=== store_unit_flat ===
**config.mk**
```make
export PLATFORM = sky130hd
export DESIGN_NAME = store_unit_flat
export DESIGN_NICKNAME = d
export VERILOG_FILES = /design/src/rtl/store_unit_if.sv /design/src/rtl/store_unit.sv /design/src/flat_wrapper.sv
export SDC_FILE = /design/constraint.sdc
export NUM_CORES = 1
export LEC_CHECK = 0
export ABC_AREA = 1
export CORE_ASPECT_RATIO = 1.1
export CORE_UTILIZATION = 30
export CTS_CLUSTER_SIZE = 14
export DETAILED_ROUTE_END_ITERATION = 8
export SYNTH_ARGS = -nofsm -noshare
export SYNTH_HDL_FRONTEND = slang
export SYNTH_SLANG_ARGS = --single-unit
```
**constraint.sdc**
```tcl
create_clock -name Clk -period 1.8 [get_ports Clk]
set_clock_uncertainty 0.1 [all_clocks]
set_input_delay 0.36 -clock Clk [delete_from_list [all_inputs] [get_ports Clk]]
set_output_delay 0.36 -clock Clk [all_outputs]
set_load 0.01 [all_outputs]
```
**src/rtl/store_unit_if.sv**
```systemverilog
// ---------------------------------------------------------------------------
// store_unit_if
//   Signal bundle between the processor datapath / data memory and the
//   store_unit write path.
//
//   Request side : Req, Size, Addr, Data (in to the unit); Busy, Done,
//                  Misalign (out of the unit).
//   Memory side  : MemRaddress, MemWaddress, MemDatain, MemWr (out of the
//                  unit); MemDataout (memory read data, in to the unit).
//
//   Modports
//     master : the environment (datapath + Memoria32) that issues stores
//              and provides memory read data.
//     slave  : the store_unit itself.
// ---------------------------------------------------------------------------
interface store_unit_if;

  logic        Req;
  logic [1:0]  Size;
  logic [63:0] Addr;
  logic [63:0] Data;
  logic        Busy;
  logic        Done;
  logic        Misalign;
  logic [31:0] MemRaddress;
  logic [31:0] MemDataout;
  logic [31:0] MemWaddress;
  logic [31:0] MemDatain;
  logic        MemWr;

  modport master (
    output Req, Size, Addr, Data, MemDataout,
    input  Busy, Done, Misalign, MemRaddress, MemWaddress, MemDatain, MemWr
  );

  modport slave (
    input  Req, Size, Addr, Data, MemDataout,
    output Busy, Done, Misalign, MemRaddress, MemWaddress, MemDatain, MemWr
  );

endinterface

```
**src/rtl/store_unit.sv**
```systemverilog
// ---------------------------------------------------------------------------
// store_unit
//   Store path from the processor datapath into the 32-bit Memoria32 data
//   memory. Each accepted 64-bit store request (byte, half, word, double)
//   becomes one or two 32-bit memory writes. Byte and half stores merge the
//   new lanes into the existing word via a read-modify-write on the memory
//   read port.
//
// Parameters
//   RD_LAT : memory read latency in cycles (1..4), MemRaddress -> MemDataout.
//
// Ports
//   Clk    : clock, rising edge.
//   Reset  : asynchronous, active-low reset.
//   bus    : store_unit_if.slave
//            Req/Size/Addr/Data  store request (accepted only while idle)
//            Busy                unit occupied
//            Done                one-cycle completion pulse (incl. error)
//            Misalign            one-cycle pulse for a rejected store
//            MemRaddress/MemDataout        read port (RMW for byte/half)
//            MemWaddress/MemDatain/MemWr   write port
//
// Build option
//   STORE_ALIGN_CHECK_EN : when defined, misaligned stores are rejected via
//   the ERR state (Done + Misalign, no write). When undefined, the low
//   address bits are masked to natural alignment and the store proceeds;
//   Misalign stays 0.
// ---------------------------------------------------------------------------
module store_unit #(
  parameter int RD_LAT = 1
) (
  input  logic         Clk,
  input  logic         Reset,
  store_unit_if.slave  bus
);

  localparam logic [1:0] SZ_BYTE   = 2'b00;
  localparam logic [1:0] SZ_HALF   = 2'b01;
  localparam logic [1:0] SZ_WORD   = 2'b10;
  localparam logic [1:0] SZ_DOUBLE = 2'b11;

  // WAIT counts down from RD_LAT-1 to 0; the read word is captured at the
  // edge that leaves WAIT with the counter at 0.
  localparam logic [1:0] WAIT_INIT = 2'(RD_LAT - 1);

  typedef enum logic [2:0] {
    IDLE,
    RD,
    WAIT,
    WR_LO,
    WR_HI
`ifdef STORE_ALIGN_CHECK_EN
    , ERR
`endif
  } state_t;

  state_t      state_reg;
  state_t      state_next;

  logic [1:0]  size_reg;
  logic [31:0] addr_reg;
  logic [63:0] data_reg;
  logic [31:0] rdata_reg;
  logic [1:0]  wait_cnt_reg;

  // -------------------------------------------------------------------------
  // Request decode: natural-alignment mask for the incoming size.
  // -------------------------------------------------------------------------
  logic [31:0] align_mask;
  logic [31:0] addr_aligned;

  always_comb begin
    align_mask = 32'h0;
    case (bus.Size)
      SZ_HALF:   align_mask = 32'h1;
      SZ_WORD:   align_mask = 32'h3;
      SZ_DOUBLE: align_mask = 32'h7;
      default:   align_mask = 32'h0;
    endcase
    addr_aligned = bus.Addr[31:0] & ~align_mask;
  end

`ifdef STORE_ALIGN_CHECK_EN
  logic misaligned;
  assign misaligned = |(bus.Addr[31:0] & align_mask);
`endif

  // Only the low 32 address bits reach the 32-bit memory.
  logic unused_addr_hi;
  assign unused_addr_hi = ^bus.Addr[63:32];

  // -------------------------------------------------------------------------
  // FSM state register
  // -------------------------------------------------------------------------
  always_ff @(posedge Clk or negedge Reset) begin
    if (!Reset) begin
      state_reg <= IDLE;
    end else begin
      state_reg <= state_next;
    end
  end

  // -------------------------------------------------------------------------
  // FSM next-state logic
  // -------------------------------------------------------------------------
  always_comb begin
    state_next = state_reg;
    case (state_reg)
      IDLE: begin
        if (bus.Req) begin
`ifdef STORE_ALIGN_CHECK_EN
          if (misaligned) state_next = ERR;
          else
`endif
          if (!bus.Size[1]) state_next = RD;     // byte/half: read-modify-write
          else              state_next = WR_LO;  // word/double: direct write
        end
      end
      RD:    state_next = WAIT;
      WAIT:  if (wait_cnt_reg == 2'd0) state_next = WR_LO;
      WR_LO: state_next = (size_reg == SZ_DOUBLE) ? WR_HI : IDLE;
      WR_HI: state_next = IDLE;
`ifdef STORE_ALIGN_CHECK_EN
      ERR:   state_next = IDLE;
`endif
      default: state_next = IDLE;
    endcase
  end

  // -------------------------------------------------------------------------
  // Datapath registers
  // -------------------------------------------------------------------------
  always_ff @(posedge Clk or negedge Reset) begin
    if (!Reset) begin
      size_reg     <= SZ_BYTE;
      addr_reg     <= 32'h0;
      data_reg     <= 64'h0;
      rdata_reg    <= 32'h0;
      wait_cnt_reg <= 2'd0;
    end else begin
      if (state_reg == IDLE && bus.Req) begin
        size_reg <= bus.Size;
        addr_reg <= addr_aligned;
        data_reg <= bus.Data;
      end

      if (state_reg == RD) begin
        wait_cnt_reg <= WAIT_INIT;
      end else if (state_reg == WAIT && wait_cnt_reg != 2'd0) begin
        wait_cnt_reg <= wait_cnt_reg - 2'd1;
      end

      if (state_reg == WAIT && wait_cnt_reg == 2'd0) begin
        rdata_reg <= bus.MemDataout;
      end
    end
  end

  // -------------------------------------------------------------------------
  // Lane merge for byte/half stores. Lanes are little-endian (lane 0 = 7:0).
  // A half store selects lane pair addr[1]; its lane gi takes Data byte
  // gi%2. A byte store selects lane addr[1:0] and always takes Data[7:0].
  // -------------------------------------------------------------------------
  logic [31:0] merged;
  logic [3:0]  lane_sel;

  genvar gi;
  generate
    for (gi = 0; gi < 4; gi++) begin : g_lane
      localparam logic [1:0] LANE = 2'(gi);
      localparam int         SRC  = (gi % 2) * 8;

      assign lane_sel[gi] = (size_reg == SZ_HALF) ? (addr_reg[1] == LANE[1])
                                                  : (addr_reg[1:0] == LANE);

      assign merged[gi*8 +: 8] =
          !lane_sel[gi]          ? rdata_reg[gi*8 +: 8] :
          (size_reg == SZ_HALF)  ? data_reg[SRC +: 8]   :
                                   data_reg[7:0];
    end
  endgenerate

  logic [31:0] word_addr;
  assign word_addr = {addr_reg[31:2], 2'b00};

  // -------------------------------------------------------------------------
  // Outputs: purely a function of the state register so that they all drop
  // together the moment Reset forces IDLE.
  // -------------------------------------------------------------------------
  always_comb begin
    bus.Busy        = 1'b0;
    bus.Done        = 1'b0;
    bus.Misalign    = 1'b0;
    bus.MemRaddress = 32'h0;
    bus.MemWaddress = 32'h0;
    bus.MemDatain   = 32'h0;
    bus.MemWr       = 1'b0;
    case (state_reg)
      IDLE: begin
      end
      RD, WAIT: begin
        bus.Busy        = 1'b1;
        bus.MemRaddress = word_addr;
      end
      WR_LO: begin
        bus.Busy        = 1'b1;
        bus.MemWr       = 1'b1;
        bus.MemWaddress = word_addr;
        bus.MemDatain   = size_reg[1] ? data_reg[31:0] : merged;
        bus.Done        = (size_reg != SZ_DOUBLE);
      end
      WR_HI: begin
        bus.Busy        = 1'b1;
        bus.MemWr       = 1'b1;
        bus.MemWaddress = word_addr + 32'd4;  // wraps modulo 2^32
        bus.MemDatain   = data_reg[63:32];
        bus.Done        = 1'b1;
      end
`ifdef STORE_ALIGN_CHECK_EN
      ERR: begin
        bus.Busy        = 1'b1;
        bus.Done        = 1'b1;
        bus.Misalign    = 1'b1;
      end
`endif
      default: begin
      end
    endcase
  end

endmodule
```
**src/flat_wrapper.sv**
```systemverilog
// flat-port wrapper written by rule: the top's interface ports become plain ports
module store_unit_flat 
#(
  parameter int RD_LAT = 1
)
  (Clk, Reset, bus_Req, bus_Size, bus_Addr, bus_Data, bus_MemDataout, bus_Busy, bus_Done, bus_Misalign, bus_MemRaddress, bus_MemWaddress, bus_MemDatain, bus_MemWr);
  store_unit_if bus_i ();
  input  logic Clk;
  input  logic Reset;
  input wire logic [$bits(bus_i.Req)-1:0] bus_Req;
  input wire logic [$bits(bus_i.Size)-1:0] bus_Size;
  input wire logic [$bits(bus_i.Addr)-1:0] bus_Addr;
  input wire logic [$bits(bus_i.Data)-1:0] bus_Data;
  input wire logic [$bits(bus_i.MemDataout)-1:0] bus_MemDataout;
  output wire logic [$bits(bus_i.Busy)-1:0] bus_Busy;
  output wire logic [$bits(bus_i.Done)-1:0] bus_Done;
  output wire logic [$bits(bus_i.Misalign)-1:0] bus_Misalign;
  output wire logic [$bits(bus_i.MemRaddress)-1:0] bus_MemRaddress;
  output wire logic [$bits(bus_i.MemWaddress)-1:0] bus_MemWaddress;
  output wire logic [$bits(bus_i.MemDatain)-1:0] bus_MemDatain;
  output wire logic [$bits(bus_i.MemWr)-1:0] bus_MemWr;
  assign bus_i.Req = bus_Req;
  assign bus_i.Size = bus_Size;
  assign bus_i.Addr = bus_Addr;
  assign bus_i.Data = bus_Data;
  assign bus_i.MemDataout = bus_MemDataout;
  assign bus_Busy = bus_i.Busy;
  assign bus_Done = bus_i.Done;
  assign bus_Misalign = bus_i.Misalign;
  assign bus_MemRaddress = bus_i.MemRaddress;
  assign bus_MemWaddress = bus_i.MemWaddress;
  assign bus_MemDatain = bus_i.MemDatain;
  assign bus_MemWr = bus_i.MemWr;
  store_unit #(.RD_LAT(RD_LAT)) u_core (.Clk(Clk), .Reset(Reset), .bus(bus_i));
endmodule
```
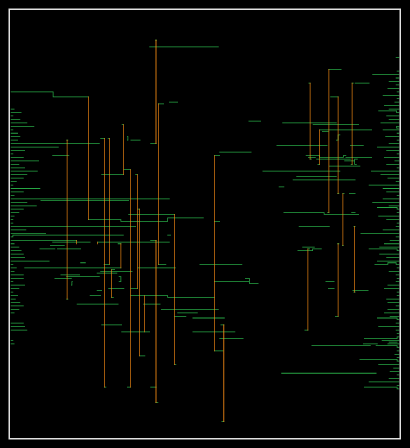
**Above:** store_unit_flat (wiring by layer).
Two of the layers only.
legend:
  M4:
    color: orange
    wire_length: 1,120 um
  M3:
    color: green
    wire_length: 1,920 um
GRT Resource Usage Total: 0.2459
Routed WL per cell: 17.89 um
vias after detailed routing: 8,839
detailed-route wire length: 32.56 mm

==> summary.txt <==
Results of the flow run.

After layout, the worst setup slack is -0.6089 ns. The worst hold margin stands at 0.3415 ns. Internal power comes to 14.04 mW. The checks that failed: setup timing. The main area contributors are sky130_fd_sc_hd__dfrtp_1, sky130_fd_sc_hd__nand2_1, sky130_fd_sc_hd__nor2_1. The power report lists the sequential group at 5.65 mW. The number of gates given a new drive strength after cts stands at 671. The buffer levels on the longest clock path stands at 2.

The overall die size recorded for this design is 0.02586 mm2. Counting flops with a built-in enable in the synthesized netlist gives 0. The run finished, with violations left. Per the skew report, the later register of the worst-skew pair sees a clock latency of 0.42 ns. In this run the vertical extent of the chip is 168.6 um.

The count of clock-net buffers in the final layout stands at 18. In the final design, more cell area goes to multi-input combinational cells than to any other class. The critical path's slowest stage uses the library cell sky130_fd_sc_hd__dfrtp_1. The completed layout was analyzed and its total power is 24.42 mW.

Listed in order, past its start point the critical path passes inv_2 > nand2_4 > buf_6 > a21oi_4 > buf_6 > buf_4 > nand2_1 > nand3_2 > nand2_2 > nand2_2 > buf_6. The vias per cell stands at 4.857. Summed over all nets, wire length on met2 after detailed routing comes to 16.33 mm. Clock network power for this build is 3.63 mW.

The number of warnings printed during yosys synthesis stands at 0. Looking at area per cell type in the netlist, the leader is sky130_fd_sc_hd__dfrtp_1. The worst setup path is captured at an output port. The most common logic cells in the final layout are sky130_fd_sc_hd__nand2_1, sky130_fd_sc_hd__dfrtp_1, sky130_fd_sc_hd__clkdlybuf4s50_1, sky130_fd_sc_hd__buf_4, sky130_fd_sc_hd__buf_6. For reference, the final report shows the max-slew violation count at 0. The total met3 wirelength after detailed routing stands at 1.920 mm.

In this run the top signal layer used is met5. The launch point of the worst register-to-register path is recorded as u_core.state_reg[2]$_DFFE_PN0P_. The cell count listed in synth_stat.txt stands at 1,080. Ranked by instance count, the synthesized netlist is headed by sky130_fd_sc_hd__nand2_1, sky130_fd_sc_hd__dfrtp_1, sky130_fd_sc_hd__nor2_1. The number of setup buffers added after CTS is 53. The number of global-route vias before repair was 8,857. Per the timing report, the biggest fanout along the worst path comes to 5. The fraction of cell area in multi-input combinational cells is reported as 0.3451. Switching power as a fraction of the total was reported as 0.4252. The final number of setup-violating endpoints stands at 108.

The part of the total power dissipated in combinational logic stands at 0.620.

=== firefly_led ===
**firefly_led: clock distribution**

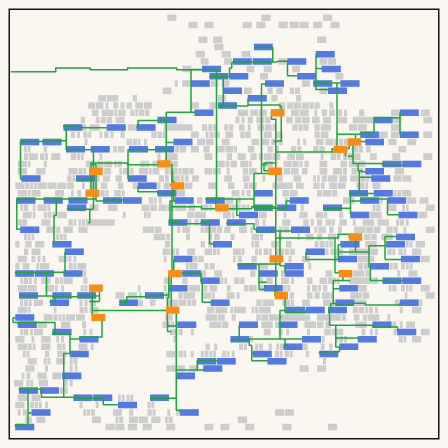
**firefly_led: pin placement**

Pins as bars across the die edge, other pins in gray.
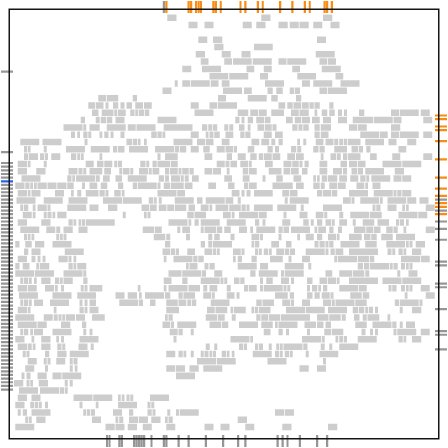
**firefly_led: cell classes on the final placement**

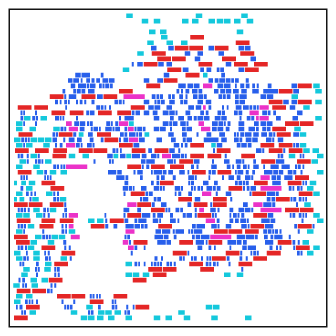
`src/rtl/firefly_led_pkg.sv`:
```
// Shared types and default constants for the firefly LED breathing generator.
// FIREFLY_LED_GAMMA_EN selects a squared duty curve for the breathing ramp.
package firefly_led_pkg;

  typedef enum logic [1:0] {
    IDLE,
    OUT_RUN,
    TEST_RUN
  } state_e;

  localparam int PERIOD_DEF = 16;
  localparam int LEVELS_DEF = 16;

endpackage

```
`src/rtl/firefly_pwm_engine.sv`:
```
// One PWM window: len cycles, led high while the index is below duty.
// A start in the same cycle as done chains the next window with no gap.
module firefly_pwm_engine
  import firefly_led_pkg::*;
(
  input  logic        clk,
  input  logic        reset,
  input  logic        start_i,
  input  logic [31:0] duty_i,
  input  logic [31:0] len_i,
  output logic        led_o,
  output logic        wr_o,
  output logic        done_o
);

  logic        active_q;
  logic [31:0] i_q;
  logic [31:0] i_d;
  logic [31:0] duty_q;
  logic [31:0] len_q;
  logic        empty;

  assign empty  = (len_q == 32'd0);
  assign led_o  = (i_q < duty_q);
  assign wr_o   = active_q && !empty;
  assign done_o = active_q && (empty || (i_q == len_q - 32'd1));
  assign i_d    = i_q + 32'd1;

  always_ff @(posedge clk) begin
    if (reset) begin
      active_q <= 1'b0;
      i_q      <= '0;
      duty_q   <= '0;
      len_q    <= '0;
    end else if (start_i) begin
      active_q <= 1'b1;
      i_q      <= '0;
      duty_q   <= duty_i;
      len_q    <= len_i;
    end else if (active_q) begin
      if (done_o) active_q <= 1'b0;
      else        i_q      <= i_d;
    end
  end

endmodule

```
`src/rtl/firefly_led.sv`:
```
// Firefly LED breathing generator: pwm_out / pwm_test calls over one engine.
// FIREFLY_LED_GAMMA_EN: ramp duty at step d becomes (d*d)/LEVELS.
module firefly_led
  import firefly_led_pkg::*;
#(
  parameter int PERIOD = PERIOD_DEF,
  parameter int LEVELS = LEVELS_DEF
) (
  input  logic        clk,
  input  logic        reset,
  input  logic [31:0] c_in,
  input  logic        c_we,
  output logic [31:0] c_out,
  input  logic [31:0] pwm_out_a,
  input  logic [31:0] pwm_out_b,
  output logic        pwm_out_busy,
  input  logic        pwm_out_req,
  output logic        pwm_test_busy,
  input  logic        pwm_test_req
);

  localparam int DW = $clog2(LEVELS) + 1;

  state_e      state_q;
  logic [DW-1:0] d_q, d_d;
  logic        up_q, up_d;
  logic        out_busy_q;
  logic        test_busy_q;
  logic [31:0] c_q;

  logic        eng_start;
  logic [31:0] eng_duty;
  logic [31:0] eng_len;
  logic        eng_led;
  logic        eng_wr;
  logic        eng_done;

  function automatic logic [31:0] ramp_duty(input logic [DW-1:0] d);
`ifdef FIREFLY_LED_GAMMA_EN
    ramp_duty = (32'(d) * 32'(d)) / 32'(LEVELS);
`else
    ramp_duty = 32'(d);
`endif
  endfunction

  // Ramp walks 0..L-1 then L-1..0, repeating each end step once.
  always_comb begin
    d_d = d_q;
    up_d = up_q;
    if (up_q) begin
      if (d_q == DW'(LEVELS - 1)) up_d = 1'b0;
      else                        d_d  = d_q + 1'b1;
    end else begin
      if (d_q == '0) up_d = 1'b1;
      else           d_d  = d_q - 1'b1;
    end
  end

  always_comb begin
    eng_start = 1'b0;
    eng_duty  = '0;
    eng_len   = '0;
    unique case (state_q)
      IDLE: begin
        if (pwm_test_req) begin
          eng_start = 1'b1;
          eng_duty  = ramp_duty('0);
          eng_len   = 32'(PERIOD);
        end else if (pwm_out_req) begin
          eng_start = 1'b1;
          eng_duty  = pwm_out_a;
          eng_len   = pwm_out_b;
        end
      end
      TEST_RUN: begin
        if (eng_done) begin
          eng_start = 1'b1;
          eng_duty  = ramp_duty(d_d);
          eng_len   = 32'(PERIOD);
        end
      end
      default: ;
    endcase
  end

  always_ff @(posedge clk) begin
    if (reset) begin
      state_q     <= IDLE;
      d_q         <= '0;
      up_q        <= 1'b1;
      out_busy_q  <= 1'b0;
      test_busy_q <= 1'b0;
    end else begin
      unique case (state_q)
        IDLE: begin
          d_q  <= '0;
          up_q <= 1'b1;
          if (pwm_test_req) begin
            state_q     <= TEST_RUN;
            test_busy_q <= 1'b1;
          end else if (pwm_out_req) begin
            state_q    <= OUT_RUN;
            out_busy_q <= 1'b1;
          end
        end
        OUT_RUN: begin
          if (eng_done) begin
            state_q    <= IDLE;
            out_busy_q <= 1'b0;
          end
        end
        TEST_RUN: begin
          if (eng_done) begin
            d_q  <= d_d;
            up_q <= up_d;
          end
        end
        default: state_q <= IDLE;
      endcase
    end
  end

  always_ff @(posedge clk) begin
    if (reset)       c_q <= '0;
    else if (c_we)   c_q <= c_in;
    else if (eng_wr) c_q <= {31'd0, eng_led};
  end

  firefly_pwm_engine u_engine (
    .clk     (clk),
    .reset   (reset),
    .start_i (eng_start),
    .duty_i  (eng_duty),
    .len_i   (eng_len),
    .led_o   (eng_led),
    .wr_o    (eng_wr),
    .done_o  (eng_done)
  );

  assign c_out         = c_q;
  assign pwm_out_busy  = out_busy_q;
  assign pwm_test_busy = test_busy_q;

endmodule

```
`config.mk`:
```
export PLATFORM = sky130hd
export DESIGN_NAME = firefly_led
export DESIGN_NICKNAME = d
export VERILOG_FILES = /design/src/rtl/firefly_led_pkg.sv /design/src/rtl/firefly_pwm_engine.sv /design/src/rtl/firefly_led.sv
export SDC_FILE = /design/constraint.sdc
export NUM_CORES = 1
export LEC_CHECK = 0
export CAP_MARGIN = 15
export CORE_UTILIZATION = 30
export CTS_BUF_LIST = sky130_fd_sc_hd__clkbuf_8
export CTS_CLUSTER_SIZE = 14
export DETAILED_ROUTE_END_ITERATION = 16
export SLEW_MARGIN = 20
export SYNTH_ARGS = -nofsm -noshare
export SYNTH_HDL_FRONTEND = slang
export SYNTH_SLANG_ARGS = --single-unit
```
`constraint.sdc`:
```
create_clock -name clk -period 11.3 [get_ports clk]
set_input_delay 2.825 -clock clk [delete_from_list [all_inputs] [get_ports clk]]
set_output_delay 2.825 -clock clk [all_outputs]
set_load 0.02 [all_outputs]
```
==> summary.txt <==
Results of the flow run.

The flow ran to the end, and the final reports show no timing, DRC or antenna violations. The average size of a mapped cell stands at 7.998 um2. The power in combinational cells stands at 0.232 mW. The final number of setup-violating endpoints stands at 0. The top-level I/O count stands at 135. For this run, the leading register cell type out of synthesis is sky130_fd_sc_hd__dfxtp_1.

For the pin with the worst max-slew slack, the measured transition is 1.021 ns. The cell-mix breakdown from Yosys lists the XOR/XNOR area share as 0.08732. The met2 usage stands at 0.2586. The aggregate global routing overflow stands at 0. The met1 global-route usage stands at 0.2072. The number of antenna violations at the first check in global routing was 0. The worst hold path belongs to the class reg2reg. The capture point of the critical path was reported as u_engine.duty_q[14]$_SDFFE_PP0P_.

Post-route period utilization is reported as 0.3952. The detailed router reported a total wirelength of 20.18 mm. The most numerous cell type found on the critical path is sky130_fd_sc_hd__buf_4.

The number of global-route vias before repair stands at 6,480. The starting utilization of the core area stands at 0.3052. The worst setup path is captured at a register. In the synthesized netlist, the dominant kind of combinational cell is simple AND/OR/NAND/NOR gates.

The worst hold path was traced through 2 stages.
About 'clock distribution' of firefly_led:
legend:
  clock-net drivers:
    color: orange
    count: 17
  clock wires:
    color: green
    length: 1,980 um
  flip-flops:
    color: blue
    count: 139
flops lie: widely spread
Clock power frac: 0.387
power of the clock network: 0.478 mW
clock network latency to the later pin of the worst-skew pair: 0.46 ns

About 'pin placement' of firefly_led:
legend:
  pwm_out_b:
    color: orange
    pins: 32
    direction: input
    edge: 20 top, 12 right
  pwm_out_req:
    color: blue
    pins: 1
    direction: input
    edge: left
all pins by edge: 65 left, 25 right, 24 bottom, 21 top
floorplan die width: 159.3 um
Chip Height: 159.3 um

About 'cell classes on the final placement' of firefly_led:
legend:
  remaining logic cells:
    color: blue
    cells: 731
    share_of_their_area: 49%
  remaining buffers and delay cells:
    color: cyan
    cells: 143
    share_of_their_area: 15%
  registers:
    color: red
    cells: 139
    share_of_their_area: 31%
  clock drivers and dummy loads:
    color: magenta
    cells: 32
    share_of_their_area: 5.1%
post-route design area: 0.009468 mm2
core area: 0.02432 mm2
standard-cell rows: 57
fraction of the core area covered by cells at the end of the flow: 0.3893
register share of the cell area: 0.2939


=== bxu_io_port ===
**bxu_io_port: pin placement**

Pins as bars across the die edge, other pins in gray.
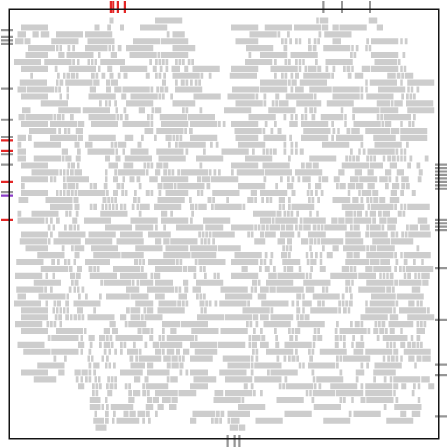
**bxu_io_port: cell classes on the final placement**

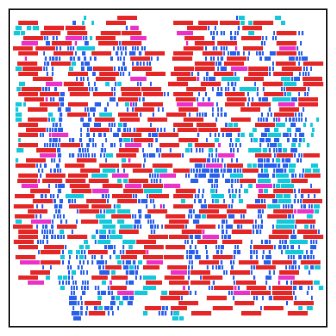
**bxu_io_port: clock distribution**

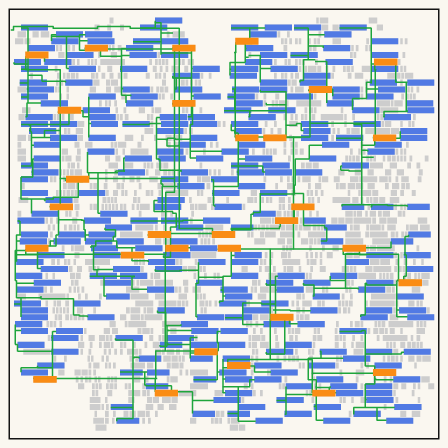
$ cat src/rtl/bxu_io_port.sv
// bxu_io_port
//   Device-side end of the BXU io handshake. Bytes from a host stream are
//   queued in an RX FIFO and handed to the core's `in` instruction; bytes
//   from the core's `out` instruction are captured into a TX FIFO and
//   offered back to the host as a stream.
//
// Handshakes:
//   rx_valid/rx_ready, tx_valid/tx_ready: a byte moves at a posedge where
//   valid and ready are both high. valid never waits on ready. Data is
//   stable while valid is high and not yet accepted.
//   io_input_ready/io_input_done: the core consumes one byte per rising edge
//   of io_input_done. io_output_ready/io_output_done: one capture per request
//   level, acknowledged with a single-cycle io_output_done pulse.
//
// Ports:
//   clk, rst_n                     clock, asynchronous active-low reset
//   io_input_data/ready/done       core input side (head of RX FIFO)
//   io_output_data/ready/done      core output side (into TX FIFO)
//   rx_data/rx_valid/rx_ready      host -> RX FIFO
//   tx_data/tx_valid/tx_ready      TX FIFO -> host
//   rx_level, tx_level             FIFO occupancy, only when
//                                  BXU_IO_PORT_LEVEL_EN is defined
//
// Debug: tx_state holds the TX FSM state (IDLE/ACK/REARM) for probing.
module bxu_io_port #(
    parameter int DATA_BITWIDTH   = 8,
    parameter int FIFO_DEPTH_LOG2 = 4
) (
    input  logic                     clk,
    input  logic                     rst_n,
    output logic [DATA_BITWIDTH-1:0] io_input_data,
    output logic                     io_input_ready,
    input  logic                     io_input_done,
    input  logic [DATA_BITWIDTH-1:0] io_output_data,
    input  logic                     io_output_ready,
    output logic                     io_output_done,
    input  logic [DATA_BITWIDTH-1:0] rx_data,
    input  logic                     rx_valid,
    output logic                     rx_ready,
    output logic [DATA_BITWIDTH-1:0] tx_data,
    output logic                     tx_valid,
    input  logic                     tx_ready
`ifdef BXU_IO_PORT_LEVEL_EN
    ,
    output logic [FIFO_DEPTH_LOG2:0] rx_level,
    output logic [FIFO_DEPTH_LOG2:0] tx_level
`endif
);

    localparam int PW    = FIFO_DEPTH_LOG2;
    localparam int DEPTH = 1 << FIFO_DEPTH_LOG2;

    localparam logic [1:0] IDLE  = 2'd0;
    localparam logic [1:0] ACK   = 2'd1;
    localparam logic [1:0] REARM = 2'd2;

    // ---------------------------------------------------------------- RX FIFO
    logic [DATA_BITWIDTH-1:0] rx_mem [DEPTH];
    logic [PW:0]              rx_wptr;
    logic [PW:0]              rx_rptr;
    logic                     rx_empty;
    logic                     rx_full;
    logic                     rx_push;
    logic                     rx_pop;
    logic                     done_q;
    logic                     done_rise;

    // Pointers carry one extra wrap bit: equal -> empty, differ only in the
    // wrap bit -> full.
    assign rx_empty = (rx_wptr == rx_rptr);
    assign rx_full  = (rx_wptr[PW] != rx_rptr[PW]) &&
                      (rx_wptr[PW-1:0] == rx_rptr[PW-1:0]);

    // Only the rising edge of io_input_done consumes, so a held level pops once.
    assign done_rise = io_input_done & ~done_q;
    assign rx_push   = rx_valid & ~rx_full;
    assign rx_pop    = done_rise & ~rx_empty;

    // rx_ready looks only at fullness; a same-cycle pop does not free a slot.
    assign rx_ready       = ~rx_full;
    assign io_input_ready = ~rx_empty;
    // Gate the head with empty so the output is 0 out of reset and when drained.
    assign io_input_data  = rx_empty ? '0 : rx_mem[rx_rptr[PW-1:0]];

    always_ff @(posedge clk) begin
        if (rx_push) begin
            rx_mem[rx_wptr[PW-1:0]] <= rx_data;
        end
    end

    always_ff @(posedge clk or negedge rst_n) begin
        if (!rst_n) begin
            rx_wptr <= '0;
            rx_rptr <= '0;
            done_q  <= 1'b0;
        end else begin
            done_q <= io_input_done;
            if (rx_push) rx_wptr <= rx_wptr + 1'b1;
            if (rx_pop)  rx_rptr <= rx_rptr + 1'b1;
        end
    end

    // ---------------------------------------------------------------- TX FIFO
    logic [DATA_BITWIDTH-1:0] tx_mem [DEPTH];
    logic [PW:0]              tx_wptr;
    logic [PW:0]              tx_rptr;
    logic                     tx_empty;
    logic                     tx_full;
    logic                     tx_push;
    logic                     tx_pop;
    logic [1:0]               tx_state;
    logic [1:0]               tx_state_next;

    assign tx_empty = (tx_wptr == tx_rptr);
    assign tx_full  = (tx_wptr[PW] != tx_rptr[PW]) &&
                      (tx_wptr[PW-1:0] == tx_rptr[PW-1:0]);

    assign tx_push  = (tx_state == IDLE) & io_output_ready & ~tx_full;
    assign tx_pop   = tx_valid & tx_ready;
    assign tx_valid = ~tx_empty;
    assign tx_data  = tx_empty ? '0 : tx_mem[tx_rptr[PW-1:0]];

    assign io_output_done = (tx_state == ACK);

    always_ff @(posedge clk) begin
        if (tx_push) begin
            tx_mem[tx_wptr[PW-1:0]] <= io_output_data;
        end
    end

    always_ff @(posedge clk or negedge rst_n) begin
        if (!rst_n) begin
            tx_wptr <= '0;
            tx_rptr <= '0;
        end else begin
            if (tx_push) tx_wptr <= tx_wptr + 1'b1;
            if (tx_pop)  tx_rptr <= tx_rptr + 1'b1;
        end
    end

    // ------------------------------------------------------------ TX FSM
    // IDLE captures once room exists; ACK pulses done; REARM waits for the
    // core to drop its request so a held level never captures twice.
    always_comb begin
        tx_state_next = tx_state;
        case (tx_state)
            IDLE:    if (tx_push) tx_state_next = ACK;
            ACK:     tx_state_next = REARM;
            REARM:   if (!io_output_ready) tx_state_next = IDLE;
            default: tx_state_next = IDLE;
        endcase
    end

    always_ff @(posedge clk or negedge rst_n) begin
        if (!rst_n) begin
            tx_state <= IDLE;
        end else begin
            tx_state <= tx_state_next;
        end
    end

`ifdef BXU_IO_PORT_LEVEL_EN
    // ------------------------------------------------------- occupancy
    localparam logic [PW:0] LVL_ONE = 1;

    always_ff @(posedge clk or negedge rst_n) begin
        if (!rst_n) begin
            rx_level <= '0;
            tx_level <= '0;
        end else begin
            case ({rx_push, rx_pop})
                2'b10:   rx_level <= rx_level + LVL_ONE;
                2'b01:   rx_level <= rx_level - LVL_ONE;
                default: rx_level <= rx_level;
            endcase
            case ({tx_push, tx_pop})
                2'b10:   tx_level <= tx_level + LVL_ONE;
                2'b01:   tx_level <= tx_level - LVL_ONE;
                default: tx_level <= tx_level;
            endcase
        end
    end
`endif

endmodule

$ cat config.mk
export PLATFORM = sky130hd
export DESIGN_NAME = bxu_io_port
export DESIGN_NICKNAME = d
export VERILOG_FILES = /design/src/rtl/bxu_io_port.sv
export SDC_FILE = /design/constraint.sdc
export NUM_CORES = 1
export LEC_CHECK = 0
export ABC_AREA = 1
export CORE_UTILIZATION = 45
export DETAILED_ROUTE_END_ITERATION = 8
export MAX_ROUTING_LAYER = met4
export PLACE_DENSITY_LB_ADDON = 0.05
export SYNTH_ARGS = -nofsm -noshare
export SYNTH_HDL_FRONTEND = slang
export SYNTH_SLANG_ARGS = --single-unit
$ cat constraint.sdc
create_clock -name clk -period 2.55 [get_ports clk]
set_input_delay 0.6375 -clock clk [delete_from_list [all_inputs] [get_ports clk]]
set_output_delay 0.6375 -clock clk [all_outputs]
set_load 0.01 [all_outputs]
==> summary.txt <==
Results of the flow run.

The post-route worst setup slack stands at -0.1957 ns. Grouping non-sequential cells by family puts the most area in simple AND/OR/NAND/NOR gates. The number of sinks handled by clock tree synthesis stands at 279. The final number of setup-violating endpoints stands at 18.

Leaving out buffers and inverters, the combinational logic in the layout accounts for 0.003755 mm2. Per the post-place timing report, worst setup slack is -0.04615 ns. TritonRoute output was used to compute an average wire per cell of 17.60 um. The number of unique standard cell types used by synthesis stands at 27. Looking at the area split, the leading class of cells is registers.

The slew at the pin closest to its max-slew limit stands at 0.7834 ns. Broken down by cell family, the worst path's largest delay share belongs to buffers and inverters. The number of hold violations in the final report stands at 0.

Sorting the synthesized cells by area gives the leading types as sky130_fd_sc_hd__edfxtp_1, sky130_fd_sc_hd__nand2_1, sky130_fd_sc_hd__nand3_1. Post-route period utilization is reported as 1.077. The overall fraction of global-route tracks in use stands at 0.2354. The total number of H-tree levels stands at 1. For reference, the post-synthesis area per instance comes to 9.872 um2. The total met3 wirelength after detailed routing stands at 1.438 mm. Leaving out fill and tap cells, the most frequent cells in the layout are sky130_fd_sc_hd__nand2_1, sky130_fd_sc_hd__edfxtp_1, sky130_fd_sc_hd__inv_1, sky130_fd_sc_hd__nand3_1, sky130_fd_sc_hd__buf_4. The run finished, with violations left. The fraction of final cell area spent on clock buffers and inverters in this run is 0.05879. Clock tree synthesis inserted a total of 30 buffers. The final reports fail on setup timing.
Notes on 'pin placement' of bxu_io_port above:
legend:
  tx_data:
    color: red
    pins: 8
    direction: output
    edge: 4 left, 4 top
  tx_valid:
    color: purple
    pins: 1
    direction: output
    edge: left
all pins by edge: 17 right, 15 left, 7 top, 3 bottom
number of buffers added on ports: 41
floorplan die width: 168.7 um
Chip Height: 168.7 um

Notes on 'cell classes on the final placement' of bxu_io_port above:
legend:
  registers:
    color: red
    cells: 279
    share_of_their_area: 53%
  remaining buffers and delay cells:
    color: cyan
    cells: 170
    share_of_their_area: 12%
  remaining logic cells:
    color: blue
    cells: 934
    share_of_their_area: 28%
  clock drivers and dummy loads:
    color: magenta
    cells: 55
    share_of_their_area: 6.1%
core area: 0.02710 mm2
standard-cell rows: 60
post-route design area: 0.01594 mm2
fraction of the core area covered by cells at the end of the flow: 0.5882

Notes on 'clock distribution' of bxu_io_port above:
legend:
  flip-flops:
    color: blue
    count: 279
  clock-net drivers:
    color: orange
    count: 30
  clock wires:
    color: green
    length: 3,480 um
flops lie: widely spread
clock network latency to the later pin of the worst-skew pair: 0.55 ns
power of the clock network: 4.17 mW
clock tree skew after final layout: 0.01501 ns


=== plic_claim_ctrl_flat ===
**plic_claim_ctrl_flat: pin placement**

Pins as bars across the die edge, other pins in gray.
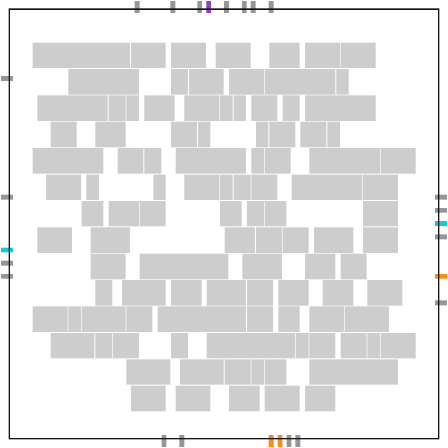
$ cat config.mk
export PLATFORM = sky130hd
export DESIGN_NAME = plic_claim_ctrl_flat
export DESIGN_NICKNAME = d
export VERILOG_FILES = /design/src/rtl/plic_pkg.sv /design/src/rtl/plic_claim_ctrl_if.sv /design/src/rtl/plic_gateway.sv /design/src/rtl/plic_claim_ctrl.sv /design/src/flat_wrapper.sv
export SDC_FILE = /design/constraint.sdc
export NUM_CORES = 1
export LEC_CHECK = 0
export CAP_MARGIN = 15
export CORE_MARGIN = 2
export CORE_UTILIZATION = 36
export DETAILED_ROUTE_END_ITERATION = 12
export HOLD_SLACK_MARGIN = 0.06
export PLACE_DENSITY_LB_ADDON = 0.2
export SLEW_MARGIN = 20
export SYNTH_ARGS = -nofsm -noshare
export SYNTH_HDL_FRONTEND = slang
export SYNTH_SLANG_ARGS = --single-unit
$ cat constraint.sdc
create_clock -name clk -period 2.2 [get_ports clk]
set_input_delay 0.33 -clock clk [delete_from_list [all_inputs] [get_ports clk]]
set_output_delay 0.33 -clock clk [all_outputs]
set_load 0.01 [all_outputs]
$ cat src/rtl/plic_pkg.sv
// -----------------------------------------------------------------------------
// plic_pkg
//   Shared types and constants for the PLIC claim/complete controller.
//   - gw_state_e  : per-source gateway state
//   - INT_ID_NONE : claim ID meaning "no interrupt"
//   - PRIO_W_DEF  : default priority/threshold width
//   - id_width()  : claim/complete ID width for a given source count
// -----------------------------------------------------------------------------
package plic_pkg;

  localparam int PRIO_W_DEF  = 3;
  localparam int INT_ID_NONE = 0;

  typedef enum logic [1:0] {
    GW_IDLE    = 2'd0,
    GW_PEND    = 2'd1,
    GW_CLAIMED = 2'd2
  } gw_state_e;

  // IDs run 0..src_num, so the width must hold src_num itself.
  function automatic int id_width(input int src_num);
    return (src_num < 2) ? 1 : $clog2(src_num + 1);
  endfunction

endpackage

$ cat src/rtl/plic_claim_ctrl_if.sv
// -----------------------------------------------------------------------------
// plic_claim_ctrl_if
//   Claim/complete handshake between the hart-side register access (master)
//   and the claim controller (slave).
//   claim_req    master->slave  one-cycle claim strobe
//   claim_vld    slave->master  one-cycle pulse, claim_id valid
//   claim_id     slave->master  claimed source ID (0 = none), held until next claim
//   complete_vld master->slave  one-cycle complete strobe
//   complete_id  master->slave  ID being completed
// -----------------------------------------------------------------------------
interface plic_claim_ctrl_if #(
  parameter int ID_W = 2
);

  logic            claim_req;
  logic            claim_vld;
  logic [ID_W-1:0] claim_id;
  logic            complete_vld;
  logic [ID_W-1:0] complete_id;

  modport master (
    output claim_req,
    output complete_vld,
    output complete_id,
    input  claim_vld,
    input  claim_id
  );

  modport slave (
    input  claim_req,
    input  complete_vld,
    input  complete_id,
    output claim_vld,
    output claim_id
  );

endinterface

$ cat src/rtl/plic_gateway.sv
// -----------------------------------------------------------------------------
// plic_gateway
//   One interrupt gateway: IDLE -(request)-> PEND -(claim)-> CLAIMED
//   -(complete)-> IDLE. Guarantees at most one interrupt in flight per source.
//   Build option PLIC_EDGE_TRIG_EN: request on rising edge of src_irq only;
//   an edge seen while CLAIMED is held in a sticky flag and pends on return to
//   IDLE (further edges coalesce). Default build is level-sensitive.
// Ports
//   clk, rst      clock, synchronous active-high reset
//   src_irq       raw interrupt line
//   claim_hit     this source is being claimed this cycle
//   complete_hit  complete strobe carries this source's ID
//   pend          gateway is in PEND
//   state         current gateway state
// -----------------------------------------------------------------------------
module plic_gateway
  import plic_pkg::*;
(
  input  logic      clk,
  input  logic      rst,
  input  logic      src_irq,
  input  logic      claim_hit,
  input  logic      complete_hit,
  output logic      pend,
  output gw_state_e state
);

  gw_state_e state_nxt;
  logic      req;

`ifdef PLIC_EDGE_TRIG_EN
  logic irq_q;
  logic sticky;
  logic rise;

  assign rise = src_irq & ~irq_q;

  always_ff @(posedge clk) begin
    if (rst) begin
      irq_q  <= 1'b0;
      sticky <= 1'b0;
    end else begin
      irq_q <= src_irq;
      if ((state == GW_CLAIMED) && rise) begin
        sticky <= 1'b1;
      end else if (state == GW_IDLE) begin
        // Any held edge is consumed by the IDLE->PEND transition this cycle.
        sticky <= 1'b0;
      end
    end
  end

  assign req = rise | sticky;
`else
  assign req = src_irq;
`endif

  // State register
  always_ff @(posedge clk) begin
    // NOTE: sequential state uses non-blocking assignment so every flop samples
    // pre-edge values regardless of process evaluation order.
    if (rst) state <= GW_IDLE;
    else     state <= state_nxt;
  end

  // Next-state logic
  always_comb begin
    // NOTE: default assignment first so no path leaves state_nxt unassigned,
    // which would otherwise infer a latch.
    state_nxt = state;
    unique case (state)
      GW_IDLE:    if (req)          state_nxt = GW_PEND;
      GW_PEND:    if (claim_hit)    state_nxt = GW_CLAIMED;
      GW_CLAIMED: if (complete_hit) state_nxt = GW_IDLE;
      default:                      state_nxt = GW_IDLE;
    endcase
  end

  // Output logic
  always_comb begin
    pend = (state == GW_PEND);
  end

endmodule

$ cat src/rtl/plic_claim_ctrl.sv
// -----------------------------------------------------------------------------
// plic_claim_ctrl
//   Claim/complete controller for a single hart target. One gateway per source
//   latches requests into pending bits; a combinational priority arbiter picks
//   the best eligible source (highest priority, lowest ID on ties); claim and
//   complete strobes are decoded onto the gateways.
//   Build option PLIC_EDGE_TRIG_EN selects edge-triggered gateways (see
//   plic_gateway); default is level-sensitive.
// Ports
//   clk, rst   clock, synchronous active-high reset
//   src_irq    raw interrupt lines, bit i = source ID i+1
//   src_en     per-source enable
//   src_prio   packed priorities, slice i = source ID i+1, 0 = never eligible
//   threshold  source eligible only if prio > threshold
//   bus        claim/complete handshake (slave side)
//   pending    gateway pending bits
//   irq        registered interrupt request to the hart
// -----------------------------------------------------------------------------
module plic_claim_ctrl
  import plic_pkg::*;
#(
  parameter int SRC_NUM = 2,
  parameter int PRIO_W  = PRIO_W_DEF
) (
  input  logic                      clk,
  input  logic                      rst,
  input  logic [SRC_NUM-1:0]        src_irq,
  input  logic [SRC_NUM-1:0]        src_en,
  input  logic [SRC_NUM*PRIO_W-1:0] src_prio,
  input  logic [PRIO_W-1:0]         threshold,
  plic_claim_ctrl_if.slave          bus,
  output logic [SRC_NUM-1:0]        pending,
  output logic                      irq
);

  localparam int ID_W = id_width(SRC_NUM);

  gw_state_e         gw_state [SRC_NUM];
  logic [SRC_NUM-1:0] claim_hit;
  logic [SRC_NUM-1:0] complete_hit;
  logic [SRC_NUM-1:0] eligible;
  logic [ID_W-1:0]    best_id;
  logic [PRIO_W-1:0]  best_prio;

  for (genvar i = 0; i < SRC_NUM; i++) begin : g_src
    plic_gateway u_gw (
      .clk          (clk),
      .rst          (rst),
      .src_irq      (src_irq[i]),
      .claim_hit    (claim_hit[i]),
      .complete_hit (complete_hit[i]),
      .pend         (pending[i]),
      .state        (gw_state[i])
    );

    // Pending latches regardless of enable; enable/threshold only mask here.
    assign eligible[i] = (gw_state[i] == GW_PEND) && src_en[i] &&
                         (src_prio[i*PRIO_W +: PRIO_W] > threshold);

    // Only a PEND gateway reacts to claim_hit, and best_id only names PEND
    // sources, so claim and complete can never collide on one gateway.
    assign claim_hit[i]    = bus.claim_req && (best_id == ID_W'(i + 1));
    // Out-of-range IDs match no gateway; non-CLAIMED gateways ignore the hit.
    assign complete_hit[i] = bus.complete_vld && (bus.complete_id == ID_W'(i + 1));
  end

  // Arbiter: strict '>' keeps the lowest ID on equal priorities. Eligible
  // sources always have prio > threshold >= 0, so best_prio starting at 0
  // never shadows a real winner.
  always_comb begin
    // NOTE: combinational logic uses blocking assignment; the loop relies on
    // best_prio updating immediately within the same evaluation.
    best_id   = ID_W'(INT_ID_NONE);
    best_prio = '0;
    for (int i = 0; i < SRC_NUM; i++) begin
      if (eligible[i] && (src_prio[i*PRIO_W +: PRIO_W] > best_prio)) begin
        best_prio = src_prio[i*PRIO_W +: PRIO_W];
        best_id   = ID_W'(i + 1);
      end
    end
  end

  always_ff @(posedge clk) begin
    if (rst) begin
      bus.claim_vld <= 1'b0;
      bus.claim_id  <= ID_W'(INT_ID_NONE);
      irq           <= 1'b0;
    end else begin
      bus.claim_vld <= bus.claim_req;
      if (bus.claim_req) bus.claim_id <= best_id;
      irq <= (best_id != ID_W'(INT_ID_NONE));
    end
  end

endmodule

$ cat src/flat_wrapper.sv
// flat-port wrapper written by rule: the top's interface ports become plain ports
module plic_claim_ctrl_flat import plic_pkg::*;
#(
  parameter int SRC_NUM = 2,
  parameter int PRIO_W  = PRIO_W_DEF
)
  (clk, rst, src_irq, src_en, src_prio, threshold, pending, irq, bus_claim_req, bus_complete_vld, bus_complete_id, bus_claim_vld, bus_claim_id);
  plic_claim_ctrl_if #(.ID_W((2))) bus_i ();
  input  logic clk;
  input  logic rst;
  input  logic [SRC_NUM-1:0] src_irq;
  input  logic [SRC_NUM-1:0] src_en;
  input  logic [SRC_NUM*PRIO_W-1:0] src_prio;
  input  logic [PRIO_W-1:0] threshold;
  output logic [SRC_NUM-1:0] pending;
  output logic irq;
  input wire logic [$bits(bus_i.claim_req)-1:0] bus_claim_req;
  input wire logic [$bits(bus_i.complete_vld)-1:0] bus_complete_vld;
  input wire logic [$bits(bus_i.complete_id)-1:0] bus_complete_id;
  output wire logic [$bits(bus_i.claim_vld)-1:0] bus_claim_vld;
  output wire logic [$bits(bus_i.claim_id)-1:0] bus_claim_id;
  assign bus_i.claim_req = bus_claim_req;
  assign bus_i.complete_vld = bus_complete_vld;
  assign bus_i.complete_id = bus_complete_id;
  assign bus_claim_vld = bus_i.claim_vld;
  assign bus_claim_id = bus_i.claim_id;
  plic_claim_ctrl #(.SRC_NUM(SRC_NUM), .PRIO_W(PRIO_W)) u_core (.clk(clk), .rst(rst), .src_irq(src_irq), .src_en(src_en), .src_prio(src_prio), .threshold(threshold), .bus(bus_i), .pending(pending), .irq(irq));
endmodule
==> summary.txt <==
Results of the flow run.

The register share after synthesis stands at 0.2765. The number of synthesized flops with an enable pin stands at 0. The number of hold violations in the final report stands at 0. Max-cap violations in this run came to 0.

The run finished with clean final reports. The share of flip-flops with an asynchronous set or reset after synthesis stands at 0. Timing would allow up to 471.6 MHz.

The share of total power consumed by net switching stands at 0.2646. The sum of negative setup slack stands at 0 ns. In the final layout, the share of cells above drive strength 1 is 0.3429. The routed layout reports a DRC error count of 0. Of the total synthesized cell area, the portion taken by XOR and XNOR cells is 0. The routability congestion estimate from global placement stands at 0.7554. The most common cell in the synthesized netlist is sky130_fd_sc_hd__ha_1.

Leaving out the clock tree, the finished layout contains an inverter count of 8. After layout, the minimum clock period comes to 2.121 ns. Fill cells in the final layout number 120.

The report shows a maximum critical-path fanout of 3. The fraction of final cell area spent on non-clock buffers in this run is 0.3098. The net switching power stands at 0.1101 mW. The power report puts the leakage power at 0.4420 nW. The worst hold path terminates at u_core.bus.claim_id[1]$_SDFFE_PP0P_. In the finished design the tool counted flip-flops and latches totalling 8. The later pin in the worst-skew pair is clocked with a latency of 0.25 ns. The critical path's slowest stage uses the library cell sky130_fd_sc_hd__o31a_2.

The number of antenna violations at the first check in global routing stands at 0. The overall fraction of global-route tracks in use stands at 0.1578. The number of nets in the finished design stands at 135.
About 'pin placement' of plic_claim_ctrl_flat:
legend:
  threshold:
    color: orange
    pins: 3
    direction: input
    edge: 2 bottom, 1 right
  bus_complete_vld:
    color: purple
    pins: 1
    direction: input
    edge: top
  pending:
    color: cyan
    pins: 2
    direction: output
    edge: 1 right, 1 left
all pins by edge: 8 top, 6 right, 6 bottom, 5 left
floorplan die width: 44.12 um
Chip Height: 44.12 um


=== mem_wb_stage ===
**mem_wb_stage: wiring by layer**

Two of the layers only.
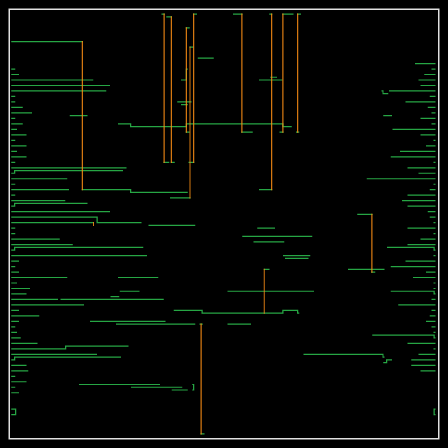
<file path="src/rtl/types_pkg.sv">
// Shared pipeline types: opcode constants, instruction details and the
// memory-access state used by the MEM/WB stage.
package types;

    // Opcode encoding carried in InstructionDetails.op
    localparam logic [3:0] OPC_ARITH = 4'd0;
    localparam logic [3:0] OPC_AR_IM = 4'd1;
    localparam logic [3:0] OPC_TEST  = 4'd2;
    localparam logic [3:0] OPC_TS_IM = 4'd3;
    localparam logic [3:0] OPC_LOAD  = 4'd4;
    localparam logic [3:0] OPC_STORE = 4'd5;
    localparam logic [3:0] OPC_BNEZ  = 4'd6;
    localparam logic [3:0] OPC_BEQZ  = 4'd7;
    localparam logic [3:0] OPC_JUMP  = 4'd8;

    // Decoded instruction as produced by the ALU stage
    typedef struct packed {
        logic       is_valid;
        logic [3:0] op;
        logic [3:0] rt;   // store-data source register
        logic [3:0] rd;   // destination register
    } InstructionDetails;

    // Data-memory access state of the MEM/WB stage
    typedef enum logic [0:0] {
        IDLE = 1'b0,
        REQ  = 1'b1
    } MemState;

    function automatic logic is_mem_op(input logic [3:0] op);
        return (op == OPC_LOAD) || (op == OPC_STORE);
    endfunction

    function automatic logic is_arith_op(input logic [3:0] op);
        return (op == OPC_ARITH) || (op == OPC_AR_IM);
    endfunction

endpackage

</file>
<file path="src/rtl/mem_wb_stage_timer.sv">
// mem_req_timer: counts cycles spent waiting for a memory acknowledge and
// flags expiry. ACK_TIMEOUT of 0 means the timer never expires.
import types::*;

module mem_req_timer #(
    parameter int ACK_TIMEOUT = 64,
    parameter int TO_W        = 8
) (
    input  logic clk,
    input  logic rst_sync_n,
    input  logic i_start,    // request issued this cycle; counting restarts
    input  logic i_run,      // request currently outstanding
    input  logic i_ack,      // acknowledge seen this cycle
    output logic o_expire    // last permitted cycle passed without ack
);

    localparam logic [TO_W-1:0] LIMIT =
        TO_W'((ACK_TIMEOUT == 0) ? 0 : ACK_TIMEOUT - 1);

    logic [TO_W-1:0] r_count;

    // Wait counter: cleared when a request starts, advances each unanswered cycle
    always_ff @(posedge clk) begin
        // NOTE: reset is sampled on the clock edge, so it sits inside the
        // clocked block rather than in the sensitivity list.
        if (!rst_sync_n) begin
            r_count <= '0;
        end else if (i_start) begin
            // NOTE: non-blocking assignment keeps every flop updating from
            // pre-edge values, independent of statement order.
            r_count <= '0;
        end else if (i_run && !i_ack) begin
            r_count <= r_count + TO_W'(1);
        end
    end

    // An ack in the final cycle still wins over expiry
    assign o_expire = (ACK_TIMEOUT != 0) && i_run && !i_ack && (r_count == LIMIT);

endmodule

</file>
<file path="src/rtl/mem_wb_stage.sv">
// MEM/WB pipeline stage: retires ALU results to the register file and runs
// loads/stores over a single-outstanding req/ack data-memory port, stalling
// upstream while an access is in flight.
import types::*;

module mem_wb_stage #(
    parameter int ACK_TIMEOUT = 64,
    parameter int TO_W        = 8
) (
    input  logic              clk,
    input  logic              rst_sync_n,
    input  logic [31:0]       in_data,
    input  InstructionDetails in_details,
    output logic              in_ready,
    output logic [3:0]        st_index,
    input  logic [31:0]       st_data,
    output logic              mem_req,
    output logic              mem_we,
    output logic [31:0]       mem_addr,
    output logic [31:0]       mem_wdata,
    input  logic              mem_ack,
    input  logic [31:0]       mem_rdata,
    output logic              wb_en,
    output logic [3:0]        wb_index,
    output logic [31:0]       wb_data,
    output logic              err,
    input  logic              err_clear
);

    MemState     r_state;
    logic        r_mem_req;
    logic        r_mem_we;
    logic [31:0] r_mem_addr;
    logic [31:0] r_mem_wdata;
    logic [3:0]  r_ld_rd;
    logic        r_wb_en;
    logic [3:0]  r_wb_index;
    logic [31:0] r_wb_data;
    logic        r_err;

    logic w_in_req;
    logic w_accept;
    logic w_is_mem;
    logic w_misaligned;
    logic w_mem_start;
    logic w_mis_err;
    logic w_expire;
    logic w_err_set;

    assign w_in_req     = (r_state == REQ);
    assign w_accept     = in_ready && in_details.is_valid;
    assign w_is_mem     = is_mem_op(in_details.op);
    assign w_misaligned = (in_data[1:0] != 2'b00);
    assign w_mem_start  = w_accept && w_is_mem && !w_misaligned;
    assign w_mis_err    = w_accept && w_is_mem && w_misaligned;
    assign w_err_set    = w_mis_err || w_expire;

    mem_req_timer #(
        .ACK_TIMEOUT (ACK_TIMEOUT),
        .TO_W        (TO_W)
    ) u_timer (
        .clk        (clk),
        .rst_sync_n (rst_sync_n),
        .i_start    (w_mem_start),
        .i_run      (w_in_req),
        .i_ack      (mem_ack),
        .o_expire   (w_expire)
    );

    // Access sequencing, writeback strobe and memory-port registers
    always_ff @(posedge clk) begin
        if (!rst_sync_n) begin
            r_state     <= IDLE;
            r_mem_req   <= 1'b0;
            r_mem_we    <= 1'b0;
            r_mem_addr  <= '0;
            r_mem_wdata <= '0;
            r_ld_rd     <= '0;
            r_wb_en     <= 1'b0;
            r_wb_index  <= '0;
            r_wb_data   <= '0;
        end else begin
            r_wb_en <= 1'b0;
            case (r_state)
                IDLE: begin
                    if (w_accept && is_arith_op(in_details.op)) begin
                        r_wb_en    <= 1'b1;
                        r_wb_index <= in_details.rd;
                        r_wb_data  <= in_data;
                    end else if (w_mem_start) begin
                        r_state     <= REQ;
                        r_mem_req   <= 1'b1;
                        r_mem_we    <= (in_details.op == OPC_STORE);
                        r_mem_addr  <= in_data;
                        r_mem_wdata <= st_data;
                        r_ld_rd     <= in_details.rd;
                    end
                end
                REQ: begin
                    if (mem_ack) begin
                        r_state   <= IDLE;
                        r_mem_req <= 1'b0;
                        if (!r_mem_we) begin
                            r_wb_en    <= 1'b1;
                            r_wb_index <= r_ld_rd;
                            r_wb_data  <= mem_rdata;
                        end
                    end else if (w_expire) begin
                        r_state   <= IDLE;
                        r_mem_req <= 1'b0;
                    end
                end
                default: r_state <= IDLE;
            endcase
        end
    end

    // Sticky error: a new error outranks a simultaneous clear
    always_ff @(posedge clk) begin
        if (!rst_sync_n) begin
            r_err <= 1'b0;
        end else if (w_err_set) begin
            r_err <= 1'b1;
        end else if (err_clear) begin
            r_err <= 1'b0;
        end
    end

    assign in_ready  = rst_sync_n && (r_state == IDLE);
    assign st_index  = in_details.rt;
    assign mem_req   = r_mem_req;
    assign mem_we    = r_mem_we;
    assign mem_addr  = r_mem_addr;
    assign mem_wdata = r_mem_wdata;
    assign wb_en     = r_wb_en;
    assign wb_index  = r_wb_index;
    assign wb_data   = r_wb_data;
    assign err       = r_err;

endmodule

</file>
<file path="config.mk">
export PLATFORM = sky130hd
export DESIGN_NAME = mem_wb_stage
export DESIGN_NICKNAME = d
export VERILOG_FILES = /design/src/rtl/types_pkg.sv /design/src/rtl/mem_wb_stage_timer.sv /design/src/rtl/mem_wb_stage.sv
export SDC_FILE = /design/constraint.sdc
export NUM_CORES = 1
export LEC_CHECK = 0
export CAP_MARGIN = 30
export CORE_UTILIZATION = 47
export CTS_BUF_LIST = sky130_fd_sc_hd__clkbuf_2
export CTS_CLUSTER_SIZE = 8
export DETAILED_ROUTE_END_ITERATION = 8
export PLACE_DENSITY_LB_ADDON = 0.25
export SYNTH_ARGS = -nofsm -noshare
export SYNTH_HDL_FRONTEND = slang
export SYNTH_SLANG_ARGS = --single-unit
</file>
<file path="constraint.sdc">
create_clock -name clk -period 3.28 [get_ports clk]
set_input_delay 0.82 -clock clk [delete_from_list [all_inputs] [get_ports clk]]
set_output_delay 0.82 -clock clk [all_outputs]
set_load 0.01 [all_outputs]
</file>
==> summary.txt <==
Results of the flow run.

The run finished with clean final reports. The register-to-register setup slack stands at 1.30 ns. The placement stage leaves a total instance area of 0.007192 mm2. The biggest slice of the total power is consumed by sequential cells. Per the detail_route log, met2 wirelength is 7.770 mm. The clock latency at the later pin of the worst-skew pair stands at 0.60 ns. The depth of the worst register-to-register path stands at 4. The share of total power dissipated in the clock network is 0.339. The cell sequence reported for the critical path is nor2b_2 > clkdlybuf4s50_1.

The number of non-filler instances in the completed layout stands at 909. The endpoint of the worst hold path is reported as wb_data[2]$_SDFFE_PN0P_. The final layout report lists a non-clock buffer count of 222. In the post-synthesis netlist, the cell with the most instances is sky130_fd_sc_hd__dfxtp_1. The number of warnings reported in the stage logs is 26.

The worst-case clock skew stands at 0.01743 ns. Setup repair after global routing left no endpoint under its margin. The number of inverters outside the clock class in the layout stands at 3.

The final max-slew violation count stands at 0. The critical path in this run is classified as reg2out. The number of nets in the synthesized netlist is 692. The total met3 wirelength after detailed routing stands at 1.217 mm. The routability congestion estimate from global placement stands at 0.8333.

According to the cell report, flip-flops and latches in the layout number 117. The final instance area stands at 0.007420 mm2. The cell count listed in synth_stat.txt stands at 578. The worst setup path is captured at an output port. The areal power density over the cells stands at 355.1 mW/mm2. Looking at the reg2reg group, the worst path ends at u_timer.r_count[7]$_SDFFE_PP0P_. The die outline area stands at 0.01126 mm2. Per Yosys stat, the portion of area used by sequential elements is 0.4600.

The fraction of cell area in sequential cells is reported as 0.3159. The met2 usage stands at 0.4725. The count of state elements after synthesis stands at 117. The number of fill cells stands at 835. The highest clock rate this design can be run at is 380.6 MHz.

The fraction of final layout cells with drive strength greater than 1 stands at 0.1113. Per STA, the worst path accumulates the most delay in the family buffers and inverters. The number of gates resized after CTS was 0. The library cell used most frequently in the layout, excluding fill and tap cells, is sky130_fd_sc_hd__clkdlybuf4s50_1. The post-route worst setup slack stands at 0.6528 ns.
About 'wiring by layer' of mem_wb_stage:
legend:
  M3:
    color: green
    wire_length: 1,220 um
  M4:
    color: orange
    wire_length: 394 um
vias after detailed routing: 5,027
GRT Resource Usage Total: 0.2741
Routed WL per cell: 16.87 um
detailed-route wire length: 15.34 mm


=== keypad_scanner_flat ===
--- config.mk ---
export PLATFORM = sky130hd
export DESIGN_NAME = keypad_scanner_flat
export DESIGN_NICKNAME = d
export VERILOG_FILES = /design/src/rtl/keypad_scanner_if.sv /design/src/rtl/keypad_scanner.sv /design/src/flat_wrapper.sv
export SDC_FILE = /design/constraint.sdc
export NUM_CORES = 1
export LEC_CHECK = 0
export CORE_MARGIN = 3
export CORE_UTILIZATION = 55
export CTS_CLUSTER_SIZE = 14
export DETAILED_ROUTE_END_ITERATION = 6
export HOLD_SLACK_MARGIN = 0.12
export PLACE_DENSITY = 0.79
export SLEW_MARGIN = 20
export SYNTH_ARGS = -nofsm -noshare
export SYNTH_HDL_FRONTEND = slang
export SYNTH_SLANG_ARGS = --single-unit
--- constraint.sdc ---
create_clock -name clk -period 2.2 [get_ports clk]
set_input_delay 0.33 -clock clk [delete_from_list [all_inputs] [get_ports clk]]
set_output_delay 0.33 -clock clk [all_outputs]
set_load 0.05 [all_outputs]
--- src/rtl/keypad_scanner_if.sv ---
// rtl/keypad_scanner_if.sv - keypad matrix and decoded-key signal bundle
//
// Purpose: groups the keypad matrix lines and the decoded key outputs of
// keypad_scanner so the scanner and its consumers share one port.
// Signals:
//   row_in     [3:0] keypad rows, active-low (driven by the keypad side)
//   col_out    [3:0] column drive, active-low, one bit low (scanner)
//   key_code   [3:0] accepted key {row[1:0], col[1:0]} (scanner)
//   key_valid        one-cycle pulse on press acceptance (scanner)
//   key_held         high from acceptance until release accepted (scanner)
//   keypad_0..3      high while the matching key is held (scanner)
//   multi_key        one-cycle pulse on a multi-row sample (scanner)
// Modports: master = scanner side, slave = keypad/consumer side.

interface keypad_scanner_if;
  logic [3:0] row_in;
  logic [3:0] col_out;
  logic [3:0] key_code;
  logic       key_valid;
  logic       key_held;
  logic       keypad_0;
  logic       keypad_1;
  logic       keypad_2;
  logic       keypad_3;
  logic       multi_key;

  modport master (
    input  row_in,
    output col_out, key_code, key_valid, key_held,
    output keypad_0, keypad_1, keypad_2, keypad_3, multi_key
  );

  modport slave (
    output row_in,
    input  col_out, key_code, key_valid, key_held,
    input  keypad_0, keypad_1, keypad_2, keypad_3, multi_key
  );
endinterface

--- src/rtl/keypad_scanner.sv ---
// rtl/keypad_scanner.sv - 4x4 matrix keypad scanner with press/release debounce
//
// Purpose: drives one keypad column low at a time, samples the rows at the
// end of each column dwell, debounces a single-key press, reports it once,
// and holds the decoded level-select lines until a debounced release.
// Parameters:
//   SCAN_DIV  clock cycles each column is driven before sampling (>= 2)
//   DEBOUNCE  consecutive identical samples to accept press/release (>= 2)
// Ports:
//   clk  system clock, rising edge
//   rst  asynchronous active-high reset
//   kp   keypad_scanner_if.master (row_in in; col_out, key_code, key_valid,
//        key_held, keypad_0..3, multi_key out; all outputs registered)

module keypad_scanner #(
  parameter int SCAN_DIV = 4,
  parameter int DEBOUNCE = 8
) (
  input  logic                     clk,
  input  logic                     rst,
  keypad_scanner_if.master         kp
);

  localparam int MAXV = (SCAN_DIV > DEBOUNCE) ? SCAN_DIV : DEBOUNCE;
  localparam int CW   = $clog2(MAXV + 1);

  localparam logic [CW-1:0] DIV_LAST = CW'(SCAN_DIV - 1);
  localparam logic [CW-1:0] DEB_LAST = CW'(DEBOUNCE - 1);

  typedef enum logic [1:0] {
    ST_SCAN,
    ST_DEBOUNCE,
    ST_HELD,
    ST_RELEASE
  } state_t;

  state_t        state_q, state_d;
  logic [1:0]    col_q, col_d;
  logic [CW-1:0] div_q, div_d;
  logic [CW-1:0] deb_q, deb_d;
  logic [3:0]    pat_q, pat_d;        // row pattern seen at the candidate sample
  logic [3:0]    cand_q, cand_d;      // candidate {row, col}
  logic [3:0]    key_code_q, key_code_d;
  logic          key_valid_q, key_valid_d;
  logic          key_held_q, key_held_d;
  logic [3:0]    keypad_q, keypad_d;  // bit N drives keypad_N
  logic          multi_key_q, multi_key_d;

  logic [3:0]    row_low;
  logic [2:0]    low_cnt;
  logic [1:0]    row_idx;

  function automatic logic [CW-1:0] sat_inc(input logic [CW-1:0] v);
    return (&v) ? v : v + 1'b1;
  endfunction

  // Only four keys feed the level-select lines; everything else maps to none.
  function automatic logic [3:0] keypad_decode(input logic [3:0] code);
    case (code)
      4'd0:    return 4'b0010;  // '1'
      4'd1:    return 4'b0100;  // '2'
      4'd2:    return 4'b1000;  // '3'
      4'd13:   return 4'b0001;  // '0'
      default: return 4'b0000;
    endcase
  endfunction

  // Count the low rows and locate the (only meaningful when single) low row.
  always_comb begin
    row_low = ~kp.row_in;
    low_cnt = 3'd0;
    row_idx = 2'd0;
    for (int i = 0; i < 4; i++) begin
      low_cnt = low_cnt + {2'b00, row_low[i]};
      if (row_low[i]) row_idx = 2'(i);
    end
  end

  always_comb begin
    state_d     = state_q;
    col_d       = col_q;
    div_d       = div_q;
    deb_d       = deb_q;
    pat_d       = pat_q;
    cand_d      = cand_q;
    key_code_d  = key_code_q;
    key_valid_d = 1'b0;
    key_held_d  = key_held_q;
    keypad_d    = keypad_q;
    multi_key_d = 1'b0;

    case (state_q)
      ST_SCAN: begin
        if (div_q == DIV_LAST) begin
          div_d = '0;
          if (low_cnt == 3'd1) begin
            // Column stays frozen on the candidate while it is debounced.
            pat_d   = kp.row_in;
            cand_d  = {row_idx, col_q};
            deb_d   = '0;
            state_d = ST_DEBOUNCE;
          end else begin
            col_d = col_q + 2'd1;
            if (low_cnt >= 3'd2) multi_key_d = 1'b1;
          end
        end else begin
          div_d = sat_inc(div_q);
        end
      end

      ST_DEBOUNCE: begin
        if (kp.row_in == pat_q) begin
          if (deb_q == DEB_LAST) begin
            key_code_d  = cand_q;
            key_valid_d = 1'b1;
            key_held_d  = 1'b1;
            keypad_d    = keypad_decode(cand_q);
            deb_d       = '0;
            state_d     = ST_HELD;
          end else begin
            deb_d = sat_inc(deb_q);
          end
        end else begin
          // Bounce or a different pattern: drop the candidate silently.
          col_d   = col_q + 2'd1;
          div_d   = '0;
          deb_d   = '0;
          state_d = ST_SCAN;
        end
      end

      ST_HELD: begin
        // Any low row keeps the key held, so extra keys are ignored here.
        if (kp.row_in == 4'b1111) begin
          deb_d   = '0;
          state_d = ST_RELEASE;
        end
      end

      ST_RELEASE: begin
        if (kp.row_in == 4'b1111) begin
          if (deb_q == DEB_LAST) begin
            key_held_d = 1'b0;
            keypad_d   = 4'b0000;
            col_d      = col_q + 2'd1;
            div_d      = '0;
            deb_d      = '0;
            state_d    = ST_SCAN;
          end else begin
            deb_d = sat_inc(deb_q);
          end
        end else begin
          deb_d   = '0;
          state_d = ST_HELD;
        end
      end

      default: begin
        col_d   = 2'd0;
        div_d   = '0;
        deb_d   = '0;
        state_d = ST_SCAN;
      end
    endcase
  end

  always_ff @(posedge clk or posedge rst) begin
    if (rst) begin
      state_q     <= ST_SCAN;
      col_q       <= 2'd0;
      div_q       <= '0;
      deb_q       <= '0;
      pat_q       <= 4'b1111;
      cand_q      <= 4'd0;
      key_code_q  <= 4'd0;
      key_valid_q <= 1'b0;
      key_held_q  <= 1'b0;
      keypad_q    <= 4'b0000;
      multi_key_q <= 1'b0;
    end else begin
      state_q     <= state_d;
      col_q       <= col_d;
      div_q       <= div_d;
      deb_q       <= deb_d;
      pat_q       <= pat_d;
      cand_q      <= cand_d;
      key_code_q  <= key_code_d;
      key_valid_q <= key_valid_d;
      key_held_q  <= key_held_d;
      keypad_q    <= keypad_d;
      multi_key_q <= multi_key_d;
    end
  end

  // Decoded straight from the column flop, so exactly one bit is low.
  assign kp.col_out   = ~(4'b0001 << col_q);
  assign kp.key_code  = key_code_q;
  assign kp.key_valid = key_valid_q;
  assign kp.key_held  = key_held_q;
  assign kp.keypad_0  = keypad_q[0];
  assign kp.keypad_1  = keypad_q[1];
  assign kp.keypad_2  = keypad_q[2];
  assign kp.keypad_3  = keypad_q[3];
  assign kp.multi_key = multi_key_q;

endmodule

--- src/flat_wrapper.sv ---
// flat-port wrapper written by rule: the top's interface ports become plain ports
module keypad_scanner_flat 
#(
  parameter int SCAN_DIV = 4,
  parameter int DEBOUNCE = 8
)
  (clk, rst, kp_row_in, kp_col_out, kp_key_code, kp_key_valid, kp_key_held, kp_keypad_0, kp_keypad_1, kp_keypad_2, kp_keypad_3, kp_multi_key);
  keypad_scanner_if kp_i ();
  input  logic clk;
  input  logic rst;
  input wire logic [$bits(kp_i.row_in)-1:0] kp_row_in;
  output wire logic [$bits(kp_i.col_out)-1:0] kp_col_out;
  output wire logic [$bits(kp_i.key_code)-1:0] kp_key_code;
  output wire logic [$bits(kp_i.key_valid)-1:0] kp_key_valid;
  output wire logic [$bits(kp_i.key_held)-1:0] kp_key_held;
  output wire logic [$bits(kp_i.keypad_0)-1:0] kp_keypad_0;
  output wire logic [$bits(kp_i.keypad_1)-1:0] kp_keypad_1;
  output wire logic [$bits(kp_i.keypad_2)-1:0] kp_keypad_2;
  output wire logic [$bits(kp_i.keypad_3)-1:0] kp_keypad_3;
  output wire logic [$bits(kp_i.multi_key)-1:0] kp_multi_key;
  assign kp_i.row_in = kp_row_in;
  assign kp_col_out = kp_i.col_out;
  assign kp_key_code = kp_i.key_code;
  assign kp_key_valid = kp_i.key_valid;
  assign kp_key_held = kp_i.key_held;
  assign kp_keypad_0 = kp_i.keypad_0;
  assign kp_keypad_1 = kp_i.keypad_1;
  assign kp_keypad_2 = kp_i.keypad_2;
  assign kp_keypad_3 = kp_i.keypad_3;
  assign kp_multi_key = kp_i.multi_key;
  keypad_scanner #(.SCAN_DIV(SCAN_DIV), .DEBOUNCE(DEBOUNCE)) u_core (.clk(clk), .rst(rst), .kp(kp_i));
endmodule
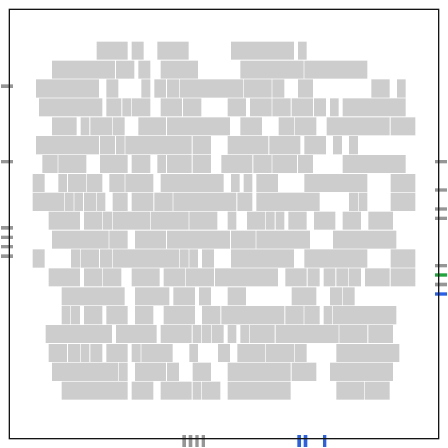
**Above:** keypad_scanner_flat (pin placement).
Pins as bars across the die edge, other pins in gray.
legend:
  kp_keypad_1:
    color: green
    pins: 1
    direction: output
    edge: right
  kp_key_code:
    color: blue
    pins: 4
    direction: output
    edge: 3 bottom, 1 right
all pins by edge: 8 right, 7 bottom, 6 left
Chip Height: 61.62 um
floorplan die width: 61.62 um
number of buffers added on ports: 20

==> summary.txt <==
Results of the flow run.

The warning total across the stage logs stands at 31. Dividing total power by cell area gives a power density of 462.9 mW/mm2. The count of buffers not belonging to the clock network in the layout stands at 38. The number of fill cells stands at 200. Of the total power, registers draw 0.565. Per the detail_route report, DRC violations left total 0. The cell area that synthesis handed to floorplanning was 0.001702 mm2. In the finished layout, the clock tree contains a buffer count of 6. Setup total negative slack on the finished layout was measured at 0 ns. Of all flip-flops after synthesis, the portion carrying an async set or reset was 1.000. Registers take 780.7 um2. The count of standard-cell rows stands at 19. The area growth from synthesis to layout is 27.94%. By startpoint and endpoint, the worst setup path is classified as in2reg. The number of logic gates stands at 107. Leaving out buffers and inverters, the combinational logic in the layout accounts for 899.6 um2. The portion of the layout cell area used by clock cells stands at 0.02586. The worst setup timing slack at the placement stage stands at -0.6267 ns. The signal arrival time at the worst endpoint stands at 2.27 ns.

The remaining max-slew budget at the tightest pin stands at 0.6608. In this run, the synthesized area fraction spent on adder and majority cells is recorded as 0.08529. The clock share of power stands at 0.331. Looking at the hold checks, the worst path lands on u_core.pat_q[1]$_DFFE_PP1P_. The average size of a mapped cell stands at 10.70 um2. The post-synthesis share of cell area spent on and, or, nand and nor gates stands at 0.1728. The aggregate global routing overflow stands at 0. Along the critical path, the tally of buffer and inverter instances is 3. The buffer levels on the longest clock path stands at 2.

The tap cell count stands at 31. The amount of wire on met2 after detailed routing stands at 1.701 mm. The instance count on the critical path stands at 10. The final antenna diode tally reported by the flow is 0. The flow ran to the end, and the final reports show no timing, DRC or antenna violations. The number of antenna violations at the first check in global routing is 0. The number of cells on the worst reg-to-reg path is 6. For this run the top cell type by instance count after synthesis was sky130_fd_sc_hd__dfrtp_1.
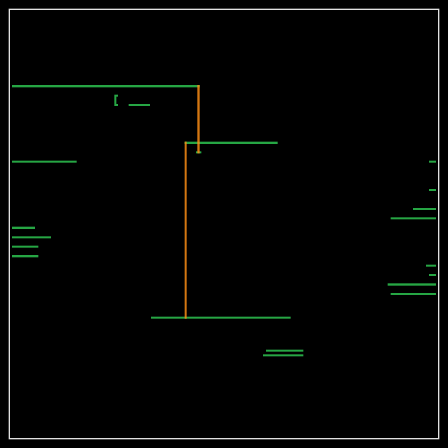
**Above:** keypad_scanner_flat (wiring by layer).
Two of the layers only.
legend:
  M3:
    color: green
    wire_length: 124 um
  M4:
    color: orange
    wire_length: 34.7 um
vias after detailed routing: 1,343
Routed WL per cell: 14.19 um


=== crt_status_sync_flat ===
**crt_status_sync_flat: pin placement**

Pins as bars across the die edge, other pins in gray.
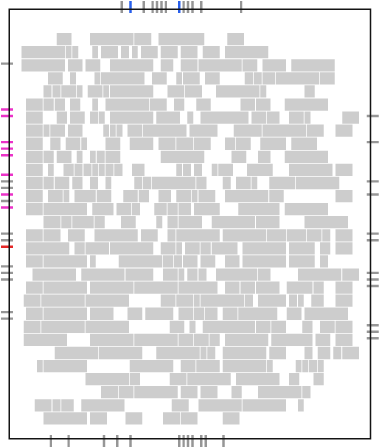
**crt_status_sync_flat: clock distribution**

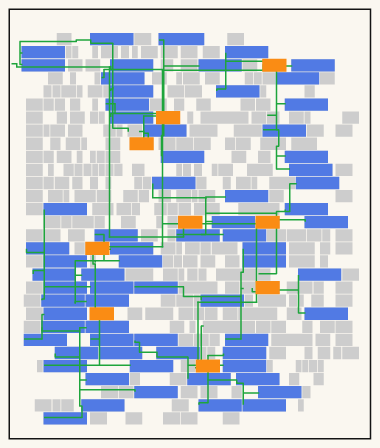
**crt_status_sync_flat: wiring by layer**

Two of the layers only.
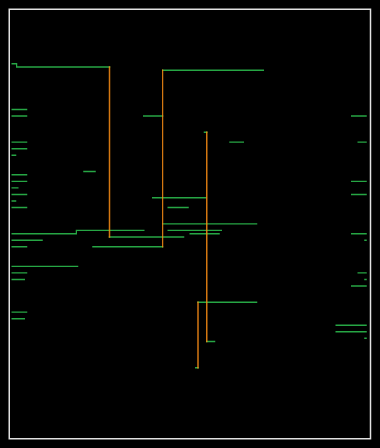
===== config.mk =====
export PLATFORM = sky130hd
export DESIGN_NAME = crt_status_sync_flat
export DESIGN_NICKNAME = d
export VERILOG_FILES = /design/src/rtl/crt_status_sync_if.sv /design/src/rtl/crt_status_sync.sv /design/src/flat_wrapper.sv
export SDC_FILE = /design/constraint.sdc
export NUM_CORES = 1
export LEC_CHECK = 0
export ABC_AREA = 0
export CAP_MARGIN = 20
export CORE_ASPECT_RATIO = 1.2
export CORE_MARGIN = 2
export CORE_UTILIZATION = 55
export CTS_CLUSTER_SIZE = 40
export DETAILED_ROUTE_END_ITERATION = 6
export PLACE_DENSITY = 0.8
export SYNTH_ARGS = -nofsm -noshare
export SYNTH_HDL_FRONTEND = slang
export SYNTH_SLANG_ARGS = --single-unit

===== constraint.sdc =====
create_clock -name hclock -period 4.8 [get_ports hclock]
set_input_delay 0.48 -clock hclock [delete_from_list [all_inputs] [get_ports hclock]]
set_output_delay 0.48 -clock hclock [all_outputs]
set_load 0.05 [all_outputs]

===== src/rtl/crt_status_sync_if.sv =====
// crt_status_sync_if: register-file side of the CRT host-clock status stage.
interface crt_status_sync_if #(parameter int LCW = 12);
  logic [7:0]     vicount;
  logic [LCW-1:0] hicount;
  logic [1:0]     int_en;
  logic [1:0]     int_clr;
  logic           vblnkst;
  logic [LCW-1:0] lcounter_stat;
  logic           ad_strst;
  logic [1:0]     int_stat;
  logic           crt_int_n;
  modport master (
    output vicount, hicount, int_en, int_clr,
    input  vblnkst, lcounter_stat, ad_strst, int_stat, crt_int_n
  );
  modport slave (
    input  vicount, hicount, int_en, int_clr,
    output vblnkst, lcounter_stat, ad_strst, int_stat, crt_int_n
  );
endinterface


===== src/rtl/crt_status_sync.sv =====
// crt_status_sync: synchronizes CRT timer status into hclock and raises
// frame-count and line-match interrupts for the CRT register file.
module crt_status_sync #(
  parameter int SYNC_STAGES = 2,
  parameter int LCW         = 12
) (
  input  logic                 hclock,
  input  logic                 hnreset,
  input  logic                 crt_vblank_a,
  input  logic [LCW-1:0]       crt_lcount_gray_a,
  input  logic                 crt_dstart_tog_a,
  crt_status_sync_if.slave     rf
);
  logic [SYNC_STAGES-1:0]          vb_sync_q, vb_sync_d, ds_sync_q, ds_sync_d;
  logic [SYNC_STAGES-1:0][LCW-1:0] lc_sync_q, lc_sync_d;
  logic [SYNC_STAGES:0]            fill_q, fill_d;
  logic                            vb_hist_q, vb_hist_d, ds_hist_q, ds_hist_d;
  logic                            ad_strst_q, ad_strst_d, crt_int_n_q, crt_int_n_d;
  logic [LCW-1:0]                  lc_prev_q, lc_prev_d, lc_stat_q, lc_stat_d;
  logic [LCW-1:0]                  lc_gray, lc_bin;
  logic [7:0]                      fcnt_q, fcnt_d;
  logic [1:0]                      int_stat_q, int_stat_d, int_set;
  logic                            vblnkst, vb_rise, lc_upd, ds_sync;

  always_comb begin
    vb_sync_d   = {vb_sync_q[SYNC_STAGES-2:0], crt_vblank_a};
    ds_sync_d   = {ds_sync_q[SYNC_STAGES-2:0], crt_dstart_tog_a};
    lc_sync_d   = {lc_sync_q[SYNC_STAGES-2:0], crt_lcount_gray_a};
    vblnkst     = vb_sync_q[SYNC_STAGES-1];
    vb_hist_d   = vblnkst;
    vb_rise     = vblnkst & ~vb_hist_q;
    lc_gray     = lc_sync_q[SYNC_STAGES-1];
    lc_bin      = '0;
    for (int i = 0; i < LCW; i++) lc_bin[i] = ^(lc_gray >> i);
    lc_prev_d   = lc_bin;
    // two equal consecutive samples reject a value caught mid-transition
    lc_upd      = (lc_bin == lc_prev_q) && (lc_bin != lc_stat_q);
    lc_stat_d   = lc_upd ? lc_bin : lc_stat_q;
    // ad_strst is held off until the toggle synchronizer and history have refilled
    fill_d      = {fill_q[SYNC_STAGES-1:0], 1'b1};
    ds_sync     = ds_sync_q[SYNC_STAGES-1];
    ds_hist_d   = ds_sync;
    ad_strst_d  = fill_q[SYNC_STAGES] & (ds_sync ^ ds_hist_q);
    int_set[0]  = vb_rise && (rf.vicount != 8'd0) && (fcnt_q + 8'd1 == rf.vicount);
    int_set[1]  = lc_upd && (lc_bin == rf.hicount);
    fcnt_d      = (rf.vicount == 8'd0 || int_set[0]) ? 8'd0 : fcnt_q + {7'd0, vb_rise};
    int_stat_d  = (int_stat_q & ~rf.int_clr) | int_set;
    crt_int_n_d = ~|(int_stat_q & rf.int_en);
  end

  always_ff @(posedge hclock or negedge hnreset)
    if (!hnreset) begin
      vb_sync_q   <= '0;
      ds_sync_q   <= '0;
      lc_sync_q   <= '0;
      fill_q      <= '0;
      vb_hist_q   <= 1'b0;
      ds_hist_q   <= 1'b0;
      ad_strst_q  <= 1'b0;
      crt_int_n_q <= 1'b1;
      lc_prev_q   <= '0;
      lc_stat_q   <= '0;
      fcnt_q      <= '0;
      int_stat_q  <= '0;
    end else begin
      vb_sync_q   <= vb_sync_d;
      ds_sync_q   <= ds_sync_d;
      lc_sync_q   <= lc_sync_d;
      fill_q      <= fill_d;
      vb_hist_q   <= vb_hist_d;
      ds_hist_q   <= ds_hist_d;
      ad_strst_q  <= ad_strst_d;
      crt_int_n_q <= crt_int_n_d;
      lc_prev_q   <= lc_prev_d;
      lc_stat_q   <= lc_stat_d;
      fcnt_q      <= fcnt_d;
      int_stat_q  <= int_stat_d;
    end

  assign rf.vblnkst       = vblnkst;
  assign rf.lcounter_stat = lc_stat_q;
  assign rf.ad_strst      = ad_strst_q;
  assign rf.int_stat      = int_stat_q;
  assign rf.crt_int_n     = crt_int_n_q;
endmodule


===== src/flat_wrapper.sv =====
// flat-port wrapper written by rule: the top's interface ports become plain ports
module crt_status_sync_flat 
#(
  parameter int SYNC_STAGES = 2,
  parameter int LCW         = 12
)
  (hclock, hnreset, crt_vblank_a, crt_lcount_gray_a, crt_dstart_tog_a, rf_vicount, rf_hicount, rf_int_en, rf_int_clr, rf_vblnkst, rf_lcounter_stat, rf_ad_strst, rf_int_stat, rf_crt_int_n);
  crt_status_sync_if #(.LCW(LCW)) rf_i ();
  input  logic hclock;
  input  logic hnreset;
  input  logic crt_vblank_a;
  input  logic [LCW-1:0] crt_lcount_gray_a;
  input  logic crt_dstart_tog_a;
  input wire logic [$bits(rf_i.vicount)-1:0] rf_vicount;
  input wire logic [$bits(rf_i.hicount)-1:0] rf_hicount;
  input wire logic [$bits(rf_i.int_en)-1:0] rf_int_en;
  input wire logic [$bits(rf_i.int_clr)-1:0] rf_int_clr;
  output wire logic [$bits(rf_i.vblnkst)-1:0] rf_vblnkst;
  output wire logic [$bits(rf_i.lcounter_stat)-1:0] rf_lcounter_stat;
  output wire logic [$bits(rf_i.ad_strst)-1:0] rf_ad_strst;
  output wire logic [$bits(rf_i.int_stat)-1:0] rf_int_stat;
  output wire logic [$bits(rf_i.crt_int_n)-1:0] rf_crt_int_n;
  assign rf_i.vicount = rf_vicount;
  assign rf_i.hicount = rf_hicount;
  assign rf_i.int_en = rf_int_en;
  assign rf_i.int_clr = rf_int_clr;
  assign rf_vblnkst = rf_i.vblnkst;
  assign rf_lcounter_stat = rf_i.lcounter_stat;
  assign rf_ad_strst = rf_i.ad_strst;
  assign rf_int_stat = rf_i.int_stat;
  assign rf_crt_int_n = rf_i.crt_int_n;
  crt_status_sync #(.SYNC_STAGES(SYNC_STAGES), .LCW(LCW)) u_core (.hclock(hclock), .hnreset(hnreset), .crt_vblank_a(crt_vblank_a), .crt_lcount_gray_a(crt_lcount_gray_a), .crt_dstart_tog_a(crt_dstart_tog_a), .rf(rf_i));
endmodule

==> summary.txt <==
Results of the flow run.

The critical path crosses 8 cells after its start point. The number of nets in the synthesized netlist stands at 321. The sequential power stands at 0.772 mW.

The run finished with clean final reports. TritonCTS reports the number of clock sinks as 69. The post-route worst setup slack stands at 1.206 ns. According to the report, the first pass of detailed routing completed in 4 iterations. Across every metal layer, demand over resource in global routing totals 0.2060. The area share of xor/xnor cells in the synthesized design stands at 0.1805. The layout has 5 inverters outside the clock class. Per the CTS log, the maximum H-tree level is 3. Setup repair after global routing left no endpoint under its margin. The synthesized design contains 0 enable-type register cells. The layout report lists the multi-input gate area as 0.001516 mm2. The starting utilization of the core area stands at 0.5769. Yosys printed 0 warnings.
## Picture notes: 'pin placement' of crt_status_sync_flat
legend:
  rf_vicount:
    color: magenta
    pins: 8
    direction: input
    edge: left
  crt_vblank_a:
    color: red
    pins: 1
    direction: input
    edge: left
  rf_int_clr:
    color: blue
    pins: 2
    direction: input
    edge: top
all pins by edge: 20 left, 13 top, 12 bottom, 12 right
floorplan die width: 74.85 um
Chip Height: 89.02 um
number of buffers added on ports: 56

## Picture notes: 'clock distribution' of crt_status_sync_flat
legend:
  clock wires:
    color: green
    length: 804 um
  flip-flops:
    color: blue
    count: 69
  clock-net drivers:
    color: orange
    count: 9
flops lie: widely spread
routed clock nets: 10
power of the clock network: 0.470 mW
clock network latency to the later pin of the worst-skew pair: 0.35 ns
clock tree skew after final layout: 0.009855 ns

## Picture notes: 'wiring by layer' of crt_status_sync_flat
legend:
  M4:
    color: orange
    wire_length: 129 um
  M3:
    color: green
    wire_length: 266 um
Routed WL per cell: 14.06 um
detailed-route wire length: 5.934 mm
vias after detailed routing: 2,209


=== card_datapath ===
**card_datapath: congestion heat map**

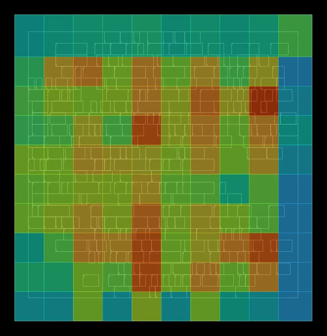
**card_datapath: cell classes on the final placement**

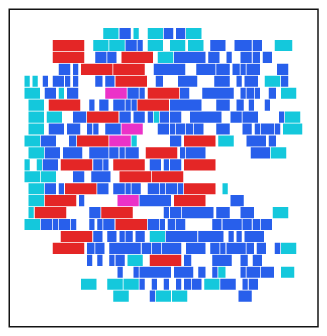
**card_datapath: wiring by layer**

Two of the layers only.
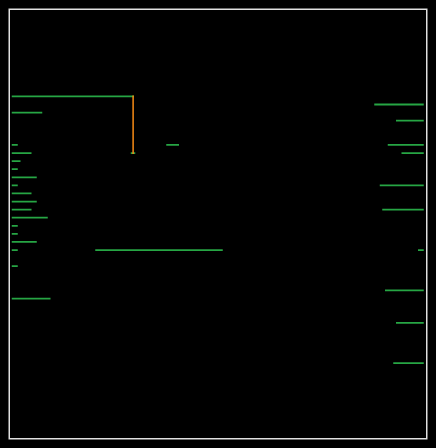
### config.mk
export PLATFORM = sky130hd
export DESIGN_NAME = card_datapath
export DESIGN_NICKNAME = d
export VERILOG_FILES = /design/src/rtl/card_pkg.sv /design/src/rtl/deck_counter.sv /design/src/rtl/card_datapath.sv
export SDC_FILE = /design/constraint.sdc
export NUM_CORES = 1
export LEC_CHECK = 0
export CAP_MARGIN = 20
export CORE_AREA = 3 3 67 69
export CTS_CLUSTER_SIZE = 10
export DETAILED_ROUTE_END_ITERATION = 12
export DIE_AREA = 0 0 70 72
export GPL_TIMING_DRIVEN = 0
export HOLD_SLACK_MARGIN = 0.1
export PLACE_DENSITY = 0.86
export SLEW_MARGIN = 10
export SYNTH_ARGS = -nofsm -noshare
export SYNTH_HDL_FRONTEND = slang
export SYNTH_SLANG_ARGS = --single-unit
### constraint.sdc
create_clock -name slow_clock -period 6.05 [get_ports slow_clock]
set_input_delay 1.21 -clock slow_clock [delete_from_list [all_inputs] [get_ports slow_clock]]
set_output_delay 1.21 -clock slow_clock [all_outputs]
set_load 0.03 [all_outputs]
### src/rtl/card_pkg.sv
// Shared card types, rank constants and the baccarat rank-to-value mapping.
package card_pkg;

    typedef logic [3:0] card_t;

    localparam card_t CARD_EMPTY = 4'd0;
    localparam card_t CARD_ACE   = 4'd1;
    localparam card_t CARD_TEN   = 4'd10;
    localparam card_t CARD_KING  = 4'd13;

    // Face cards, tens, the empty slot and out-of-range injected ranks all count 0.
    function automatic card_t card_value(input card_t rank);
        if (rank >= CARD_ACE && rank < CARD_TEN) begin
            return rank;
        end
        return CARD_EMPTY;
    endfunction

endpackage

### src/rtl/deck_counter.sv
// Free-running card source: cycles 1..MAX_CARD every clock, restarting at DECK_START on reset.
module deck_counter
    import card_pkg::*;
#(
    parameter int unsigned DECK_START = 1,
    parameter int unsigned MAX_CARD   = 13
) (
    input  logic        slow_clock,
    input  logic        reset,
    output logic [3:0]  count
);

    card_t count_d;

    // Wrap on anything at or above MAX_CARD so an illegal value can never persist.
    always_comb begin
        count_d = count + 4'd1;
        if (count >= 4'(MAX_CARD) || count == CARD_EMPTY) begin
            count_d = CARD_ACE;
        end
    end

    always_ff @(posedge slow_clock) begin
        if (reset) begin
            count <= 4'(DECK_START);
        end else begin
            count <= count_d;
        end
    end

endmodule

### src/rtl/card_datapath.sv
// Baccarat card datapath: deals cards into six registers on load strobes and reports hand scores.
module card_datapath
    import card_pkg::*;
#(
    parameter int unsigned DECK_START = 1,
    parameter int unsigned MAX_CARD   = 13
) (
    input  logic        slow_clock,
    input  logic        reset,
    input  logic        load_pcard1,
    input  logic        load_pcard2,
    input  logic        load_pcard3,
    input  logic        load_dcard1,
    input  logic        load_dcard2,
    input  logic        load_dcard3,
    input  logic        ext_card_en,
    input  logic [3:0]  ext_card,
    output logic [3:0]  pcard1,
    output logic [3:0]  pcard2,
    output logic [3:0]  pcard3,
    output logic [3:0]  dcard1,
    output logic [3:0]  dcard2,
    output logic [3:0]  dcard3,
    output logic [3:0]  pscore,
    output logic [3:0]  dscore,
    output logic [3:0]  next_card
);

    card_t       dealt;
    logic [4:0]  psum;
    logic [4:0]  dsum;

    deck_counter #(
        .DECK_START (DECK_START),
        .MAX_CARD   (MAX_CARD)
    ) u_deck_counter (
        .slow_clock (slow_clock),
        .reset      (reset),
        .count      (next_card)
    );

    assign dealt = ext_card_en ? ext_card : next_card;

    // Simultaneous strobes are tolerated: every addressed slot takes the same card.
    always_ff @(posedge slow_clock) begin
        if (reset) begin
            pcard1 <= CARD_EMPTY;
            pcard2 <= CARD_EMPTY;
            pcard3 <= CARD_EMPTY;
            dcard1 <= CARD_EMPTY;
            dcard2 <= CARD_EMPTY;
            dcard3 <= CARD_EMPTY;
        end else begin
            if (load_pcard1) pcard1 <= dealt;
            if (load_pcard2) pcard2 <= dealt;
            if (load_pcard3) pcard3 <= dealt;
            if (load_dcard1) dcard1 <= dealt;
            if (load_dcard2) dcard2 <= dealt;
            if (load_dcard3) dcard3 <= dealt;
        end
    end

    always_comb begin
        psum   = 5'(card_value(pcard1)) + 5'(card_value(pcard2)) + 5'(card_value(pcard3));
        dsum   = 5'(card_value(dcard1)) + 5'(card_value(dcard2)) + 5'(card_value(dcard3));
        pscore = 4'(psum % 5'd10);
        dscore = 4'(dsum % 5'd10);
    end

endmodule

==> summary.txt <==
Results of the flow run.

Detailed placement finished with a half-perimeter wire length of 3.473 mm. Along the critical path, the tally of buffer and inverter instances is 2. The sequential power stands at 0.234 mW.

Of all flip-flops after synthesis, the portion carrying an async set or reset was 0. For this design, the CTS-stage hold fixing added 0 buffers. For the worst reg-to-reg path, the startpoint reported by OpenROAD is u_deck_counter.count[0]$_SDFF_PP1_. Counting cells, the worst reg-to-reg path comes to 5. The root buffer cell chosen for the clock tree is sky130_fd_sc_hd__clkbuf_8. The number of nets in the finished design stands at 312. The average size of a mapped cell stands at 8.660 um2. The CTS clock-pin slew for the worst setup and hold paths stands at 0.09 ns. The met1 layer wirelength in the final routing stands at 1.996 mm.

In the log, the iteration count for the first detailed-route pass is 4. Looking at the critical path, the single cell with the biggest stage delay is sky130_fd_sc_hd__fa_1. The number of hold violations in the final report stands at 0. Counting the clock-network buffers in the layout gives 4. The flow ran to the end, and the final reports show no timing, DRC or antenna violations. The timing report lists the critical path depth as 16 cells. The commonest cells after synthesis are sky130_fd_sc_hd__nor2_1, sky130_fd_sc_hd__dfxtp_1, sky130_fd_sc_hd__a211oi_1. The clock share of power stands at 0.138.

The layout report lists the clock-cell share of area as 0.02197. The die outline area stands at 0.005040 mm2. The number of antenna violations at the first check in global routing came to 0. By area the synthesized netlist is led by sky130_fd_sc_hd__dfxtp_1, sky130_fd_sc_hd__fa_1, sky130_fd_sc_hd__a211oi_1.

The final critical-path share of the clock period stands at 0.9541. The number of sequential cells in the layout stands at 28. The cell count listed in synth_stat.txt stands at 229. The warning total across the stage logs stands at 31. Setup slack on the critical path of the routed design comes to 0.2775 ns. The power report lists the clock group at 0.112 mW. The number of standard cells after synthesis stands at 229. Across all register-to-register paths, the minimum setup slack is 4.62 ns. The number of global-route vias before repair stands at 1,651. The power report puts the leakage power at 1.055 nW. The biggest slice of the total power is consumed by combinational cells.

In this run, placement finished with an instance count of 319. The register share after synthesis stands at 0.2826.
Notes on 'congestion heat map' of card_datapath above:
met1 Usage GRT: 0.2357
global routing met3 resource utilization: 0.01385
Routed WL per cell: 13.29 um
GRT Resource Usage Total: 0.1765
Top Usage Layer GRT: met2

Notes on 'cell classes on the final placement' of card_datapath above:
legend:
  registers:
    color: red
    cells: 28
    share_of_their_area: 23%
  remaining logic cells:
    color: blue
    cells: 190
    share_of_their_area: 57%
  remaining buffers and delay cells:
    color: cyan
    cells: 51
    share_of_their_area: 18%
  clock drivers and dummy loads:
    color: magenta
    cells: 4
    share_of_their_area: 2.3%
register share of the cell area: 0.2237
standard-cell rows: 23
fraction of the core area covered by cells at the end of the flow: 0.6311
core area: 0.003971 mm2
post-route design area: 0.002506 mm2

Notes on 'wiring by layer' of card_datapath above:
legend:
  M3:
    color: green
    wire_length: 139 um
  M4:
    color: orange
    wire_length: 9.50 um
detailed-route wire length: 4.292 mm
vias after detailed routing: 1,724


=== pipe_skid_reg ===
**pipe_skid_reg: congestion heat map**

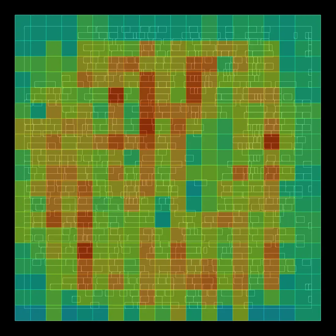
**pipe_skid_reg: clock distribution**

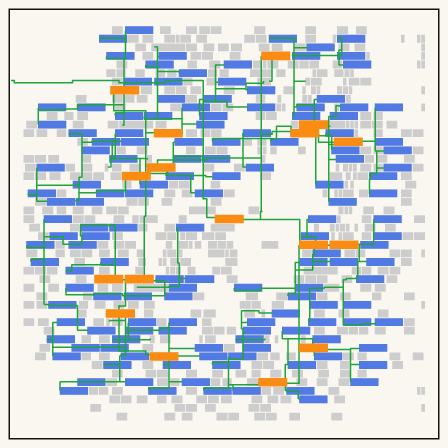
**pipe_skid_reg: wiring by layer**

Two of the layers only.
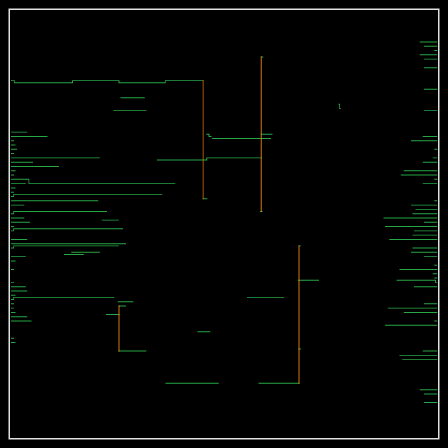
`src/rtl/pipe_skid_reg_pkg.sv`:
```
// pipe_pkg: shared types and defaults for the skid-buffered pipeline stage register.
//   pipe_payload_t : {instr, pc, bd, exc} at the default widths
//   pipe_state_e   : EMPTY / FULL / SKID occupancy states
//   EXC_NONE       : exception code meaning "no exception"
//   HANDLER_PC_DEF : default exception handler pc
package pipe_pkg;
    localparam int INSTR_W_DEF = 32;
    localparam int PC_W_DEF = 32;
    localparam int EXC_W_DEF = 5;
    localparam int EXC_NONE = 0;
    localparam logic [31:0] HANDLER_PC_DEF = 32'h0000_4180;
    typedef enum logic [1:0] {EMPTY, FULL, SKID} pipe_state_e;
    typedef struct packed {
        logic [INSTR_W_DEF-1:0] instr;
        logic [PC_W_DEF-1:0]    pc;
        logic                   bd;
        logic [EXC_W_DEF-1:0]   exc;
    } pipe_payload_t;
endpackage

```
`src/rtl/pipe_skid_reg_payload_slot.sv`:
```
// pipe_payload_slot: one payload register with synchronous load and clear.
//   clk, reset : clock, asynchronous active-high reset (q <= RST_VAL)
//   load, d    : capture d
//   clear      : zero the slot (wins over load)
//   q          : stored payload
module pipe_payload_slot
    import pipe_pkg::*;
#(
    parameter int W = $bits(pipe_payload_t),
    parameter logic [W-1:0] RST_VAL = '0
) (
    input  logic         clk,
    input  logic         reset,
    input  logic         load,
    input  logic         clear,
    input  logic [W-1:0] d,
    output logic [W-1:0] q
);
    always_ff @(posedge clk or posedge reset)
        if (reset) q <= RST_VAL;
        else if (clear) q <= '0;
        else if (load) q <= d;
endmodule

```
`src/rtl/pipe_skid_reg.sv`:
```
// pipe_skid_reg: valid/ready pipeline stage register with a 2-entry skid buffer, flush and exception bubble.
//   clk, reset          : clock, asynchronous active-high reset
//   exc_req, flush      : exception bubble (pc <= HANDLER_PC) / squash; exc_req has priority
//   in_valid, in_ready  : upstream handshake; in_ready is registered (= skid empty)
//   in_instr/pc/bd/exc  : upstream payload
//   out_valid, out_ready: downstream handshake
//   out_instr/pc/bd/exc : main-entry payload
//   stall_cnt           : saturating count of out_valid & !out_ready cycles,
//                         built only when PIPE_SKID_STALL_CNT_EN is defined (else 0)
module pipe_skid_reg
    import pipe_pkg::*;
#(
    parameter int INSTR_W = INSTR_W_DEF,
    parameter int PC_W = PC_W_DEF,
    parameter int EXC_W = EXC_W_DEF,
    parameter logic [PC_W-1:0] HANDLER_PC = PC_W'(HANDLER_PC_DEF),
    parameter logic [PC_W-1:0] RESET_PC = '0,
    parameter int CNT_W = 16
) (
    input  logic               clk,
    input  logic               reset,
    input  logic               exc_req,
    input  logic               flush,
    input  logic               in_valid,
    output logic               in_ready,
    input  logic [INSTR_W-1:0] in_instr,
    input  logic [PC_W-1:0]    in_pc,
    input  logic               in_bd,
    input  logic [EXC_W-1:0]   in_exc,
    output logic               out_valid,
    input  logic               out_ready,
    output logic [INSTR_W-1:0] out_instr,
    output logic [PC_W-1:0]    out_pc,
    output logic               out_bd,
    output logic [EXC_W-1:0]   out_exc,
    output logic [CNT_W-1:0]   stall_cnt
);
    typedef struct packed {
        logic [INSTR_W-1:0] instr;
        logic [PC_W-1:0]    pc;
        logic               bd;
        logic [EXC_W-1:0]   exc;
    } payload_t;
    localparam int W = $bits(payload_t);
    localparam payload_t MAIN_RST = '{instr: '0, pc: RESET_PC, bd: 1'b0, exc: '0};
    pipe_state_e state;
    payload_t in_p, main_q, skid_q, main_d, exc_p, flush_p;
    logic in_xfer, out_xfer, kill, main_from_skid, main_load, skid_load, skid_clear;
    assign in_xfer = in_valid & in_ready;
    assign out_xfer = out_valid & out_ready;
    assign kill = exc_req | flush;
    // skid is occupied exactly when in_ready is low
    assign main_from_skid = !in_ready & out_xfer;
    assign main_load = kill | main_from_skid | (in_xfer & (!out_valid | out_xfer));
    assign skid_load = !kill & in_xfer & out_valid & !out_xfer;
    assign skid_clear = kill | main_from_skid;
    assign in_p = '{instr: in_instr, pc: in_pc, bd: in_bd, exc: in_exc};
    assign exc_p = '{instr: '0, pc: HANDLER_PC, bd: 1'b0, exc: EXC_W'(EXC_NONE)};
    // flush turns the main entry into a nop but keeps pc/bd/exc for pc tracking
    assign flush_p = '{instr: '0, pc: main_q.pc, bd: main_q.bd, exc: main_q.exc};
    always_comb main_d = exc_req ? exc_p : flush ? flush_p : main_from_skid ? skid_q : in_p;
    pipe_payload_slot #(.W(W), .RST_VAL(MAIN_RST)) u_main (
        .clk(clk), .reset(reset), .load(main_load), .clear(1'b0), .d(main_d), .q(main_q)
    );
    pipe_payload_slot #(.W(W), .RST_VAL('0)) u_skid (
        .clk(clk), .reset(reset), .load(skid_load), .clear(skid_clear), .d(in_p), .q(skid_q)
    );
    always_ff @(posedge clk or posedge reset)
        if (reset) begin
            state <= EMPTY;
            out_valid <= 1'b0;
            in_ready <= 1'b1;
        end else if (kill) begin
            state <= EMPTY;
            out_valid <= 1'b0;
            in_ready <= 1'b1;
        end else
            case (state)
                EMPTY: if (in_xfer) begin
                    state <= FULL;
                    out_valid <= 1'b1;
                end
                FULL: if (in_xfer && !out_xfer) begin
                    state <= SKID;
                    in_ready <= 1'b0;
                end else if (!in_xfer && out_xfer) begin
                    state <= EMPTY;
                    out_valid <= 1'b0;
                end
                SKID: if (out_xfer) begin
                    state <= FULL;
                    in_ready <= 1'b1;
                end
                default: begin
                    state <= EMPTY;
                    out_valid <= 1'b0;
                    in_ready <= 1'b1;
                end
            endcase
    assign out_instr = main_q.instr;
    assign out_pc = main_q.pc;
    assign out_bd = main_q.bd;
    assign out_exc = main_q.exc;
`ifdef PIPE_SKID_STALL_CNT_EN
    logic [CNT_W-1:0] cnt;
    always_ff @(posedge clk or posedge reset)
        if (reset) cnt <= '0;
        else if (out_valid && !out_ready && !(&cnt)) cnt <= cnt + 1'b1;
    assign stall_cnt = cnt;
`else
    assign stall_cnt = '0;
`endif
endmodule

```
`config.mk`:
```
export PLATFORM = sky130hd
export DESIGN_NAME = pipe_skid_reg
export DESIGN_NICKNAME = d
export VERILOG_FILES = /design/src/rtl/pipe_skid_reg_pkg.sv /design/src/rtl/pipe_skid_reg_payload_slot.sv /design/src/rtl/pipe_skid_reg.sv
export SDC_FILE = /design/constraint.sdc
export NUM_CORES = 1
export LEC_CHECK = 0
export ABC_CLOCK_PERIOD_IN_PS = 16149
export CAP_MARGIN = 20
export CORE_MARGIN = 4
export CORE_UTILIZATION = 39
export DETAILED_ROUTE_END_ITERATION = 16
export PLACE_DENSITY = 0.63
export SLEW_MARGIN = 20
export SYNTH_ARGS = -nofsm -noshare
export SYNTH_HDL_FRONTEND = slang
export SYNTH_SLANG_ARGS = --single-unit
```
`constraint.sdc`:
```
create_clock -name clk -period 16.15 [get_ports clk]
set_clock_uncertainty 0.15 [all_clocks]
set_input_delay 4.845 -clock clk [delete_from_list [all_inputs] [get_ports clk]]
set_output_delay 4.845 -clock clk [all_outputs]
set_load 0.005 [all_outputs]
```
==> summary.txt <==
Results of the flow run.

Per the layout area report, the register area comes to 0.003605 mm2. The area share of xor/xnor cells in the synthesized design stands at 0. The first global-routing pass estimated 25.49 mm of wire. The final critical-path share of the clock period stands at 0.4310. Measured along the y axis, the die boundary spans 135.6 um. The run finished with clean final reports.

The largest incremental delay on the critical path stands at 0.68 ns. For this run, the leading register cell type out of synthesis is sky130_fd_sc_hd__dfrtp_1. The synthesis run identifies the leading combinational cell family as AND-OR/OR-AND gates. Summed over all sequential cells, the power is 0.376 mW.

The quantity of I/O buffers inserted on ports stands at 147. The half-perimeter wire length after placement stands at 10.13 mm. Per the final layout report, the fraction of cells sized above drive strength 1 comes to 0.08544. Of the total synthesized cell area, the portion taken by AND-OR and OR-AND cells is 0.2067. The critical path endpoint has a required time of 16.25 ns. For the worst reg-to-reg path, the startpoint reported by OpenROAD is in_ready$_DFFE_PP1P_. In this run the critical path is formed by clkdlybuf4s50_1 > mux2_4 > nand3_2 > buf_4 > a2bb2oi_1. Looking at the post-CTS report, the setup buffer insertion count equals 0. The number of unique standard cell types used by synthesis stands at 37. The min-delay analysis places its worst path in the category reg2reg.

The routability congestion estimate from global placement stands at 0.7429. The biggest slice of the area belongs to registers.
About 'congestion heat map' of pipe_skid_reg:
global routing met3 resource utilization: 0.05646
fraction of the core area covered by cells at the end of the flow: 0.5319
Routed WL per cell: 18.47 um
met1 Usage GRT: 0.2287
Top Usage Layer GRT: met2

About 'clock distribution' of pipe_skid_reg:
legend:
  clock wires:
    color: green
    length: 1,790 um
  flip-flops:
    color: blue
    count: 144
  clock-net drivers:
    color: orange
    count: 17
routed clock nets: 18
power of the clock network: 0.411 mW
Clock power frac: 0.475
clock network latency to the later pin of the worst-skew pair: 0.42 ns

About 'wiring by layer' of pipe_skid_reg:
legend:
  M3:
    color: green
    wire_length: 965 um
  M4:
    color: orange
    wire_length: 144 um
GRT Resource Usage Total: 0.1764
detailed-route wire length: 15.67 mm


=== ialu_sequencer ===
===== config.mk =====
export PLATFORM = sky130hd
export DESIGN_NAME = ialu_sequencer
export DESIGN_NICKNAME = d
export VERILOG_FILES = /design/src/rtl/ialu_sequencer_pkg.sv /design/src/rtl/ialu_decode.sv /design/src/rtl/ialu_sequencer.sv
export SDC_FILE = /design/constraint.sdc
export NUM_CORES = 1
export LEC_CHECK = 0
export CAP_MARGIN = 20
export CORE_MARGIN = 1.5
export CORE_UTILIZATION = 47
export DETAILED_ROUTE_END_ITERATION = 16
export PLACE_DENSITY = 0.88
export SLEW_MARGIN = 40
export SYNTH_ARGS = -nofsm -noshare
export SYNTH_HDL_FRONTEND = slang
export SYNTH_HIERARCHICAL = 1
export SYNTH_SLANG_ARGS = --single-unit

===== constraint.sdc =====
create_clock -name clk -period 6.61 [get_ports clk]
set_input_delay 1.322 -clock clk [delete_from_list [all_inputs] [get_ports clk]]
set_output_delay 1.322 -clock clk [all_outputs]
set_load 0.01 [all_outputs]

===== src/rtl/ialu_sequencer_pkg.sv =====
// Shared constants, opcode/funct3 encodings and FSM state type for the I-type ALU sequencer.
package ialu_sequencer_pkg;

    localparam int unsigned REGISTER_WIDTH = 32;
    localparam int unsigned REGISTER_DEPTH = 32;
    localparam int unsigned REG_ADDR_WIDTH = $clog2(REGISTER_DEPTH);

    typedef enum logic [6:0] {
        I_TYPE = 7'b0010011
    } opcode_t;

    typedef enum logic [2:0] {
        ADDI      = 3'd0,
        SLLI      = 3'd1,
        SLTI      = 3'd2,
        SLTIU     = 3'd3,
        XORI      = 3'd4,
        SRLI_SRAI = 3'd5,
        ORI       = 3'd6,
        ANDI      = 3'd7
    } i_type_funct3_t;

    typedef enum logic [2:0] {
        FETCH_REQ  = 3'd0,
        FETCH_WAIT = 3'd1,
        DECODE     = 3'd2,
        EXECUTE    = 3'd3,
        WRITEBACK  = 3'd4,
        TRAP       = 3'd5
    } ialu_seq_state_t;

    localparam logic [6:0] SHAMT_SRA = 7'b0100000;

endpackage


===== src/rtl/ialu_decode.sv =====
// Combinational I-type field extraction, immediate sign extension and legality check.
module ialu_decode
    import ialu_sequencer_pkg::*;
(
    input  logic [REGISTER_WIDTH-1:0] instr,
    output logic [REG_ADDR_WIDTH-1:0] rd,
    output logic [REG_ADDR_WIDTH-1:0] rs1,
    output logic [2:0]                funct3,
    output logic [REGISTER_WIDTH-1:0] imm_sext,
    output logic                      arith,
    output logic                      legal
);

    logic [11:0] imm;
    logic [6:0]  imm_hi;

    always_comb begin
        rd       = instr[11:7];
        rs1      = instr[19:15];
        funct3   = instr[14:12];
        imm      = instr[31:20];
        imm_hi   = imm[11:5];
        imm_sext = {{(REGISTER_WIDTH-12){imm[11]}}, imm};
        arith    = (funct3 == SRLI_SRAI) && (imm_hi == SHAMT_SRA);

        legal = (instr[6:0] == I_TYPE);
        if ((funct3 == SLLI) && (imm_hi != '0)) begin
            legal = 1'b0;
        end
        if ((funct3 == SRLI_SRAI) && (imm_hi != '0) && (imm_hi != SHAMT_SRA)) begin
            legal = 1'b0;
        end
    end

endmodule


===== src/rtl/ialu_sequencer.sv =====
// Multi-cycle fetch/decode/execute/writeback sequencer for the I-type ALU datapath.
// Define IALU_SEQ_PERF_EN to build the retired-instruction counter.
module ialu_sequencer
    import ialu_sequencer_pkg::*;
#(
    parameter logic [REGISTER_WIDTH-1:0] RESET_PC = 32'h0000_0000
) (
    input  logic                      clk,
    input  logic                      rst_n,
    input  logic                      run,
    output logic                      imem_req_valid,
    input  logic                      imem_req_ready,
    output logic [REGISTER_WIDTH-1:0] imem_addr,
    input  logic                      imem_rsp_valid,
    input  logic [REGISTER_WIDTH-1:0] imem_rsp_data,
    output logic [REG_ADDR_WIDTH-1:0] rf_rs1_addr,
    input  logic [REGISTER_WIDTH-1:0] rf_rs1_data,
    output logic [2:0]                alu_funct3,
    output logic                      alu_arith,
    output logic [REGISTER_WIDTH-1:0] alu_operand_a,
    output logic [REGISTER_WIDTH-1:0] alu_operand_b,
    input  logic [REGISTER_WIDTH-1:0] alu_result,
    output logic                      rf_we,
    output logic [REG_ADDR_WIDTH-1:0] rf_waddr,
    output logic [REGISTER_WIDTH-1:0] rf_wdata,
    output logic [REGISTER_WIDTH-1:0] pc,
    output logic                      halted,
    output logic [REGISTER_WIDTH-1:0] instret
);

    ialu_seq_state_t state, state_next;

    logic [REGISTER_WIDTH-1:0] ir;
    logic [REGISTER_WIDTH-1:0] result;

    logic [REG_ADDR_WIDTH-1:0] dec_rd;
    logic [REG_ADDR_WIDTH-1:0] dec_rs1;
    logic [2:0]                dec_funct3;
    logic [REGISTER_WIDTH-1:0] dec_imm;
    logic                      dec_arith;
    logic                      dec_legal;

    ialu_decode u_decode (
        .instr    (ir),
        .rd       (dec_rd),
        .rs1      (dec_rs1),
        .funct3   (dec_funct3),
        .imm_sext (dec_imm),
        .arith    (dec_arith),
        .legal    (dec_legal)
    );

    always_ff @(posedge clk or negedge rst_n) begin
        if (!rst_n) begin
            state <= FETCH_REQ;
        end else begin
            state <= state_next;
        end
    end

    // The request is masked by rst_n so it is low while reset is held, even with run=1.
    always_comb begin
        state_next     = state;
        imem_req_valid = 1'b0;
        rf_we          = 1'b0;
        case (state)
            FETCH_REQ: begin
                imem_req_valid = run && rst_n;
                if (run && imem_req_ready) begin
                    state_next = FETCH_WAIT;
                end
            end
            FETCH_WAIT: begin
                if (imem_rsp_valid) begin
                    state_next = DECODE;
                end
            end
            DECODE:    state_next = dec_legal ? EXECUTE : TRAP;
            EXECUTE:   state_next = WRITEBACK;
            WRITEBACK: begin
                rf_we      = (dec_rd != '0);
                state_next = FETCH_REQ;
            end
            TRAP:      state_next = TRAP;
            default:   state_next = FETCH_REQ;
        endcase
    end

    // ALU inputs load on the DECODE->EXECUTE edge so they are stable for all of EXECUTE.
    always_ff @(posedge clk or negedge rst_n) begin
        if (!rst_n) begin
            pc            <= RESET_PC;
            ir            <= '0;
            result        <= '0;
            halted        <= 1'b0;
            alu_operand_a <= '0;
            alu_operand_b <= '0;
            alu_funct3    <= '0;
            alu_arith     <= 1'b0;
        end else begin
            case (state)
                FETCH_WAIT: begin
                    if (imem_rsp_valid) begin
                        ir <= imem_rsp_data;
                    end
                end
                DECODE: begin
                    if (dec_legal) begin
                        alu_operand_a <= rf_rs1_data;
                        alu_operand_b <= dec_imm;
                        alu_funct3    <= dec_funct3;
                        alu_arith     <= dec_arith;
                    end else begin
                        halted <= 1'b1;
                    end
                end
                EXECUTE:   result <= alu_result;
                WRITEBACK: pc <= pc + REGISTER_WIDTH'(4);
                default: ;
            endcase
        end
    end

    assign imem_addr   = pc;
    assign rf_rs1_addr = dec_rs1;
    assign rf_waddr    = dec_rd;
    assign rf_wdata    = result;

`ifdef IALU_SEQ_PERF_EN
    logic [REGISTER_WIDTH-1:0] instret_q;

    always_ff @(posedge clk or negedge rst_n) begin
        if (!rst_n) begin
            instret_q <= '0;
        end else if (state == WRITEBACK) begin
            instret_q <= instret_q + REGISTER_WIDTH'(1);
        end
    end

    assign instret = instret_q;
`else
    assign instret = '0;
`endif

endmodule


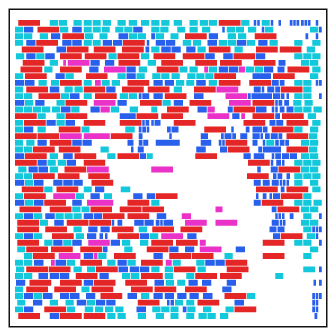
**Above:** ialu_sequencer (cell classes on the final placement).
legend:
  remaining logic cells:
    color: blue
    cells: 296
    share_of_their_area: 25%
  clock drivers and dummy loads:
    color: magenta
    cells: 32
    share_of_their_area: 5.8%
  registers:
    color: red
    cells: 166
    share_of_their_area: 41%
  remaining buffers and delay cells:
    color: cyan
    cells: 277
    share_of_their_area: 28%
standard-cell rows: 45
fraction of the core area covered by cells at the end of the flow: 0.6689
register share of the cell area: 0.4040
core area: 0.01537 mm2

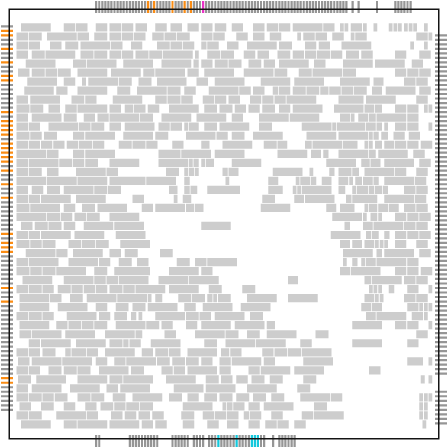
**Above:** ialu_sequencer (pin placement).
Pins as bars across the die edge, other pins in gray.
legend:
  run:
    color: magenta
    pins: 1
    direction: input
    edge: top
  rf_waddr:
    color: cyan
    pins: 5
    direction: output
    edge: bottom
  rf_rs1_data:
    color: orange
    pins: 32
    direction: input
    edge: 27 left, 5 top
all pins by edge: 92 top, 86 left, 84 right, 48 bottom
Chip Height: 129.0 um
floorplan die width: 129.0 um

==> summary.txt <==
Results of the flow run.

The most used flip-flop cell after synthesis is sky130_fd_sc_hd__dfrtp_1. Entering global routing, the biggest net connects 88 pins. The signal arrival time at the worst endpoint stands at 2.74 ns. TritonCTS built the clock tree.

Dividing the final minimum period by the clock period gives 0.6151. The placement report lists the number of port buffers as 273. The flow ran to the end, and the final reports show no timing, DRC or antenna violations. The worst pin sits at a relative slew slack of 0.5175.

The worst register-to-register path begins at ir[31]$_DFFE_PN0P_. Per the cell usage report, the commonest logic cell in the layout is sky130_fd_sc_hd__clkdlybuf4s50_1. The first global-routing pass estimated 26.52 mm of wire.

A synthesized cell averages 13.40 um2. The report lists the number of cells resized after CTS as 0. The final layout report lists a filler cell count of 1,121. OpenSTA, run right after detailed placement, puts the worst setup slack at 2.480 ns.

The buffer share of cell area stands at 0.2698. Hold analysis lists the worst path endpoint as halted$_DFFE_PN0P_. In the synthesized netlist, the dominant kind of combinational cell is multiplexers. The aoi/oai-family share of the synthesized area stands at 0.006202. The total met3 wirelength after detailed routing stands at 1.478 mm. Setup violations remaining at the end of the flow were counted as 0. The number of antenna violations at the first check in global routing is 0.

The buffer levels on the longest clock path stands at 2.

=== dm_cache_responder ===
### src/rtl/cache_types.sv
// Shared types and geometry for the direct-mapped cache responder.
package cache_types;

  localparam int unsigned S_INDEX    = 3;
  localparam int unsigned S_OFFSET   = 5;
  localparam int unsigned S_TAG      = 32 - S_OFFSET - S_INDEX;
  localparam int unsigned NUM_SETS   = 1 << S_INDEX;
  localparam int unsigned LINE_BYTES = 1 << S_OFFSET;

  typedef enum logic [1:0] {
    IDLE,
    CHECK,
    WRITEBACK,
    ALLOCATE
  } state_t;

  typedef logic [255:0] line_t;

endpackage

### src/rtl/dm_cache_array.sv
// Flop-based tag/valid/dirty/data storage: combinational read, byte-masked synchronous write.
module dm_cache_array
  import cache_types::*;
(
  input  logic               clk,
  input  logic               rst,
  input  logic [S_INDEX-1:0] i_index,
  output logic [S_TAG-1:0]   o_tag,
  output logic               o_valid,
  output logic               o_dirty,
  output line_t              o_line,
  input  logic [31:0]        i_byte_we,
  input  line_t              i_wdata,
  input  logic               i_tag_we,
  input  logic [S_TAG-1:0]   i_tag,
  input  logic               i_valid_set,
  input  logic               i_dirty_set,
  input  logic               i_dirty_clr
);

  logic [S_TAG-1:0]    r_tag  [NUM_SETS];
  line_t               r_data [NUM_SETS];
  logic [NUM_SETS-1:0] r_valid;
  logic [NUM_SETS-1:0] r_dirty;

  assign o_tag   = r_tag[i_index];
  assign o_line  = r_data[i_index];
  assign o_valid = r_valid[i_index];
  assign o_dirty = r_dirty[i_index];

  // Status bits: cleared by reset, set/cleared by the FSM.
  always_ff @(posedge clk) begin
    if (rst) begin
      r_valid <= '0;
      r_dirty <= '0;
    end else begin
      if (i_valid_set) r_valid[i_index] <= 1'b1;
      if (i_dirty_clr) r_dirty[i_index] <= 1'b0;
      if (i_dirty_set) r_dirty[i_index] <= 1'b1;
    end
  end

  // Tag and data are never cleared; writes are only suppressed while in reset.
  always_ff @(posedge clk) begin
    if (!rst) begin
      for (int b = 0; b < LINE_BYTES; b++) begin
        if (i_byte_we[b]) r_data[i_index][8*b +: 8] <= i_wdata[8*b +: 8];
      end
      if (i_tag_we) r_tag[i_index] <= i_tag;
    end
  end

endmodule

### src/rtl/dm_cache_responder.sv
// Direct-mapped write-back/write-allocate cache: FSM, hit compare, word select, byte merge.
module dm_cache_responder
  import cache_types::*;
(
  input  logic        clk,
  input  logic        rst,
  input  logic        mem_read,
  input  logic        mem_write,
  input  logic [3:0]  mem_byte_enable,
  input  logic [31:0] mem_address,
  input  logic [31:0] mem_wdata,
  output logic        mem_resp,
  output logic [31:0] mem_rdata,
  output logic        pmem_read,
  output logic        pmem_write,
  output logic [31:0] pmem_address,
  output logic [255:0] pmem_wdata,
  input  logic        pmem_resp,
  input  logic [255:0] pmem_rdata
);

  state_t r_state, w_state_next;

  logic [S_TAG-1:0]   w_addr_tag;
  logic [S_INDEX-1:0] w_index;
  logic [2:0]         w_word;
  logic               w_unused;

  logic [S_TAG-1:0] w_tag;
  logic             w_valid;
  logic             w_dirty;
  line_t            w_line;
  logic             w_hit;

  logic [31:0] w_byte_we;
  line_t       w_wdata;
  logic        w_tag_we;
  logic        w_valid_set;
  logic        w_dirty_set;
  logic        w_dirty_clr;

  assign w_addr_tag = mem_address[31 -: S_TAG];
  assign w_index    = mem_address[S_OFFSET +: S_INDEX];
  assign w_word     = mem_address[S_OFFSET-1:2];
  assign w_unused   = ^mem_address[1:0];
  assign w_hit      = w_valid && (w_tag == w_addr_tag);

  dm_cache_array u_array (
    .clk         (clk),
    .rst         (rst),
    .i_index     (w_index),
    .o_tag       (w_tag),
    .o_valid     (w_valid),
    .o_dirty     (w_dirty),
    .o_line      (w_line),
    .i_byte_we   (w_byte_we),
    .i_wdata     (w_wdata),
    .i_tag_we    (w_tag_we),
    .i_tag       (w_addr_tag),
    .i_valid_set (w_valid_set),
    .i_dirty_set (w_dirty_set),
    .i_dirty_clr (w_dirty_clr)
  );

  // State register.
  always_ff @(posedge clk) begin
    if (rst) r_state <= IDLE;
    else     r_state <= w_state_next;
  end

  // Next state, CPU/memory strobes and array write controls.
  always_comb begin
    w_state_next = r_state;
    mem_resp     = 1'b0;
    mem_rdata    = '0;
    pmem_read    = 1'b0;
    pmem_write   = 1'b0;
    pmem_address = '0;
    pmem_wdata   = '0;
    w_byte_we    = '0;
    w_wdata      = '0;
    w_tag_we     = 1'b0;
    w_valid_set  = 1'b0;
    w_dirty_set  = 1'b0;
    w_dirty_clr  = 1'b0;
    unique case (r_state)
      IDLE: begin
        if (mem_read || mem_write) w_state_next = CHECK;
      end
      CHECK: begin
        if (mem_read || mem_write) begin
          if (w_hit) begin
            mem_resp     = 1'b1;
            w_state_next = IDLE;
            // Write wins when both strobes are (illegally) high.
            if (mem_write) begin
              w_byte_we   = {28'b0, mem_byte_enable} << {w_word, 2'b00};
              w_wdata     = {8{mem_wdata}};
              w_dirty_set = 1'b1;
            end else begin
              mem_rdata = w_line[{w_word, 5'b0} +: 32];
            end
          end else if (w_valid && w_dirty) begin
            w_state_next = WRITEBACK;
          end else begin
            w_state_next = ALLOCATE;
          end
        end else begin
          w_state_next = IDLE;
        end
      end
      WRITEBACK: begin
        pmem_write   = 1'b1;
        pmem_address = {w_tag, w_index, {S_OFFSET{1'b0}}};
        pmem_wdata   = w_line;
        if (pmem_resp) begin
          w_dirty_clr  = 1'b1;
          w_state_next = ALLOCATE;
        end
      end
      ALLOCATE: begin
        pmem_read    = 1'b1;
        pmem_address = {mem_address[31:S_OFFSET], {S_OFFSET{1'b0}}};
        if (pmem_resp) begin
          w_byte_we    = '1;
          w_wdata      = pmem_rdata;
          w_tag_we     = 1'b1;
          w_valid_set  = 1'b1;
          w_dirty_clr  = 1'b1;
          w_state_next = CHECK;
        end
      end
      default: w_state_next = IDLE;
    endcase
  end

endmodule

### config.mk
export PLATFORM = sky130hd
export DESIGN_NAME = dm_cache_responder
export DESIGN_NICKNAME = d
export VERILOG_FILES = /design/src/rtl/cache_types.sv /design/src/rtl/dm_cache_array.sv /design/src/rtl/dm_cache_responder.sv
export SDC_FILE = /design/constraint.sdc
export NUM_CORES = 2
export LEC_CHECK = 0
export CAP_MARGIN = 20
export CORE_MARGIN = 10
export CORE_UTILIZATION = 40
export DETAILED_ROUTE_END_ITERATION = 12
export PLACE_DENSITY = 0.66
export REMOVE_ABC_BUFFERS = 1
export SLEW_MARGIN = 30
export SYNTH_ARGS = -nofsm -noshare
export SYNTH_HDL_FRONTEND = slang
export SYNTH_HIERARCHICAL = 1
export SYNTH_SLANG_ARGS = --single-unit
### constraint.sdc
create_clock -name clk -period 6.5 [get_ports clk]
set_input_delay 1.3 -clock clk [delete_from_list [all_inputs] [get_ports clk]]
set_output_delay 1.3 -clock clk [all_outputs]
set_load 0.03 [all_outputs]
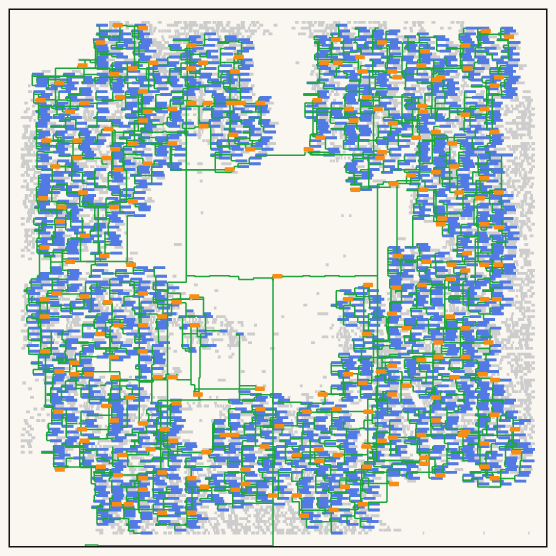
**Above:** dm_cache_responder (clock distribution).
legend:
  clock-net drivers:
    color: orange
    count: 227
  clock wires:
    color: green
    length: 25.4 mm
  flip-flops:
    color: blue
    count: 2,258
routed clock nets: 228
power of the clock network: 13.0 mW
clock tree skew after final layout: 0.06562 ns
Clock power frac: 0.422
clock network latency to the later pin of the worst-skew pair: 0.90 ns

==> summary.txt <==
Results of the flow run.

The half-perimeter wire length after placement stands at 187.6 mm. The logic share of the area stands at 0.2148. The number of DRC violations after detailed-routing iteration 0 stands at 5,866. The final period demand of the worst path stands at 6.305 ns.

The number of logic gates stands at 1,988. The initial utilization of the core area, before any placement, comes to 0.4013. The number of setup buffers added after CTS stands at 0. Per the OpenROAD floorplan log, the area of the core is 0.2347 mm2. The met2 usage stands at 0.3411.

In this run the number of H-tree levels came out at 4. In this run the worst setup path begins at mem_address[5]. By instance count, the cell type seen most on the critical path is sky130_fd_sc_hd__buf_12.

Compared with the post-synthesis result, the final layout area differs by 20.48%. The number of antenna violations at the first check in global routing is 33. The maximum ir drop on the vdd rail stands at 238.7 uV. The floorplan has 178 rows.

The routed length per instance stands at 31.39 um. The final number of setup-violating endpoints stands at 0. The first global-routing pass estimated 393.0 mm of wire. The number of sequential cells in the layout stands at 2,258. The OpenROAD report gives the critical path a required time of 5.20 ns. The register with the most flip-flops in the layout has 2,048 of them. Logged for this run, the post-placement worst setup slack is 0.04265 ns.

The area taken by multi-input combinational cells is reported as 0.02438 mm2. For this run, the leading register cell type out of synthesis is sky130_fd_sc_hd__edfxtp_1. The report lists the cells along the critical path as buf_12 > mux4_2 > mux2_2 > xnor2_1 > nand4_1 > or4_1 > or4_2 > buf_4 > nor2_1 > buf_12.

The pin closest to its max-slew limit shows a slew of 1.141 ns. The logs give a warning total of 49. The final critical-path share of the clock period stands at 0.9699. Entering global routing, the biggest net connects 127 pins. The run finished with clean final reports. The routability congestion estimate from global placement stands at 0.7868. Post-CTS repair changed the size of 0 cells.

Data on the critical path arrives at its endpoint at 5.00 ns. The number of inverters outside the clock class in the layout stands at 6.

=== pipe_latch_skid ===
==> src/rtl/pipe_latch_skid.sv <==
// pipe_latch_skid: valid/ready pipeline boundary register with one-entry skid buffer and synchronous flush
// Ports: CLK, nRST (async active-low); in_valid/in_ready/in_data upstream; out_valid/out_ready/out_data
// downstream; flush squashes held entries; occupancy = held entries (0..2).
// Optional PIPE_LATCH_STATS_EN adds saturating stall_cnt[31:0] and flush_cnt[15:0].
module pipe_latch_skid #(
  parameter int DATA_W = 96,
  parameter logic [DATA_W-1:0] NOP_VALUE = '0
) (
  input  logic              CLK,
  input  logic              nRST,
  input  logic              in_valid,
  output logic              in_ready,
  input  logic [DATA_W-1:0] in_data,
  input  logic              flush,
  output logic              out_valid,
  input  logic              out_ready,
  output logic [DATA_W-1:0] out_data,
  output logic [1:0]        occupancy
`ifdef PIPE_LATCH_STATS_EN
  ,
  output logic [31:0]       stall_cnt,
  output logic [15:0]       flush_cnt
`endif
);
  localparam logic [1:0] EMPTY = 2'b00;
  localparam logic [1:0] ONE   = 2'b01;
  localparam logic [1:0] FULL  = 2'b11;
  logic              main_valid, skid_valid;
  logic [DATA_W-1:0] main_data, skid_data;
  logic              in_fire, out_fire;
  logic [1:0]        state;
  assign state     = {skid_valid, main_valid};
  assign in_ready  = !skid_valid;
  assign in_fire   = in_valid && in_ready;
  assign out_fire  = main_valid && out_ready;
  assign out_valid = main_valid;
  assign out_data  = main_data;
  assign occupancy = {1'b0, main_valid} + {1'b0, skid_valid};
  always_ff @(posedge CLK or negedge nRST)
    if (!nRST) begin
      main_valid <= 1'b0;
      skid_valid <= 1'b0;
      main_data  <= NOP_VALUE;
      skid_data  <= NOP_VALUE;
    end else if (flush) begin
      main_valid <= 1'b0;
      skid_valid <= 1'b0;
      main_data  <= NOP_VALUE;
      skid_data  <= NOP_VALUE;
    end else
      case (state)
        EMPTY: if (in_fire) begin
          main_valid <= 1'b1;
          main_data  <= in_data;
        end
        ONE:
          if (in_fire && out_fire) main_data <= in_data;
          else if (in_fire) begin
            skid_valid <= 1'b1;
            skid_data  <= in_data;
          end else if (out_fire) main_valid <= 1'b0;
        // the skid entry is older than anything upstream, so it moves to main first
        FULL: if (out_fire) begin
          main_data  <= skid_data;
          skid_valid <= 1'b0;
        end
        default: begin
          main_valid <= 1'b0;
          skid_valid <= 1'b0;
        end
      endcase
`ifdef PIPE_LATCH_STATS_EN
  always_ff @(posedge CLK or negedge nRST)
    if (!nRST) begin
      stall_cnt <= '0;
      flush_cnt <= '0;
    end else begin
      if (main_valid && !out_ready && !(&stall_cnt)) stall_cnt <= stall_cnt + 32'd1;
      if (flush && occupancy != 2'd0 && !(&flush_cnt)) flush_cnt <= flush_cnt + 16'd1;
    end
`endif
endmodule

==> config.mk <==
export PLATFORM = sky130hd
export DESIGN_NAME = pipe_latch_skid
export DESIGN_NICKNAME = d
export VERILOG_FILES = /design/src/rtl/pipe_latch_skid.sv
export SDC_FILE = /design/constraint.sdc
export NUM_CORES = 1
export LEC_CHECK = 0
export CAP_MARGIN = 20
export CORE_ASPECT_RATIO = 1.5
export CORE_UTILIZATION = 46
export DETAILED_ROUTE_END_ITERATION = 7
export PLACE_DENSITY = 0.79
export REMOVE_ABC_BUFFERS = 1
export SLEW_MARGIN = 25
export SYNTH_ARGS = -nofsm -noshare
export SYNTH_HDL_FRONTEND = slang
export SYNTH_SLANG_ARGS = --single-unit
==> constraint.sdc <==
create_clock -name CLK -period 2.4 [get_ports CLK]
set_input_delay 0.72 -clock CLK [delete_from_list [all_inputs] [get_ports CLK]]
set_output_delay 0.72 -clock CLK [all_outputs]
set_load 0.01 [all_outputs]
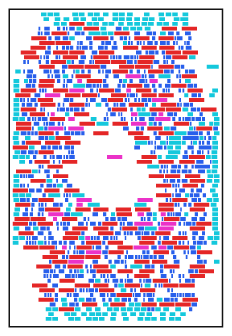
**Above:** pipe_latch_skid (cell classes on the final placement).
legend:
  remaining buffers and delay cells:
    color: cyan
    cells: 249
    share_of_their_area: 21%
  clock drivers and dummy loads:
    color: magenta
    cells: 32
    share_of_their_area: 4.7%
  registers:
    color: red
    cells: 194
    share_of_their_area: 38%
  remaining logic cells:
    color: blue
    cells: 696
    share_of_their_area: 36%
core area: 0.02098 mm2
register share of the cell area: 0.3749
standard-cell rows: 65
fraction of the core area covered by cells at the end of the flow: 0.6175
post-route design area: 0.01296 mm2

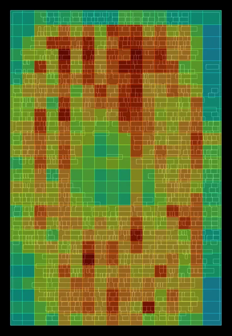
**Above:** pipe_latch_skid (congestion heat map).
Routed WL per cell: 18.32 um
met1 Usage GRT: 0.3105
met2 routing resource usage after global routing: 0.4238
GRT Resource Usage Total: 0.2490
Top Usage Layer GRT: met2

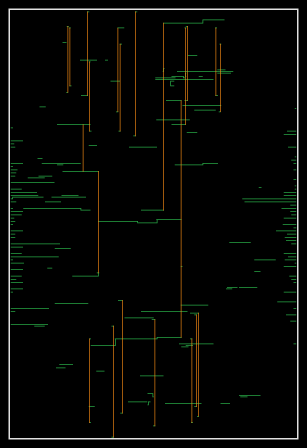
**Above:** pipe_latch_skid (wiring by layer).
Two of the layers only.
legend:
  M3:
    color: green
    wire_length: 1,030 um
  M4:
    color: orange
    wire_length: 904 um
vias after detailed routing: 8,431
detailed-route wire length: 26.37 mm

==> summary.txt <==
Results of the flow run.

The run finished with clean final reports. In this run, the synthesized area fraction spent on AND-OR/OR-AND gates is recorded as 0.1520. According to the I/O placement log, the pin count is 201. The slew check shows that the tightest pin keeps a relative margin of 0.4033. The buffer share of cell area stands at 0.2027. The signal arrival time at the worst endpoint stands at 1.52 ns. The synthesis log from Yosys contains 0 warnings. The quantity of I/O buffers inserted on ports stands at 200.

The final report lists the setup-violating endpoint count as 0. TritonCTS built the clock tree. Using the TritonRoute via totals, the vias-per-cell ratio works out to 5.859.

The fraction of met3 tracks used by global routing stands at 0.03354. sky130_fd_sc_hd__dfrtp_1 takes more of the synthesized area than any other cell. The power report attributes to the clock group a share of 0.269.

The depth of the worst register-to-register path stands at 8. Clock network power for this build is 2.89 mW.

=== ram_arbiter ===
[src/rtl/ram_arbiter.sv]
// Two-port arbiter in front of a single-port synchronous RAM.
// Grants are combinational; ownership bursts are bounded by BURST while the other port waits.
module ram_arbiter #(
    parameter int SIZE  = 8,
    parameter int DEPTH = 256,
    parameter int BURST = 4,
    localparam int AW   = (DEPTH > 1) ? $clog2(DEPTH) : 1
) (
    input  logic            clk,
    input  logic            rst_n,
    input  logic            a_req,
    input  logic            a_we,
    input  logic [AW-1:0]   a_addr,
    input  logic [SIZE-1:0] a_wdata,
    input  logic            b_req,
    input  logic            b_we,
    input  logic [AW-1:0]   b_addr,
    input  logic [SIZE-1:0] b_wdata,
    output logic            a_gnt,
    output logic            b_gnt,
    output logic            a_rvalid,
    output logic            b_rvalid,
    output logic [SIZE-1:0] rdata,
    output logic [AW-1:0]   ram_address,
    output logic [SIZE-1:0] ram_write_data,
    output logic            ram_write_en,
    input  logic [SIZE-1:0] ram_read_data
);

    typedef enum logic [1:0] {IDLE, OWN_A, OWN_B} state_t;

    localparam logic [7:0] BURST8 = 8'(BURST);

    state_t     state_q, state_d;
    logic [7:0] cnt_q, cnt_d;
    logic       last_b_q, last_b_d;
    logic       grant_a, grant_b;
    logic       vld_a_p1, vld_b_p1;

    always_ff @(posedge clk or negedge rst_n) begin
        if (!rst_n) begin
            state_q  <= IDLE;
            cnt_q    <= 8'd0;
            last_b_q <= 1'b1;
        end else begin
            state_q  <= state_d;
            cnt_q    <= cnt_d;
            last_b_q <= last_b_d;
        end
    end

    // Owner keeps the RAM until its burst is spent while the other port waits.
    always_comb begin
        state_d  = state_q;
        cnt_d    = cnt_q;
        last_b_d = last_b_q;
        grant_a  = 1'b0;
        grant_b  = 1'b0;
        case (state_q)
            IDLE: begin
                if (a_req && (!b_req || last_b_q)) begin
                    grant_a = 1'b1;
                    state_d = OWN_A;
                    cnt_d   = 8'd1;
                end else if (b_req) begin
                    grant_b = 1'b1;
                    state_d = OWN_B;
                    cnt_d   = 8'd1;
                end
            end
            OWN_A: begin
                if (a_req && (!b_req || cnt_q < BURST8)) begin
                    grant_a = 1'b1;
                    if (cnt_q < BURST8) cnt_d = cnt_q + 8'd1;
                end else if (b_req) begin
                    grant_b = 1'b1;
                    state_d = OWN_B;
                    cnt_d   = 8'd1;
                end else begin
                    state_d  = IDLE;
                    cnt_d    = 8'd0;
                    last_b_d = 1'b0;
                end
            end
            OWN_B: begin
                if (b_req && (!a_req || cnt_q < BURST8)) begin
                    grant_b = 1'b1;
                    if (cnt_q < BURST8) cnt_d = cnt_q + 8'd1;
                end else if (a_req) begin
                    grant_a = 1'b1;
                    state_d = OWN_A;
                    cnt_d   = 8'd1;
                end else begin
                    state_d  = IDLE;
                    cnt_d    = 8'd0;
                    last_b_d = 1'b1;
                end
            end
            default: begin
                state_d = IDLE;
                cnt_d   = 8'd0;
            end
        endcase
    end

    // Reset holds the RAM quiet even if a request is already pending.
    assign a_gnt = grant_a & rst_n;
    assign b_gnt = grant_b & rst_n;

    always_comb begin
        ram_address    = '0;
        ram_write_data = '0;
        ram_write_en   = 1'b0;
        if (a_gnt) begin
            ram_address    = a_addr;
            ram_write_data = a_wdata;
            ram_write_en   = a_we;
        end else if (b_gnt) begin
            ram_address    = b_addr;
            ram_write_data = b_wdata;
            ram_write_en   = b_we;
        end
    end

    // Stage p1: RAM read data returns one cycle after the grant.
    always_ff @(posedge clk or negedge rst_n) begin
        if (!rst_n) begin
            vld_a_p1 <= 1'b0;
            vld_b_p1 <= 1'b0;
        end else begin
            vld_a_p1 <= a_gnt & ~a_we;
            vld_b_p1 <= b_gnt & ~b_we;
        end
    end

    assign a_rvalid = vld_a_p1;
    assign b_rvalid = vld_b_p1;
    assign rdata    = ram_read_data;

endmodule

[config.mk]
export PLATFORM = sky130hd
export DESIGN_NAME = ram_arbiter
export DESIGN_NICKNAME = d
export VERILOG_FILES = /design/src/rtl/ram_arbiter.sv
export SDC_FILE = /design/constraint.sdc
export NUM_CORES = 1
export LEC_CHECK = 0
export CAP_MARGIN = 10
export CORE_ASPECT_RATIO = 1.1
export CORE_UTILIZATION = 33
export CTS_CLUSTER_SIZE = 14
export DETAILED_ROUTE_END_ITERATION = 8
export PLACE_DENSITY = 0.8
export RECOVER_POWER = 25
export SYNTH_ARGS = -nofsm -noshare
export SYNTH_HDL_FRONTEND = slang
export SYNTH_SLANG_ARGS = --single-unit
export TNS_END_PERCENT = 30
[constraint.sdc]
create_clock -name clk -period 2.3 [get_ports clk]
set_input_delay 0.23 -clock clk [delete_from_list [all_inputs] [get_ports clk]]
set_output_delay 0.23 -clock clk [all_outputs]
set_load 0.03 [all_outputs]
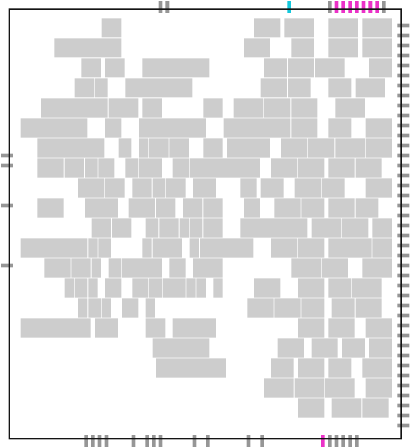
**Above:** ram_arbiter (pin placement).
Pins as bars across the die edge, other pins in gray.
legend:
  ram_write_data:
    color: magenta
    pins: 8
    direction: output
    edge: 7 top, 1 bottom
  ram_write_en:
    color: cyan
    pins: 1
    direction: output
    edge: top
all pins by edge: 41 right, 18 bottom, 12 top, 4 left
floorplan die width: 53.08 um
Chip Height: 58.19 um

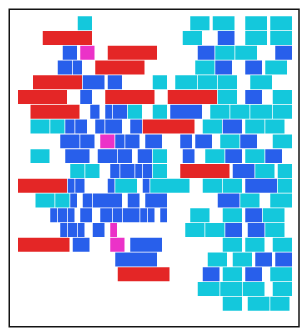
**Above:** ram_arbiter (cell classes on the final placement).
legend:
  remaining logic cells:
    color: blue
    cells: 77
    share_of_their_area: 36%
  registers:
    color: red
    cells: 13
    share_of_their_area: 20%
  clock drivers and dummy loads:
    color: magenta
    cells: 4
    share_of_their_area: 1.6%
  remaining buffers and delay cells:
    color: cyan
    cells: 70
    share_of_their_area: 43%
standard-cell rows: 20
register share of the cell area: 0.1948

==> summary.txt <==
Results of the flow run.

The layer flagged by global routing as most heavily used is met2. The layout report lists the clock-cell share of area as 0.01556. Of all the cell area in the finished design, non-clock buffers hold 0.4163. Tap insertion was completed with 33 tapcells. The final number of setup-violating endpoints stands at 17.

The register with the most flip-flops in the final layout is cnt_q. The number of nets in the synthesized netlist stands at 150. The count of state elements after synthesis stands at 13.

The flow ran to the end, but the final reports show violations. The aggregate global routing overflow stands at 0. Entering global routing, the biggest net connects 17 pins. The met1 layer wirelength in the final routing stands at 1.245 mm. Per the run summary, max-cap violations total 0. The area fraction of the largest cell type after synthesis is 0.3170. 75 I/O pins were placed. The sequential power stands at 0.282 mW. The floorplan step defined a core boundary enclosing 0.002753 mm2.

The worst hold margin stands at 0.2990 ns. The final timing report derives a shortest allowable period of 2.399 ns. The number of warnings printed during yosys synthesis stands at 0. The worst register-to-register path depth is 6.

Per the synthesis report, the dominant area consumer among library cells is sky130_fd_sc_hd__dfrtp_1. Dividing the final minimum period by the clock period gives 1.043. The half-perimeter wire length after placement stands at 2.169 mm. The launch point of the critical path was reported as cnt_q[3]$_DFFE_PN0P_.

Summed over all cells, the static leakage comes to 0.7126 nW. In the global route stage, met3 resource usage came out at 0.08661. For this block, the initial DRC count from the detailed router was 58.

In the floorplan report the effective utilization is 0.3441. The TritonCTS buffer count stands at 3. The final reports fail on setup timing. The portion of total power attributed to sequential cells stands at 0.322.

The number of logic gates stands at 76. The cell-internal power stands at 0.5452 mW. The report shows a maximum critical-path fanout of 5. The instance count on the critical path stands at 5. The post-synthesis share of cell area spent on and, or, nand and nor gates stands at 0.1968. The setup path with the least slack is of type reg2out. The post-route worst setup slack stands at -0.09932 ns. The worst setup path is launched from a register. Among all stages on the critical path, the largest delay is contributed by sky130_fd_sc_hd__or4_4.

=== memory_home_ctrl_flat ===
**memory_home_ctrl_flat: wiring by layer**

Two of the layers only.
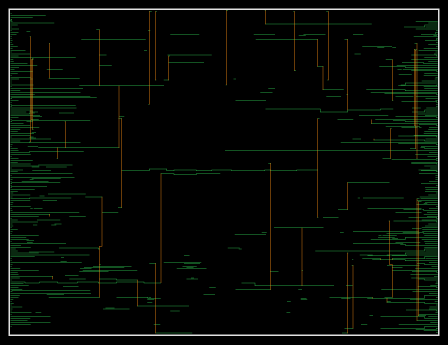
**config.mk**
```make
export PLATFORM = sky130hd
export DESIGN_NAME = memory_home_ctrl_flat
export DESIGN_NICKNAME = d
export VERILOG_FILES = /design/src/rtl/memory_home_if.sv /design/src/rtl/memory_home_ctrl.sv /design/src/flat_wrapper.sv
export SDC_FILE = /design/constraint.sdc
export NUM_CORES = 1
export LEC_CHECK = 0
export ABC_AREA = 1
export CAP_MARGIN = 20
export CELL_PAD_IN_SITES_DETAIL_PLACEMENT = 0
export CELL_PAD_IN_SITES_GLOBAL_PLACEMENT = 2
export CORE_ASPECT_RATIO = 0.75
export CORE_MARGIN = 5
export CORE_UTILIZATION = 24
export CTS_BUF_LIST = sky130_fd_sc_hd__clkbuf_8
export DETAILED_ROUTE_END_ITERATION = 8
export PLACE_DENSITY = 0.84
export SLEW_MARGIN = 20
export SYNTH_ARGS = -nofsm -noshare
export SYNTH_HDL_FRONTEND = slang
export SYNTH_SLANG_ARGS = --single-unit
```
**constraint.sdc**
```tcl
create_clock -name clk -period 15.35 [get_ports clk]
set_clock_uncertainty 0.1 [all_clocks]
set_input_delay 3.07 -clock clk [delete_from_list [all_inputs] [get_ports clk]]
set_output_delay 3.07 -clock clk [all_outputs]
set_load 0.01 [all_outputs]
```
**src/rtl/memory_home_if.sv**
```systemverilog
// Ring-side request/response channels and RAM-side port bundle for the home directory controller.
// The slave modport is the controller's view; the master modport is the ring/RAM environment's view.
interface memory_home_if #(
  parameter int DIR_W  = 4,
  parameter int LINE_W = 128
);
  localparam int ID_W = $clog2(DIR_W);
  localparam int ST_W = DIR_W + 2;

  logic              req_valid_in;
  logic              req_ready_out;
  logic [1:0]        req_type_in;
  logic [ID_W-1:0]   req_src_in;
  logic [31:0]       req_addr_in;
  logic [LINE_W-1:0] req_data_in;

  logic              resp_valid_out;
  logic              resp_ready_in;
  logic [1:0]        resp_type_out;
  logic [DIR_W-1:0]  resp_dst_out;
  logic [31:0]       resp_addr_out;
  logic [LINE_W-1:0] resp_data_out;

  logic [31:0]       addr_out;
  logic              state_re_out;
  logic              state_we_out;
  logic              data_re_out;
  logic              data_we_out;
  logic [ST_W-1:0]   state_wdata_out;
  logic [LINE_W-1:0] data_wdata_out;
  logic [ST_W-1:0]   state_rdata_in;
  logic [LINE_W-1:0] data_rdata_in;

  modport slave (
    input  req_valid_in, req_type_in, req_src_in, req_addr_in, req_data_in,
    output req_ready_out,
    output resp_valid_out, resp_type_out, resp_dst_out, resp_addr_out, resp_data_out,
    input  resp_ready_in,
    output addr_out, state_re_out, state_we_out, data_re_out, data_we_out,
    output state_wdata_out, data_wdata_out,
    input  state_rdata_in, data_rdata_in
  );

  modport master (
    output req_valid_in, req_type_in, req_src_in, req_addr_in, req_data_in,
    input  req_ready_out,
    input  resp_valid_out, resp_type_out, resp_dst_out, resp_addr_out, resp_data_out,
    output resp_ready_in,
    input  addr_out, state_re_out, state_we_out, data_re_out, data_we_out,
    input  state_wdata_out, data_wdata_out,
    output state_rdata_in, data_rdata_in
  );
endinterface

```
**src/rtl/memory_home_ctrl.sv**
```systemverilog
// Home-node directory controller: one line transaction at a time, directory lookup,
// invalidation of conflicting sharers/owner, and data/ack responses back to the ring.
module memory_home_ctrl #(
  parameter int DIR_W  = 4,
  parameter int LINE_W = 128
) (
  input  logic                clk,
  input  logic                rst,
  memory_home_if.slave        bus,
  output logic [2:0]          dbg_state
);
  localparam int ID_W = $clog2(DIR_W);
  localparam int ST_W = DIR_W + 2;

  typedef logic [DIR_W-1:0] dir_t;
  typedef enum logic [2:0] {S_IDLE, S_LOOKUP, S_INV, S_WAIT_ACK, S_RESP} state_e;

  localparam logic [1:0] RD_SH = 2'b00, RD_EX = 2'b01, WB = 2'b10, INV_ACK = 2'b11;
  localparam logic [1:0] T_DATA_SH = 2'b00, T_DATA_EX = 2'b01, T_WB_ACK = 2'b10, T_INV = 2'b11;
  localparam logic [1:0] H_R = 2'b00, H_W = 2'b01, H_TR = 2'b10, H_TW = 2'b11;

  // Handshake: a request transfers when req_valid_in && req_ready_out on a rising edge;
  // a response transfers when resp_valid_out && resp_ready_in on a rising edge.
  state_e            state_q, state_d;
  logic [1:0]        type_q;
  logic [ID_W-1:0]   src_q;
  logic [31:0]       addr_q;
  logic [LINE_W-1:0] wb_data_q;
  logic [1:0]        resp_type_q;
  logic [LINE_W-1:0] resp_data_q;
  dir_t              pending_q;
  logic              owner_flag_q;

  logic              ready;
  logic              req_fire;
  logic              req_accept;
  dir_t              m;

  logic              lk_is_w;
  logic              lk_own;
  logic              lk_conflict;
  logic              lk_swe;
  logic              lk_dwe;
  logic [ST_W-1:0]   lk_swdata;
  logic [1:0]        lk_rtype;
  dir_t              lk_pending;
  dir_t              lk_dir;
  logic [ID_W-1:0]   lk_owner;

  logic              ack_hit;
  logic              ack_done;
  dir_t              pending_nxt;
  logic [ST_W-1:0]   final_state;

  assign ready = (state_q == S_IDLE) ? !rst
               : (state_q == S_WAIT_ACK) && (bus.req_type_in == INV_ACK);
  assign req_fire   = bus.req_valid_in && ready;
  assign req_accept = req_fire && (state_q == S_IDLE) && (bus.req_type_in != INV_ACK);
  assign m          = dir_t'(1) << src_q;
  assign dbg_state  = state_q;

  // Lookup decode; TR/TW found here is read as R with the same low bits.
  always_comb begin
    lk_dir      = bus.state_rdata_in[DIR_W-1:0];
    lk_owner    = bus.state_rdata_in[ID_W-1:0];
    lk_is_w     = (bus.state_rdata_in[ST_W-1:DIR_W] == H_W);
    lk_own      = lk_is_w && (lk_owner == src_q);
    lk_pending  = lk_is_w ? (dir_t'(1) << lk_owner) : (lk_dir & ~m);
    lk_conflict = 1'b0;
    lk_swe      = 1'b0;
    lk_dwe      = 1'b0;
    lk_swdata   = '0;
    lk_rtype    = T_WB_ACK;
    case (type_q)
      WB: begin
        if (lk_own) begin
          lk_swe = 1'b1;
          lk_dwe = 1'b1;
        end
      end
      RD_SH: begin
        lk_rtype = T_DATA_SH;
        if (!lk_is_w) begin
          lk_swe    = 1'b1;
          lk_swdata = {H_R, lk_dir | m};
        end else if (lk_own) begin
          lk_swe    = 1'b1;
          lk_swdata = {H_R, m};
        end else begin
          lk_conflict = 1'b1;
        end
      end
      RD_EX: begin
        lk_rtype = T_DATA_EX;
        if (!lk_is_w && ((lk_dir & ~m) == '0)) begin
          lk_swe    = 1'b1;
          lk_swdata = {H_W, {(DIR_W-ID_W){1'b0}}, src_q};
        end else if (!lk_own) begin
          lk_conflict = 1'b1;
        end
      end
      default: ;
    endcase
    if (lk_conflict) begin
      lk_swe    = 1'b1;
      lk_swdata = {(type_q == RD_SH) ? H_TR : H_TW, lk_pending};
    end
  end

  assign ack_hit     = req_fire && (state_q == S_WAIT_ACK) && pending_q[bus.req_src_in];
  assign pending_nxt = pending_q & ~(dir_t'(1) << bus.req_src_in);
  assign ack_done    = ack_hit && (pending_nxt == '0);
  assign final_state = (type_q == RD_SH) ? {H_R, m} : {H_W, {(DIR_W-ID_W){1'b0}}, src_q};

  always_ff @(posedge clk or posedge rst) begin
    if (rst) state_q <= S_IDLE;
    else     state_q <= state_d;
  end

  always_comb begin
    state_d = state_q;
    case (state_q)
      S_IDLE:     if (req_accept) state_d = S_LOOKUP;
      S_LOOKUP:   state_d = lk_conflict ? S_INV : S_RESP;
      S_INV:      if (bus.resp_ready_in) state_d = S_WAIT_ACK;
      S_WAIT_ACK: if (ack_done) state_d = S_RESP;
      S_RESP:     if (bus.resp_ready_in) state_d = S_IDLE;
      default:    state_d = S_IDLE;
    endcase
  end

  always_comb begin
    bus.req_ready_out   = ready;
    bus.resp_valid_out  = 1'b0;
    bus.resp_type_out   = '0;
    bus.resp_dst_out    = '0;
    bus.resp_addr_out   = '0;
    bus.resp_data_out   = '0;
    bus.addr_out        = addr_q;
    bus.state_re_out    = 1'b0;
    bus.data_re_out     = 1'b0;
    bus.state_we_out    = 1'b0;
    bus.data_we_out     = 1'b0;
    bus.state_wdata_out = '0;
    bus.data_wdata_out  = '0;
    case (state_q)
      S_IDLE: begin
        bus.addr_out     = rst ? '0 : bus.req_addr_in;
        bus.state_re_out = req_accept;
        bus.data_re_out  = req_accept;
      end
      S_LOOKUP: begin
        bus.state_we_out    = lk_swe;
        bus.state_wdata_out = lk_swdata;
        bus.data_we_out     = lk_dwe;
        bus.data_wdata_out  = lk_dwe ? wb_data_q : '0;
      end
      S_INV: begin
        bus.resp_valid_out = 1'b1;
        bus.resp_type_out  = T_INV;
        bus.resp_dst_out   = pending_q;
        bus.resp_addr_out  = addr_q;
      end
      S_WAIT_ACK: begin
        if (ack_hit && owner_flag_q) begin
          bus.data_we_out    = 1'b1;
          bus.data_wdata_out = bus.req_data_in;
        end
        if (ack_done) begin
          bus.state_we_out    = 1'b1;
          bus.state_wdata_out = final_state;
        end
      end
      S_RESP: begin
        bus.resp_valid_out = 1'b1;
        bus.resp_type_out  = resp_type_q;
        bus.resp_dst_out   = m;
        bus.resp_addr_out  = addr_q;
        bus.resp_data_out  = resp_data_q;
      end
      default: ;
    endcase
  end

  always_ff @(posedge clk or posedge rst) begin
    if (rst) begin
      type_q       <= '0;
      src_q        <= '0;
      addr_q       <= '0;
      wb_data_q    <= '0;
      resp_type_q  <= '0;
      resp_data_q  <= '0;
      pending_q    <= '0;
      owner_flag_q <= 1'b0;
    end else begin
      if (req_accept) begin
        type_q    <= bus.req_type_in;
        src_q     <= bus.req_src_in;
        addr_q    <= bus.req_addr_in;
        wb_data_q <= bus.req_data_in;
      end
      if (state_q == S_LOOKUP) begin
        resp_type_q  <= lk_rtype;
        resp_data_q  <= (lk_rtype == T_WB_ACK) ? '0 : bus.data_rdata_in;
        owner_flag_q <= lk_conflict && lk_is_w;
        if (lk_conflict) pending_q <= lk_pending;
      end
      // Owner writeback data on the ack replaces the stale RAM copy in the response.
      if (ack_hit) begin
        pending_q <= pending_nxt;
        if (owner_flag_q) resp_data_q <= bus.req_data_in;
      end
    end
  end
endmodule

```
**src/flat_wrapper.sv**
```systemverilog
// flat-port wrapper written by rule: the top's interface ports become plain ports
module memory_home_ctrl_flat 
#(
  parameter int DIR_W  = 4,
  parameter int LINE_W = 128
)
  (clk, rst, dbg_state, bus_req_valid_in, bus_req_type_in, bus_req_src_in, bus_req_addr_in, bus_req_data_in, bus_req_ready_out, bus_resp_valid_out, bus_resp_type_out, bus_resp_dst_out, bus_resp_addr_out, bus_resp_data_out, bus_resp_ready_in, bus_addr_out, bus_state_re_out, bus_state_we_out, bus_data_re_out, bus_data_we_out, bus_state_wdata_out, bus_data_wdata_out, bus_state_rdata_in, bus_data_rdata_in);
  memory_home_if #(.DIR_W(DIR_W), .LINE_W(LINE_W)) bus_i ();
  input  logic clk;
  input  logic rst;
  output logic [2:0] dbg_state;
  input wire logic [$bits(bus_i.req_valid_in)-1:0] bus_req_valid_in;
  input wire logic [$bits(bus_i.req_type_in)-1:0] bus_req_type_in;
  input wire logic [$bits(bus_i.req_src_in)-1:0] bus_req_src_in;
  input wire logic [$bits(bus_i.req_addr_in)-1:0] bus_req_addr_in;
  input wire logic [$bits(bus_i.req_data_in)-1:0] bus_req_data_in;
  output wire logic [$bits(bus_i.req_ready_out)-1:0] bus_req_ready_out;
  output wire logic [$bits(bus_i.resp_valid_out)-1:0] bus_resp_valid_out;
  output wire logic [$bits(bus_i.resp_type_out)-1:0] bus_resp_type_out;
  output wire logic [$bits(bus_i.resp_dst_out)-1:0] bus_resp_dst_out;
  output wire logic [$bits(bus_i.resp_addr_out)-1:0] bus_resp_addr_out;
  output wire logic [$bits(bus_i.resp_data_out)-1:0] bus_resp_data_out;
  input wire logic [$bits(bus_i.resp_ready_in)-1:0] bus_resp_ready_in;
  output wire logic [$bits(bus_i.addr_out)-1:0] bus_addr_out;
  output wire logic [$bits(bus_i.state_re_out)-1:0] bus_state_re_out;
  output wire logic [$bits(bus_i.state_we_out)-1:0] bus_state_we_out;
  output wire logic [$bits(bus_i.data_re_out)-1:0] bus_data_re_out;
  output wire logic [$bits(bus_i.data_we_out)-1:0] bus_data_we_out;
  output wire logic [$bits(bus_i.state_wdata_out)-1:0] bus_state_wdata_out;
  output wire logic [$bits(bus_i.data_wdata_out)-1:0] bus_data_wdata_out;
  input wire logic [$bits(bus_i.state_rdata_in)-1:0] bus_state_rdata_in;
  input wire logic [$bits(bus_i.data_rdata_in)-1:0] bus_data_rdata_in;
  assign bus_i.req_valid_in = bus_req_valid_in;
  assign bus_i.req_type_in = bus_req_type_in;
  assign bus_i.req_src_in = bus_req_src_in;
  assign bus_i.req_addr_in = bus_req_addr_in;
  assign bus_i.req_data_in = bus_req_data_in;
  assign bus_req_ready_out = bus_i.req_ready_out;
  assign bus_resp_valid_out = bus_i.resp_valid_out;
  assign bus_resp_type_out = bus_i.resp_type_out;
  assign bus_resp_dst_out = bus_i.resp_dst_out;
  assign bus_resp_addr_out = bus_i.resp_addr_out;
  assign bus_resp_data_out = bus_i.resp_data_out;
  assign bus_i.resp_ready_in = bus_resp_ready_in;
  assign bus_addr_out = bus_i.addr_out;
  assign bus_state_re_out = bus_i.state_re_out;
  assign bus_state_we_out = bus_i.state_we_out;
  assign bus_data_re_out = bus_i.data_re_out;
  assign bus_data_we_out = bus_i.data_we_out;
  assign bus_state_wdata_out = bus_i.state_wdata_out;
  assign bus_data_wdata_out = bus_i.data_wdata_out;
  assign bus_i.state_rdata_in = bus_state_rdata_in;
  assign bus_i.data_rdata_in = bus_data_rdata_in;
  memory_home_ctrl #(.DIR_W(DIR_W), .LINE_W(LINE_W)) u_core (.clk(clk), .rst(rst), .bus(bus_i), .dbg_state(dbg_state));
endmodule
```
==> summary.txt <==
Results of the flow run.

The run finished with clean final reports. The largest registers in the layout are u_core.resp_data_q x128, u_core.wb_data_q x128, u_core.addr_q x32. The number of hold buffers added after CTS stands at 0. The end-of-flow timing check tallies setup violations at 0.

The fraction of final layout cells with drive strength greater than 1 stands at 0.04275. Pins over their slew limit in the final report were tallied at 0. Setup repair after global routing left no endpoint under its margin.

Based on the critical path, the design can be clocked at up to 87.03 MHz. The worst register-to-register path begins at u_core.dbg_state[1]$_DFFE_PP0P_. The area of the placeable core stands at 0.06336 mm2. The sequential power stands at 1.34 mW.

The width of the die stands at 301.4 um. The net switching power in the latest report is 1.455 mW. The portion of total power attributed to sequential cells stands at 0.360. Per STA, the worst path accumulates the most delay in the family simple AND/OR/NAND/NOR gates.

The power attributed to the clock group stands at 0.801 mW. The warning total across the stage logs stands at 32. The DRC violation total left in the routed layout is recorded as 0.

The portion of the layout cell area used by clock cells stands at 0.04838. The worst setup timing slack at the placement stage stands at 3.718 ns. The multi-input logic area stands at 0.005812 mm2. The floorplan step records an initial core utilization of 0.2412. The share of the synthesized area in the top cell type stands at 0.4946. The tool flagged a number of max-cap violations equal to 0. Summing all multiplexer cells gives an area fraction of 0. Hold is met by 0.3865 ns. Wire segments on met2 add up to 31.59 mm in the final route. The worst setup path is launched from an input pin. Counting endpoints that fail hold in the final report gives 0. Looking at the hold checks, the worst path lands on u_core.addr_q[6]$_DFFE_PP0P_. Yosys reported that registers with async set or reset make up 1.000. The required time of the critical path stands at 12.18 ns. The highest layer touched by signal routing is met5. The final period demand of the worst path stands at 11.49 ns. The die outline area stands at 0.06887 mm2. The number of antenna violations at the first check in global routing stands at 13. Looking at area per cell type in the netlist, the leader is sky130_fd_sc_hd__dfrtp_1. The critical path's slowest stage uses the library cell sky130_fd_sc_hd__nor2_4. Clock latency on the worst-skew pair, taken at its later pin, is 0.61 ns.

The number of fill cells stands at 6,576. The placement report lists the number of port buffers as 642. Relative to the synthesized area, the layout overhead comes to 54.00%. The maximum number of pins on one net before global-route repair stands at 145.
About 'wiring by layer' of memory_home_ctrl_flat:
legend:
  M3:
    color: green
    wire_length: 7,200 um
  M4:
    color: orange
    wire_length: 1,750 um
detailed-route wire length: 68.00 mm
vias after detailed routing: 16.00k
GRT Resource Usage Total: 0.1878
Routed WL per cell: 19.52 um


=== note_scheduler ===
**note_scheduler: pin placement**

Pins as bars across the die edge, other pins in gray.
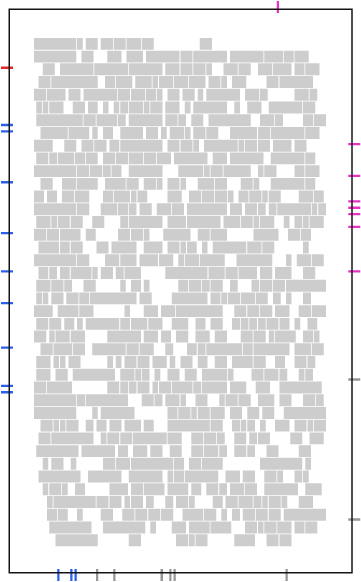
`config.mk`:
```
export PLATFORM = sky130hd
export DESIGN_NAME = note_scheduler
export DESIGN_NICKNAME = d
export VERILOG_FILES = /design/src/rtl/note_pkg.sv /design/src/rtl/note_scheduler_key_stack.sv /design/src/rtl/note_scheduler.sv
export SDC_FILE = /design/constraint.sdc
export NUM_CORES = 1
export LEC_CHECK = 0
export ABC_CLOCK_PERIOD_IN_PS = 4500
export CAP_MARGIN = 20
export CORE_ASPECT_RATIO = 1.75
export CORE_MARGIN = 5
export CORE_UTILIZATION = 55
export CTS_CLUSTER_SIZE = 10
export DETAILED_ROUTE_END_ITERATION = 8
export DONT_BUFFER_PORTS = 1
export PLACE_DENSITY_LB_ADDON = 0.12
export SKIP_CTS_REPAIR_TIMING = 1
export SLEW_MARGIN = 20
export SYNTH_ARGS = -nofsm -noshare
export SYNTH_HDL_FRONTEND = slang
export SYNTH_SLANG_ARGS = --single-unit
```
`constraint.sdc`:
```
create_clock -name clk -period 4.5 [get_ports clk]
set_clock_uncertainty 0.15 [all_clocks]
set_input_delay 0.9 -clock clk [delete_from_list [all_inputs] [get_ports clk]]
set_output_delay 0.9 -clock clk [all_outputs]
set_load 0.01 [all_outputs]
```
`src/rtl/note_pkg.sv`:
```
// Shared definitions for the note scheduler.
//   SC_BREAK / SC_EXT : PS/2 Set-2 prefix bytes
//   parse_state_t     : scan-code parser states
//   note_t            : {hit, freq} result of a key lookup
//   note_lookup()     : maps a make/break code to a tone frequency in Hz
package note_pkg;

  localparam logic [7:0] SC_BREAK = 8'hF0;
  localparam logic [7:0] SC_EXT   = 8'hE0;

  localparam int CODE_W = 8;
  localparam int FREQ_W = 12;
  localparam int CNT_W  = 4;

  typedef enum logic [1:0] {
    IDLE    = 2'd0,
    BRK     = 2'd1,
    EXT     = 2'd2,
    EXT_BRK = 2'd3
  } parse_state_t;

  typedef struct packed {
    logic              hit;
    logic [FREQ_W-1:0] freq;
  } note_t;

  // A miss returns all zeros, so every mapped entry is distinguishable by a
  // non-zero frequency as well as by the hit bit.
  function automatic note_t note_lookup(input logic [CODE_W-1:0] code);
    note_t r;
    r.hit  = 1'b1;
    r.freq = '0;
    case (code)
      8'h1C:   r.freq = 12'd262;
      8'h1B:   r.freq = 12'd294;
      8'h23:   r.freq = 12'd330;
      8'h2B:   r.freq = 12'd349;
      8'h34:   r.freq = 12'd392;
      8'h33:   r.freq = 12'd440;
      8'h3B:   r.freq = 12'd494;
      8'h42:   r.freq = 12'd523;
      default: r.hit  = 1'b0;
    endcase
    return r;
  endfunction

endpackage

```
`src/rtl/note_scheduler_key_stack.sv`:
```
// Last-note-priority stack of held key codes.
//   clk, rst_n : clock, asynchronous active-low reset (clears count only)
//   ev_vld     : one key event this cycle
//   ev_brk     : 1 = break (remove), 0 = make (push)
//   ev_code    : key code of the event
//   count      : registered number of valid entries
//   nxt_count  : entry count after this cycle's event
//   nxt_top    : newest code after this cycle's event (0 when empty)
// Entry 0 is the oldest. A make of a held code is ignored; a make on a full
// stack drops entry 0; a break removes the matching entry and closes the gap.
module key_stack
  import note_pkg::*;
#(
  parameter int DEPTH = 4
) (
  input  logic              clk,
  input  logic              rst_n,
  input  logic              ev_vld,
  input  logic              ev_brk,
  input  logic [CODE_W-1:0] ev_code,
  output logic [CNT_W-1:0]  count,
  output logic [CNT_W-1:0]  nxt_count,
  output logic [CODE_W-1:0] nxt_top
);

  logic [CODE_W-1:0] ent     [DEPTH];
  logic [CODE_W-1:0] nxt_ent [DEPTH];
  logic              hit;
  logic [CNT_W-1:0]  hit_idx;

  always_comb begin
    hit     = 1'b0;
    hit_idx = '0;
    for (int i = 0; i < DEPTH; i++) begin
      if ((CNT_W'(i) < count) && (ent[i] == ev_code)) begin
        hit     = 1'b1;
        hit_idx = CNT_W'(i);
      end
    end
  end

  always_comb begin
    nxt_ent   = ent;
    nxt_count = count;
    if (ev_vld && !ev_brk && !hit) begin
      if (count < CNT_W'(DEPTH)) begin
        for (int i = 0; i < DEPTH; i++) begin
          if (CNT_W'(i) == count) nxt_ent[i] = ev_code;
        end
        nxt_count = count + CNT_W'(1);
      end else begin
        // Full: the oldest key falls off the bottom.
        for (int i = 0; i < DEPTH - 1; i++) nxt_ent[i] = ent[i + 1];
        nxt_ent[DEPTH-1] = ev_code;
      end
    end else if (ev_vld && ev_brk && hit) begin
      // Compact everything above the released key down by one slot.
      for (int i = 0; i < DEPTH - 1; i++) begin
        if (CNT_W'(i) >= hit_idx) nxt_ent[i] = ent[i + 1];
      end
      nxt_count = count - CNT_W'(1);
    end
  end

  always_comb begin
    nxt_top = '0;
    for (int i = 0; i < DEPTH; i++) begin
      if (CNT_W'(i) + CNT_W'(1) == nxt_count) nxt_top = nxt_ent[i];
    end
  end

  // ---- stack register boundary ----
  always_ff @(posedge clk or negedge rst_n) begin
    if (!rst_n) count <= '0;
    else        count <= nxt_count;
  end

  always_ff @(posedge clk) begin
    ent <= nxt_ent;
  end

endmodule

```
`src/rtl/note_scheduler.sv`:
```
// Note scheduler: PS/2 Set-2 scan codes in, speaker frequency word out.
//   clk, rst_n  : clock, asynchronous active-low reset
//   scan_code   : received PS/2 byte
//   scan_valid  : one-cycle strobe qualifying scan_code
//   note_freq   : frequency word in Hz, 0 = silent
//   gate        : 1 while a note sounds (held or in release tail)
//   note_change : one-cycle pulse whenever note_freq changes
//   held_count  : number of keys on the stack
// All outputs are registered one cycle after the causing scan_valid.
module note_scheduler
  import note_pkg::*;
#(
  parameter int DEPTH       = 4,
  parameter int TAIL_CYCLES = 0,
  parameter int TAIL_W      = 24
) (
  input  logic              clk,
  input  logic              rst_n,
  input  logic [CODE_W-1:0] scan_code,
  input  logic              scan_valid,
  output logic [FREQ_W-1:0] note_freq,
  output logic              gate,
  output logic              note_change,
  output logic [CNT_W-1:0]  held_count
);

  localparam logic [TAIL_W-1:0] TAIL_C = TAIL_W'(TAIL_CYCLES);

  parse_state_t      pstate, pstate_nxt;
  note_t             key_p0;
  logic              key_hit_p0;
  logic              ev_vld_p0;
  logic              ev_brk_p0;

  logic [CNT_W-1:0]  nxt_count;
  logic [CODE_W-1:0] nxt_top;
  note_t             top_note;

  logic [FREQ_W-1:0] freq_nxt;
  logic              gate_nxt;
  logic [TAIL_W-1:0] tail_cnt_p1, tail_nxt;

  // ---- stage p0: byte decode and parser ----
  assign key_p0     = note_lookup(scan_code);
  assign key_hit_p0 = key_p0.hit & (key_p0.freq != '0);

  always_comb begin
    pstate_nxt = pstate;
    ev_vld_p0  = 1'b0;
    ev_brk_p0  = 1'b0;
    if (scan_valid) begin
      case (pstate)
        IDLE: begin
          if (scan_code == SC_BREAK)    pstate_nxt = BRK;
          else if (scan_code == SC_EXT) pstate_nxt = EXT;
          else                          ev_vld_p0  = key_hit_p0;
        end
        BRK: begin
          ev_vld_p0  = key_hit_p0;
          ev_brk_p0  = 1'b1;
          pstate_nxt = IDLE;
        end
        // Extended keys are not musical; their bytes are swallowed.
        EXT: begin
          if (scan_code == SC_BREAK) pstate_nxt = EXT_BRK;
          else                       pstate_nxt = IDLE;
        end
        EXT_BRK: pstate_nxt = IDLE;
        default: pstate_nxt = IDLE;
      endcase
    end
  end

  always_ff @(posedge clk or negedge rst_n) begin
    if (!rst_n) pstate <= IDLE;
    else        pstate <= pstate_nxt;
  end

  key_stack #(
    .DEPTH (DEPTH)
  ) u_stack (
    .clk       (clk),
    .rst_n     (rst_n),
    .ev_vld    (ev_vld_p0),
    .ev_brk    (ev_brk_p0),
    .ev_code   (scan_code),
    .count     (held_count),
    .nxt_count (nxt_count),
    .nxt_top   (nxt_top)
  );

  // Outputs are computed from the post-event stack so they land on the same
  // edge as the stack update.
  assign top_note = note_lookup(nxt_top);

  always_comb begin
    freq_nxt = note_freq;
    gate_nxt = gate;
    tail_nxt = tail_cnt_p1;
    if (nxt_count != '0) begin
      freq_nxt = top_note.hit ? top_note.freq : '0;
      gate_nxt = 1'b1;
      tail_nxt = '0;
    end else if (held_count != '0) begin
      // Stack is emptying on this edge.
      if (TAIL_CYCLES == 0) begin
        freq_nxt = '0;
        gate_nxt = 1'b0;
        tail_nxt = '0;
      end else begin
        tail_nxt = TAIL_W'(1);
      end
    end else if (gate) begin
      // tail_cnt_p1 numbers the tail cycle currently being output.
      if (tail_cnt_p1 >= TAIL_C) begin
        freq_nxt = '0;
        gate_nxt = 1'b0;
        tail_nxt = '0;
      end else begin
        tail_nxt = tail_cnt_p1 + TAIL_W'(1);
      end
    end
  end

  // ---- stage p1: registered outputs ----
  always_ff @(posedge clk or negedge rst_n) begin
    if (!rst_n) begin
      note_freq   <= '0;
      gate        <= 1'b0;
      note_change <= 1'b0;
      tail_cnt_p1 <= '0;
    end else begin
      note_freq   <= freq_nxt;
      gate        <= gate_nxt;
      note_change <= (freq_nxt != note_freq);
      tail_cnt_p1 <= tail_nxt;
    end
  end

endmodule

```
==> summary.txt <==
Results of the flow run.

The flow ran to the end, but the final reports show violations. The checks that failed: setup timing. On the critical path the data arrives at 4.88 ns. The aoi/oai-family share of the synthesized area stands at 0.2689. CTS placed an instance of sky130_fd_sc_hd__clkbuf_16 at the clock tree root. The number of clock buffers added by TritonCTS is 5. STA classifies the critical path startpoint as an input pin.

Walking the worst path, the cells encountered are xnor2_1 > nand4_1 > o31a_1 > buf_4 > and4_2 > a22oi_2 > o22ai_1 > and4_1 > o31a_1 > a2111oi_4 > a22oi_2 > a2111oi_4 > mux2_1 > nand4_1 > nor4_2 > buf_4 > o211ai_1. The CTS clock-pin slew for the worst setup and hold paths stands at 0.07 ns. The number of non-filler instances in the completed layout stands at 667. Entering global routing, the biggest net connects 21 pins. Clock network power for this build is 0.397 mW. The die outline area stands at 0.008760 mm2. After detailed routing, the number of remaining DRC violations is 0. The design received a total of 84 well taps at floorplan. Setup total negative slack on the finished layout was measured at -0.3568 ns. The plain and repair buffers instantiated in the layout total 155. The worst setup timing slack at the placement stage stands at -0.8360 ns. The post-route worst setup slack stands at -0.3568 ns. Detailed-route iteration 0 reported a violation count of 317. The final max-slew violation count stands at 0.

In the final layout, the fill cell count is 492. For this design the top-level I/O count stands at 29. In the final report, the number of endpoints failing setup comes to 1.

Of the total power, registers draw 0.243. In the post-synthesis netlist, the biggest area contributors are sky130_fd_sc_hd__dfxtp_1, sky130_fd_sc_hd__dfrtp_1, sky130_fd_sc_hd__nand2_1. The share of the Yosys chip area taken by registers is 0.2994. Of the total power, combinational logic draws 0.606. The share of synthesized area in the top cell type comes to 0.1681. For reference, the critical path is launched at scan_code[5].
About 'pin placement' of note_scheduler:
legend:
  clk:
    color: red
    pins: 1
    direction: input
    edge: left
  note_freq:
    color: blue
    pins: 12
    direction: output
    edge: 9 left, 3 bottom
  scan_code:
    color: magenta
    pins: 8
    direction: input
    edge: 7 right, 1 top
Chip Height: 120.1 um
floorplan die width: 72.93 um


=== cache_ctrl_fsm ===
$ cat config.mk
export PLATFORM = sky130hd
export DESIGN_NAME = cache_ctrl_fsm
export DESIGN_NICKNAME = d
export VERILOG_FILES = /design/src/rtl/cache_ctrl_pkg.sv /design/src/rtl/sat_counter.sv /design/src/rtl/cache_ctrl_fsm.sv
export SDC_FILE = /design/constraint.sdc
export NUM_CORES = 1
export LEC_CHECK = 0
export ABC_AREA = 1
export CAP_MARGIN = 0
export CORE_MARGIN = 4
export CORE_UTILIZATION = 49
export CTS_BUF_LIST = sky130_fd_sc_hd__clkbuf_8 sky130_fd_sc_hd__clkbuf_16
export CTS_CLUSTER_DIAMETER = 150
export DETAILED_ROUTE_END_ITERATION = 10
export PLACE_DENSITY_LB_ADDON = 0.12
export SLEW_MARGIN = 30
export SYNTH_ARGS = -nofsm -noshare
export SYNTH_HDL_FRONTEND = slang
export SYNTH_SLANG_ARGS = --single-unit
$ cat constraint.sdc
create_clock -name clk -period 3 [get_ports clk]
set_clock_uncertainty 0.1 [all_clocks]
set_input_delay 0.9 -clock clk [delete_from_list [all_inputs] [get_ports clk]]
set_output_delay 0.9 -clock clk [all_outputs]
set_load 0.005 [all_outputs]
$ cat src/rtl/cache_ctrl_pkg.sv
// Shared types for the cache controller: state encodings visible on the state port.
package cache_ctrl_pkg;

    localparam logic [2:0] IDLE_CODE  = 3'd0;
    localparam logic [2:0] DONE_CODE  = 3'd5;
    localparam logic [2:0] ERROR_CODE = 3'd6;

    typedef enum logic [2:0] {
        IDLE      = IDLE_CODE,
        COMPARE   = 3'd1,
        WRITE     = 3'd2,
        WRITEBACK = 3'd3,
        ALLOCATE  = 3'd4,
        DONE      = DONE_CODE,
        ERROR     = ERROR_CODE
    } state_t;

endpackage

$ cat src/rtl/sat_counter.sv
// Saturating up-counter with synchronous clear; clear wins over increment.
module sat_counter #(
    parameter int WIDTH = 16
) (
    input  logic             clk,
    input  logic             reset,
    input  logic             inc,
    input  logic             clr,
    output logic [WIDTH-1:0] count
);

    logic [WIDTH-1:0] count_q;
    logic [WIDTH-1:0] count_d;

    always_comb begin
        count_d = count_q;
        if (clr) begin
            count_d = '0;
        end else if (inc && (count_q != '1)) begin
            count_d = count_q + WIDTH'(1);
        end
    end

    always_ff @(posedge clk or posedge reset) begin
        if (reset) begin
            count_q <= '0;
        end else begin
            count_q <= count_d;
        end
    end

    assign count = count_q;

endmodule

$ cat src/rtl/cache_ctrl_fsm.sv
// Cache controller FSM: sequences tag compare, dirty eviction, line fill and
// write-back/write-through stores for one CPU request at a time.
module cache_ctrl_fsm
    import cache_ctrl_pkg::*;
#(
    parameter bit WRITE_BACK = 1'b1,
    parameter int TIMEOUT    = 64,
    parameter int CNT_W      = 16
) (
    input  logic             clk,
    input  logic             reset,
    input  logic             run,
    input  logic             rw,
    input  logic             hit,
    input  logic             dirty,
    input  logic             mem_ack,
    input  logic             cnt_clr,
    output logic             mem_req,
    output logic             mem_we,
    output logic             fill_en,
    output logic             write_en,
    output logic             set_dirty,
    output logic             data_ready,
    output logic             err,
    output logic             busy,
    output logic [2:0]       state,
    output logic [CNT_W-1:0] hit_cnt,
    output logic [CNT_W-1:0] miss_cnt
);

    localparam int TMO_W = (TIMEOUT > 0) ? $clog2(TIMEOUT + 1) : 1;
    localparam logic [TMO_W-1:0] TMO_LAST = (TIMEOUT > 0) ? TMO_W'(TIMEOUT - 1) : '0;

    state_t           state_q, state_d;
    logic             rw_q, rw_d;
    logic             first_q, first_d;
    logic             entry_q;
    logic [TMO_W-1:0] tmo_q, tmo_d;
    logic             waiting;
    logic             timed_out;
    logic             hit_inc, miss_inc;

    // Any state that holds mem_req is waiting on memory and subject to the timeout.
    assign waiting   = (state_q == WRITEBACK) || (state_q == ALLOCATE) ||
                       ((state_q == WRITE) && !WRITE_BACK);
    assign timed_out = (TIMEOUT > 0) && !mem_ack && (tmo_q == TMO_LAST);

    always_comb begin
        state_d    = state_q;
        rw_d       = rw_q;
        first_d    = first_q;
        tmo_d      = tmo_q;
        mem_req    = waiting;
        mem_we     = (state_q == WRITEBACK) || ((state_q == WRITE) && !WRITE_BACK);
        fill_en    = (state_q == ALLOCATE) && mem_ack;
        write_en   = (state_q == WRITE) && entry_q;
        set_dirty  = WRITE_BACK && (state_q == WRITE) && entry_q;
        data_ready = (state_q == DONE);
        err        = (state_q == ERROR);
        busy       = (state_q != IDLE);

        case (state_q)
            IDLE: begin
                if (run) begin
                    state_d = COMPARE;
                    rw_d    = rw;
                    first_d = 1'b1;
                end
            end
            COMPARE: begin
                if (hit) begin
                    state_d = rw_q ? WRITE : DONE;
                end else if (!first_q) begin
                    state_d = ERROR;
                end else if (WRITE_BACK) begin
                    state_d = dirty ? WRITEBACK : ALLOCATE;
                end else begin
                    state_d = rw_q ? WRITE : ALLOCATE;
                end
            end
            WRITEBACK: begin
                if (mem_ack) state_d = ALLOCATE;
                else if (timed_out) state_d = ERROR;
            end
            ALLOCATE: begin
                if (mem_ack) begin
                    state_d = COMPARE;
                    first_d = 1'b0;
                end else if (timed_out) begin
                    state_d = ERROR;
                end
            end
            WRITE: begin
                if (WRITE_BACK || mem_ack) state_d = DONE;
                else if (timed_out) state_d = ERROR;
            end
            DONE:    state_d = IDLE;
            ERROR:   state_d = IDLE;
            default: state_d = IDLE;
        endcase

        if (state_d != state_q) begin
            tmo_d = '0;
        end else if (waiting && !mem_ack) begin
            tmo_d = tmo_q + TMO_W'(1);
        end
    end

    // entry_q marks the first cycle spent in a state, used for the one-shot write strobe.
    always_ff @(posedge clk or posedge reset) begin
        if (reset) begin
            state_q <= IDLE;
            rw_q    <= 1'b0;
            first_q <= 1'b0;
            entry_q <= 1'b0;
            tmo_q   <= '0;
        end else begin
            state_q <= state_d;
            rw_q    <= rw_d;
            first_q <= first_d;
            entry_q <= (state_d != state_q);
            tmo_q   <= tmo_d;
        end
    end

    assign state    = state_q;
    assign hit_inc  = (state_q == COMPARE) && first_q && hit;
    assign miss_inc = (state_q == COMPARE) && first_q && !hit;

    sat_counter #(.WIDTH(CNT_W)) u_hit_cnt (
        .clk   (clk),
        .reset (reset),
        .inc   (hit_inc),
        .clr   (cnt_clr),
        .count (hit_cnt)
    );

    sat_counter #(.WIDTH(CNT_W)) u_miss_cnt (
        .clk   (clk),
        .reset (reset),
        .inc   (miss_inc),
        .clr   (cnt_clr),
        .count (miss_cnt)
    );

endmodule

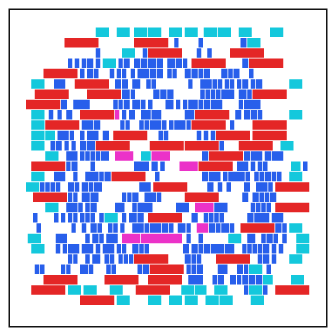
**Above:** cache_ctrl_fsm (cell classes on the final placement).
legend:
  remaining logic cells:
    color: blue
    cells: 328
    share_of_their_area: 48%
  clock drivers and dummy loads:
    color: magenta
    cells: 8
    share_of_their_area: 3.3%
  remaining buffers and delay cells:
    color: cyan
    cells: 54
    share_of_their_area: 16%
  registers:
    color: red
    cells: 45
    share_of_their_area: 33%
fraction of the core area covered by cells at the end of the flow: 0.6314
post-route design area: 0.003477 mm2
core area: 0.005507 mm2

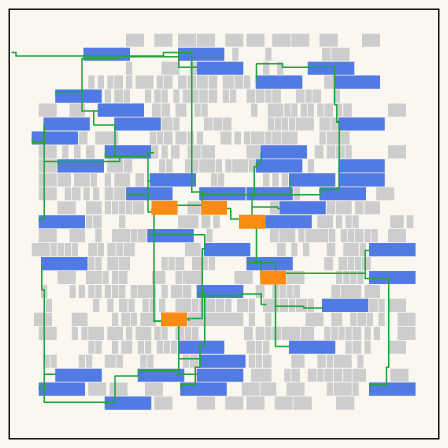
**Above:** cache_ctrl_fsm (clock distribution).
legend:
  clock wires:
    color: green
    length: 601 um
  clock-net drivers:
    color: orange
    count: 5
  flip-flops:
    color: blue
    count: 45
flops lie: widely spread
clock network latency to the later pin of the worst-skew pair: 0.29 ns
power of the clock network: 0.459 mW
Clock power frac: 0.258

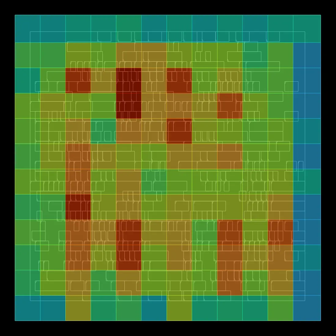
**Above:** cache_ctrl_fsm (congestion heat map).
Routed WL per cell: 12.57 um
met2 routing resource usage after global routing: 0.3302

==> summary.txt <==
Results of the flow run.

The fraction of synthesized area in multiplexers stands at 0.004039. The number of sequential cells in the layout stands at 45. Looking at the cell usage after synthesis, the top flip-flop cell is sky130_fd_sc_hd__dfrtp_1. The clock drives 45 sinks.

The capture point of the critical path was reported as fill_en. Across the placement rows, the number of tap cells is 72. Relative to the synthesized area, the layout overhead comes to 24.73%.

The number of logic gates stands at 288. The TritonCTS buffer count stands at 5. The total met3 wirelength after detailed routing stands at 156 um. The worst setup path is captured at an output port. Counting the inverters off the clock network in the layout gives 40. Once placement finished, the instance area stood at 0.003367 mm2.

The run finished with clean final reports. The instance count along the most critical hold path stands at 1. The aoi/oai-family share of the synthesized area stands at 0.06508. The cell count listed in synth_stat.txt stands at 379. The endpoint of the worst hold path is reported as rw_q$_DFFE_PP0P_.

By area, the class that comes first in the final layout consists of multi-input combinational cells. The total number of H-tree levels stands at 2.

=== parity_frame_gen ===
**parity_frame_gen: clock distribution**

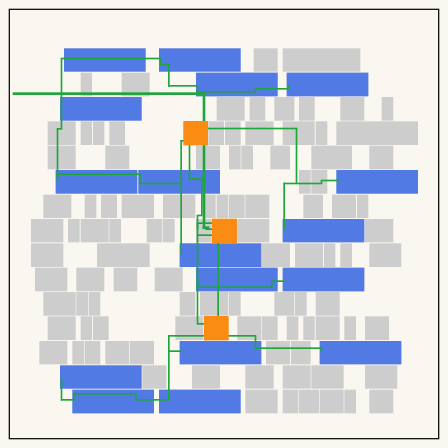
**parity_frame_gen: pin placement**

Pins as bars across the die edge, other pins in gray.
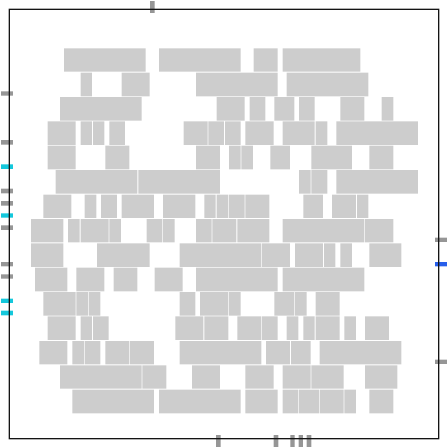
**parity_frame_gen: cell classes on the final placement**

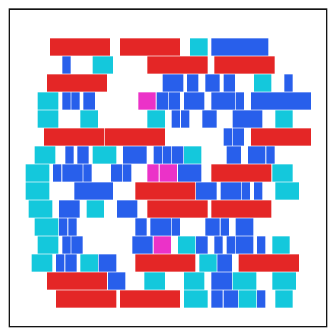
===== src/rtl/parity_pkg.sv =====
// Shared types and default sizing for the parity frame generator.
package parity_pkg;

  typedef enum logic {
    S_DATA  = 1'b0,
    S_TRAIL = 1'b1
  } state_e;

  localparam int DATA_W_DEF    = 4;
  localparam int MAX_WORDS_DEF = 16;

endpackage


===== src/rtl/parity_reduce.sv =====
// XOR reduction of a word, optionally inverted for odd parity.
module parity_reduce #(
  parameter int DATA_W = 4
) (
  input  logic [DATA_W-1:0] data,
  input  logic              odd,
  output logic              par
);

  assign par = (^data) ^ odd;

endmodule


===== src/rtl/parity_frame_gen.sv =====
// Per-word parity tagging with a frame-parity trailer beat; frames longer
// than MAX_WORDS are cut short and their trailer is flagged with out_err.
module parity_frame_gen
  import parity_pkg::*;
#(
  parameter int DATA_W    = DATA_W_DEF,
  parameter int MAX_WORDS = MAX_WORDS_DEF
) (
  input  logic              clk,
  input  logic              rst_n,
  input  logic              odd_mode,
  input  logic [DATA_W-1:0] in_data,
  input  logic              in_valid,
  input  logic              in_last,
  output logic              in_ready,
  output logic [DATA_W-1:0] out_data,
  output logic              out_wpar,
  output logic              out_trailer,
  output logic              out_last,
  output logic              out_err,
  output logic              out_valid,
  input  logic              out_ready
);

  localparam int CNT_W = $clog2(MAX_WORDS + 1);
  localparam logic [CNT_W-1:0] MAX_CNT = CNT_W'(MAX_WORDS);

  state_e            state_q, state_d;
  logic              acc_q, acc_d;
  logic [CNT_W-1:0]  cnt_q, cnt_d;
  logic              mode_q, mode_d;
  logic              perr_q, perr_d;

  logic [DATA_W-1:0] out_data_q, out_data_d;
  logic              out_wpar_q, out_wpar_d;
  logic              out_trailer_q, out_trailer_d;
  logic              out_last_q, out_last_d;
  logic              out_err_q, out_err_d;
  logic              out_valid_q, out_valid_d;

  logic              free_slot;
  logic              in_fire;
  logic              cur_mode;
  logic              word_par;
  logic              trail_par;
  logic [CNT_W-1:0]  cnt_inc;

  assign free_slot = !out_valid_q || out_ready;
  assign in_ready  = (state_q == S_DATA) && free_slot;
  assign in_fire   = in_valid && in_ready;
  assign cnt_inc   = cnt_q + CNT_W'(1);

  // The first word of a frame uses the live mode pin; later words use the captured copy.
  assign cur_mode = (cnt_q == '0) ? odd_mode : mode_q;

  parity_reduce #(.DATA_W(DATA_W)) u_word_par (
    .data (in_data),
    .odd  (cur_mode),
    .par  (word_par)
  );

  parity_reduce #(.DATA_W(1)) u_trail_par (
    .data (acc_q),
    .odd  (mode_q),
    .par  (trail_par)
  );

  always_ff @(posedge clk or negedge rst_n) begin
    if (!rst_n) begin
      state_q       <= S_DATA;
      acc_q         <= 1'b0;
      cnt_q         <= '0;
      mode_q        <= 1'b0;
      perr_q        <= 1'b0;
      out_data_q    <= '0;
      out_wpar_q    <= 1'b0;
      out_trailer_q <= 1'b0;
      out_last_q    <= 1'b0;
      out_err_q     <= 1'b0;
      out_valid_q   <= 1'b0;
    end else begin
      state_q       <= state_d;
      acc_q         <= acc_d;
      cnt_q         <= cnt_d;
      mode_q        <= mode_d;
      perr_q        <= perr_d;
      out_data_q    <= out_data_d;
      out_wpar_q    <= out_wpar_d;
      out_trailer_q <= out_trailer_d;
      out_last_q    <= out_last_d;
      out_err_q     <= out_err_d;
      out_valid_q   <= out_valid_d;
    end
  end

  always_comb begin
    state_d       = state_q;
    acc_d         = acc_q;
    cnt_d         = cnt_q;
    mode_d        = mode_q;
    perr_d        = perr_q;
    out_data_d    = out_data_q;
    out_wpar_d    = out_wpar_q;
    out_trailer_d = out_trailer_q;
    out_last_d    = out_last_q;
    out_err_d     = out_err_q;
    out_valid_d   = out_valid_q;

    if (in_fire) begin
      out_valid_d   = 1'b1;
      out_data_d    = in_data;
      out_wpar_d    = word_par;
      out_trailer_d = 1'b0;
      out_last_d    = 1'b0;
      out_err_d     = 1'b0;
      acc_d         = acc_q ^ (^in_data);
      cnt_d         = cnt_inc;
      if (cnt_q == '0) mode_d = odd_mode;
      if (in_last) begin
        state_d = S_TRAIL;
      end else if (cnt_inc == MAX_CNT) begin
        state_d = S_TRAIL;
        perr_d  = 1'b1;
      end
    end else if (state_q == S_TRAIL && free_slot) begin
      out_valid_d   = 1'b1;
      out_data_d    = '0;
      out_wpar_d    = trail_par;
      out_trailer_d = 1'b1;
      out_last_d    = 1'b1;
      out_err_d     = perr_q;
      acc_d         = 1'b0;
      cnt_d         = '0;
      perr_d        = 1'b0;
      state_d       = S_DATA;
    end else if (out_valid_q && out_ready) begin
      out_valid_d = 1'b0;
    end
  end

  assign out_data    = out_data_q;
  assign out_wpar    = out_wpar_q;
  assign out_trailer = out_trailer_q;
  assign out_last    = out_last_q;
  assign out_err     = out_err_q;
  assign out_valid   = out_valid_q;

endmodule


===== config.mk =====
export PLATFORM = sky130hd
export DESIGN_NAME = parity_frame_gen
export DESIGN_NICKNAME = d
export VERILOG_FILES = /design/src/rtl/parity_pkg.sv /design/src/rtl/parity_reduce.sv /design/src/rtl/parity_frame_gen.sv
export SDC_FILE = /design/constraint.sdc
export NUM_CORES = 1
export LEC_CHECK = 0
export CORE_MARGIN = 2
export CORE_UTILIZATION = 45
export DETAILED_ROUTE_END_ITERATION = 10
export GPL_ROUTABILITY_DRIVEN = 1
export PLACE_DENSITY = 0.73
export SLEW_MARGIN = 20
export SYNTH_ARGS = -nofsm -noshare
export SYNTH_HDL_FRONTEND = slang
export SYNTH_SLANG_ARGS = --single-unit

===== constraint.sdc =====
create_clock -name clk -period 1.51 [get_ports clk]
set_input_delay 0.2265 -clock clk [delete_from_list [all_inputs] [get_ports clk]]
set_output_delay 0.2265 -clock clk [all_outputs]
set_load 0.03 [all_outputs]

==> summary.txt <==
Results of the flow run.

In the final routing, the length of wire on met1 measures 877 um. Among the non-sequential cells, simple AND/OR/NAND/NOR gates take the most area. In the Yosys stats the netlist draws on 27 distinct library cells. CTS placed an instance of sky130_fd_sc_hd__clkbuf_4 at the clock tree root. The final critical-path share of the clock period stands at 0.9584. Per the power-grid run, VDD falls by no more than 737.7 uV. For this run, global-route usage on met3 was measured as 0.04528. The detailed-route via count stands at 732. The area of the mapped netlist stands at 860.8 um2. The critical path ends at out_wpar$_DFFE_PN0P_. For this sky-water flow run, the detailed-routed wirelength per cell is reported as 12.45 um.

The timing report notes that buffer and inverter cells on the critical path total 1. The synthesized instance count is 89. The flow ran to the end, and the final reports show no timing, DRC or antenna violations. TritonCTS built the clock tree. Note, the detailed placer reported a final HPWL of 1.339 mm. The buffer share of cell area stands at 0.2235. Static timing analysis puts the maximum clock frequency at 691.0 MHz. The aoi/oai-family share of the synthesized area stands at 0.1134. Using the TritonRoute via totals, the vias-per-cell ratio works out to 5.014. The slew at the pin closest to its max-slew limit stands at 0.6377 ns. Routed signal wires occupy layers up through met4. The overall fraction of global-route tracks in use stands at 0.1901. Per the synthesis report, the simple-gate share of the synthesized area is 0.2108. Counting flops with a built-in enable in the synthesized netlist gives 0. By count the netlist is led by sky130_fd_sc_hd__nand2_1, sky130_fd_sc_hd__dfrtp_1, sky130_fd_sc_hd__nand3_1. The total met3 wirelength after detailed routing stands at 71 um. The total number of H-tree levels stands at 1. Of the total standard cell area in the layout, the sequential portion is 0.3568. The number of global-route vias before repair stands at 709.

Once iteration 0 of detailed routing completed, the report listed 16 DRC markers. The top cell types in the final layout, fill and taps aside, are sky130_fd_sc_hd__nand2_1, sky130_fd_sc_hd__dfrtp_1, sky130_fd_sc_hd__buf_4, sky130_fd_sc_hd__clkdlybuf4s50_1, sky130_fd_sc_hd__dlygate4sd2_1. In this run the critical register-to-register path is captured at out_wpar$_DFFE_PN0P_. The buffer levels on the longest clock path stands at 2. The OpenROAD report gives the critical path a required time of 1.69 ns. Looking at the critical path, the single cell with the biggest stage delay is sky130_fd_sc_hd__dfrtp_1. The multi-input logic area stands at 426.7 um2. The report puts the cell count of the worst reg-to-reg path at 6.

The biggest fanout along the worst timing path stands at 2. The launch point of the critical path was reported as cnt_q[1]$_DFFE_PN0P_. The post-route worst setup slack stands at 0.06279 ns.

The count of state elements after synthesis stands at 17. Of all power groups, the one with the highest power is combinational cells. After detailed routing, the total wire length is 1.817 mm. The switching portion of total power comes to 0.3744.
Notes on 'clock distribution' of parity_frame_gen above:
legend:
  flip-flops:
    color: blue
    count: 17
  clock wires:
    color: green
    length: 234 um
  clock-net drivers:
    color: orange
    count: 3
routed clock nets: 4
clock tree skew after final layout: 0.005872 ns
power of the clock network: 0.251 mW
Clock power frac: 0.167

Notes on 'pin placement' of parity_frame_gen above:
legend:
  out_data:
    color: cyan
    pins: 4
    direction: output
    edge: left
  in_last:
    color: blue
    pins: 1
    direction: input
    edge: right
floorplan die width: 47.74 um
Chip Height: 47.74 um
number of buffers added on ports: 19

Notes on 'cell classes on the final placement' of parity_frame_gen above:
legend:
  registers:
    color: red
    cells: 17
    share_of_their_area: 37%
  clock drivers and dummy loads:
    color: magenta
    cells: 4
    share_of_their_area: 2.4%
  remaining buffers and delay cells:
    color: cyan
    cells: 31
    share_of_their_area: 23%
  remaining logic cells:
    color: blue
    cells: 69
    share_of_their_area: 38%
core area: 0.001764 mm2
post-route design area: 0.001192 mm2


=== io_port_responder ===
**io_port_responder: congestion heat map**

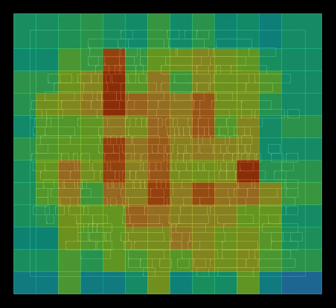
**io_port_responder: cell classes on the final placement**

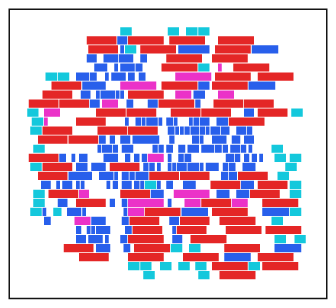
--- src/rtl/io_port_responder_pkg.sv ---
// Shared definitions for the I/O port responder: port map, status and
// control register bit positions, and a small saturation helper.
package io_port_responder_pkg;

  typedef enum logic [2:0] {
    PORT_OUT_A   = 3'd0,
    PORT_OUT_B   = 3'd1,
    PORT_SYNC_IN = 3'd2,
    PORT_STATUS  = 3'd3,
    PORT_TX      = 3'd4,
    PORT_RX      = 3'd5,
    PORT_TIMER   = 3'd6,
    PORT_CTRL    = 3'd7
  } port_addr_e;

  localparam int STAT_TX_FULL     = 3;
  localparam int STAT_RX_NONEMPTY = 2;
  localparam int STAT_TIMER_EXP   = 1;
  localparam int STAT_ERR         = 0;

  localparam int CTRL_IE_TIMER  = 3;
  localparam int CTRL_IE_RX     = 2;
  localparam int CTRL_CLR_TIMER = 1;
  localparam int CTRL_CLR_ERR   = 0;

  function automatic logic [3:0] sat4(input logic [7:0] value);
    return (value > 8'd15) ? 4'hF : value[3:0];
  endfunction

endpackage

--- src/rtl/io_port_responder_fifo.sv ---
// Small 4-bit FIFO used for both the TX and RX streams. Pushes when full and
// pops when empty are ignored, so callers may drive raw strobes.
module port_fifo #(
  parameter int DEPTH = 4
) (
  input  logic                     clock,
  input  logic                     reset,
  input  logic                     i_push,
  input  logic                     i_pop,
  input  logic [3:0]               i_wdata,
  output logic [3:0]               o_head,
  output logic                     o_full,
  output logic                     o_empty,
  output logic [$clog2(DEPTH):0]   o_count
);

  localparam int AW = $clog2(DEPTH);
  localparam logic [AW:0] FULL_COUNT = (AW + 1)'(DEPTH);

  logic [3:0]    r_mem [DEPTH];
  logic [AW-1:0] r_wr_ptr;
  logic [AW-1:0] r_rd_ptr;
  logic [AW:0]   r_count;
  logic          w_push;
  logic          w_pop;

  assign o_full  = (r_count == FULL_COUNT);
  assign o_empty = (r_count == '0);
  assign o_count = r_count;
  assign o_head  = r_mem[r_rd_ptr];
  assign w_push  = i_push && !o_full;
  assign w_pop   = i_pop && !o_empty;

  // NOTE: storage has no reset; the count and pointers alone define validity.
  always_ff @(posedge clock) begin
    if (w_push) r_mem[r_wr_ptr] <= i_wdata;
  end

  // NOTE: sequential state uses non-blocking assignments so every flop
  // samples pre-edge values regardless of statement order.
  always_ff @(posedge clock or posedge reset) begin
    if (reset) begin
      r_wr_ptr <= '0;
      r_rd_ptr <= '0;
      r_count  <= '0;
    end else begin
      if (w_push) r_wr_ptr <= r_wr_ptr + 1'b1;
      if (w_pop)  r_rd_ptr <= r_rd_ptr + 1'b1;
      case ({w_push, w_pop})
        2'b10:   r_count <= r_count + 1'b1;
        2'b01:   r_count <= r_count - 1'b1;
        default: r_count <= r_count;
      endcase
    end
  end

endmodule

--- src/rtl/io_port_responder.sv ---
// Eight-port I/O responder for a small command-controlled device: output
// latches, synchronised inputs, TX/RX FIFOs, a down-counter and an interrupt.
module io_port_responder
  import io_port_responder_pkg::*;
#(
  parameter int FIFO_DEPTH = 4
) (
  input  logic       clock,
  input  logic       reset,
  input  logic [2:0] port_id,
  input  logic       port_read,
  input  logic       port_write,
  input  logic [3:0] cpu_wdata,
  output logic [3:0] cpu_rdata,
  input  logic [3:0] ext_in,
  output logic [3:0] out_a,
  output logic [3:0] out_b,
  output logic [3:0] tx_data,
  output logic       tx_valid,
  input  logic       tx_ready,
  input  logic [3:0] rx_data,
  input  logic       rx_valid,
  output logic       rx_ready,
  output logic       irq
);

  localparam int CW = $clog2(FIFO_DEPTH) + 1;

  logic [3:0]    r_out_a, r_out_b, r_sync_1, r_sync_2, r_timer;
  logic          r_timer_expired, r_err, r_ie_timer, r_ie_rx, r_irq;

  logic          w_tx_push, w_tx_pop, w_tx_full, w_tx_empty;
  logic [CW-1:0] w_tx_count;
  logic          w_rx_read, w_rx_full, w_rx_empty, w_rx_nonempty;
  logic [CW-1:0] w_rx_count;
  logic [3:0]    w_rx_head;
  logic          w_timer_load, w_timer_set, w_ctrl_wr, w_err_set;
  logic [3:0]    w_status;

  assign w_tx_push     = port_write && (port_id == PORT_TX);
  assign w_tx_pop      = tx_valid && tx_ready;
  assign w_rx_read     = port_read && (port_id == PORT_RX);
  assign w_rx_nonempty = (w_rx_count != '0);
  assign w_timer_load  = port_write && (port_id == PORT_TIMER);
  assign w_ctrl_wr     = port_write && (port_id == PORT_CTRL);
  // A reload in the same cycle pre-empts the 1->0 step, so no expiry.
  assign w_timer_set   = (r_timer == 4'd1) && !w_timer_load;
  assign w_err_set     = (w_tx_push && w_tx_full) || (w_rx_read && w_rx_empty);

  assign tx_valid = !w_tx_empty;
  assign rx_ready = !w_rx_full;
  assign out_a    = r_out_a;
  assign out_b    = r_out_b;
  assign irq      = r_irq;

  port_fifo #(.DEPTH(FIFO_DEPTH)) u_tx_fifo (
    .clock   (clock),
    .reset   (reset),
    .i_push  (w_tx_push),
    .i_pop   (w_tx_pop),
    .i_wdata (cpu_wdata),
    .o_head  (tx_data),
    .o_full  (w_tx_full),
    .o_empty (w_tx_empty),
    .o_count (w_tx_count)
  );

  port_fifo #(.DEPTH(FIFO_DEPTH)) u_rx_fifo (
    .clock   (clock),
    .reset   (reset),
    .i_push  (rx_valid),
    .i_pop   (w_rx_read),
    .i_wdata (rx_data),
    .o_head  (w_rx_head),
    .o_full  (w_rx_full),
    .o_empty (w_rx_empty),
    .o_count (w_rx_count)
  );

  always_comb begin
    w_status                   = '0;
    w_status[STAT_TX_FULL]     = w_tx_full;
    w_status[STAT_RX_NONEMPTY] = w_rx_nonempty;
    w_status[STAT_TIMER_EXP]   = r_timer_expired;
    w_status[STAT_ERR]         = r_err;
  end

  always_comb begin
    cpu_rdata = '0;
    if (port_read) begin
      case (port_addr_e'(port_id))
        PORT_OUT_A:   cpu_rdata = r_out_a;
        PORT_OUT_B:   cpu_rdata = r_out_b;
        PORT_SYNC_IN: cpu_rdata = r_sync_2;
        PORT_STATUS:  cpu_rdata = w_status;
        PORT_TX:      cpu_rdata = sat4(8'(w_tx_count));
        PORT_RX:      cpu_rdata = w_rx_empty ? 4'h0 : w_rx_head;
        PORT_TIMER:   cpu_rdata = r_timer;
        PORT_CTRL:    cpu_rdata = {r_ie_timer, r_ie_rx, 2'b00};
        default:      cpu_rdata = '0;
      endcase
    end
  end

  always_ff @(posedge clock or posedge reset) begin
    if (reset) begin
      r_out_a         <= '0;
      r_out_b         <= '0;
      r_sync_1        <= '0;
      r_sync_2        <= '0;
      r_timer         <= '0;
      r_timer_expired <= 1'b0;
      r_err           <= 1'b0;
      r_ie_timer      <= 1'b0;
      r_ie_rx         <= 1'b0;
      r_irq           <= 1'b0;
    end else begin
      r_sync_1 <= ext_in;
      r_sync_2 <= r_sync_1;
      if (port_write && (port_id == PORT_OUT_A)) r_out_a <= cpu_wdata;
      if (port_write && (port_id == PORT_OUT_B)) r_out_b <= cpu_wdata;

      if (w_timer_load)         r_timer <= cpu_wdata;
      else if (r_timer != '0)   r_timer <= r_timer - 4'd1;

      // Set conditions take priority over software clears.
      if (w_timer_set)                                 r_timer_expired <= 1'b1;
      else if (w_ctrl_wr && cpu_wdata[CTRL_CLR_TIMER]) r_timer_expired <= 1'b0;

      if (w_err_set)                                 r_err <= 1'b1;
      else if (w_ctrl_wr && cpu_wdata[CTRL_CLR_ERR]) r_err <= 1'b0;

      if (w_ctrl_wr) begin
        r_ie_timer <= cpu_wdata[CTRL_IE_TIMER];
        r_ie_rx    <= cpu_wdata[CTRL_IE_RX];
      end

      r_irq <= (r_timer_expired && r_ie_timer) || (w_rx_nonempty && r_ie_rx);
    end
  end

endmodule

--- config.mk ---
export PLATFORM = sky130hd
export DESIGN_NAME = io_port_responder
export DESIGN_NICKNAME = d
export VERILOG_FILES = /design/src/rtl/io_port_responder_pkg.sv /design/src/rtl/io_port_responder_fifo.sv /design/src/rtl/io_port_responder.sv
export SDC_FILE = /design/constraint.sdc
export NUM_CORES = 1
export LEC_CHECK = 0
export CAP_MARGIN = 30
export CORE_ASPECT_RATIO = 0.9
export CORE_MARGIN = 5
export CORE_UTILIZATION = 50
export DETAILED_ROUTE_END_ITERATION = 8
export PLACE_DENSITY = 0.72
export SLEW_MARGIN = 20
export SYNTH_ARGS = -nofsm -noshare
export SYNTH_HDL_FRONTEND = slang
export SYNTH_SLANG_ARGS = --single-unit
--- constraint.sdc ---
create_clock -name clock -period 6.8 [get_ports clock]
set_input_delay 1.36 -clock clock [delete_from_list [all_inputs] [get_ports clock]]
set_output_delay 1.36 -clock clock [all_outputs]
set_load 0.02 [all_outputs]
==> summary.txt <==
Results of the flow run.

The first global-routing pass estimated 10.32 mm of wire. The largest incremental delay on the critical path stands at 0.76 ns. Endpoints with negative setup slack in the final report add up to 0. In the post-route analysis, the smallest setup slack over all paths is 1.651 ns. The power attributed to the clock group stands at 0.428 mW. Compared with the post-synthesis result, the final layout area differs by 21.87%.

The power report lists the sequential group at 0.655 mW. The synthesis run shows the most used standard cells to be sky130_fd_sc_hd__dfrtp_1, sky130_fd_sc_hd__edfxtp_1, sky130_fd_sc_hd__inv_1. The synthesized-area fraction occupied by adder cells stands at 0.06205.

The number of setup buffers added after CTS stands at 0. The share of total power dissipated in sequential elements is 0.425. The run finished with clean final reports. For the pin with the worst max-slew slack, the measured transition is 0.6774 ns.

The number of global-route vias before repair is 2,015. According to the timing report, the critical path is captured at cpu_rdata[3]. The CTS clock-pin slew for the worst setup and hold paths stands at 0.07 ns. The portion of the layout cell area used by clock cells stands at 0.06537. Wire segments on met2 add up to 2.778 mm in the final route. Setup repair after global routing left no endpoint under its margin. As reported, the later end of the worst-skew pair has a clock insertion delay of 0.34 ns. RePlAce ended its routability-driven mode at a weighted congestion of 0.8314. In this run the clock root is driven by a sky130_fd_sc_hd__clkbuf_8.

According to the report, the first pass of detailed routing completed in 4 iterations. On met3, the global router reports a usage of 0.06076. The quantity of I/O buffers inserted on ports stands at 39. TritonCTS built the clock tree. The count of buffers not belonging to the clock network in the layout stands at 40.

The cell-mix breakdown from Yosys lists the compound-gate area share as 0.05439. The register-to-register setup slack stands at 4.35 ns. STA classifies the critical path startpoint as an input pin. The area share of xor/xnor cells in the synthesized design stands at 0.03753.
## Picture notes: 'congestion heat map' of io_port_responder
fraction of the core area covered by cells at the end of the flow: 0.6143
Top Usage Layer GRT: met2
met1 Usage GRT: 0.2380

## Picture notes: 'cell classes on the final placement' of io_port_responder
legend:
  remaining logic cells:
    color: blue
    cells: 162
    share_of_their_area: 33%
  registers:
    color: red
    cells: 71
    share_of_their_area: 50%
  clock drivers and dummy loads:
    color: magenta
    cells: 16
    share_of_their_area: 6.7%
  remaining buffers and delay cells:
    color: cyan
    cells: 40
    share_of_their_area: 10%
post-route design area: 0.003981 mm2
core area: 0.006481 mm2


=== uart_tx_periph ===
**uart_tx_periph: clock distribution**

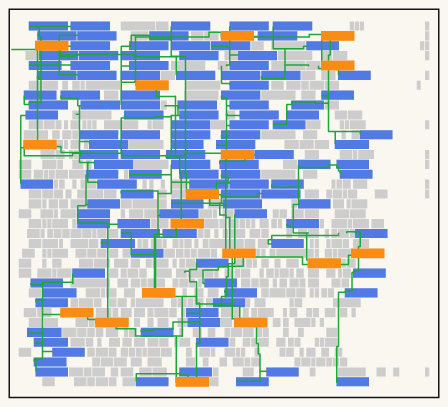
[src/rtl/uart_pkg.sv]
// Shared definitions for the UART peripherals: register offsets, STATUS bit
// positions and the transmitter FSM encoding.
package uart_pkg;

  localparam logic [3:0] UART_TXDATA  = 4'h0;
  localparam logic [3:0] UART_STATUS  = 4'h4;
  localparam logic [3:0] UART_BAUDDIV = 4'h8;

  localparam int ST_BUSY   = 0;
  localparam int ST_FULL   = 1;
  localparam int ST_EMPTY  = 2;
  localparam int ST_OVF    = 3;
  localparam int ST_CNT_LO = 4;
  localparam int ST_CNT_W  = 5;

  typedef enum logic [1:0] {
    S_IDLE  = 2'd0,
    S_START = 2'd1,
    S_DATA  = 2'd2,
    S_STOP  = 2'd3
  } uart_state_t;

endpackage

[src/rtl/sync_fifo.sv]
// Single-clock FIFO with occupancy count. Pushes while full and pops while
// empty are ignored; a simultaneous push and pop leaves the count unchanged.
module sync_fifo #(
  parameter int WIDTH = 8,
  parameter int DEPTH = 8,
  localparam int AW   = $clog2(DEPTH)
) (
  input  logic             clk,
  input  logic             rst_n,
  input  logic             push,
  input  logic [WIDTH-1:0] wdata,
  input  logic             pop,
  output logic [WIDTH-1:0] rdata,
  output logic             full,
  output logic             empty,
  output logic [AW:0]      count
);

  logic [WIDTH-1:0] mem [DEPTH];
  logic [AW-1:0]    wr_ptr;
  logic [AW-1:0]    rd_ptr;
  logic             wr_ok;
  logic             rd_ok;

  assign full  = (count == (AW+1)'(DEPTH));
  assign empty = (count == '0);
  assign wr_ok = push && !full;
  assign rd_ok = pop && !empty;
  assign rdata = mem[rd_ptr];

  always_ff @(posedge clk) begin
    if (wr_ok) mem[wr_ptr] <= wdata;
  end

  always_ff @(posedge clk or negedge rst_n) begin
    if (!rst_n) begin
      wr_ptr <= '0;
      rd_ptr <= '0;
      count  <= '0;
    end else begin
      if (wr_ok) wr_ptr <= wr_ptr + AW'(1);
      if (rd_ok) rd_ptr <= rd_ptr + AW'(1);
      case ({wr_ok, rd_ok})
        2'b10:   count <= count + (AW+1)'(1);
        2'b01:   count <= count - (AW+1)'(1);
        default: count <= count;
      endcase
    end
  end

endmodule

[src/rtl/uart_tx_periph.sv]
// Bus-mapped 8N1 UART transmitter: register window, TX FIFO, baud counter and
// frame FSM. The FSM state is kept in `state` for hierarchical observation.
module uart_tx_periph
  import uart_pkg::*;
#(
  parameter int CLK_HZ     = 100_000_000,
  parameter int BAUD       = 115200,
  parameter int FIFO_DEPTH = 8
) (
  input  logic        clk,
  input  logic        rst_n,
  input  logic        sel,
  input  logic [3:0]  A,
  input  logic [31:0] WD,
  input  logic        WE,
  output logic [31:0] RD,
  output logic        tx,
  output logic        irq_empty
);

  localparam int          CW      = $clog2(FIFO_DEPTH) + 1;
  localparam logic [15:0] DIV_RST = 16'(CLK_HZ / BAUD);

  uart_state_t   state;
  logic [15:0]   baud_div;
  logic [15:0]   bit_cnt;
  logic [7:0]    shift;
  logic [2:0]    bit_idx;
  logic          ovf;
  logic          tx_q;
  logic [31:0]   status;

  logic          wr_txdata, wr_status, wr_baud;
  logic          fifo_pop, fifo_full, fifo_empty;
  logic [7:0]    fifo_head;
  logic [CW-1:0] fifo_count;
  logic [15:0]   div_m1;
  logic          bit_end;
  logic          busy;
  logic          unused_bits;

  assign wr_txdata = sel && WE && (A[3:2] == UART_TXDATA[3:2]);
  assign wr_status = sel && WE && (A[3:2] == UART_STATUS[3:2]);
  assign wr_baud   = sel && WE && (A[3:2] == UART_BAUDDIV[3:2]);

  // A divisor of 0 behaves like 1: the counter reloads with 0 every bit.
  assign div_m1   = (baud_div == 16'd0) ? 16'd0 : baud_div - 16'd1;
  assign bit_end  = (bit_cnt == 16'd0);
  assign fifo_pop = !fifo_empty && ((state == S_IDLE) || ((state == S_STOP) && bit_end));

  assign busy      = (state != S_IDLE) || !fifo_empty;
  assign irq_empty = fifo_empty && (state == S_IDLE);
  assign tx        = tx_q;

  assign unused_bits = ^{A[1:0], WD[31:16]};

  sync_fifo #(.WIDTH(8), .DEPTH(FIFO_DEPTH)) u_fifo (
    .clk   (clk),
    .rst_n (rst_n),
    .push  (wr_txdata),
    .wdata (WD[7:0]),
    .pop   (fifo_pop),
    .rdata (fifo_head),
    .full  (fifo_full),
    .empty (fifo_empty),
    .count (fifo_count)
  );

  always_comb begin
    status = '0;
    status[ST_BUSY]                = busy;
    status[ST_FULL]                = fifo_full;
    status[ST_EMPTY]               = fifo_empty;
    status[ST_OVF]                 = ovf;
    status[ST_CNT_LO +: ST_CNT_W]  = ST_CNT_W'(fifo_count);
  end

  always_comb begin
    RD = '0;
    if (sel) begin
      case (A[3:2])
        UART_STATUS[3:2]:  RD = status;
        UART_BAUDDIV[3:2]: RD = {16'd0, baud_div};
        default:           RD = '0;
      endcase
    end
  end

  always_ff @(posedge clk or negedge rst_n) begin
    if (!rst_n) begin
      baud_div <= DIV_RST;
      ovf      <= 1'b0;
    end else begin
      if (wr_baud) baud_div <= WD[15:0];
      if (wr_txdata && fifo_full) ovf <= 1'b1;
      else if (wr_status && WD[ST_OVF]) ovf <= 1'b0;
    end
  end

  // tx is registered: each transition drives the level of the state it enters.
  always_ff @(posedge clk or negedge rst_n) begin
    if (!rst_n) begin
      state   <= S_IDLE;
      bit_cnt <= '0;
      shift   <= '0;
      bit_idx <= '0;
      tx_q    <= 1'b1;
    end else begin
      case (state)
        S_IDLE: begin
          tx_q <= 1'b1;
          if (!fifo_empty) begin
            shift   <= fifo_head;
            bit_idx <= '0;
            bit_cnt <= div_m1;
            tx_q    <= 1'b0;
            state   <= S_START;
          end
        end
        S_START: begin
          if (bit_end) begin
            bit_cnt <= div_m1;
            tx_q    <= shift[0];
            state   <= S_DATA;
          end else begin
            bit_cnt <= bit_cnt - 16'd1;
          end
        end
        S_DATA: begin
          if (bit_end) begin
            bit_cnt <= div_m1;
            if (bit_idx == 3'd7) begin
              tx_q  <= 1'b1;
              state <= S_STOP;
            end else begin
              shift   <= {1'b0, shift[7:1]};
              bit_idx <= bit_idx + 3'd1;
              tx_q    <= shift[1];
            end
          end else begin
            bit_cnt <= bit_cnt - 16'd1;
          end
        end
        S_STOP: begin
          if (bit_end) begin
            if (!fifo_empty) begin
              shift   <= fifo_head;
              bit_idx <= '0;
              bit_cnt <= div_m1;
              tx_q    <= 1'b0;
              state   <= S_START;
            end else begin
              tx_q  <= 1'b1;
              state <= S_IDLE;
            end
          end else begin
            bit_cnt <= bit_cnt - 16'd1;
          end
        end
        default: state <= S_IDLE;
      endcase
    end
  end

endmodule

[config.mk]
export PLATFORM = sky130hd
export DESIGN_NAME = uart_tx_periph
export DESIGN_NICKNAME = d
export VERILOG_FILES = /design/src/rtl/uart_pkg.sv /design/src/rtl/sync_fifo.sv /design/src/rtl/uart_tx_periph.sv
export SDC_FILE = /design/constraint.sdc
export NUM_CORES = 1
export LEC_CHECK = 0
export CORE_ASPECT_RATIO = 0.9
export CORE_MARGIN = 2
export CORE_UTILIZATION = 60
export CTS_CLUSTER_DIAMETER = 80
export DETAILED_ROUTE_END_ITERATION = 7
export PLACE_DENSITY = 0.84
export SYNTH_ARGS = -nofsm -noshare
export SYNTH_HDL_FRONTEND = slang
export SYNTH_HIERARCHICAL = 1
export SYNTH_SLANG_ARGS = --single-unit
[constraint.sdc]
create_clock -name clk -period 10.9 [get_ports clk]
set_input_delay 2.18 -clock clk [delete_from_list [all_inputs] [get_ports clk]]
set_output_delay 2.18 -clock clk [all_outputs]
set_load 0.05 [all_outputs]
==> summary.txt <==
Results of the flow run.

Setup slack on the worst reg-to-reg path comes out at 6.41 ns. The critical path starts at A[2]. The number of DRC violations after detailed-routing iteration 0 stands at 627. Of all cell types, the one taking the most synthesized area is sky130_fd_sc_hd__edfxtp_1. The script logs the mean routed wire length per placed instance as 22.57 um. The synthesized-area fraction occupied by adder cells stands at 0.03509.

The critical path's slowest stage uses the library cell sky130_fd_sc_hd__clkdlybuf4s50_1. Entering global routing, the biggest net connects 58 pins. Input and output buffers added on the ports amount to 39. The flow ran to the end, and the final reports show no timing, DRC or antenna violations.

sky130_fd_sc_hd__edfxtp_1 is the most common cell in the netlist. The run reported a max-capacitance violation count of 0. The tree is rooted in a sky130_fd_sc_hd__clkbuf_16.

The script extracted a total leakage power of 2.968 nW. The cell-internal power stands at 1.314 mW. The sum of negative setup slack stands at 0 ns.

During I/O placement, the number of pins put on the boundary was 74. The final instance area stands at 0.007943 mm2. The number of inverters outside the clock class in the layout stands at 23. The count of buffers not belonging to the clock network in the layout stands at 43. The warning total across the stage logs stands at 51. Measured along the x axis, the die boundary spans 117.8 um. The fraction of final layout cells with drive strength greater than 1 stands at 0.1519. STA classifies the critical path endpoint as an output port. After detailed routing, the number of vias per cell comes to 6.789. The largest registers in the layout are u_fifo/mem x64, baud_div x16, bit_cnt x16. The net count of the finished layout is 678. The worst hold margin stands at 0.4859 ns.

In this design, the largest share of critical-path delay is due to buffers and inverters. The worst setup timing slack at the placement stage stands at 4.385 ns. The H-tree was split into 4 levels. The count of standard-cell rows stands at 37. The final number of setup-violating endpoints stands at 0.

The share of total power consumed by net switching stands at 0.4032. The number of different library cells used by synthesis comes to 77. The number of cells reported by Yosys stat comes to 597. Post-route period utilization is reported as 0.6022. After detailed routing, the met3 layer carries 1.834 mm of wire. In the synthesized netlist, the cells that appear most often are sky130_fd_sc_hd__edfxtp_1, sky130_fd_sc_hd__dfrtp_1, sky130_fd_sc_hd__nand2_1. The net switching power stands at 0.8878 mW.
Notes on 'clock distribution' of uart_tx_periph above:
legend:
  clock-net drivers:
    color: orange
    count: 17
  clock wires:
    color: green
    length: 1,600 um
  flip-flops:
    color: blue
    count: 121
routed clock nets: 18
flops lie: widely spread
clock network latency to the later pin of the worst-skew pair: 0.43 ns
Clock power frac: 0.260
power of the clock network: 0.572 mW
clock tree skew after final layout: 0.006253 ns


=== ship_heading ===
**ship_heading: cell classes on the final placement**

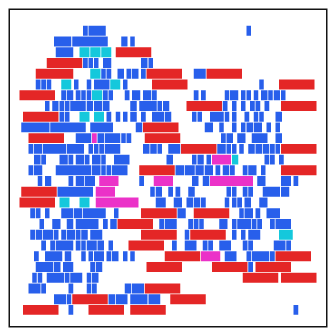
**ship_heading: pin placement**

Pins as bars across the die edge, other pins in gray.
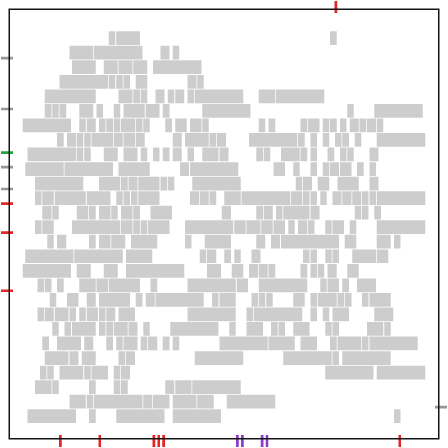
### src/rtl/ship_heading.sv
// ship_heading -- rotating heading controller for a ship sprite.
//
// A free-running tick counter paces rotation updates at DIVIDER Hz. On each tick the
// left/right buttons rotate the 10-bit phase. The phase moves slowly at first and
// speeds up after HOLD_TICKS consecutive ticks in the same direction. A collision
// restarts the heading immediately.
//
// Ports:
//   clk        system clock, rising edge
//   resetN     asynchronous active-low reset
//   left       rotate counter-clockwise (phase increases)
//   right      rotate clockwise (phase decreases)
//   collision  synchronous restart request, overrides tick and buttons
//   phase      registered 10-bit heading for the sine/cosine table
//   frame_idx  registered sprite orientation index, nearest of 16
//   rotating   registered, high while the FSM is not idle
module ship_heading #(
   parameter int unsigned CLK_RATE   = 25_000_000,
   parameter int unsigned DIVIDER    = 60,
   parameter int unsigned SLOW_STEP  = 4,
   parameter int unsigned FAST_STEP  = 16,
   parameter int unsigned HOLD_TICKS = 8,
   parameter logic [9:0]  INIT_PHASE = 10'd0
) (
   input  logic       clk,
   input  logic       resetN,
   input  logic       left,
   input  logic       right,
   input  logic       collision,
   output logic [9:0] phase,
   output logic [3:0] frame_idx,
   output logic       rotating
);

   localparam int unsigned TickPeriod = CLK_RATE / DIVIDER;
   localparam int unsigned CntW       = (TickPeriod > 1) ? $clog2(TickPeriod) : 1;
   localparam logic [CntW-1:0] CntLast = CntW'(TickPeriod - 1);

   // One spare bit so the incremented hold count can never wrap.
   localparam int unsigned HoldW = $clog2(HOLD_TICKS + 2);
   localparam logic [HoldW-1:0] HoldLast = HoldW'(HOLD_TICKS);
   localparam logic [HoldW-1:0] HoldOne  = HoldW'(1);

   localparam logic [9:0] SlowInc = 10'(SLOW_STEP);
   localparam logic [9:0] FastInc = 10'(FAST_STEP);

   // Adding half a sector (32) before truncating rounds to the nearest orientation.
   localparam logic [9:0] InitFrameSum = INIT_PHASE + 10'd32;
   localparam logic [3:0] InitFrame    = InitFrameSum[9:6];

   typedef enum logic [1:0] {
      StIdle,
      StSlow,
      StFast
   } state_e;

   logic [CntW-1:0]  cnt_q;
   logic             tick;
   state_e           state_q, state_d;
   logic             dir_q, dir_d;     // 0: left (increasing), 1: right (decreasing)
   logic [HoldW-1:0] hold_q, hold_d;
   logic [HoldW-1:0] hold_inc;
   logic [9:0]       phase_q, phase_d;
   logic [9:0]       step;
   logic [9:0]       frame_sum;
   logic [3:0]       frame_q;
   logic             rotating_q;
   logic             req_valid;
   logic             req_dir;

   //------------------------------------------------------------------
   // Tick counter: collision deliberately does not touch it.
   //------------------------------------------------------------------
   assign tick = (cnt_q == CntLast);

   always_ff @(posedge clk or negedge resetN) begin
      if (!resetN) begin
         cnt_q <= '0;
      end else if (tick) begin
         cnt_q <= '0;
      end else begin
         cnt_q <= cnt_q + CntW'(1);
      end
   end

   //------------------------------------------------------------------
   // Rotation FSM
   //------------------------------------------------------------------
   assign req_valid = left ^ right;
   assign req_dir   = right;
   assign hold_inc  = hold_q + HoldOne;

   always_comb begin
      state_d = state_q;
      dir_d   = dir_q;
      hold_d  = hold_q;
      phase_d = phase_q;
      step    = SlowInc;

      if (collision) begin
         phase_d = INIT_PHASE;
         state_d = StIdle;
         hold_d  = '0;
      end else if (tick) begin
         if (!req_valid) begin
            state_d = StIdle;
            hold_d  = '0;
         end else begin
            unique case (state_q)
               StIdle: begin
                  dir_d   = req_dir;
                  hold_d  = HoldOne;
                  state_d = StSlow;
               end
               StSlow: begin
                  if (req_dir == dir_q) begin
                     hold_d  = hold_inc;
                     // >= rather than == keeps HOLD_TICKS = 1 from stalling in SLOW.
                     state_d = (hold_inc >= HoldLast) ? StFast : StSlow;
                  end else begin
                     dir_d   = req_dir;
                     hold_d  = HoldOne;
                     state_d = StSlow;
                  end
               end
               StFast: begin
                  if (req_dir == dir_q) begin
                     step = FastInc;
                  end else begin
                     dir_d   = req_dir;
                     hold_d  = HoldOne;
                     state_d = StSlow;
                  end
               end
               default: begin
                  state_d = StIdle;
                  hold_d  = '0;
               end
            endcase
            // Modulo-1024 wrap comes for free from the 10-bit width.
            phase_d = req_dir ? (phase_q - step) : (phase_q + step);
         end
      end
   end

   always_ff @(posedge clk or negedge resetN) begin
      if (!resetN) begin
         state_q <= StIdle;
         dir_q   <= 1'b0;
         hold_q  <= '0;
         phase_q <= INIT_PHASE;
      end else begin
         state_q <= state_d;
         dir_q   <= dir_d;
         hold_q  <= hold_d;
         phase_q <= phase_d;
      end
   end

   //------------------------------------------------------------------
   // Output registers
   //------------------------------------------------------------------
   assign frame_sum = phase_q + 10'd32;

   always_ff @(posedge clk or negedge resetN) begin
      if (!resetN) begin
         frame_q    <= InitFrame;
         rotating_q <= 1'b0;
      end else begin
         frame_q    <= frame_sum[9:6];
         rotating_q <= (state_d != StIdle);
      end
   end

   assign phase     = phase_q;
   assign frame_idx = frame_q;
   assign rotating  = rotating_q;

endmodule

### config.mk
export PLATFORM = sky130hd
export DESIGN_NAME = ship_heading
export DESIGN_NICKNAME = d
export VERILOG_FILES = /design/src/rtl/ship_heading.sv
export SDC_FILE = /design/constraint.sdc
export NUM_CORES = 1
export LEC_CHECK = 0
export ABC_AREA = 1
export CAP_MARGIN = 20
export CORE_MARGIN = 2
export CORE_UTILIZATION = 45
export CTS_CLUSTER_SIZE = 30
export DETAILED_ROUTE_END_ITERATION = 7
export DONT_BUFFER_PORTS = 1
export PLACE_DENSITY = 0.62
export RECOVER_POWER = 25
export SETUP_SLACK_MARGIN = 0.3
export SYNTH_ARGS = -nofsm -noshare
export SYNTH_HDL_FRONTEND = slang
export SYNTH_SLANG_ARGS = --single-unit
### constraint.sdc
create_clock -name clk -period 2.15 [get_ports clk]
set_input_delay 0.43 -clock clk [delete_from_list [all_inputs] [get_ports clk]]
set_output_delay 0.43 -clock clk [all_outputs]
set_load 0.01 [all_outputs]
==> summary.txt <==
Results of the flow run.

The number of standard cells after synthesis stands at 343. The count of state elements after synthesis stands at 39. The number of non-filler instances in the completed layout stands at 430. The register-to-register setup slack stands at 0.27 ns. The worst setup path is launched from a register. The number of fill cells stands at 515. On the reported timing paths, the clock transition at the registers reads 0.08 ns. The final report lists the setup-violating endpoint count as 0. By count the netlist is led by sky130_fd_sc_hd__nand2_1, sky130_fd_sc_hd__inv_1, sky130_fd_sc_hd__dfrtp_1.

The detailed router put a total of 2.579 mm of wire on met1. The aggregate global routing overflow stands at 0. The remaining max-slew budget at the tightest pin stands at 0.3489. In this design, the critical path's most frequently occurring cell is sky130_fd_sc_hd__nand2_1. The fraction of final cell area spent on clock buffers and inverters in this run is 0.04406. The CTS log lists the clock sinks for this run as 39. The wire length of the first global-routing pass stands at 9.839 mm.

For reference, the final report shows the max-slew violation count at 0. Adding up every negative setup slack in the final design gives 0 ns. The placed cell area stands at 0.002698 mm2.

The total chip power stands at 1.596 mW. According to the timing report, the arrival time at the worst endpoint equals 2.06 ns. The instance count after placement with tap cells included stands at 409. The Yosys chip area stands at 0.002604 mm2. The worst-case clock skew stands at 0.007629 ns. The number of max-capacitance violations reported stands at 0. The number of sequential cells in the layout stands at 39. Of the total power, registers draw 0.472. In this run, the synthesized area fraction spent on adder and majority cells is recorded as 0.07689.

The cell count listed in synth_stat.txt stands at 343. The placement report lists the number of port buffers as 0. The fmax stands at 532.8 MHz. The met1 global-route usage stands at 0.2548.

Per the layout area report, the combinational gate area comes to 0.001519 mm2. Per the final layout report, the fraction of cells sized above drive strength 1 comes to 0.1983. Counting distinct cell types in the post-synthesis netlist gives 32. The flip-flop count of the largest register after layout stands at 19. For this run, the number of Yosys warnings is 0. Summed over all nets, wire length on met3 after detailed routing comes to 172 um. The number of multi-input combinational cells in the layout is 252.

The starting utilization of the core area stands at 0.4700. The switching portion of total power comes to 0.2179. At the placement stage, the worst setup path has a slack of 0.1461 ns.

The amount of wire on met2 after detailed routing stands at 2.748 mm. The run finished with clean final reports. The global routing report lists met2 layer usage as 0.3217.
## Picture notes: 'cell classes on the final placement' of ship_heading
legend:
  remaining buffers and delay cells:
    color: cyan
    cells: 13
    share_of_their_area: 3.3%
  remaining logic cells:
    color: blue
    cells: 298
    share_of_their_area: 59%
  clock drivers and dummy loads:
    color: magenta
    cells: 8
    share_of_their_area: 4.5%
  registers:
    color: red
    cells: 39
    share_of_their_area: 33%
fraction of the core area covered by cells at the end of the flow: 0.5434
register share of the cell area: 0.3246
post-route design area: 0.003010 mm2
standard-cell rows: 27
core area: 0.005540 mm2

## Picture notes: 'pin placement' of ship_heading
legend:
  rotating:
    color: green
    pins: 1
    direction: output
    edge: left
  phase:
    color: red
    pins: 10
    direction: output
    edge: 6 bottom, 3 left, 1 top
  frame_idx:
    color: purple
    pins: 4
    direction: output
    edge: bottom
all pins by edge: 10 bottom, 8 left, 1 top, 1 right
floorplan die width: 80.07 um
Chip Height: 80.07 um


=== reg_bus_arbiter ===
`config.mk`:
```
export PLATFORM = sky130hd
export DESIGN_NAME = reg_bus_arbiter
export DESIGN_NICKNAME = d
export VERILOG_FILES = /design/src/rtl/reg_arb_pkg.sv /design/src/rtl/rr_arb2.sv /design/src/rtl/reg_bus_arbiter.sv
export SDC_FILE = /design/constraint.sdc
export NUM_CORES = 1
export LEC_CHECK = 0
export ABC_CLOCK_PERIOD_IN_PS = 2060
export CORE_MARGIN = 3
export CORE_UTILIZATION = 25
export CTS_BUF_LIST = sky130_fd_sc_hd__clkbuf_8
export DETAILED_ROUTE_END_ITERATION = 16
export PLACE_DENSITY = 0.65
export SYNTH_ARGS = -nofsm -noshare
export SYNTH_HDL_FRONTEND = slang
export SYNTH_SLANG_ARGS = --single-unit
export TNS_END_PERCENT = 5
```
`constraint.sdc`:
```
create_clock -name clk -period 2.06 [get_ports clk]
set_clock_uncertainty 0.15 [all_clocks]
set_input_delay 0.412 -clock clk [delete_from_list [all_inputs] [get_ports clk]]
set_output_delay 0.412 -clock clk [all_outputs]
set_load 0.02 [all_outputs]
```
`src/rtl/reg_arb_pkg.sv`:
```
// Shared types and constants for the register-bank arbiter.
// State encodings, default widths and master ids.
package reg_arb_pkg;

    localparam int AW_DEF = 7;
    localparam int DW_DEF = 8;

    typedef enum logic [1:0] {
        ST_IDLE   = 2'd0,
        ST_ISSUE  = 2'd1,
        ST_RDWAIT = 2'd2,
        ST_ACK    = 2'd3
    } arb_state_e;

    typedef logic mid_t;

    localparam mid_t M0 = 1'b0;
    localparam mid_t M1 = 1'b1;

endpackage

```
`src/rtl/rr_arb2.sv`:
```
// Two-way grant logic with the last-grant history register.
// Ports: clk, reset_n, req0/req1 in; commit/commit_id record the
// finished winner; any_req/gnt give the winner for the current cycle.
// Build option: REG_ARB_RR_EN selects round-robin, otherwise m0 wins.
module rr_arb2
    import reg_arb_pkg::*;
(
    input  logic clk,
    input  logic reset_n,
    input  logic req0,
    input  logic req1,
    input  logic commit,
    input  mid_t commit_id,
    output logic any_req,
    output mid_t gnt
);

`ifdef REG_ARB_RR_EN
    localparam bit RR_EN = 1'b1;
`else
    localparam bit RR_EN = 1'b0;
`endif

    // Reset to M1 so that m0 wins the first contest.
    mid_t last_gnt;

    always_ff @(posedge clk or negedge reset_n) begin
        if (!reset_n) begin
            last_gnt <= M1;
        end else if (commit) begin
            last_gnt <= commit_id;
        end
    end

    always_comb begin
        any_req = req0 | req1;
        gnt     = M0;
        unique case (1'b1)
            req0 && req1: gnt = RR_EN ? ~last_gnt : M0;
            req1 && !req0: gnt = M1;
            default:       gnt = M0;
        endcase
    end

endmodule

```
`src/rtl/reg_bus_arbiter.sv`:
```
// Serialises two masters onto the single-port register bank.
// Ports: clk, reset_n; m0_*/m1_* request/ack/rdata per master;
// rf_* drive the bank (rdata arrives the cycle after rf_rd);
// arb_busy/arb_gnt report state. REG_ARB_RR_EN enables round-robin.
module reg_bus_arbiter
    import reg_arb_pkg::*;
#(
    parameter int AW = AW_DEF,
    parameter int DW = DW_DEF
) (
    input  logic          clk,
    input  logic          reset_n,
    input  logic          m0_req,
    input  logic          m0_wr,
    input  logic [AW-1:0] m0_addr,
    input  logic [DW-1:0] m0_wdata,
    output logic          m0_ack,
    output logic [DW-1:0] m0_rdata,
    input  logic          m1_req,
    input  logic          m1_wr,
    input  logic [AW-1:0] m1_addr,
    input  logic [DW-1:0] m1_wdata,
    output logic          m1_ack,
    output logic [DW-1:0] m1_rdata,
    output logic [AW-1:0] rf_addr,
    output logic [DW-1:0] rf_wdata,
    output logic          rf_rd,
    output logic          rf_wr,
    input  logic [DW-1:0] rf_rdata,
    output logic          arb_busy,
    output logic          arb_gnt
);

    arb_state_e    state_q;
    arb_state_e    state_d;
    logic          cmd_wr_q;
    logic          cmd_wr_d;
    logic [AW-1:0] addr_d;
    logic [DW-1:0] wdata_d;
    mid_t          gnt_d;
    logic          rf_wr_d;
    logic          rf_rd_d;
    logic          busy_d;
    logic          m0_ack_d;
    logic          m1_ack_d;
    logic          cap0;
    logic          cap1;
    logic          any_req;
    mid_t          win;

    rr_arb2 u_arb (
        .clk       (clk),
        .reset_n   (reset_n),
        .req0      (m0_req),
        .req1      (m1_req),
        .commit    (state_q == ST_ACK),
        .commit_id (arb_gnt),
        .any_req   (any_req),
        .gnt       (win)
    );

    always_ff @(posedge clk or negedge reset_n) begin
        if (!reset_n) begin
            state_q <= ST_IDLE;
        end else begin
            state_q <= state_d;
        end
    end

    always_comb begin
        state_d = state_q;
        unique case (state_q)
            ST_IDLE:   if (any_req) state_d = ST_ISSUE;
            ST_ISSUE:  state_d = cmd_wr_q ? ST_ACK : ST_RDWAIT;
            ST_RDWAIT: state_d = ST_ACK;
            ST_ACK:    state_d = ST_IDLE;
            default:   state_d = ST_IDLE;
        endcase
    end

    // Next values of the registered outputs. The command is taken from
    // the winner on the grant edge so the strobe lines up with ISSUE.
    always_comb begin
        gnt_d    = arb_gnt;
        cmd_wr_d = cmd_wr_q;
        addr_d   = rf_addr;
        wdata_d  = rf_wdata;
        if (state_q == ST_IDLE && any_req) begin
            gnt_d = win;
            if (win == M1) begin
                cmd_wr_d = m1_wr;
                addr_d   = m1_addr;
                wdata_d  = m1_wdata;
            end else begin
                cmd_wr_d = m0_wr;
                addr_d   = m0_addr;
                wdata_d  = m0_wdata;
            end
        end
        rf_wr_d  = (state_d == ST_ISSUE) && cmd_wr_d;
        rf_rd_d  = (state_d == ST_ISSUE) && !cmd_wr_d;
        busy_d   = (state_d != ST_IDLE);
        m0_ack_d = (state_d == ST_ACK) && (gnt_d == M0);
        m1_ack_d = (state_d == ST_ACK) && (gnt_d == M1);
        cap0     = (state_q == ST_RDWAIT) && (arb_gnt == M0);
        cap1     = (state_q == ST_RDWAIT) && (arb_gnt == M1);
    end

    always_ff @(posedge clk or negedge reset_n) begin
        if (!reset_n) begin
            cmd_wr_q <= 1'b0;
            rf_addr  <= '0;
            rf_wdata <= '0;
            rf_wr    <= 1'b0;
            rf_rd    <= 1'b0;
            arb_busy <= 1'b0;
            arb_gnt  <= M0;
            m0_ack   <= 1'b0;
            m1_ack   <= 1'b0;
        end else begin
            cmd_wr_q <= cmd_wr_d;
            rf_addr  <= addr_d;
            rf_wdata <= wdata_d;
            rf_wr    <= rf_wr_d;
            rf_rd    <= rf_rd_d;
            arb_busy <= busy_d;
            arb_gnt  <= gnt_d;
            m0_ack   <= m0_ack_d;
            m1_ack   <= m1_ack_d;
        end
    end

    // Only the winner's read-data register ever changes.
    always_ff @(posedge clk or negedge reset_n) begin
        if (!reset_n) begin
            m0_rdata <= '0;
            m1_rdata <= '0;
        end else begin
            if (cap0) m0_rdata <= rf_rdata;
            if (cap1) m1_rdata <= rf_rdata;
        end
    end

endmodule

```
==> summary.txt <==
Results of the flow run.

The flow ran to the end, and the final reports show no timing, DRC or antenna violations. Per the synth log, the flip-flop and latch total comes to 40. The met2 usage stands at 0.1808.

The number of buffers and inverters on the critical path is 1. The cell type that accounts for the most area after synthesis is sky130_fd_sc_hd__dfrtp_1. The portion of the layout cell area used by clock cells stands at 0.03354.

In the finished layout, the clock tree contains a buffer count of 6. The post-synthesis share of cell area spent on and, or, nand and nor gates stands at 0.05060. The final period demand of the worst path stands at 1.907 ns.

The number of nets in the finished design stands at 254. The placed cell area stands at 0.002594 mm2. The final max-slew violation count recorded for this run is 0. The global routing report lists met3 layer usage as 0.04421. Once layout is done, the placed cells without fillers occupy 0.002686 mm2. After clock tree synthesis, the setup repair step added 0 buffers. The cell count listed in synth_stat.txt stands at 119. The worst path meets setup with 0.1527 ns of slack.

At floorplan, the net count of the design was reported as 167. The wire length recorded after detailed routing is 3.898 mm. The number of warnings printed during yosys synthesis stands at 0. The biggest fanout along the worst timing path stands at 4.
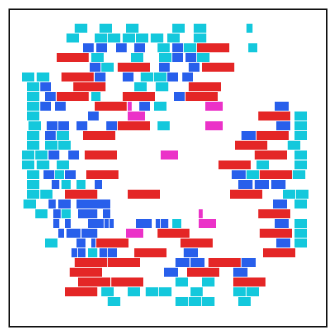
**Above:** reg_bus_arbiter (cell classes on the final placement).
legend:
  registers:
    color: red
    cells: 40
    share_of_their_area: 39%
  remaining buffers and delay cells:
    color: cyan
    cells: 88
    share_of_their_area: 33%
  remaining logic cells:
    color: blue
    cells: 71
    share_of_their_area: 25%
  clock drivers and dummy loads:
    color: magenta
    cells: 8
    share_of_their_area: 3.5%
fraction of the core area covered by cells at the end of the flow: 0.4183
register share of the cell area: 0.3726
core area: 0.006422 mm2
standard-cell rows: 29


=== ddr2_v11_0_if_csr_bytes_to_packets ===
**ddr2_v11_0_if_csr_bytes_to_packets: clock distribution**

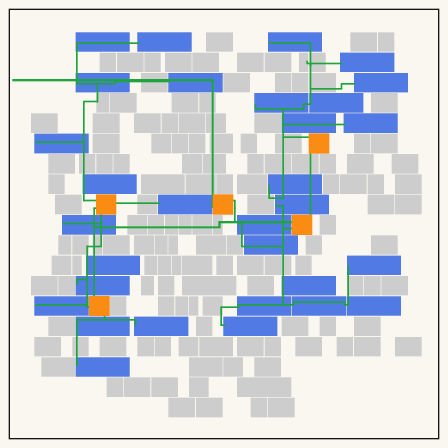
**src/rtl/ddr2_v11_0_if_csr_b2p_pkg.sv**
```systemverilog
// Shared constants, byte classes and classification helper for the CSR byte-to-packet decoder.
package ddr2_v11_0_if_csr_b2p_pkg;

    localparam logic [7:0] B2P_SOP_CHAR = 8'h7A;
    localparam logic [7:0] B2P_EOP_CHAR = 8'h7B;
    localparam logic [7:0] B2P_CHN_CHAR = 8'h7C;
    localparam logic [7:0] B2P_ESC_CHAR = 8'h7D;
    localparam logic [7:0] B2P_ESC_XOR  = 8'h20;

    typedef enum logic [2:0] {
        CLS_DATA,
        CLS_SOP,
        CLS_EOP,
        CLS_CHN,
        CLS_ESC
    } byte_class_e;

    // Classify a raw (unescaped) byte against the configured marker set.
    function automatic byte_class_e classify(
        input logic [7:0] b,
        input logic [7:0] sop_c,
        input logic [7:0] eop_c,
        input logic [7:0] chn_c,
        input logic [7:0] esc_c
    );
        if (b == sop_c) return CLS_SOP;
        if (b == eop_c) return CLS_EOP;
        if (b == chn_c) return CLS_CHN;
        if (b == esc_c) return CLS_ESC;
        return CLS_DATA;
    endfunction

endpackage

```
**src/rtl/ddr2_v11_0_if_csr_b2p_out_reg.sv**
```systemverilog
// Single-entry output holding register with full-throughput ready/valid handshake.
module ddr2_v11_0_if_csr_b2p_out_reg #(
    parameter int unsigned CHANNEL_WIDTH = 8
) (
    input  logic                     clk,
    input  logic                     reset,
    input  logic                     load,
    input  logic [7:0]               load_data,
    input  logic                     load_sop,
    input  logic                     load_eop,
    input  logic [CHANNEL_WIDTH-1:0] load_channel,
    input  logic                     out_ready,
    output logic                     in_ready,
    output logic                     out_valid,
    output logic [7:0]               out_data,
    output logic                     out_startofpacket,
    output logic                     out_endofpacket,
    output logic [CHANNEL_WIDTH-1:0] out_channel
);

    // Space exists when empty or when the held beat leaves on this edge.
    assign in_ready = !out_valid || out_ready;

    always_ff @(posedge clk) begin
        if (reset) begin
            out_valid         <= 1'b0;
            out_data          <= 8'h00;
            out_startofpacket <= 1'b0;
            out_endofpacket   <= 1'b0;
            out_channel       <= '0;
        end else if (load) begin
            out_valid         <= 1'b1;
            out_data          <= load_data;
            out_startofpacket <= load_sop;
            out_endofpacket   <= load_eop;
            out_channel       <= load_channel;
        end else if (out_ready) begin
            out_valid         <= 1'b0;
        end
    end

endmodule

```
**src/rtl/ddr2_v11_0_if_csr_bytes_to_packets.sv**
```systemverilog
// Decodes the escaped CSR byte stream into an Avalon-ST packet stream with SOP/EOP/channel.
// Optional DDR2_V11_0_B2P_PROTOCOL_ERR_EN adds a one-cycle protocol_error pulse output.
module ddr2_v11_0_if_csr_bytes_to_packets
    import ddr2_v11_0_if_csr_b2p_pkg::*;
#(
    parameter int unsigned CHANNEL_WIDTH = 8,
    parameter logic [7:0]  SOP_CHAR      = B2P_SOP_CHAR,
    parameter logic [7:0]  EOP_CHAR      = B2P_EOP_CHAR,
    parameter logic [7:0]  CHN_CHAR      = B2P_CHN_CHAR,
    parameter logic [7:0]  ESC_CHAR      = B2P_ESC_CHAR
) (
    input  logic                     clk,
    input  logic                     reset,
    output logic                     in_ready,
    input  logic                     in_valid,
    input  logic [7:0]               in_data,
    input  logic                     out_ready,
    output logic                     out_valid,
    output logic [7:0]               out_data,
    output logic                     out_startofpacket,
    output logic                     out_endofpacket,
    output logic [CHANNEL_WIDTH-1:0] out_channel
`ifdef DDR2_V11_0_B2P_PROTOCOL_ERR_EN
    ,
    output logic                     protocol_error
`endif
);

    logic                     sop_pend, eop_pend, chn_pend, esc_pend;
    logic [CHANNEL_WIDTH-1:0] cur_channel;
    logic                     sop_pend_nxt, eop_pend_nxt, chn_pend_nxt, esc_pend_nxt;
    logic [CHANNEL_WIDTH-1:0] cur_channel_nxt;
    logic                     accept;
    logic                     emit;
    logic [7:0]               value;
    byte_class_e              raw_cls;
    byte_class_e              cls;

    // Decoder state register.
    always_ff @(posedge clk) begin
        if (reset) begin
            sop_pend    <= 1'b0;
            eop_pend    <= 1'b0;
            chn_pend    <= 1'b0;
            esc_pend    <= 1'b0;
            cur_channel <= '0;
        end else begin
            sop_pend    <= sop_pend_nxt;
            eop_pend    <= eop_pend_nxt;
            chn_pend    <= chn_pend_nxt;
            esc_pend    <= esc_pend_nxt;
            cur_channel <= cur_channel_nxt;
        end
    end

    // Byte classification and next-state; an escaped byte is always ordinary data.
    always_comb begin
        accept          = in_valid && in_ready;
        raw_cls         = classify(in_data, SOP_CHAR, EOP_CHAR, CHN_CHAR, ESC_CHAR);
        cls             = esc_pend ? CLS_DATA : raw_cls;
        value           = esc_pend ? (in_data ^ B2P_ESC_XOR) : in_data;
        sop_pend_nxt    = sop_pend;
        eop_pend_nxt    = eop_pend;
        chn_pend_nxt    = chn_pend;
        esc_pend_nxt    = esc_pend;
        cur_channel_nxt = cur_channel;
        emit            = 1'b0;
        if (accept) begin
            case (cls)
                CLS_ESC: esc_pend_nxt = 1'b1;
                CLS_SOP: sop_pend_nxt = 1'b1;
                CLS_EOP: eop_pend_nxt = 1'b1;
                CLS_CHN: chn_pend_nxt = 1'b1;
                default: begin
                    esc_pend_nxt = 1'b0;
                    if (chn_pend) begin
                        chn_pend_nxt    = 1'b0;
                        cur_channel_nxt = CHANNEL_WIDTH'(value);
                    end else begin
                        emit         = 1'b1;
                        sop_pend_nxt = 1'b0;
                        eop_pend_nxt = 1'b0;
                    end
                end
            endcase
        end
    end

    ddr2_v11_0_if_csr_b2p_out_reg #(
        .CHANNEL_WIDTH(CHANNEL_WIDTH)
    ) u_out_reg (
        .clk              (clk),
        .reset            (reset),
        .load             (emit),
        .load_data        (value),
        .load_sop         (sop_pend),
        .load_eop         (eop_pend),
        .load_channel     (cur_channel),
        .out_ready        (out_ready),
        .in_ready         (in_ready),
        .out_valid        (out_valid),
        .out_data         (out_data),
        .out_startofpacket(out_startofpacket),
        .out_endofpacket  (out_endofpacket),
        .out_channel      (out_channel)
    );

`ifdef DDR2_V11_0_B2P_PROTOCOL_ERR_EN
    logic perr_nxt;

    // Flags a marker following ESC, or SOP arriving while an EOP is still pending.
    always_comb begin
        perr_nxt = 1'b0;
        if (accept) begin
            if (esc_pend)
                perr_nxt = (raw_cls != CLS_DATA);
            else
                perr_nxt = (raw_cls == CLS_SOP) && eop_pend;
        end
    end

    always_ff @(posedge clk) begin
        if (reset) protocol_error <= 1'b0;
        else       protocol_error <= perr_nxt;
    end
`endif

endmodule

```
**config.mk**
```make
export PLATFORM = sky130hd
export DESIGN_NAME = ddr2_v11_0_if_csr_bytes_to_packets
export DESIGN_NICKNAME = d
export VERILOG_FILES = /design/src/rtl/ddr2_v11_0_if_csr_b2p_pkg.sv /design/src/rtl/ddr2_v11_0_if_csr_b2p_out_reg.sv /design/src/rtl/ddr2_v11_0_if_csr_bytes_to_packets.sv
export SDC_FILE = /design/constraint.sdc
export NUM_CORES = 1
export LEC_CHECK = 0
export CORE_MARGIN = 2
export CORE_UTILIZATION = 48
export DETAILED_ROUTE_END_ITERATION = 12
export PLACE_DENSITY = 0.81
export SYNTH_ARGS = -nofsm -noshare
export SYNTH_HDL_FRONTEND = slang
export SYNTH_SLANG_ARGS = --single-unit
```
**constraint.sdc**
```tcl
create_clock -name clk -period 1.8 [get_ports clk]
set_input_delay 0.27 -clock clk [delete_from_list [all_inputs] [get_ports clk]]
set_output_delay 0.27 -clock clk [all_outputs]
set_load 0.005 [all_outputs]
```
==> summary.txt <==
Results of the flow run.

The logic share of the area stands at 0.3848. The share of synthesized area in the top cell type comes to 0.4546. The count of clock-net buffers in the final layout stands at 7. The flow ran to the end, and the final reports show no timing, DRC or antenna violations. The commonest register cell is sky130_fd_sc_hd__dfxtp_1. The fmax stands at 609.7 MHz. By instance count after routing, the leading logic cell types are sky130_fd_sc_hd__nand2b_1, sky130_fd_sc_hd__dfxtp_1, sky130_fd_sc_hd__clkdlybuf4s50_1, sky130_fd_sc_hd__mux2i_1, sky130_fd_sc_hd__buf_4.

The met2 usage stands at 0.3038. The part of the total power dissipated in combinational logic stands at 0.149. The final hold violation count recorded for this run is 0.

In the setup report, the worst path falls into the class in2reg. The tree is rooted in a sky130_fd_sc_hd__clkbuf_4. The warning total across the stage logs stands at 26. The count of buffering cells on the critical path with inverters included stands at 2. The area of the placeable core stands at 0.002734 mm2. The slowest stage of the critical path is the sky130_fd_sc_hd__clkdlybuf4s50_1 cell. The wire length of the first global-routing pass stands at 4.271 mm. In this run, synthesis produced a sequential element count of 31. The path with the worst hold slack has its endpoint at cur_channel[2]$_SDFFE_PP0P_.
About 'clock distribution' of ddr2_v11_0_if_csr_bytes_to_packets:
legend:
  clock wires:
    color: green
    length: 331 um
  flip-flops:
    color: blue
    count: 31
  clock-net drivers:
    color: orange
    count: 5
routed clock nets: 6
clock network latency to the later pin of the worst-skew pair: 0.31 ns
Clock power frac: 0.288
power of the clock network: 0.364 mW
clock tree skew after final layout: 0.004258 ns


=== timer_counter_core ===
**timer_counter_core: wiring by layer**

Two of the layers only.
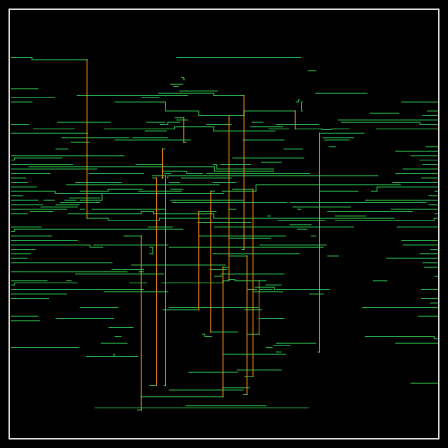
**timer_counter_core: clock distribution**

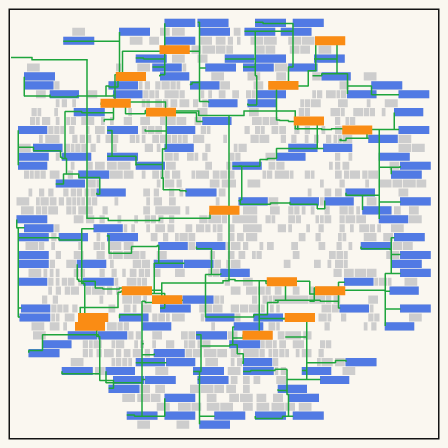
==> config.mk <==
export PLATFORM = sky130hd
export DESIGN_NAME = timer_counter_core
export DESIGN_NICKNAME = d
export VERILOG_FILES = /design/src/rtl/timer_counter_core.sv
export SDC_FILE = /design/constraint.sdc
export NUM_CORES = 1
export LEC_CHECK = 0
export CAP_MARGIN = 40
export CORE_UTILIZATION = 45
export DETAILED_ROUTE_END_ITERATION = 12
export DONT_BUFFER_PORTS = 1
export PLACE_DENSITY = 0.65
export SLEW_MARGIN = 20
export SYNTH_ARGS = -nofsm -noshare
export SYNTH_HDL_FRONTEND = slang
export SYNTH_SLANG_ARGS = --single-unit
==> constraint.sdc <==
create_clock -name CLK -period 4.1 [get_ports CLK]
set_input_delay 0.82 -clock CLK [delete_from_list [all_inputs] [get_ports CLK]]
set_output_delay 0.82 -clock CLK [all_outputs]
set_load 0.02 [all_outputs]
==> src/rtl/timer_counter_core.sv <==
// 64-bit timer counter with half-word register writes, a 64-bit compare value
// and a sticky compare-match interrupt status.
module timer_counter_core #(
  parameter logic [63:0] CMP_RST = 64'hFFFF_FFFF_FFFF_FFFF,
  parameter logic [63:0] CNT_RST = 64'h0
) (
  input  logic        CLK,
  input  logic        RST_N,
  input  logic        cnt_en,
  input  logic        timer_en,
  input  logic [31:0] wdata,
  input  logic        cnt_wr_lo,
  input  logic        cnt_wr_hi,
  input  logic        cmp_wr_lo,
  input  logic        cmp_wr_hi,
  input  logic        int_en,
  input  logic        int_clr,
  output logic [63:0] cnt,
  output logic [63:0] cmp,
  output logic        int_st,
  output logic        tim_int
);

  logic        timer_en_q;
  logic        timer_fall;
  logic        cnt_any_wr;
  logic        match;
  logic [63:0] cnt_inc;
  logic [31:0] cnt_lo_nxt;
  logic [31:0] cnt_hi_nxt;

  assign timer_fall = timer_en_q & ~timer_en;
  assign cnt_any_wr = cnt_wr_lo | cnt_wr_hi;
  assign cnt_inc    = cnt + 64'd1;
  assign match      = (cnt == cmp);
  assign tim_int    = int_st & int_en;

  // Each half picks its own source; a write to either half suppresses the
  // increment on both, so no carry leaks out of a freshly written half.
  always_comb begin
    cnt_lo_nxt = cnt[31:0];
    cnt_hi_nxt = cnt[63:32];
    if (cnt_wr_lo)
      cnt_lo_nxt = wdata;
    else if (timer_fall)
      cnt_lo_nxt = CNT_RST[31:0];
    else if (!cnt_any_wr && cnt_en)
      cnt_lo_nxt = cnt_inc[31:0];

    if (cnt_wr_hi)
      cnt_hi_nxt = wdata;
    else if (timer_fall)
      cnt_hi_nxt = CNT_RST[63:32];
    else if (!cnt_any_wr && cnt_en)
      cnt_hi_nxt = cnt_inc[63:32];
  end

  always_ff @(posedge CLK or negedge RST_N) begin
    if (!RST_N) begin
      timer_en_q <= 1'b0;
      cnt        <= CNT_RST;
    end else begin
      timer_en_q <= timer_en;
      cnt        <= {cnt_hi_nxt, cnt_lo_nxt};
    end
  end

  always_ff @(posedge CLK or negedge RST_N) begin
    if (!RST_N) begin
      cmp <= CMP_RST;
    end else begin
      if (cmp_wr_lo) cmp[31:0]  <= wdata;
      if (cmp_wr_hi) cmp[63:32] <= wdata;
    end
  end

  // Set has priority over clear so a clear during a standing match is ignored.
  always_ff @(posedge CLK or negedge RST_N) begin
    if (!RST_N)
      int_st <= 1'b0;
    else if (match)
      int_st <= 1'b1;
    else if (int_clr)
      int_st <= 1'b0;
  end

endmodule
==> summary.txt <==
Results of the flow run.

STA classifies the critical path endpoint as a register. The largest registers in the layout are cmp x64, cnt x64. The number of sequential cells in the layout stands at 130. The post-synthesis share of cell area spent on and, or, nand and nor gates stands at 0.1897. The portion of total power attributed to sequential cells stands at 0.491.

The synthesized design spends more area on one cell type than any other, namely sky130_fd_sc_hd__dfstp_2. The largest part of the power goes to sequential cells. Of all the cell area in the finished design, the clock network holds 0.06765. The final routed DRC violation total stands at 0. For this run, the number of Yosys warnings is 0.

The final core utilization stands at 0.5109. The count of standard-cell rows stands at 46. The run finished with clean final reports. For this run, global-route usage on met2 was measured as 0.4856. According to the finish report, the design has a final net count of 812. The number of DRC violations after detailed-routing iteration 0 stands at 874. The number of inverters outside the clock class in the layout stands at 11.

From synthesis to final layout, the design area changed by 10.20%. The buffer share of cell area stands at 0.01316. Counting buffers and inverters, the worst setup path is 6 cells deep. The script computed the net switching share of total power as 0.3054.

For this design the top-level I/O count stands at 172. The launch point of the critical path was reported as cnt[5]$_DFFE_PN0P_. The routability congestion estimate from global placement stands at 0.9274. Setup repair after global routing left no endpoint under its margin. TritonCTS built the clock tree. Looking at the post-CTS report, the setup buffer insertion count equals 0. The tree is rooted in a sky130_fd_sc_hd__clkbuf_16.

The aggregate global routing overflow stands at 0. The areal power density over the cells stands at 450.7 mW/mm2. The worst setup timing slack at the placement stage stands at 0.8541 ns. The number of unique standard cell types used by synthesis stands at 56. The detailed router reports a met3 wire length of 3.230 mm. The OpenROAD report gives the critical path a data arrival time of 3.62 ns. The share of total power dissipated in combinational logic is 0.118.
## Picture notes: 'wiring by layer' of timer_counter_core
legend:
  M3:
    color: green
    wire_length: 3,230 um
  M4:
    color: orange
    wire_length: 642 um
detailed-route wire length: 26.77 mm
vias after detailed routing: 6,502
Routed WL per cell: 26.85 um
GRT Resource Usage Total: 0.3246

## Picture notes: 'clock distribution' of timer_counter_core
legend:
  flip-flops:
    color: blue
    count: 130
  clock-net drivers:
    color: orange
    count: 17
  clock wires:
    color: green
    length: 1,800 um
flops lie: widely spread
routed clock nets: 18
clock network latency to the later pin of the worst-skew pair: 0.42 ns
clock tree skew after final layout: 0.008739 ns
Clock power frac: 0.391


=== oem8_batch_loader_flat ===
**oem8_batch_loader_flat: wiring by layer**

Two of the layers only.
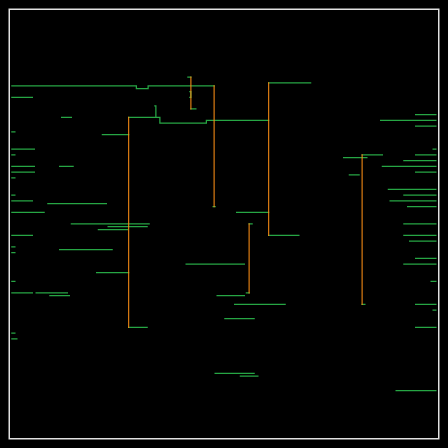
--- src/rtl/oem8_batch_loader_pkg.sv ---
// oem_pkg: shared widths, pad value, loader state encoding and lane offset helper
package oem_pkg;
  localparam int OEM_DW = 6;
  localparam int OEM_N = 8;
  localparam int OEM_CNT_W = 4;
  localparam logic [OEM_DW-1:0] OEM_PAD = 6'h3F;
  typedef enum logic {FILL, HOLD} state_t;
  function automatic int lane(input int i);
    return OEM_DW * i;
  endfunction
endpackage

--- src/rtl/oem8_batch_loader_if.sv ---
// oem8_batch_loader_if: serial key input and parallel batch output of the loader
interface oem8_batch_loader_if;
  import oem_pkg::*;
  logic                      s_valid;
  logic                      s_ready;
  logic [OEM_DW-1:0]         s_data;
  logic                      s_last;
  logic                      m_valid;
  logic                      m_ready;
  logic [OEM_N*OEM_DW-1:0]   m_data;
  logic [OEM_CNT_W-1:0]      m_count;
  modport slave (input s_valid, s_data, s_last, m_ready, output s_ready, m_valid, m_data, m_count);
  modport master (output s_valid, s_data, s_last, m_ready, input s_ready, m_valid, m_data, m_count);
endinterface

--- src/rtl/oem8_out_slot.sv ---
// oem8_out_slot: registered batch holding slot; contents only change when free
module oem8_out_slot
  import oem_pkg::*;
(
  input  logic                    clk,
  input  logic                    rst_n,
  input  logic                    load_i,
  input  logic [OEM_N*OEM_DW-1:0] data_i,
  input  logic [OEM_CNT_W-1:0]    count_i,
  input  logic                    ready_i,
  output logic                    free_o,
  output logic                    valid_o,
  output logic [OEM_N*OEM_DW-1:0] data_o,
  output logic [OEM_CNT_W-1:0]    count_o
);
  logic                    valid_q;
  logic [OEM_N*OEM_DW-1:0] data_q;
  logic [OEM_CNT_W-1:0]    count_q;
  assign free_o = !valid_q || ready_i;
  assign valid_o = valid_q;
  assign data_o = data_q;
  assign count_o = count_q;
  // load replaces the batch only when the slot is empty or being consumed; consume alone clears valid
  always_ff @(posedge clk or negedge rst_n) begin
    if (!rst_n) begin
      valid_q <= 1'b0;
      data_q <= {OEM_N{OEM_PAD}};
      count_q <= '0;
    end else if (load_i && free_o) begin
      valid_q <= 1'b1;
      data_q <= data_i;
      count_q <= count_i;
    end else if (ready_i) begin
      valid_q <= 1'b0;
    end
  end
endmodule

--- src/rtl/oem8_batch_loader.sv ---
// oem8_batch_loader: packs a serial key stream into padded 8-key batches for the merge sorter
module oem8_batch_loader
  import oem_pkg::*;
(
  input logic clk,
  input logic rst_n,
  oem8_batch_loader_if.slave bus
);
  state_t                             state_q, state_d;
  logic [OEM_CNT_W-1:0]               cnt_q, cnt_d, cnt_n, cnt_ld;
  logic [OEM_N-1:0][OEM_DW-1:0]       fill_q, fill_d, fill_w;
  logic [OEM_N*OEM_DW-1:0]            ld_data;
  logic                               accept, done, free, xfer;
  assign bus.s_ready = (state_q == FILL);
  // fill buffer, count and HOLD state registers
  always_ff @(posedge clk or negedge rst_n) begin
    if (!rst_n) begin
      state_q <= FILL;
      cnt_q <= '0;
      fill_q <= {OEM_N{OEM_PAD}};
    end else begin
      state_q <= state_d;
      cnt_q <= cnt_d;
      fill_q <= fill_d;
    end
  end
  // accept/complete decode, padded batch word and next state; HOLD keeps the finished count frozen
  always_comb begin
    accept = bus.s_valid && state_q == FILL;
    cnt_n = cnt_q + OEM_CNT_W'(1);
    done = accept && (cnt_q == OEM_CNT_W'(OEM_N - 1) || bus.s_last);
    fill_w = fill_q;
    if (accept) fill_w[cnt_q[2:0]] = bus.s_data;
    cnt_ld = (state_q == HOLD) ? cnt_q : cnt_n;
    xfer = free && (done || state_q == HOLD);
    ld_data = '0;
    for (int i = 0; i < OEM_N; i++)
      ld_data[lane(i) +: OEM_DW] = (OEM_CNT_W'(i) < cnt_ld) ? fill_w[i] : OEM_PAD;
    state_d = xfer ? FILL : done ? HOLD : state_q;
    cnt_d = xfer ? '0 : accept ? cnt_n : cnt_q;
    fill_d = xfer ? {OEM_N{OEM_PAD}} : fill_w;
  end
  oem8_out_slot u_slot (
    .clk     (clk),
    .rst_n   (rst_n),
    .load_i  (xfer),
    .data_i  (ld_data),
    .count_i (cnt_ld),
    .ready_i (bus.m_ready),
    .free_o  (free),
    .valid_o (bus.m_valid),
    .data_o  (bus.m_data),
    .count_o (bus.m_count)
  );
endmodule

--- src/flat_wrapper.sv ---
// flat-port wrapper written by rule: the top's interface ports become plain ports
module oem8_batch_loader_flat import oem_pkg::*;
  (clk, rst_n, bus_s_valid, bus_s_data, bus_s_last, bus_m_ready, bus_s_ready, bus_m_valid, bus_m_data, bus_m_count);
  oem8_batch_loader_if bus_i ();
  input logic clk;
  input logic rst_n;
  input wire logic [$bits(bus_i.s_valid)-1:0] bus_s_valid;
  input wire logic [$bits(bus_i.s_data)-1:0] bus_s_data;
  input wire logic [$bits(bus_i.s_last)-1:0] bus_s_last;
  input wire logic [$bits(bus_i.m_ready)-1:0] bus_m_ready;
  output wire logic [$bits(bus_i.s_ready)-1:0] bus_s_ready;
  output wire logic [$bits(bus_i.m_valid)-1:0] bus_m_valid;
  output wire logic [$bits(bus_i.m_data)-1:0] bus_m_data;
  output wire logic [$bits(bus_i.m_count)-1:0] bus_m_count;
  assign bus_i.s_valid = bus_s_valid;
  assign bus_i.s_data = bus_s_data;
  assign bus_i.s_last = bus_s_last;
  assign bus_i.m_ready = bus_m_ready;
  assign bus_s_ready = bus_i.s_ready;
  assign bus_m_valid = bus_i.m_valid;
  assign bus_m_data = bus_i.m_data;
  assign bus_m_count = bus_i.m_count;
  oem8_batch_loader u_core (.clk(clk), .rst_n(rst_n), .bus(bus_i));
endmodule
--- config.mk ---
export PLATFORM = sky130hd
export DESIGN_NAME = oem8_batch_loader_flat
export DESIGN_NICKNAME = d
export VERILOG_FILES = /design/src/rtl/oem8_batch_loader_pkg.sv /design/src/rtl/oem8_batch_loader_if.sv /design/src/rtl/oem8_out_slot.sv /design/src/rtl/oem8_batch_loader.sv /design/src/flat_wrapper.sv
export SDC_FILE = /design/constraint.sdc
export NUM_CORES = 1
export LEC_CHECK = 0
export CORE_MARGIN = 4
export CORE_UTILIZATION = 54
export DETAILED_ROUTE_END_ITERATION = 8
export PLACE_DENSITY = 0.79
export SYNTH_ARGS = -nofsm -noshare
export SYNTH_HDL_FRONTEND = slang
export SYNTH_SLANG_ARGS = --single-unit
export TNS_END_PERCENT = 100
--- constraint.sdc ---
create_clock -name clk -period 2.25 [get_ports clk]
set_clock_uncertainty 0.05 [all_clocks]
set_input_delay 0.45 -clock clk [delete_from_list [all_inputs] [get_ports clk]]
set_output_delay 0.45 -clock clk [all_outputs]
set_load 0.1 [all_outputs]
==> summary.txt <==
Results of the flow run.

The run finished with clean final reports. The number of non-filler instances in the completed layout stands at 580. On the worst path, the slowest cell contributes a delay of 0.42 ns.

The maximum ir drop on the vdd rail stands at 796.5 uV. The routability congestion estimate from global placement stands at 0.8440. The Yosys chip area stands at 0.004693 mm2. Per the OpenROAD floorplan log, the area of the core is 0.008341 mm2.

By instance count after routing, the leading logic cell types are sky130_fd_sc_hd__dfstp_2, sky130_fd_sc_hd__buf_4, sky130_fd_sc_hd__nand2_1, sky130_fd_sc_hd__nor2_1, sky130_fd_sc_hd__mux2i_1. The portion of total power attributed to sequential cells stands at 0.369. The cell-internal power stands at 4.201 mW. Per the final layout report, the fraction of cells sized above drive strength 1 comes to 0.4400.

At the placement stage, the worst setup path has a slack of -0.2450 ns. 264 cells are multi-input combinational gates. The routed design uses 473 um of met3 wire.

The cell type that accounts for the most area after synthesis is sky130_fd_sc_hd__dfstp_2.
## Picture notes: 'wiring by layer' of oem8_batch_loader_flat
legend:
  M3:
    color: green
    wire_length: 473 um
  M4:
    color: orange
    wire_length: 173 um
GRT Resource Usage Total: 0.2150
vias after detailed routing: 3,245
detailed-route wire length: 10.12 mm



## Gallery

Wiring by layer.
Two of the layers only.
image #1
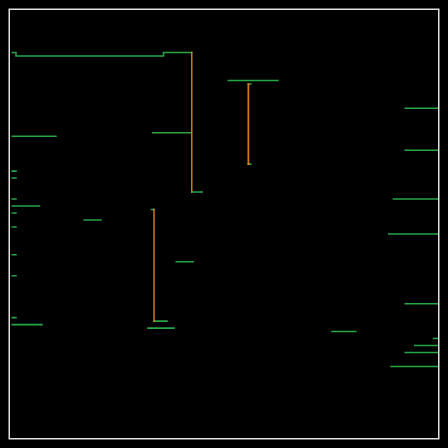
image #2
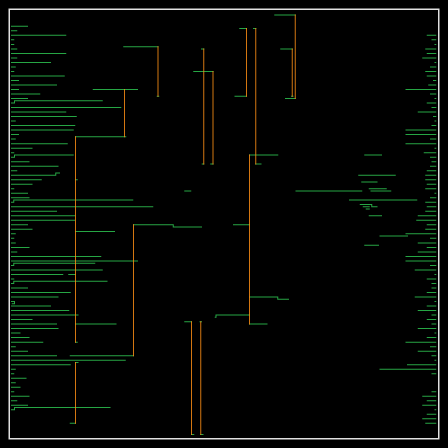
image #3
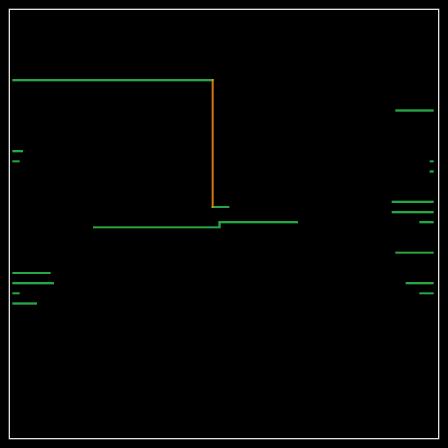
image #4
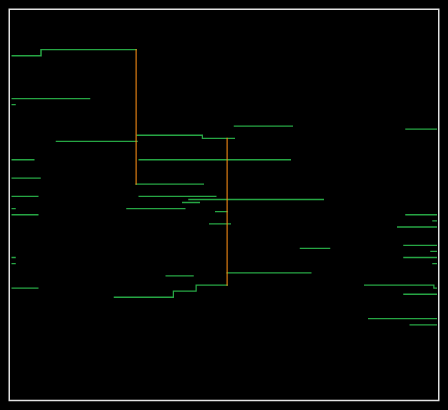
image #5
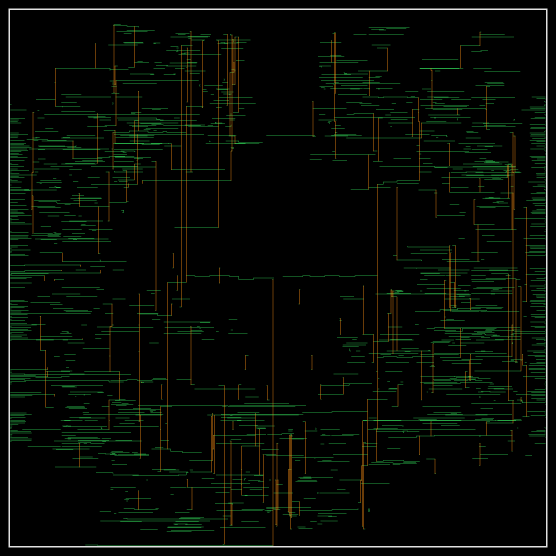
image #6
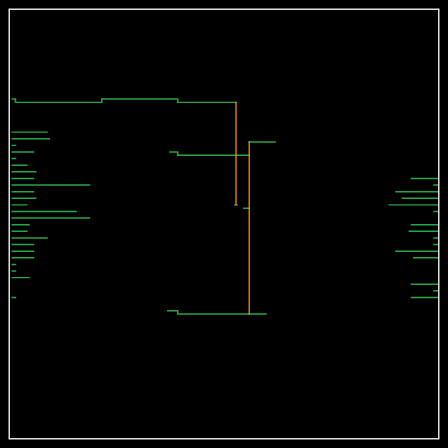
Of these, most wire: image #5
ddr2_v11_0_if_csr_bytes_to_packets: image #3
ialu_sequencer: image #2
dm_cache_responder: image #5
cache_ctrl_fsm: image #1
reg_bus_arbiter: image #6
io_port_responder: image #4


==> notes/layouts.md <==
Pictures saved along the way, in no particular order.

Cell classes on the final placement.
(a)
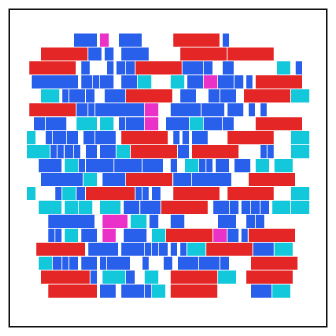
(b)
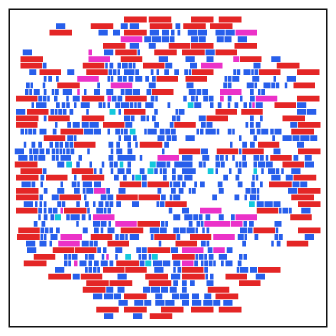
(c)
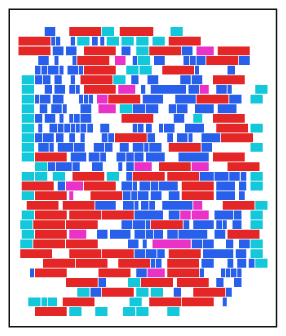
(d)
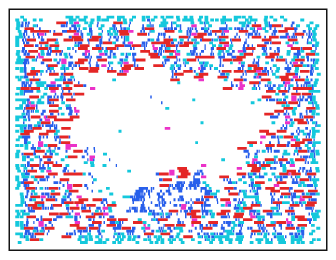
(e)
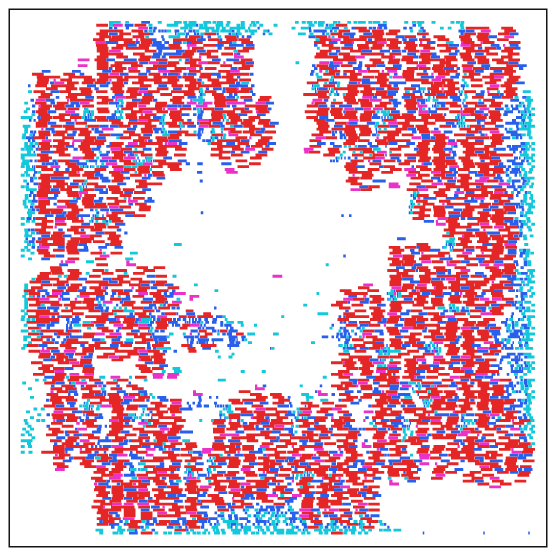
(f)
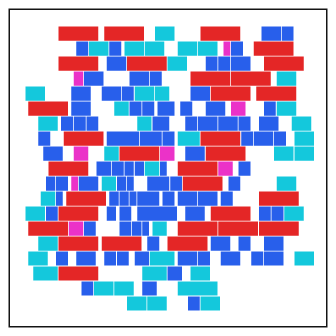
- most cells: (e)
(f): ddr2_v11_0_if_csr_bytes_to_packets
(d): memory_home_ctrl_flat
(b): timer_counter_core
(a): keypad_scanner_flat
(c): crt_status_sync_flat
(e): dm_cache_responder

Key to (b):
legend:
  remaining buffers and delay cells:
    color: cyan
    cells: 15
    share_of_their_area: 1.4%
  registers:
    color: red
    cells: 130
    share_of_their_area: 42%
  clock drivers and dummy loads:
    color: magenta
    cells: 31
    share_of_their_area: 7.0%
  remaining logic cells:
    color: blue
    cells: 605
    share_of_their_area: 49%

Power figures rest on the tool's default switching activity, not on a simulated workload.
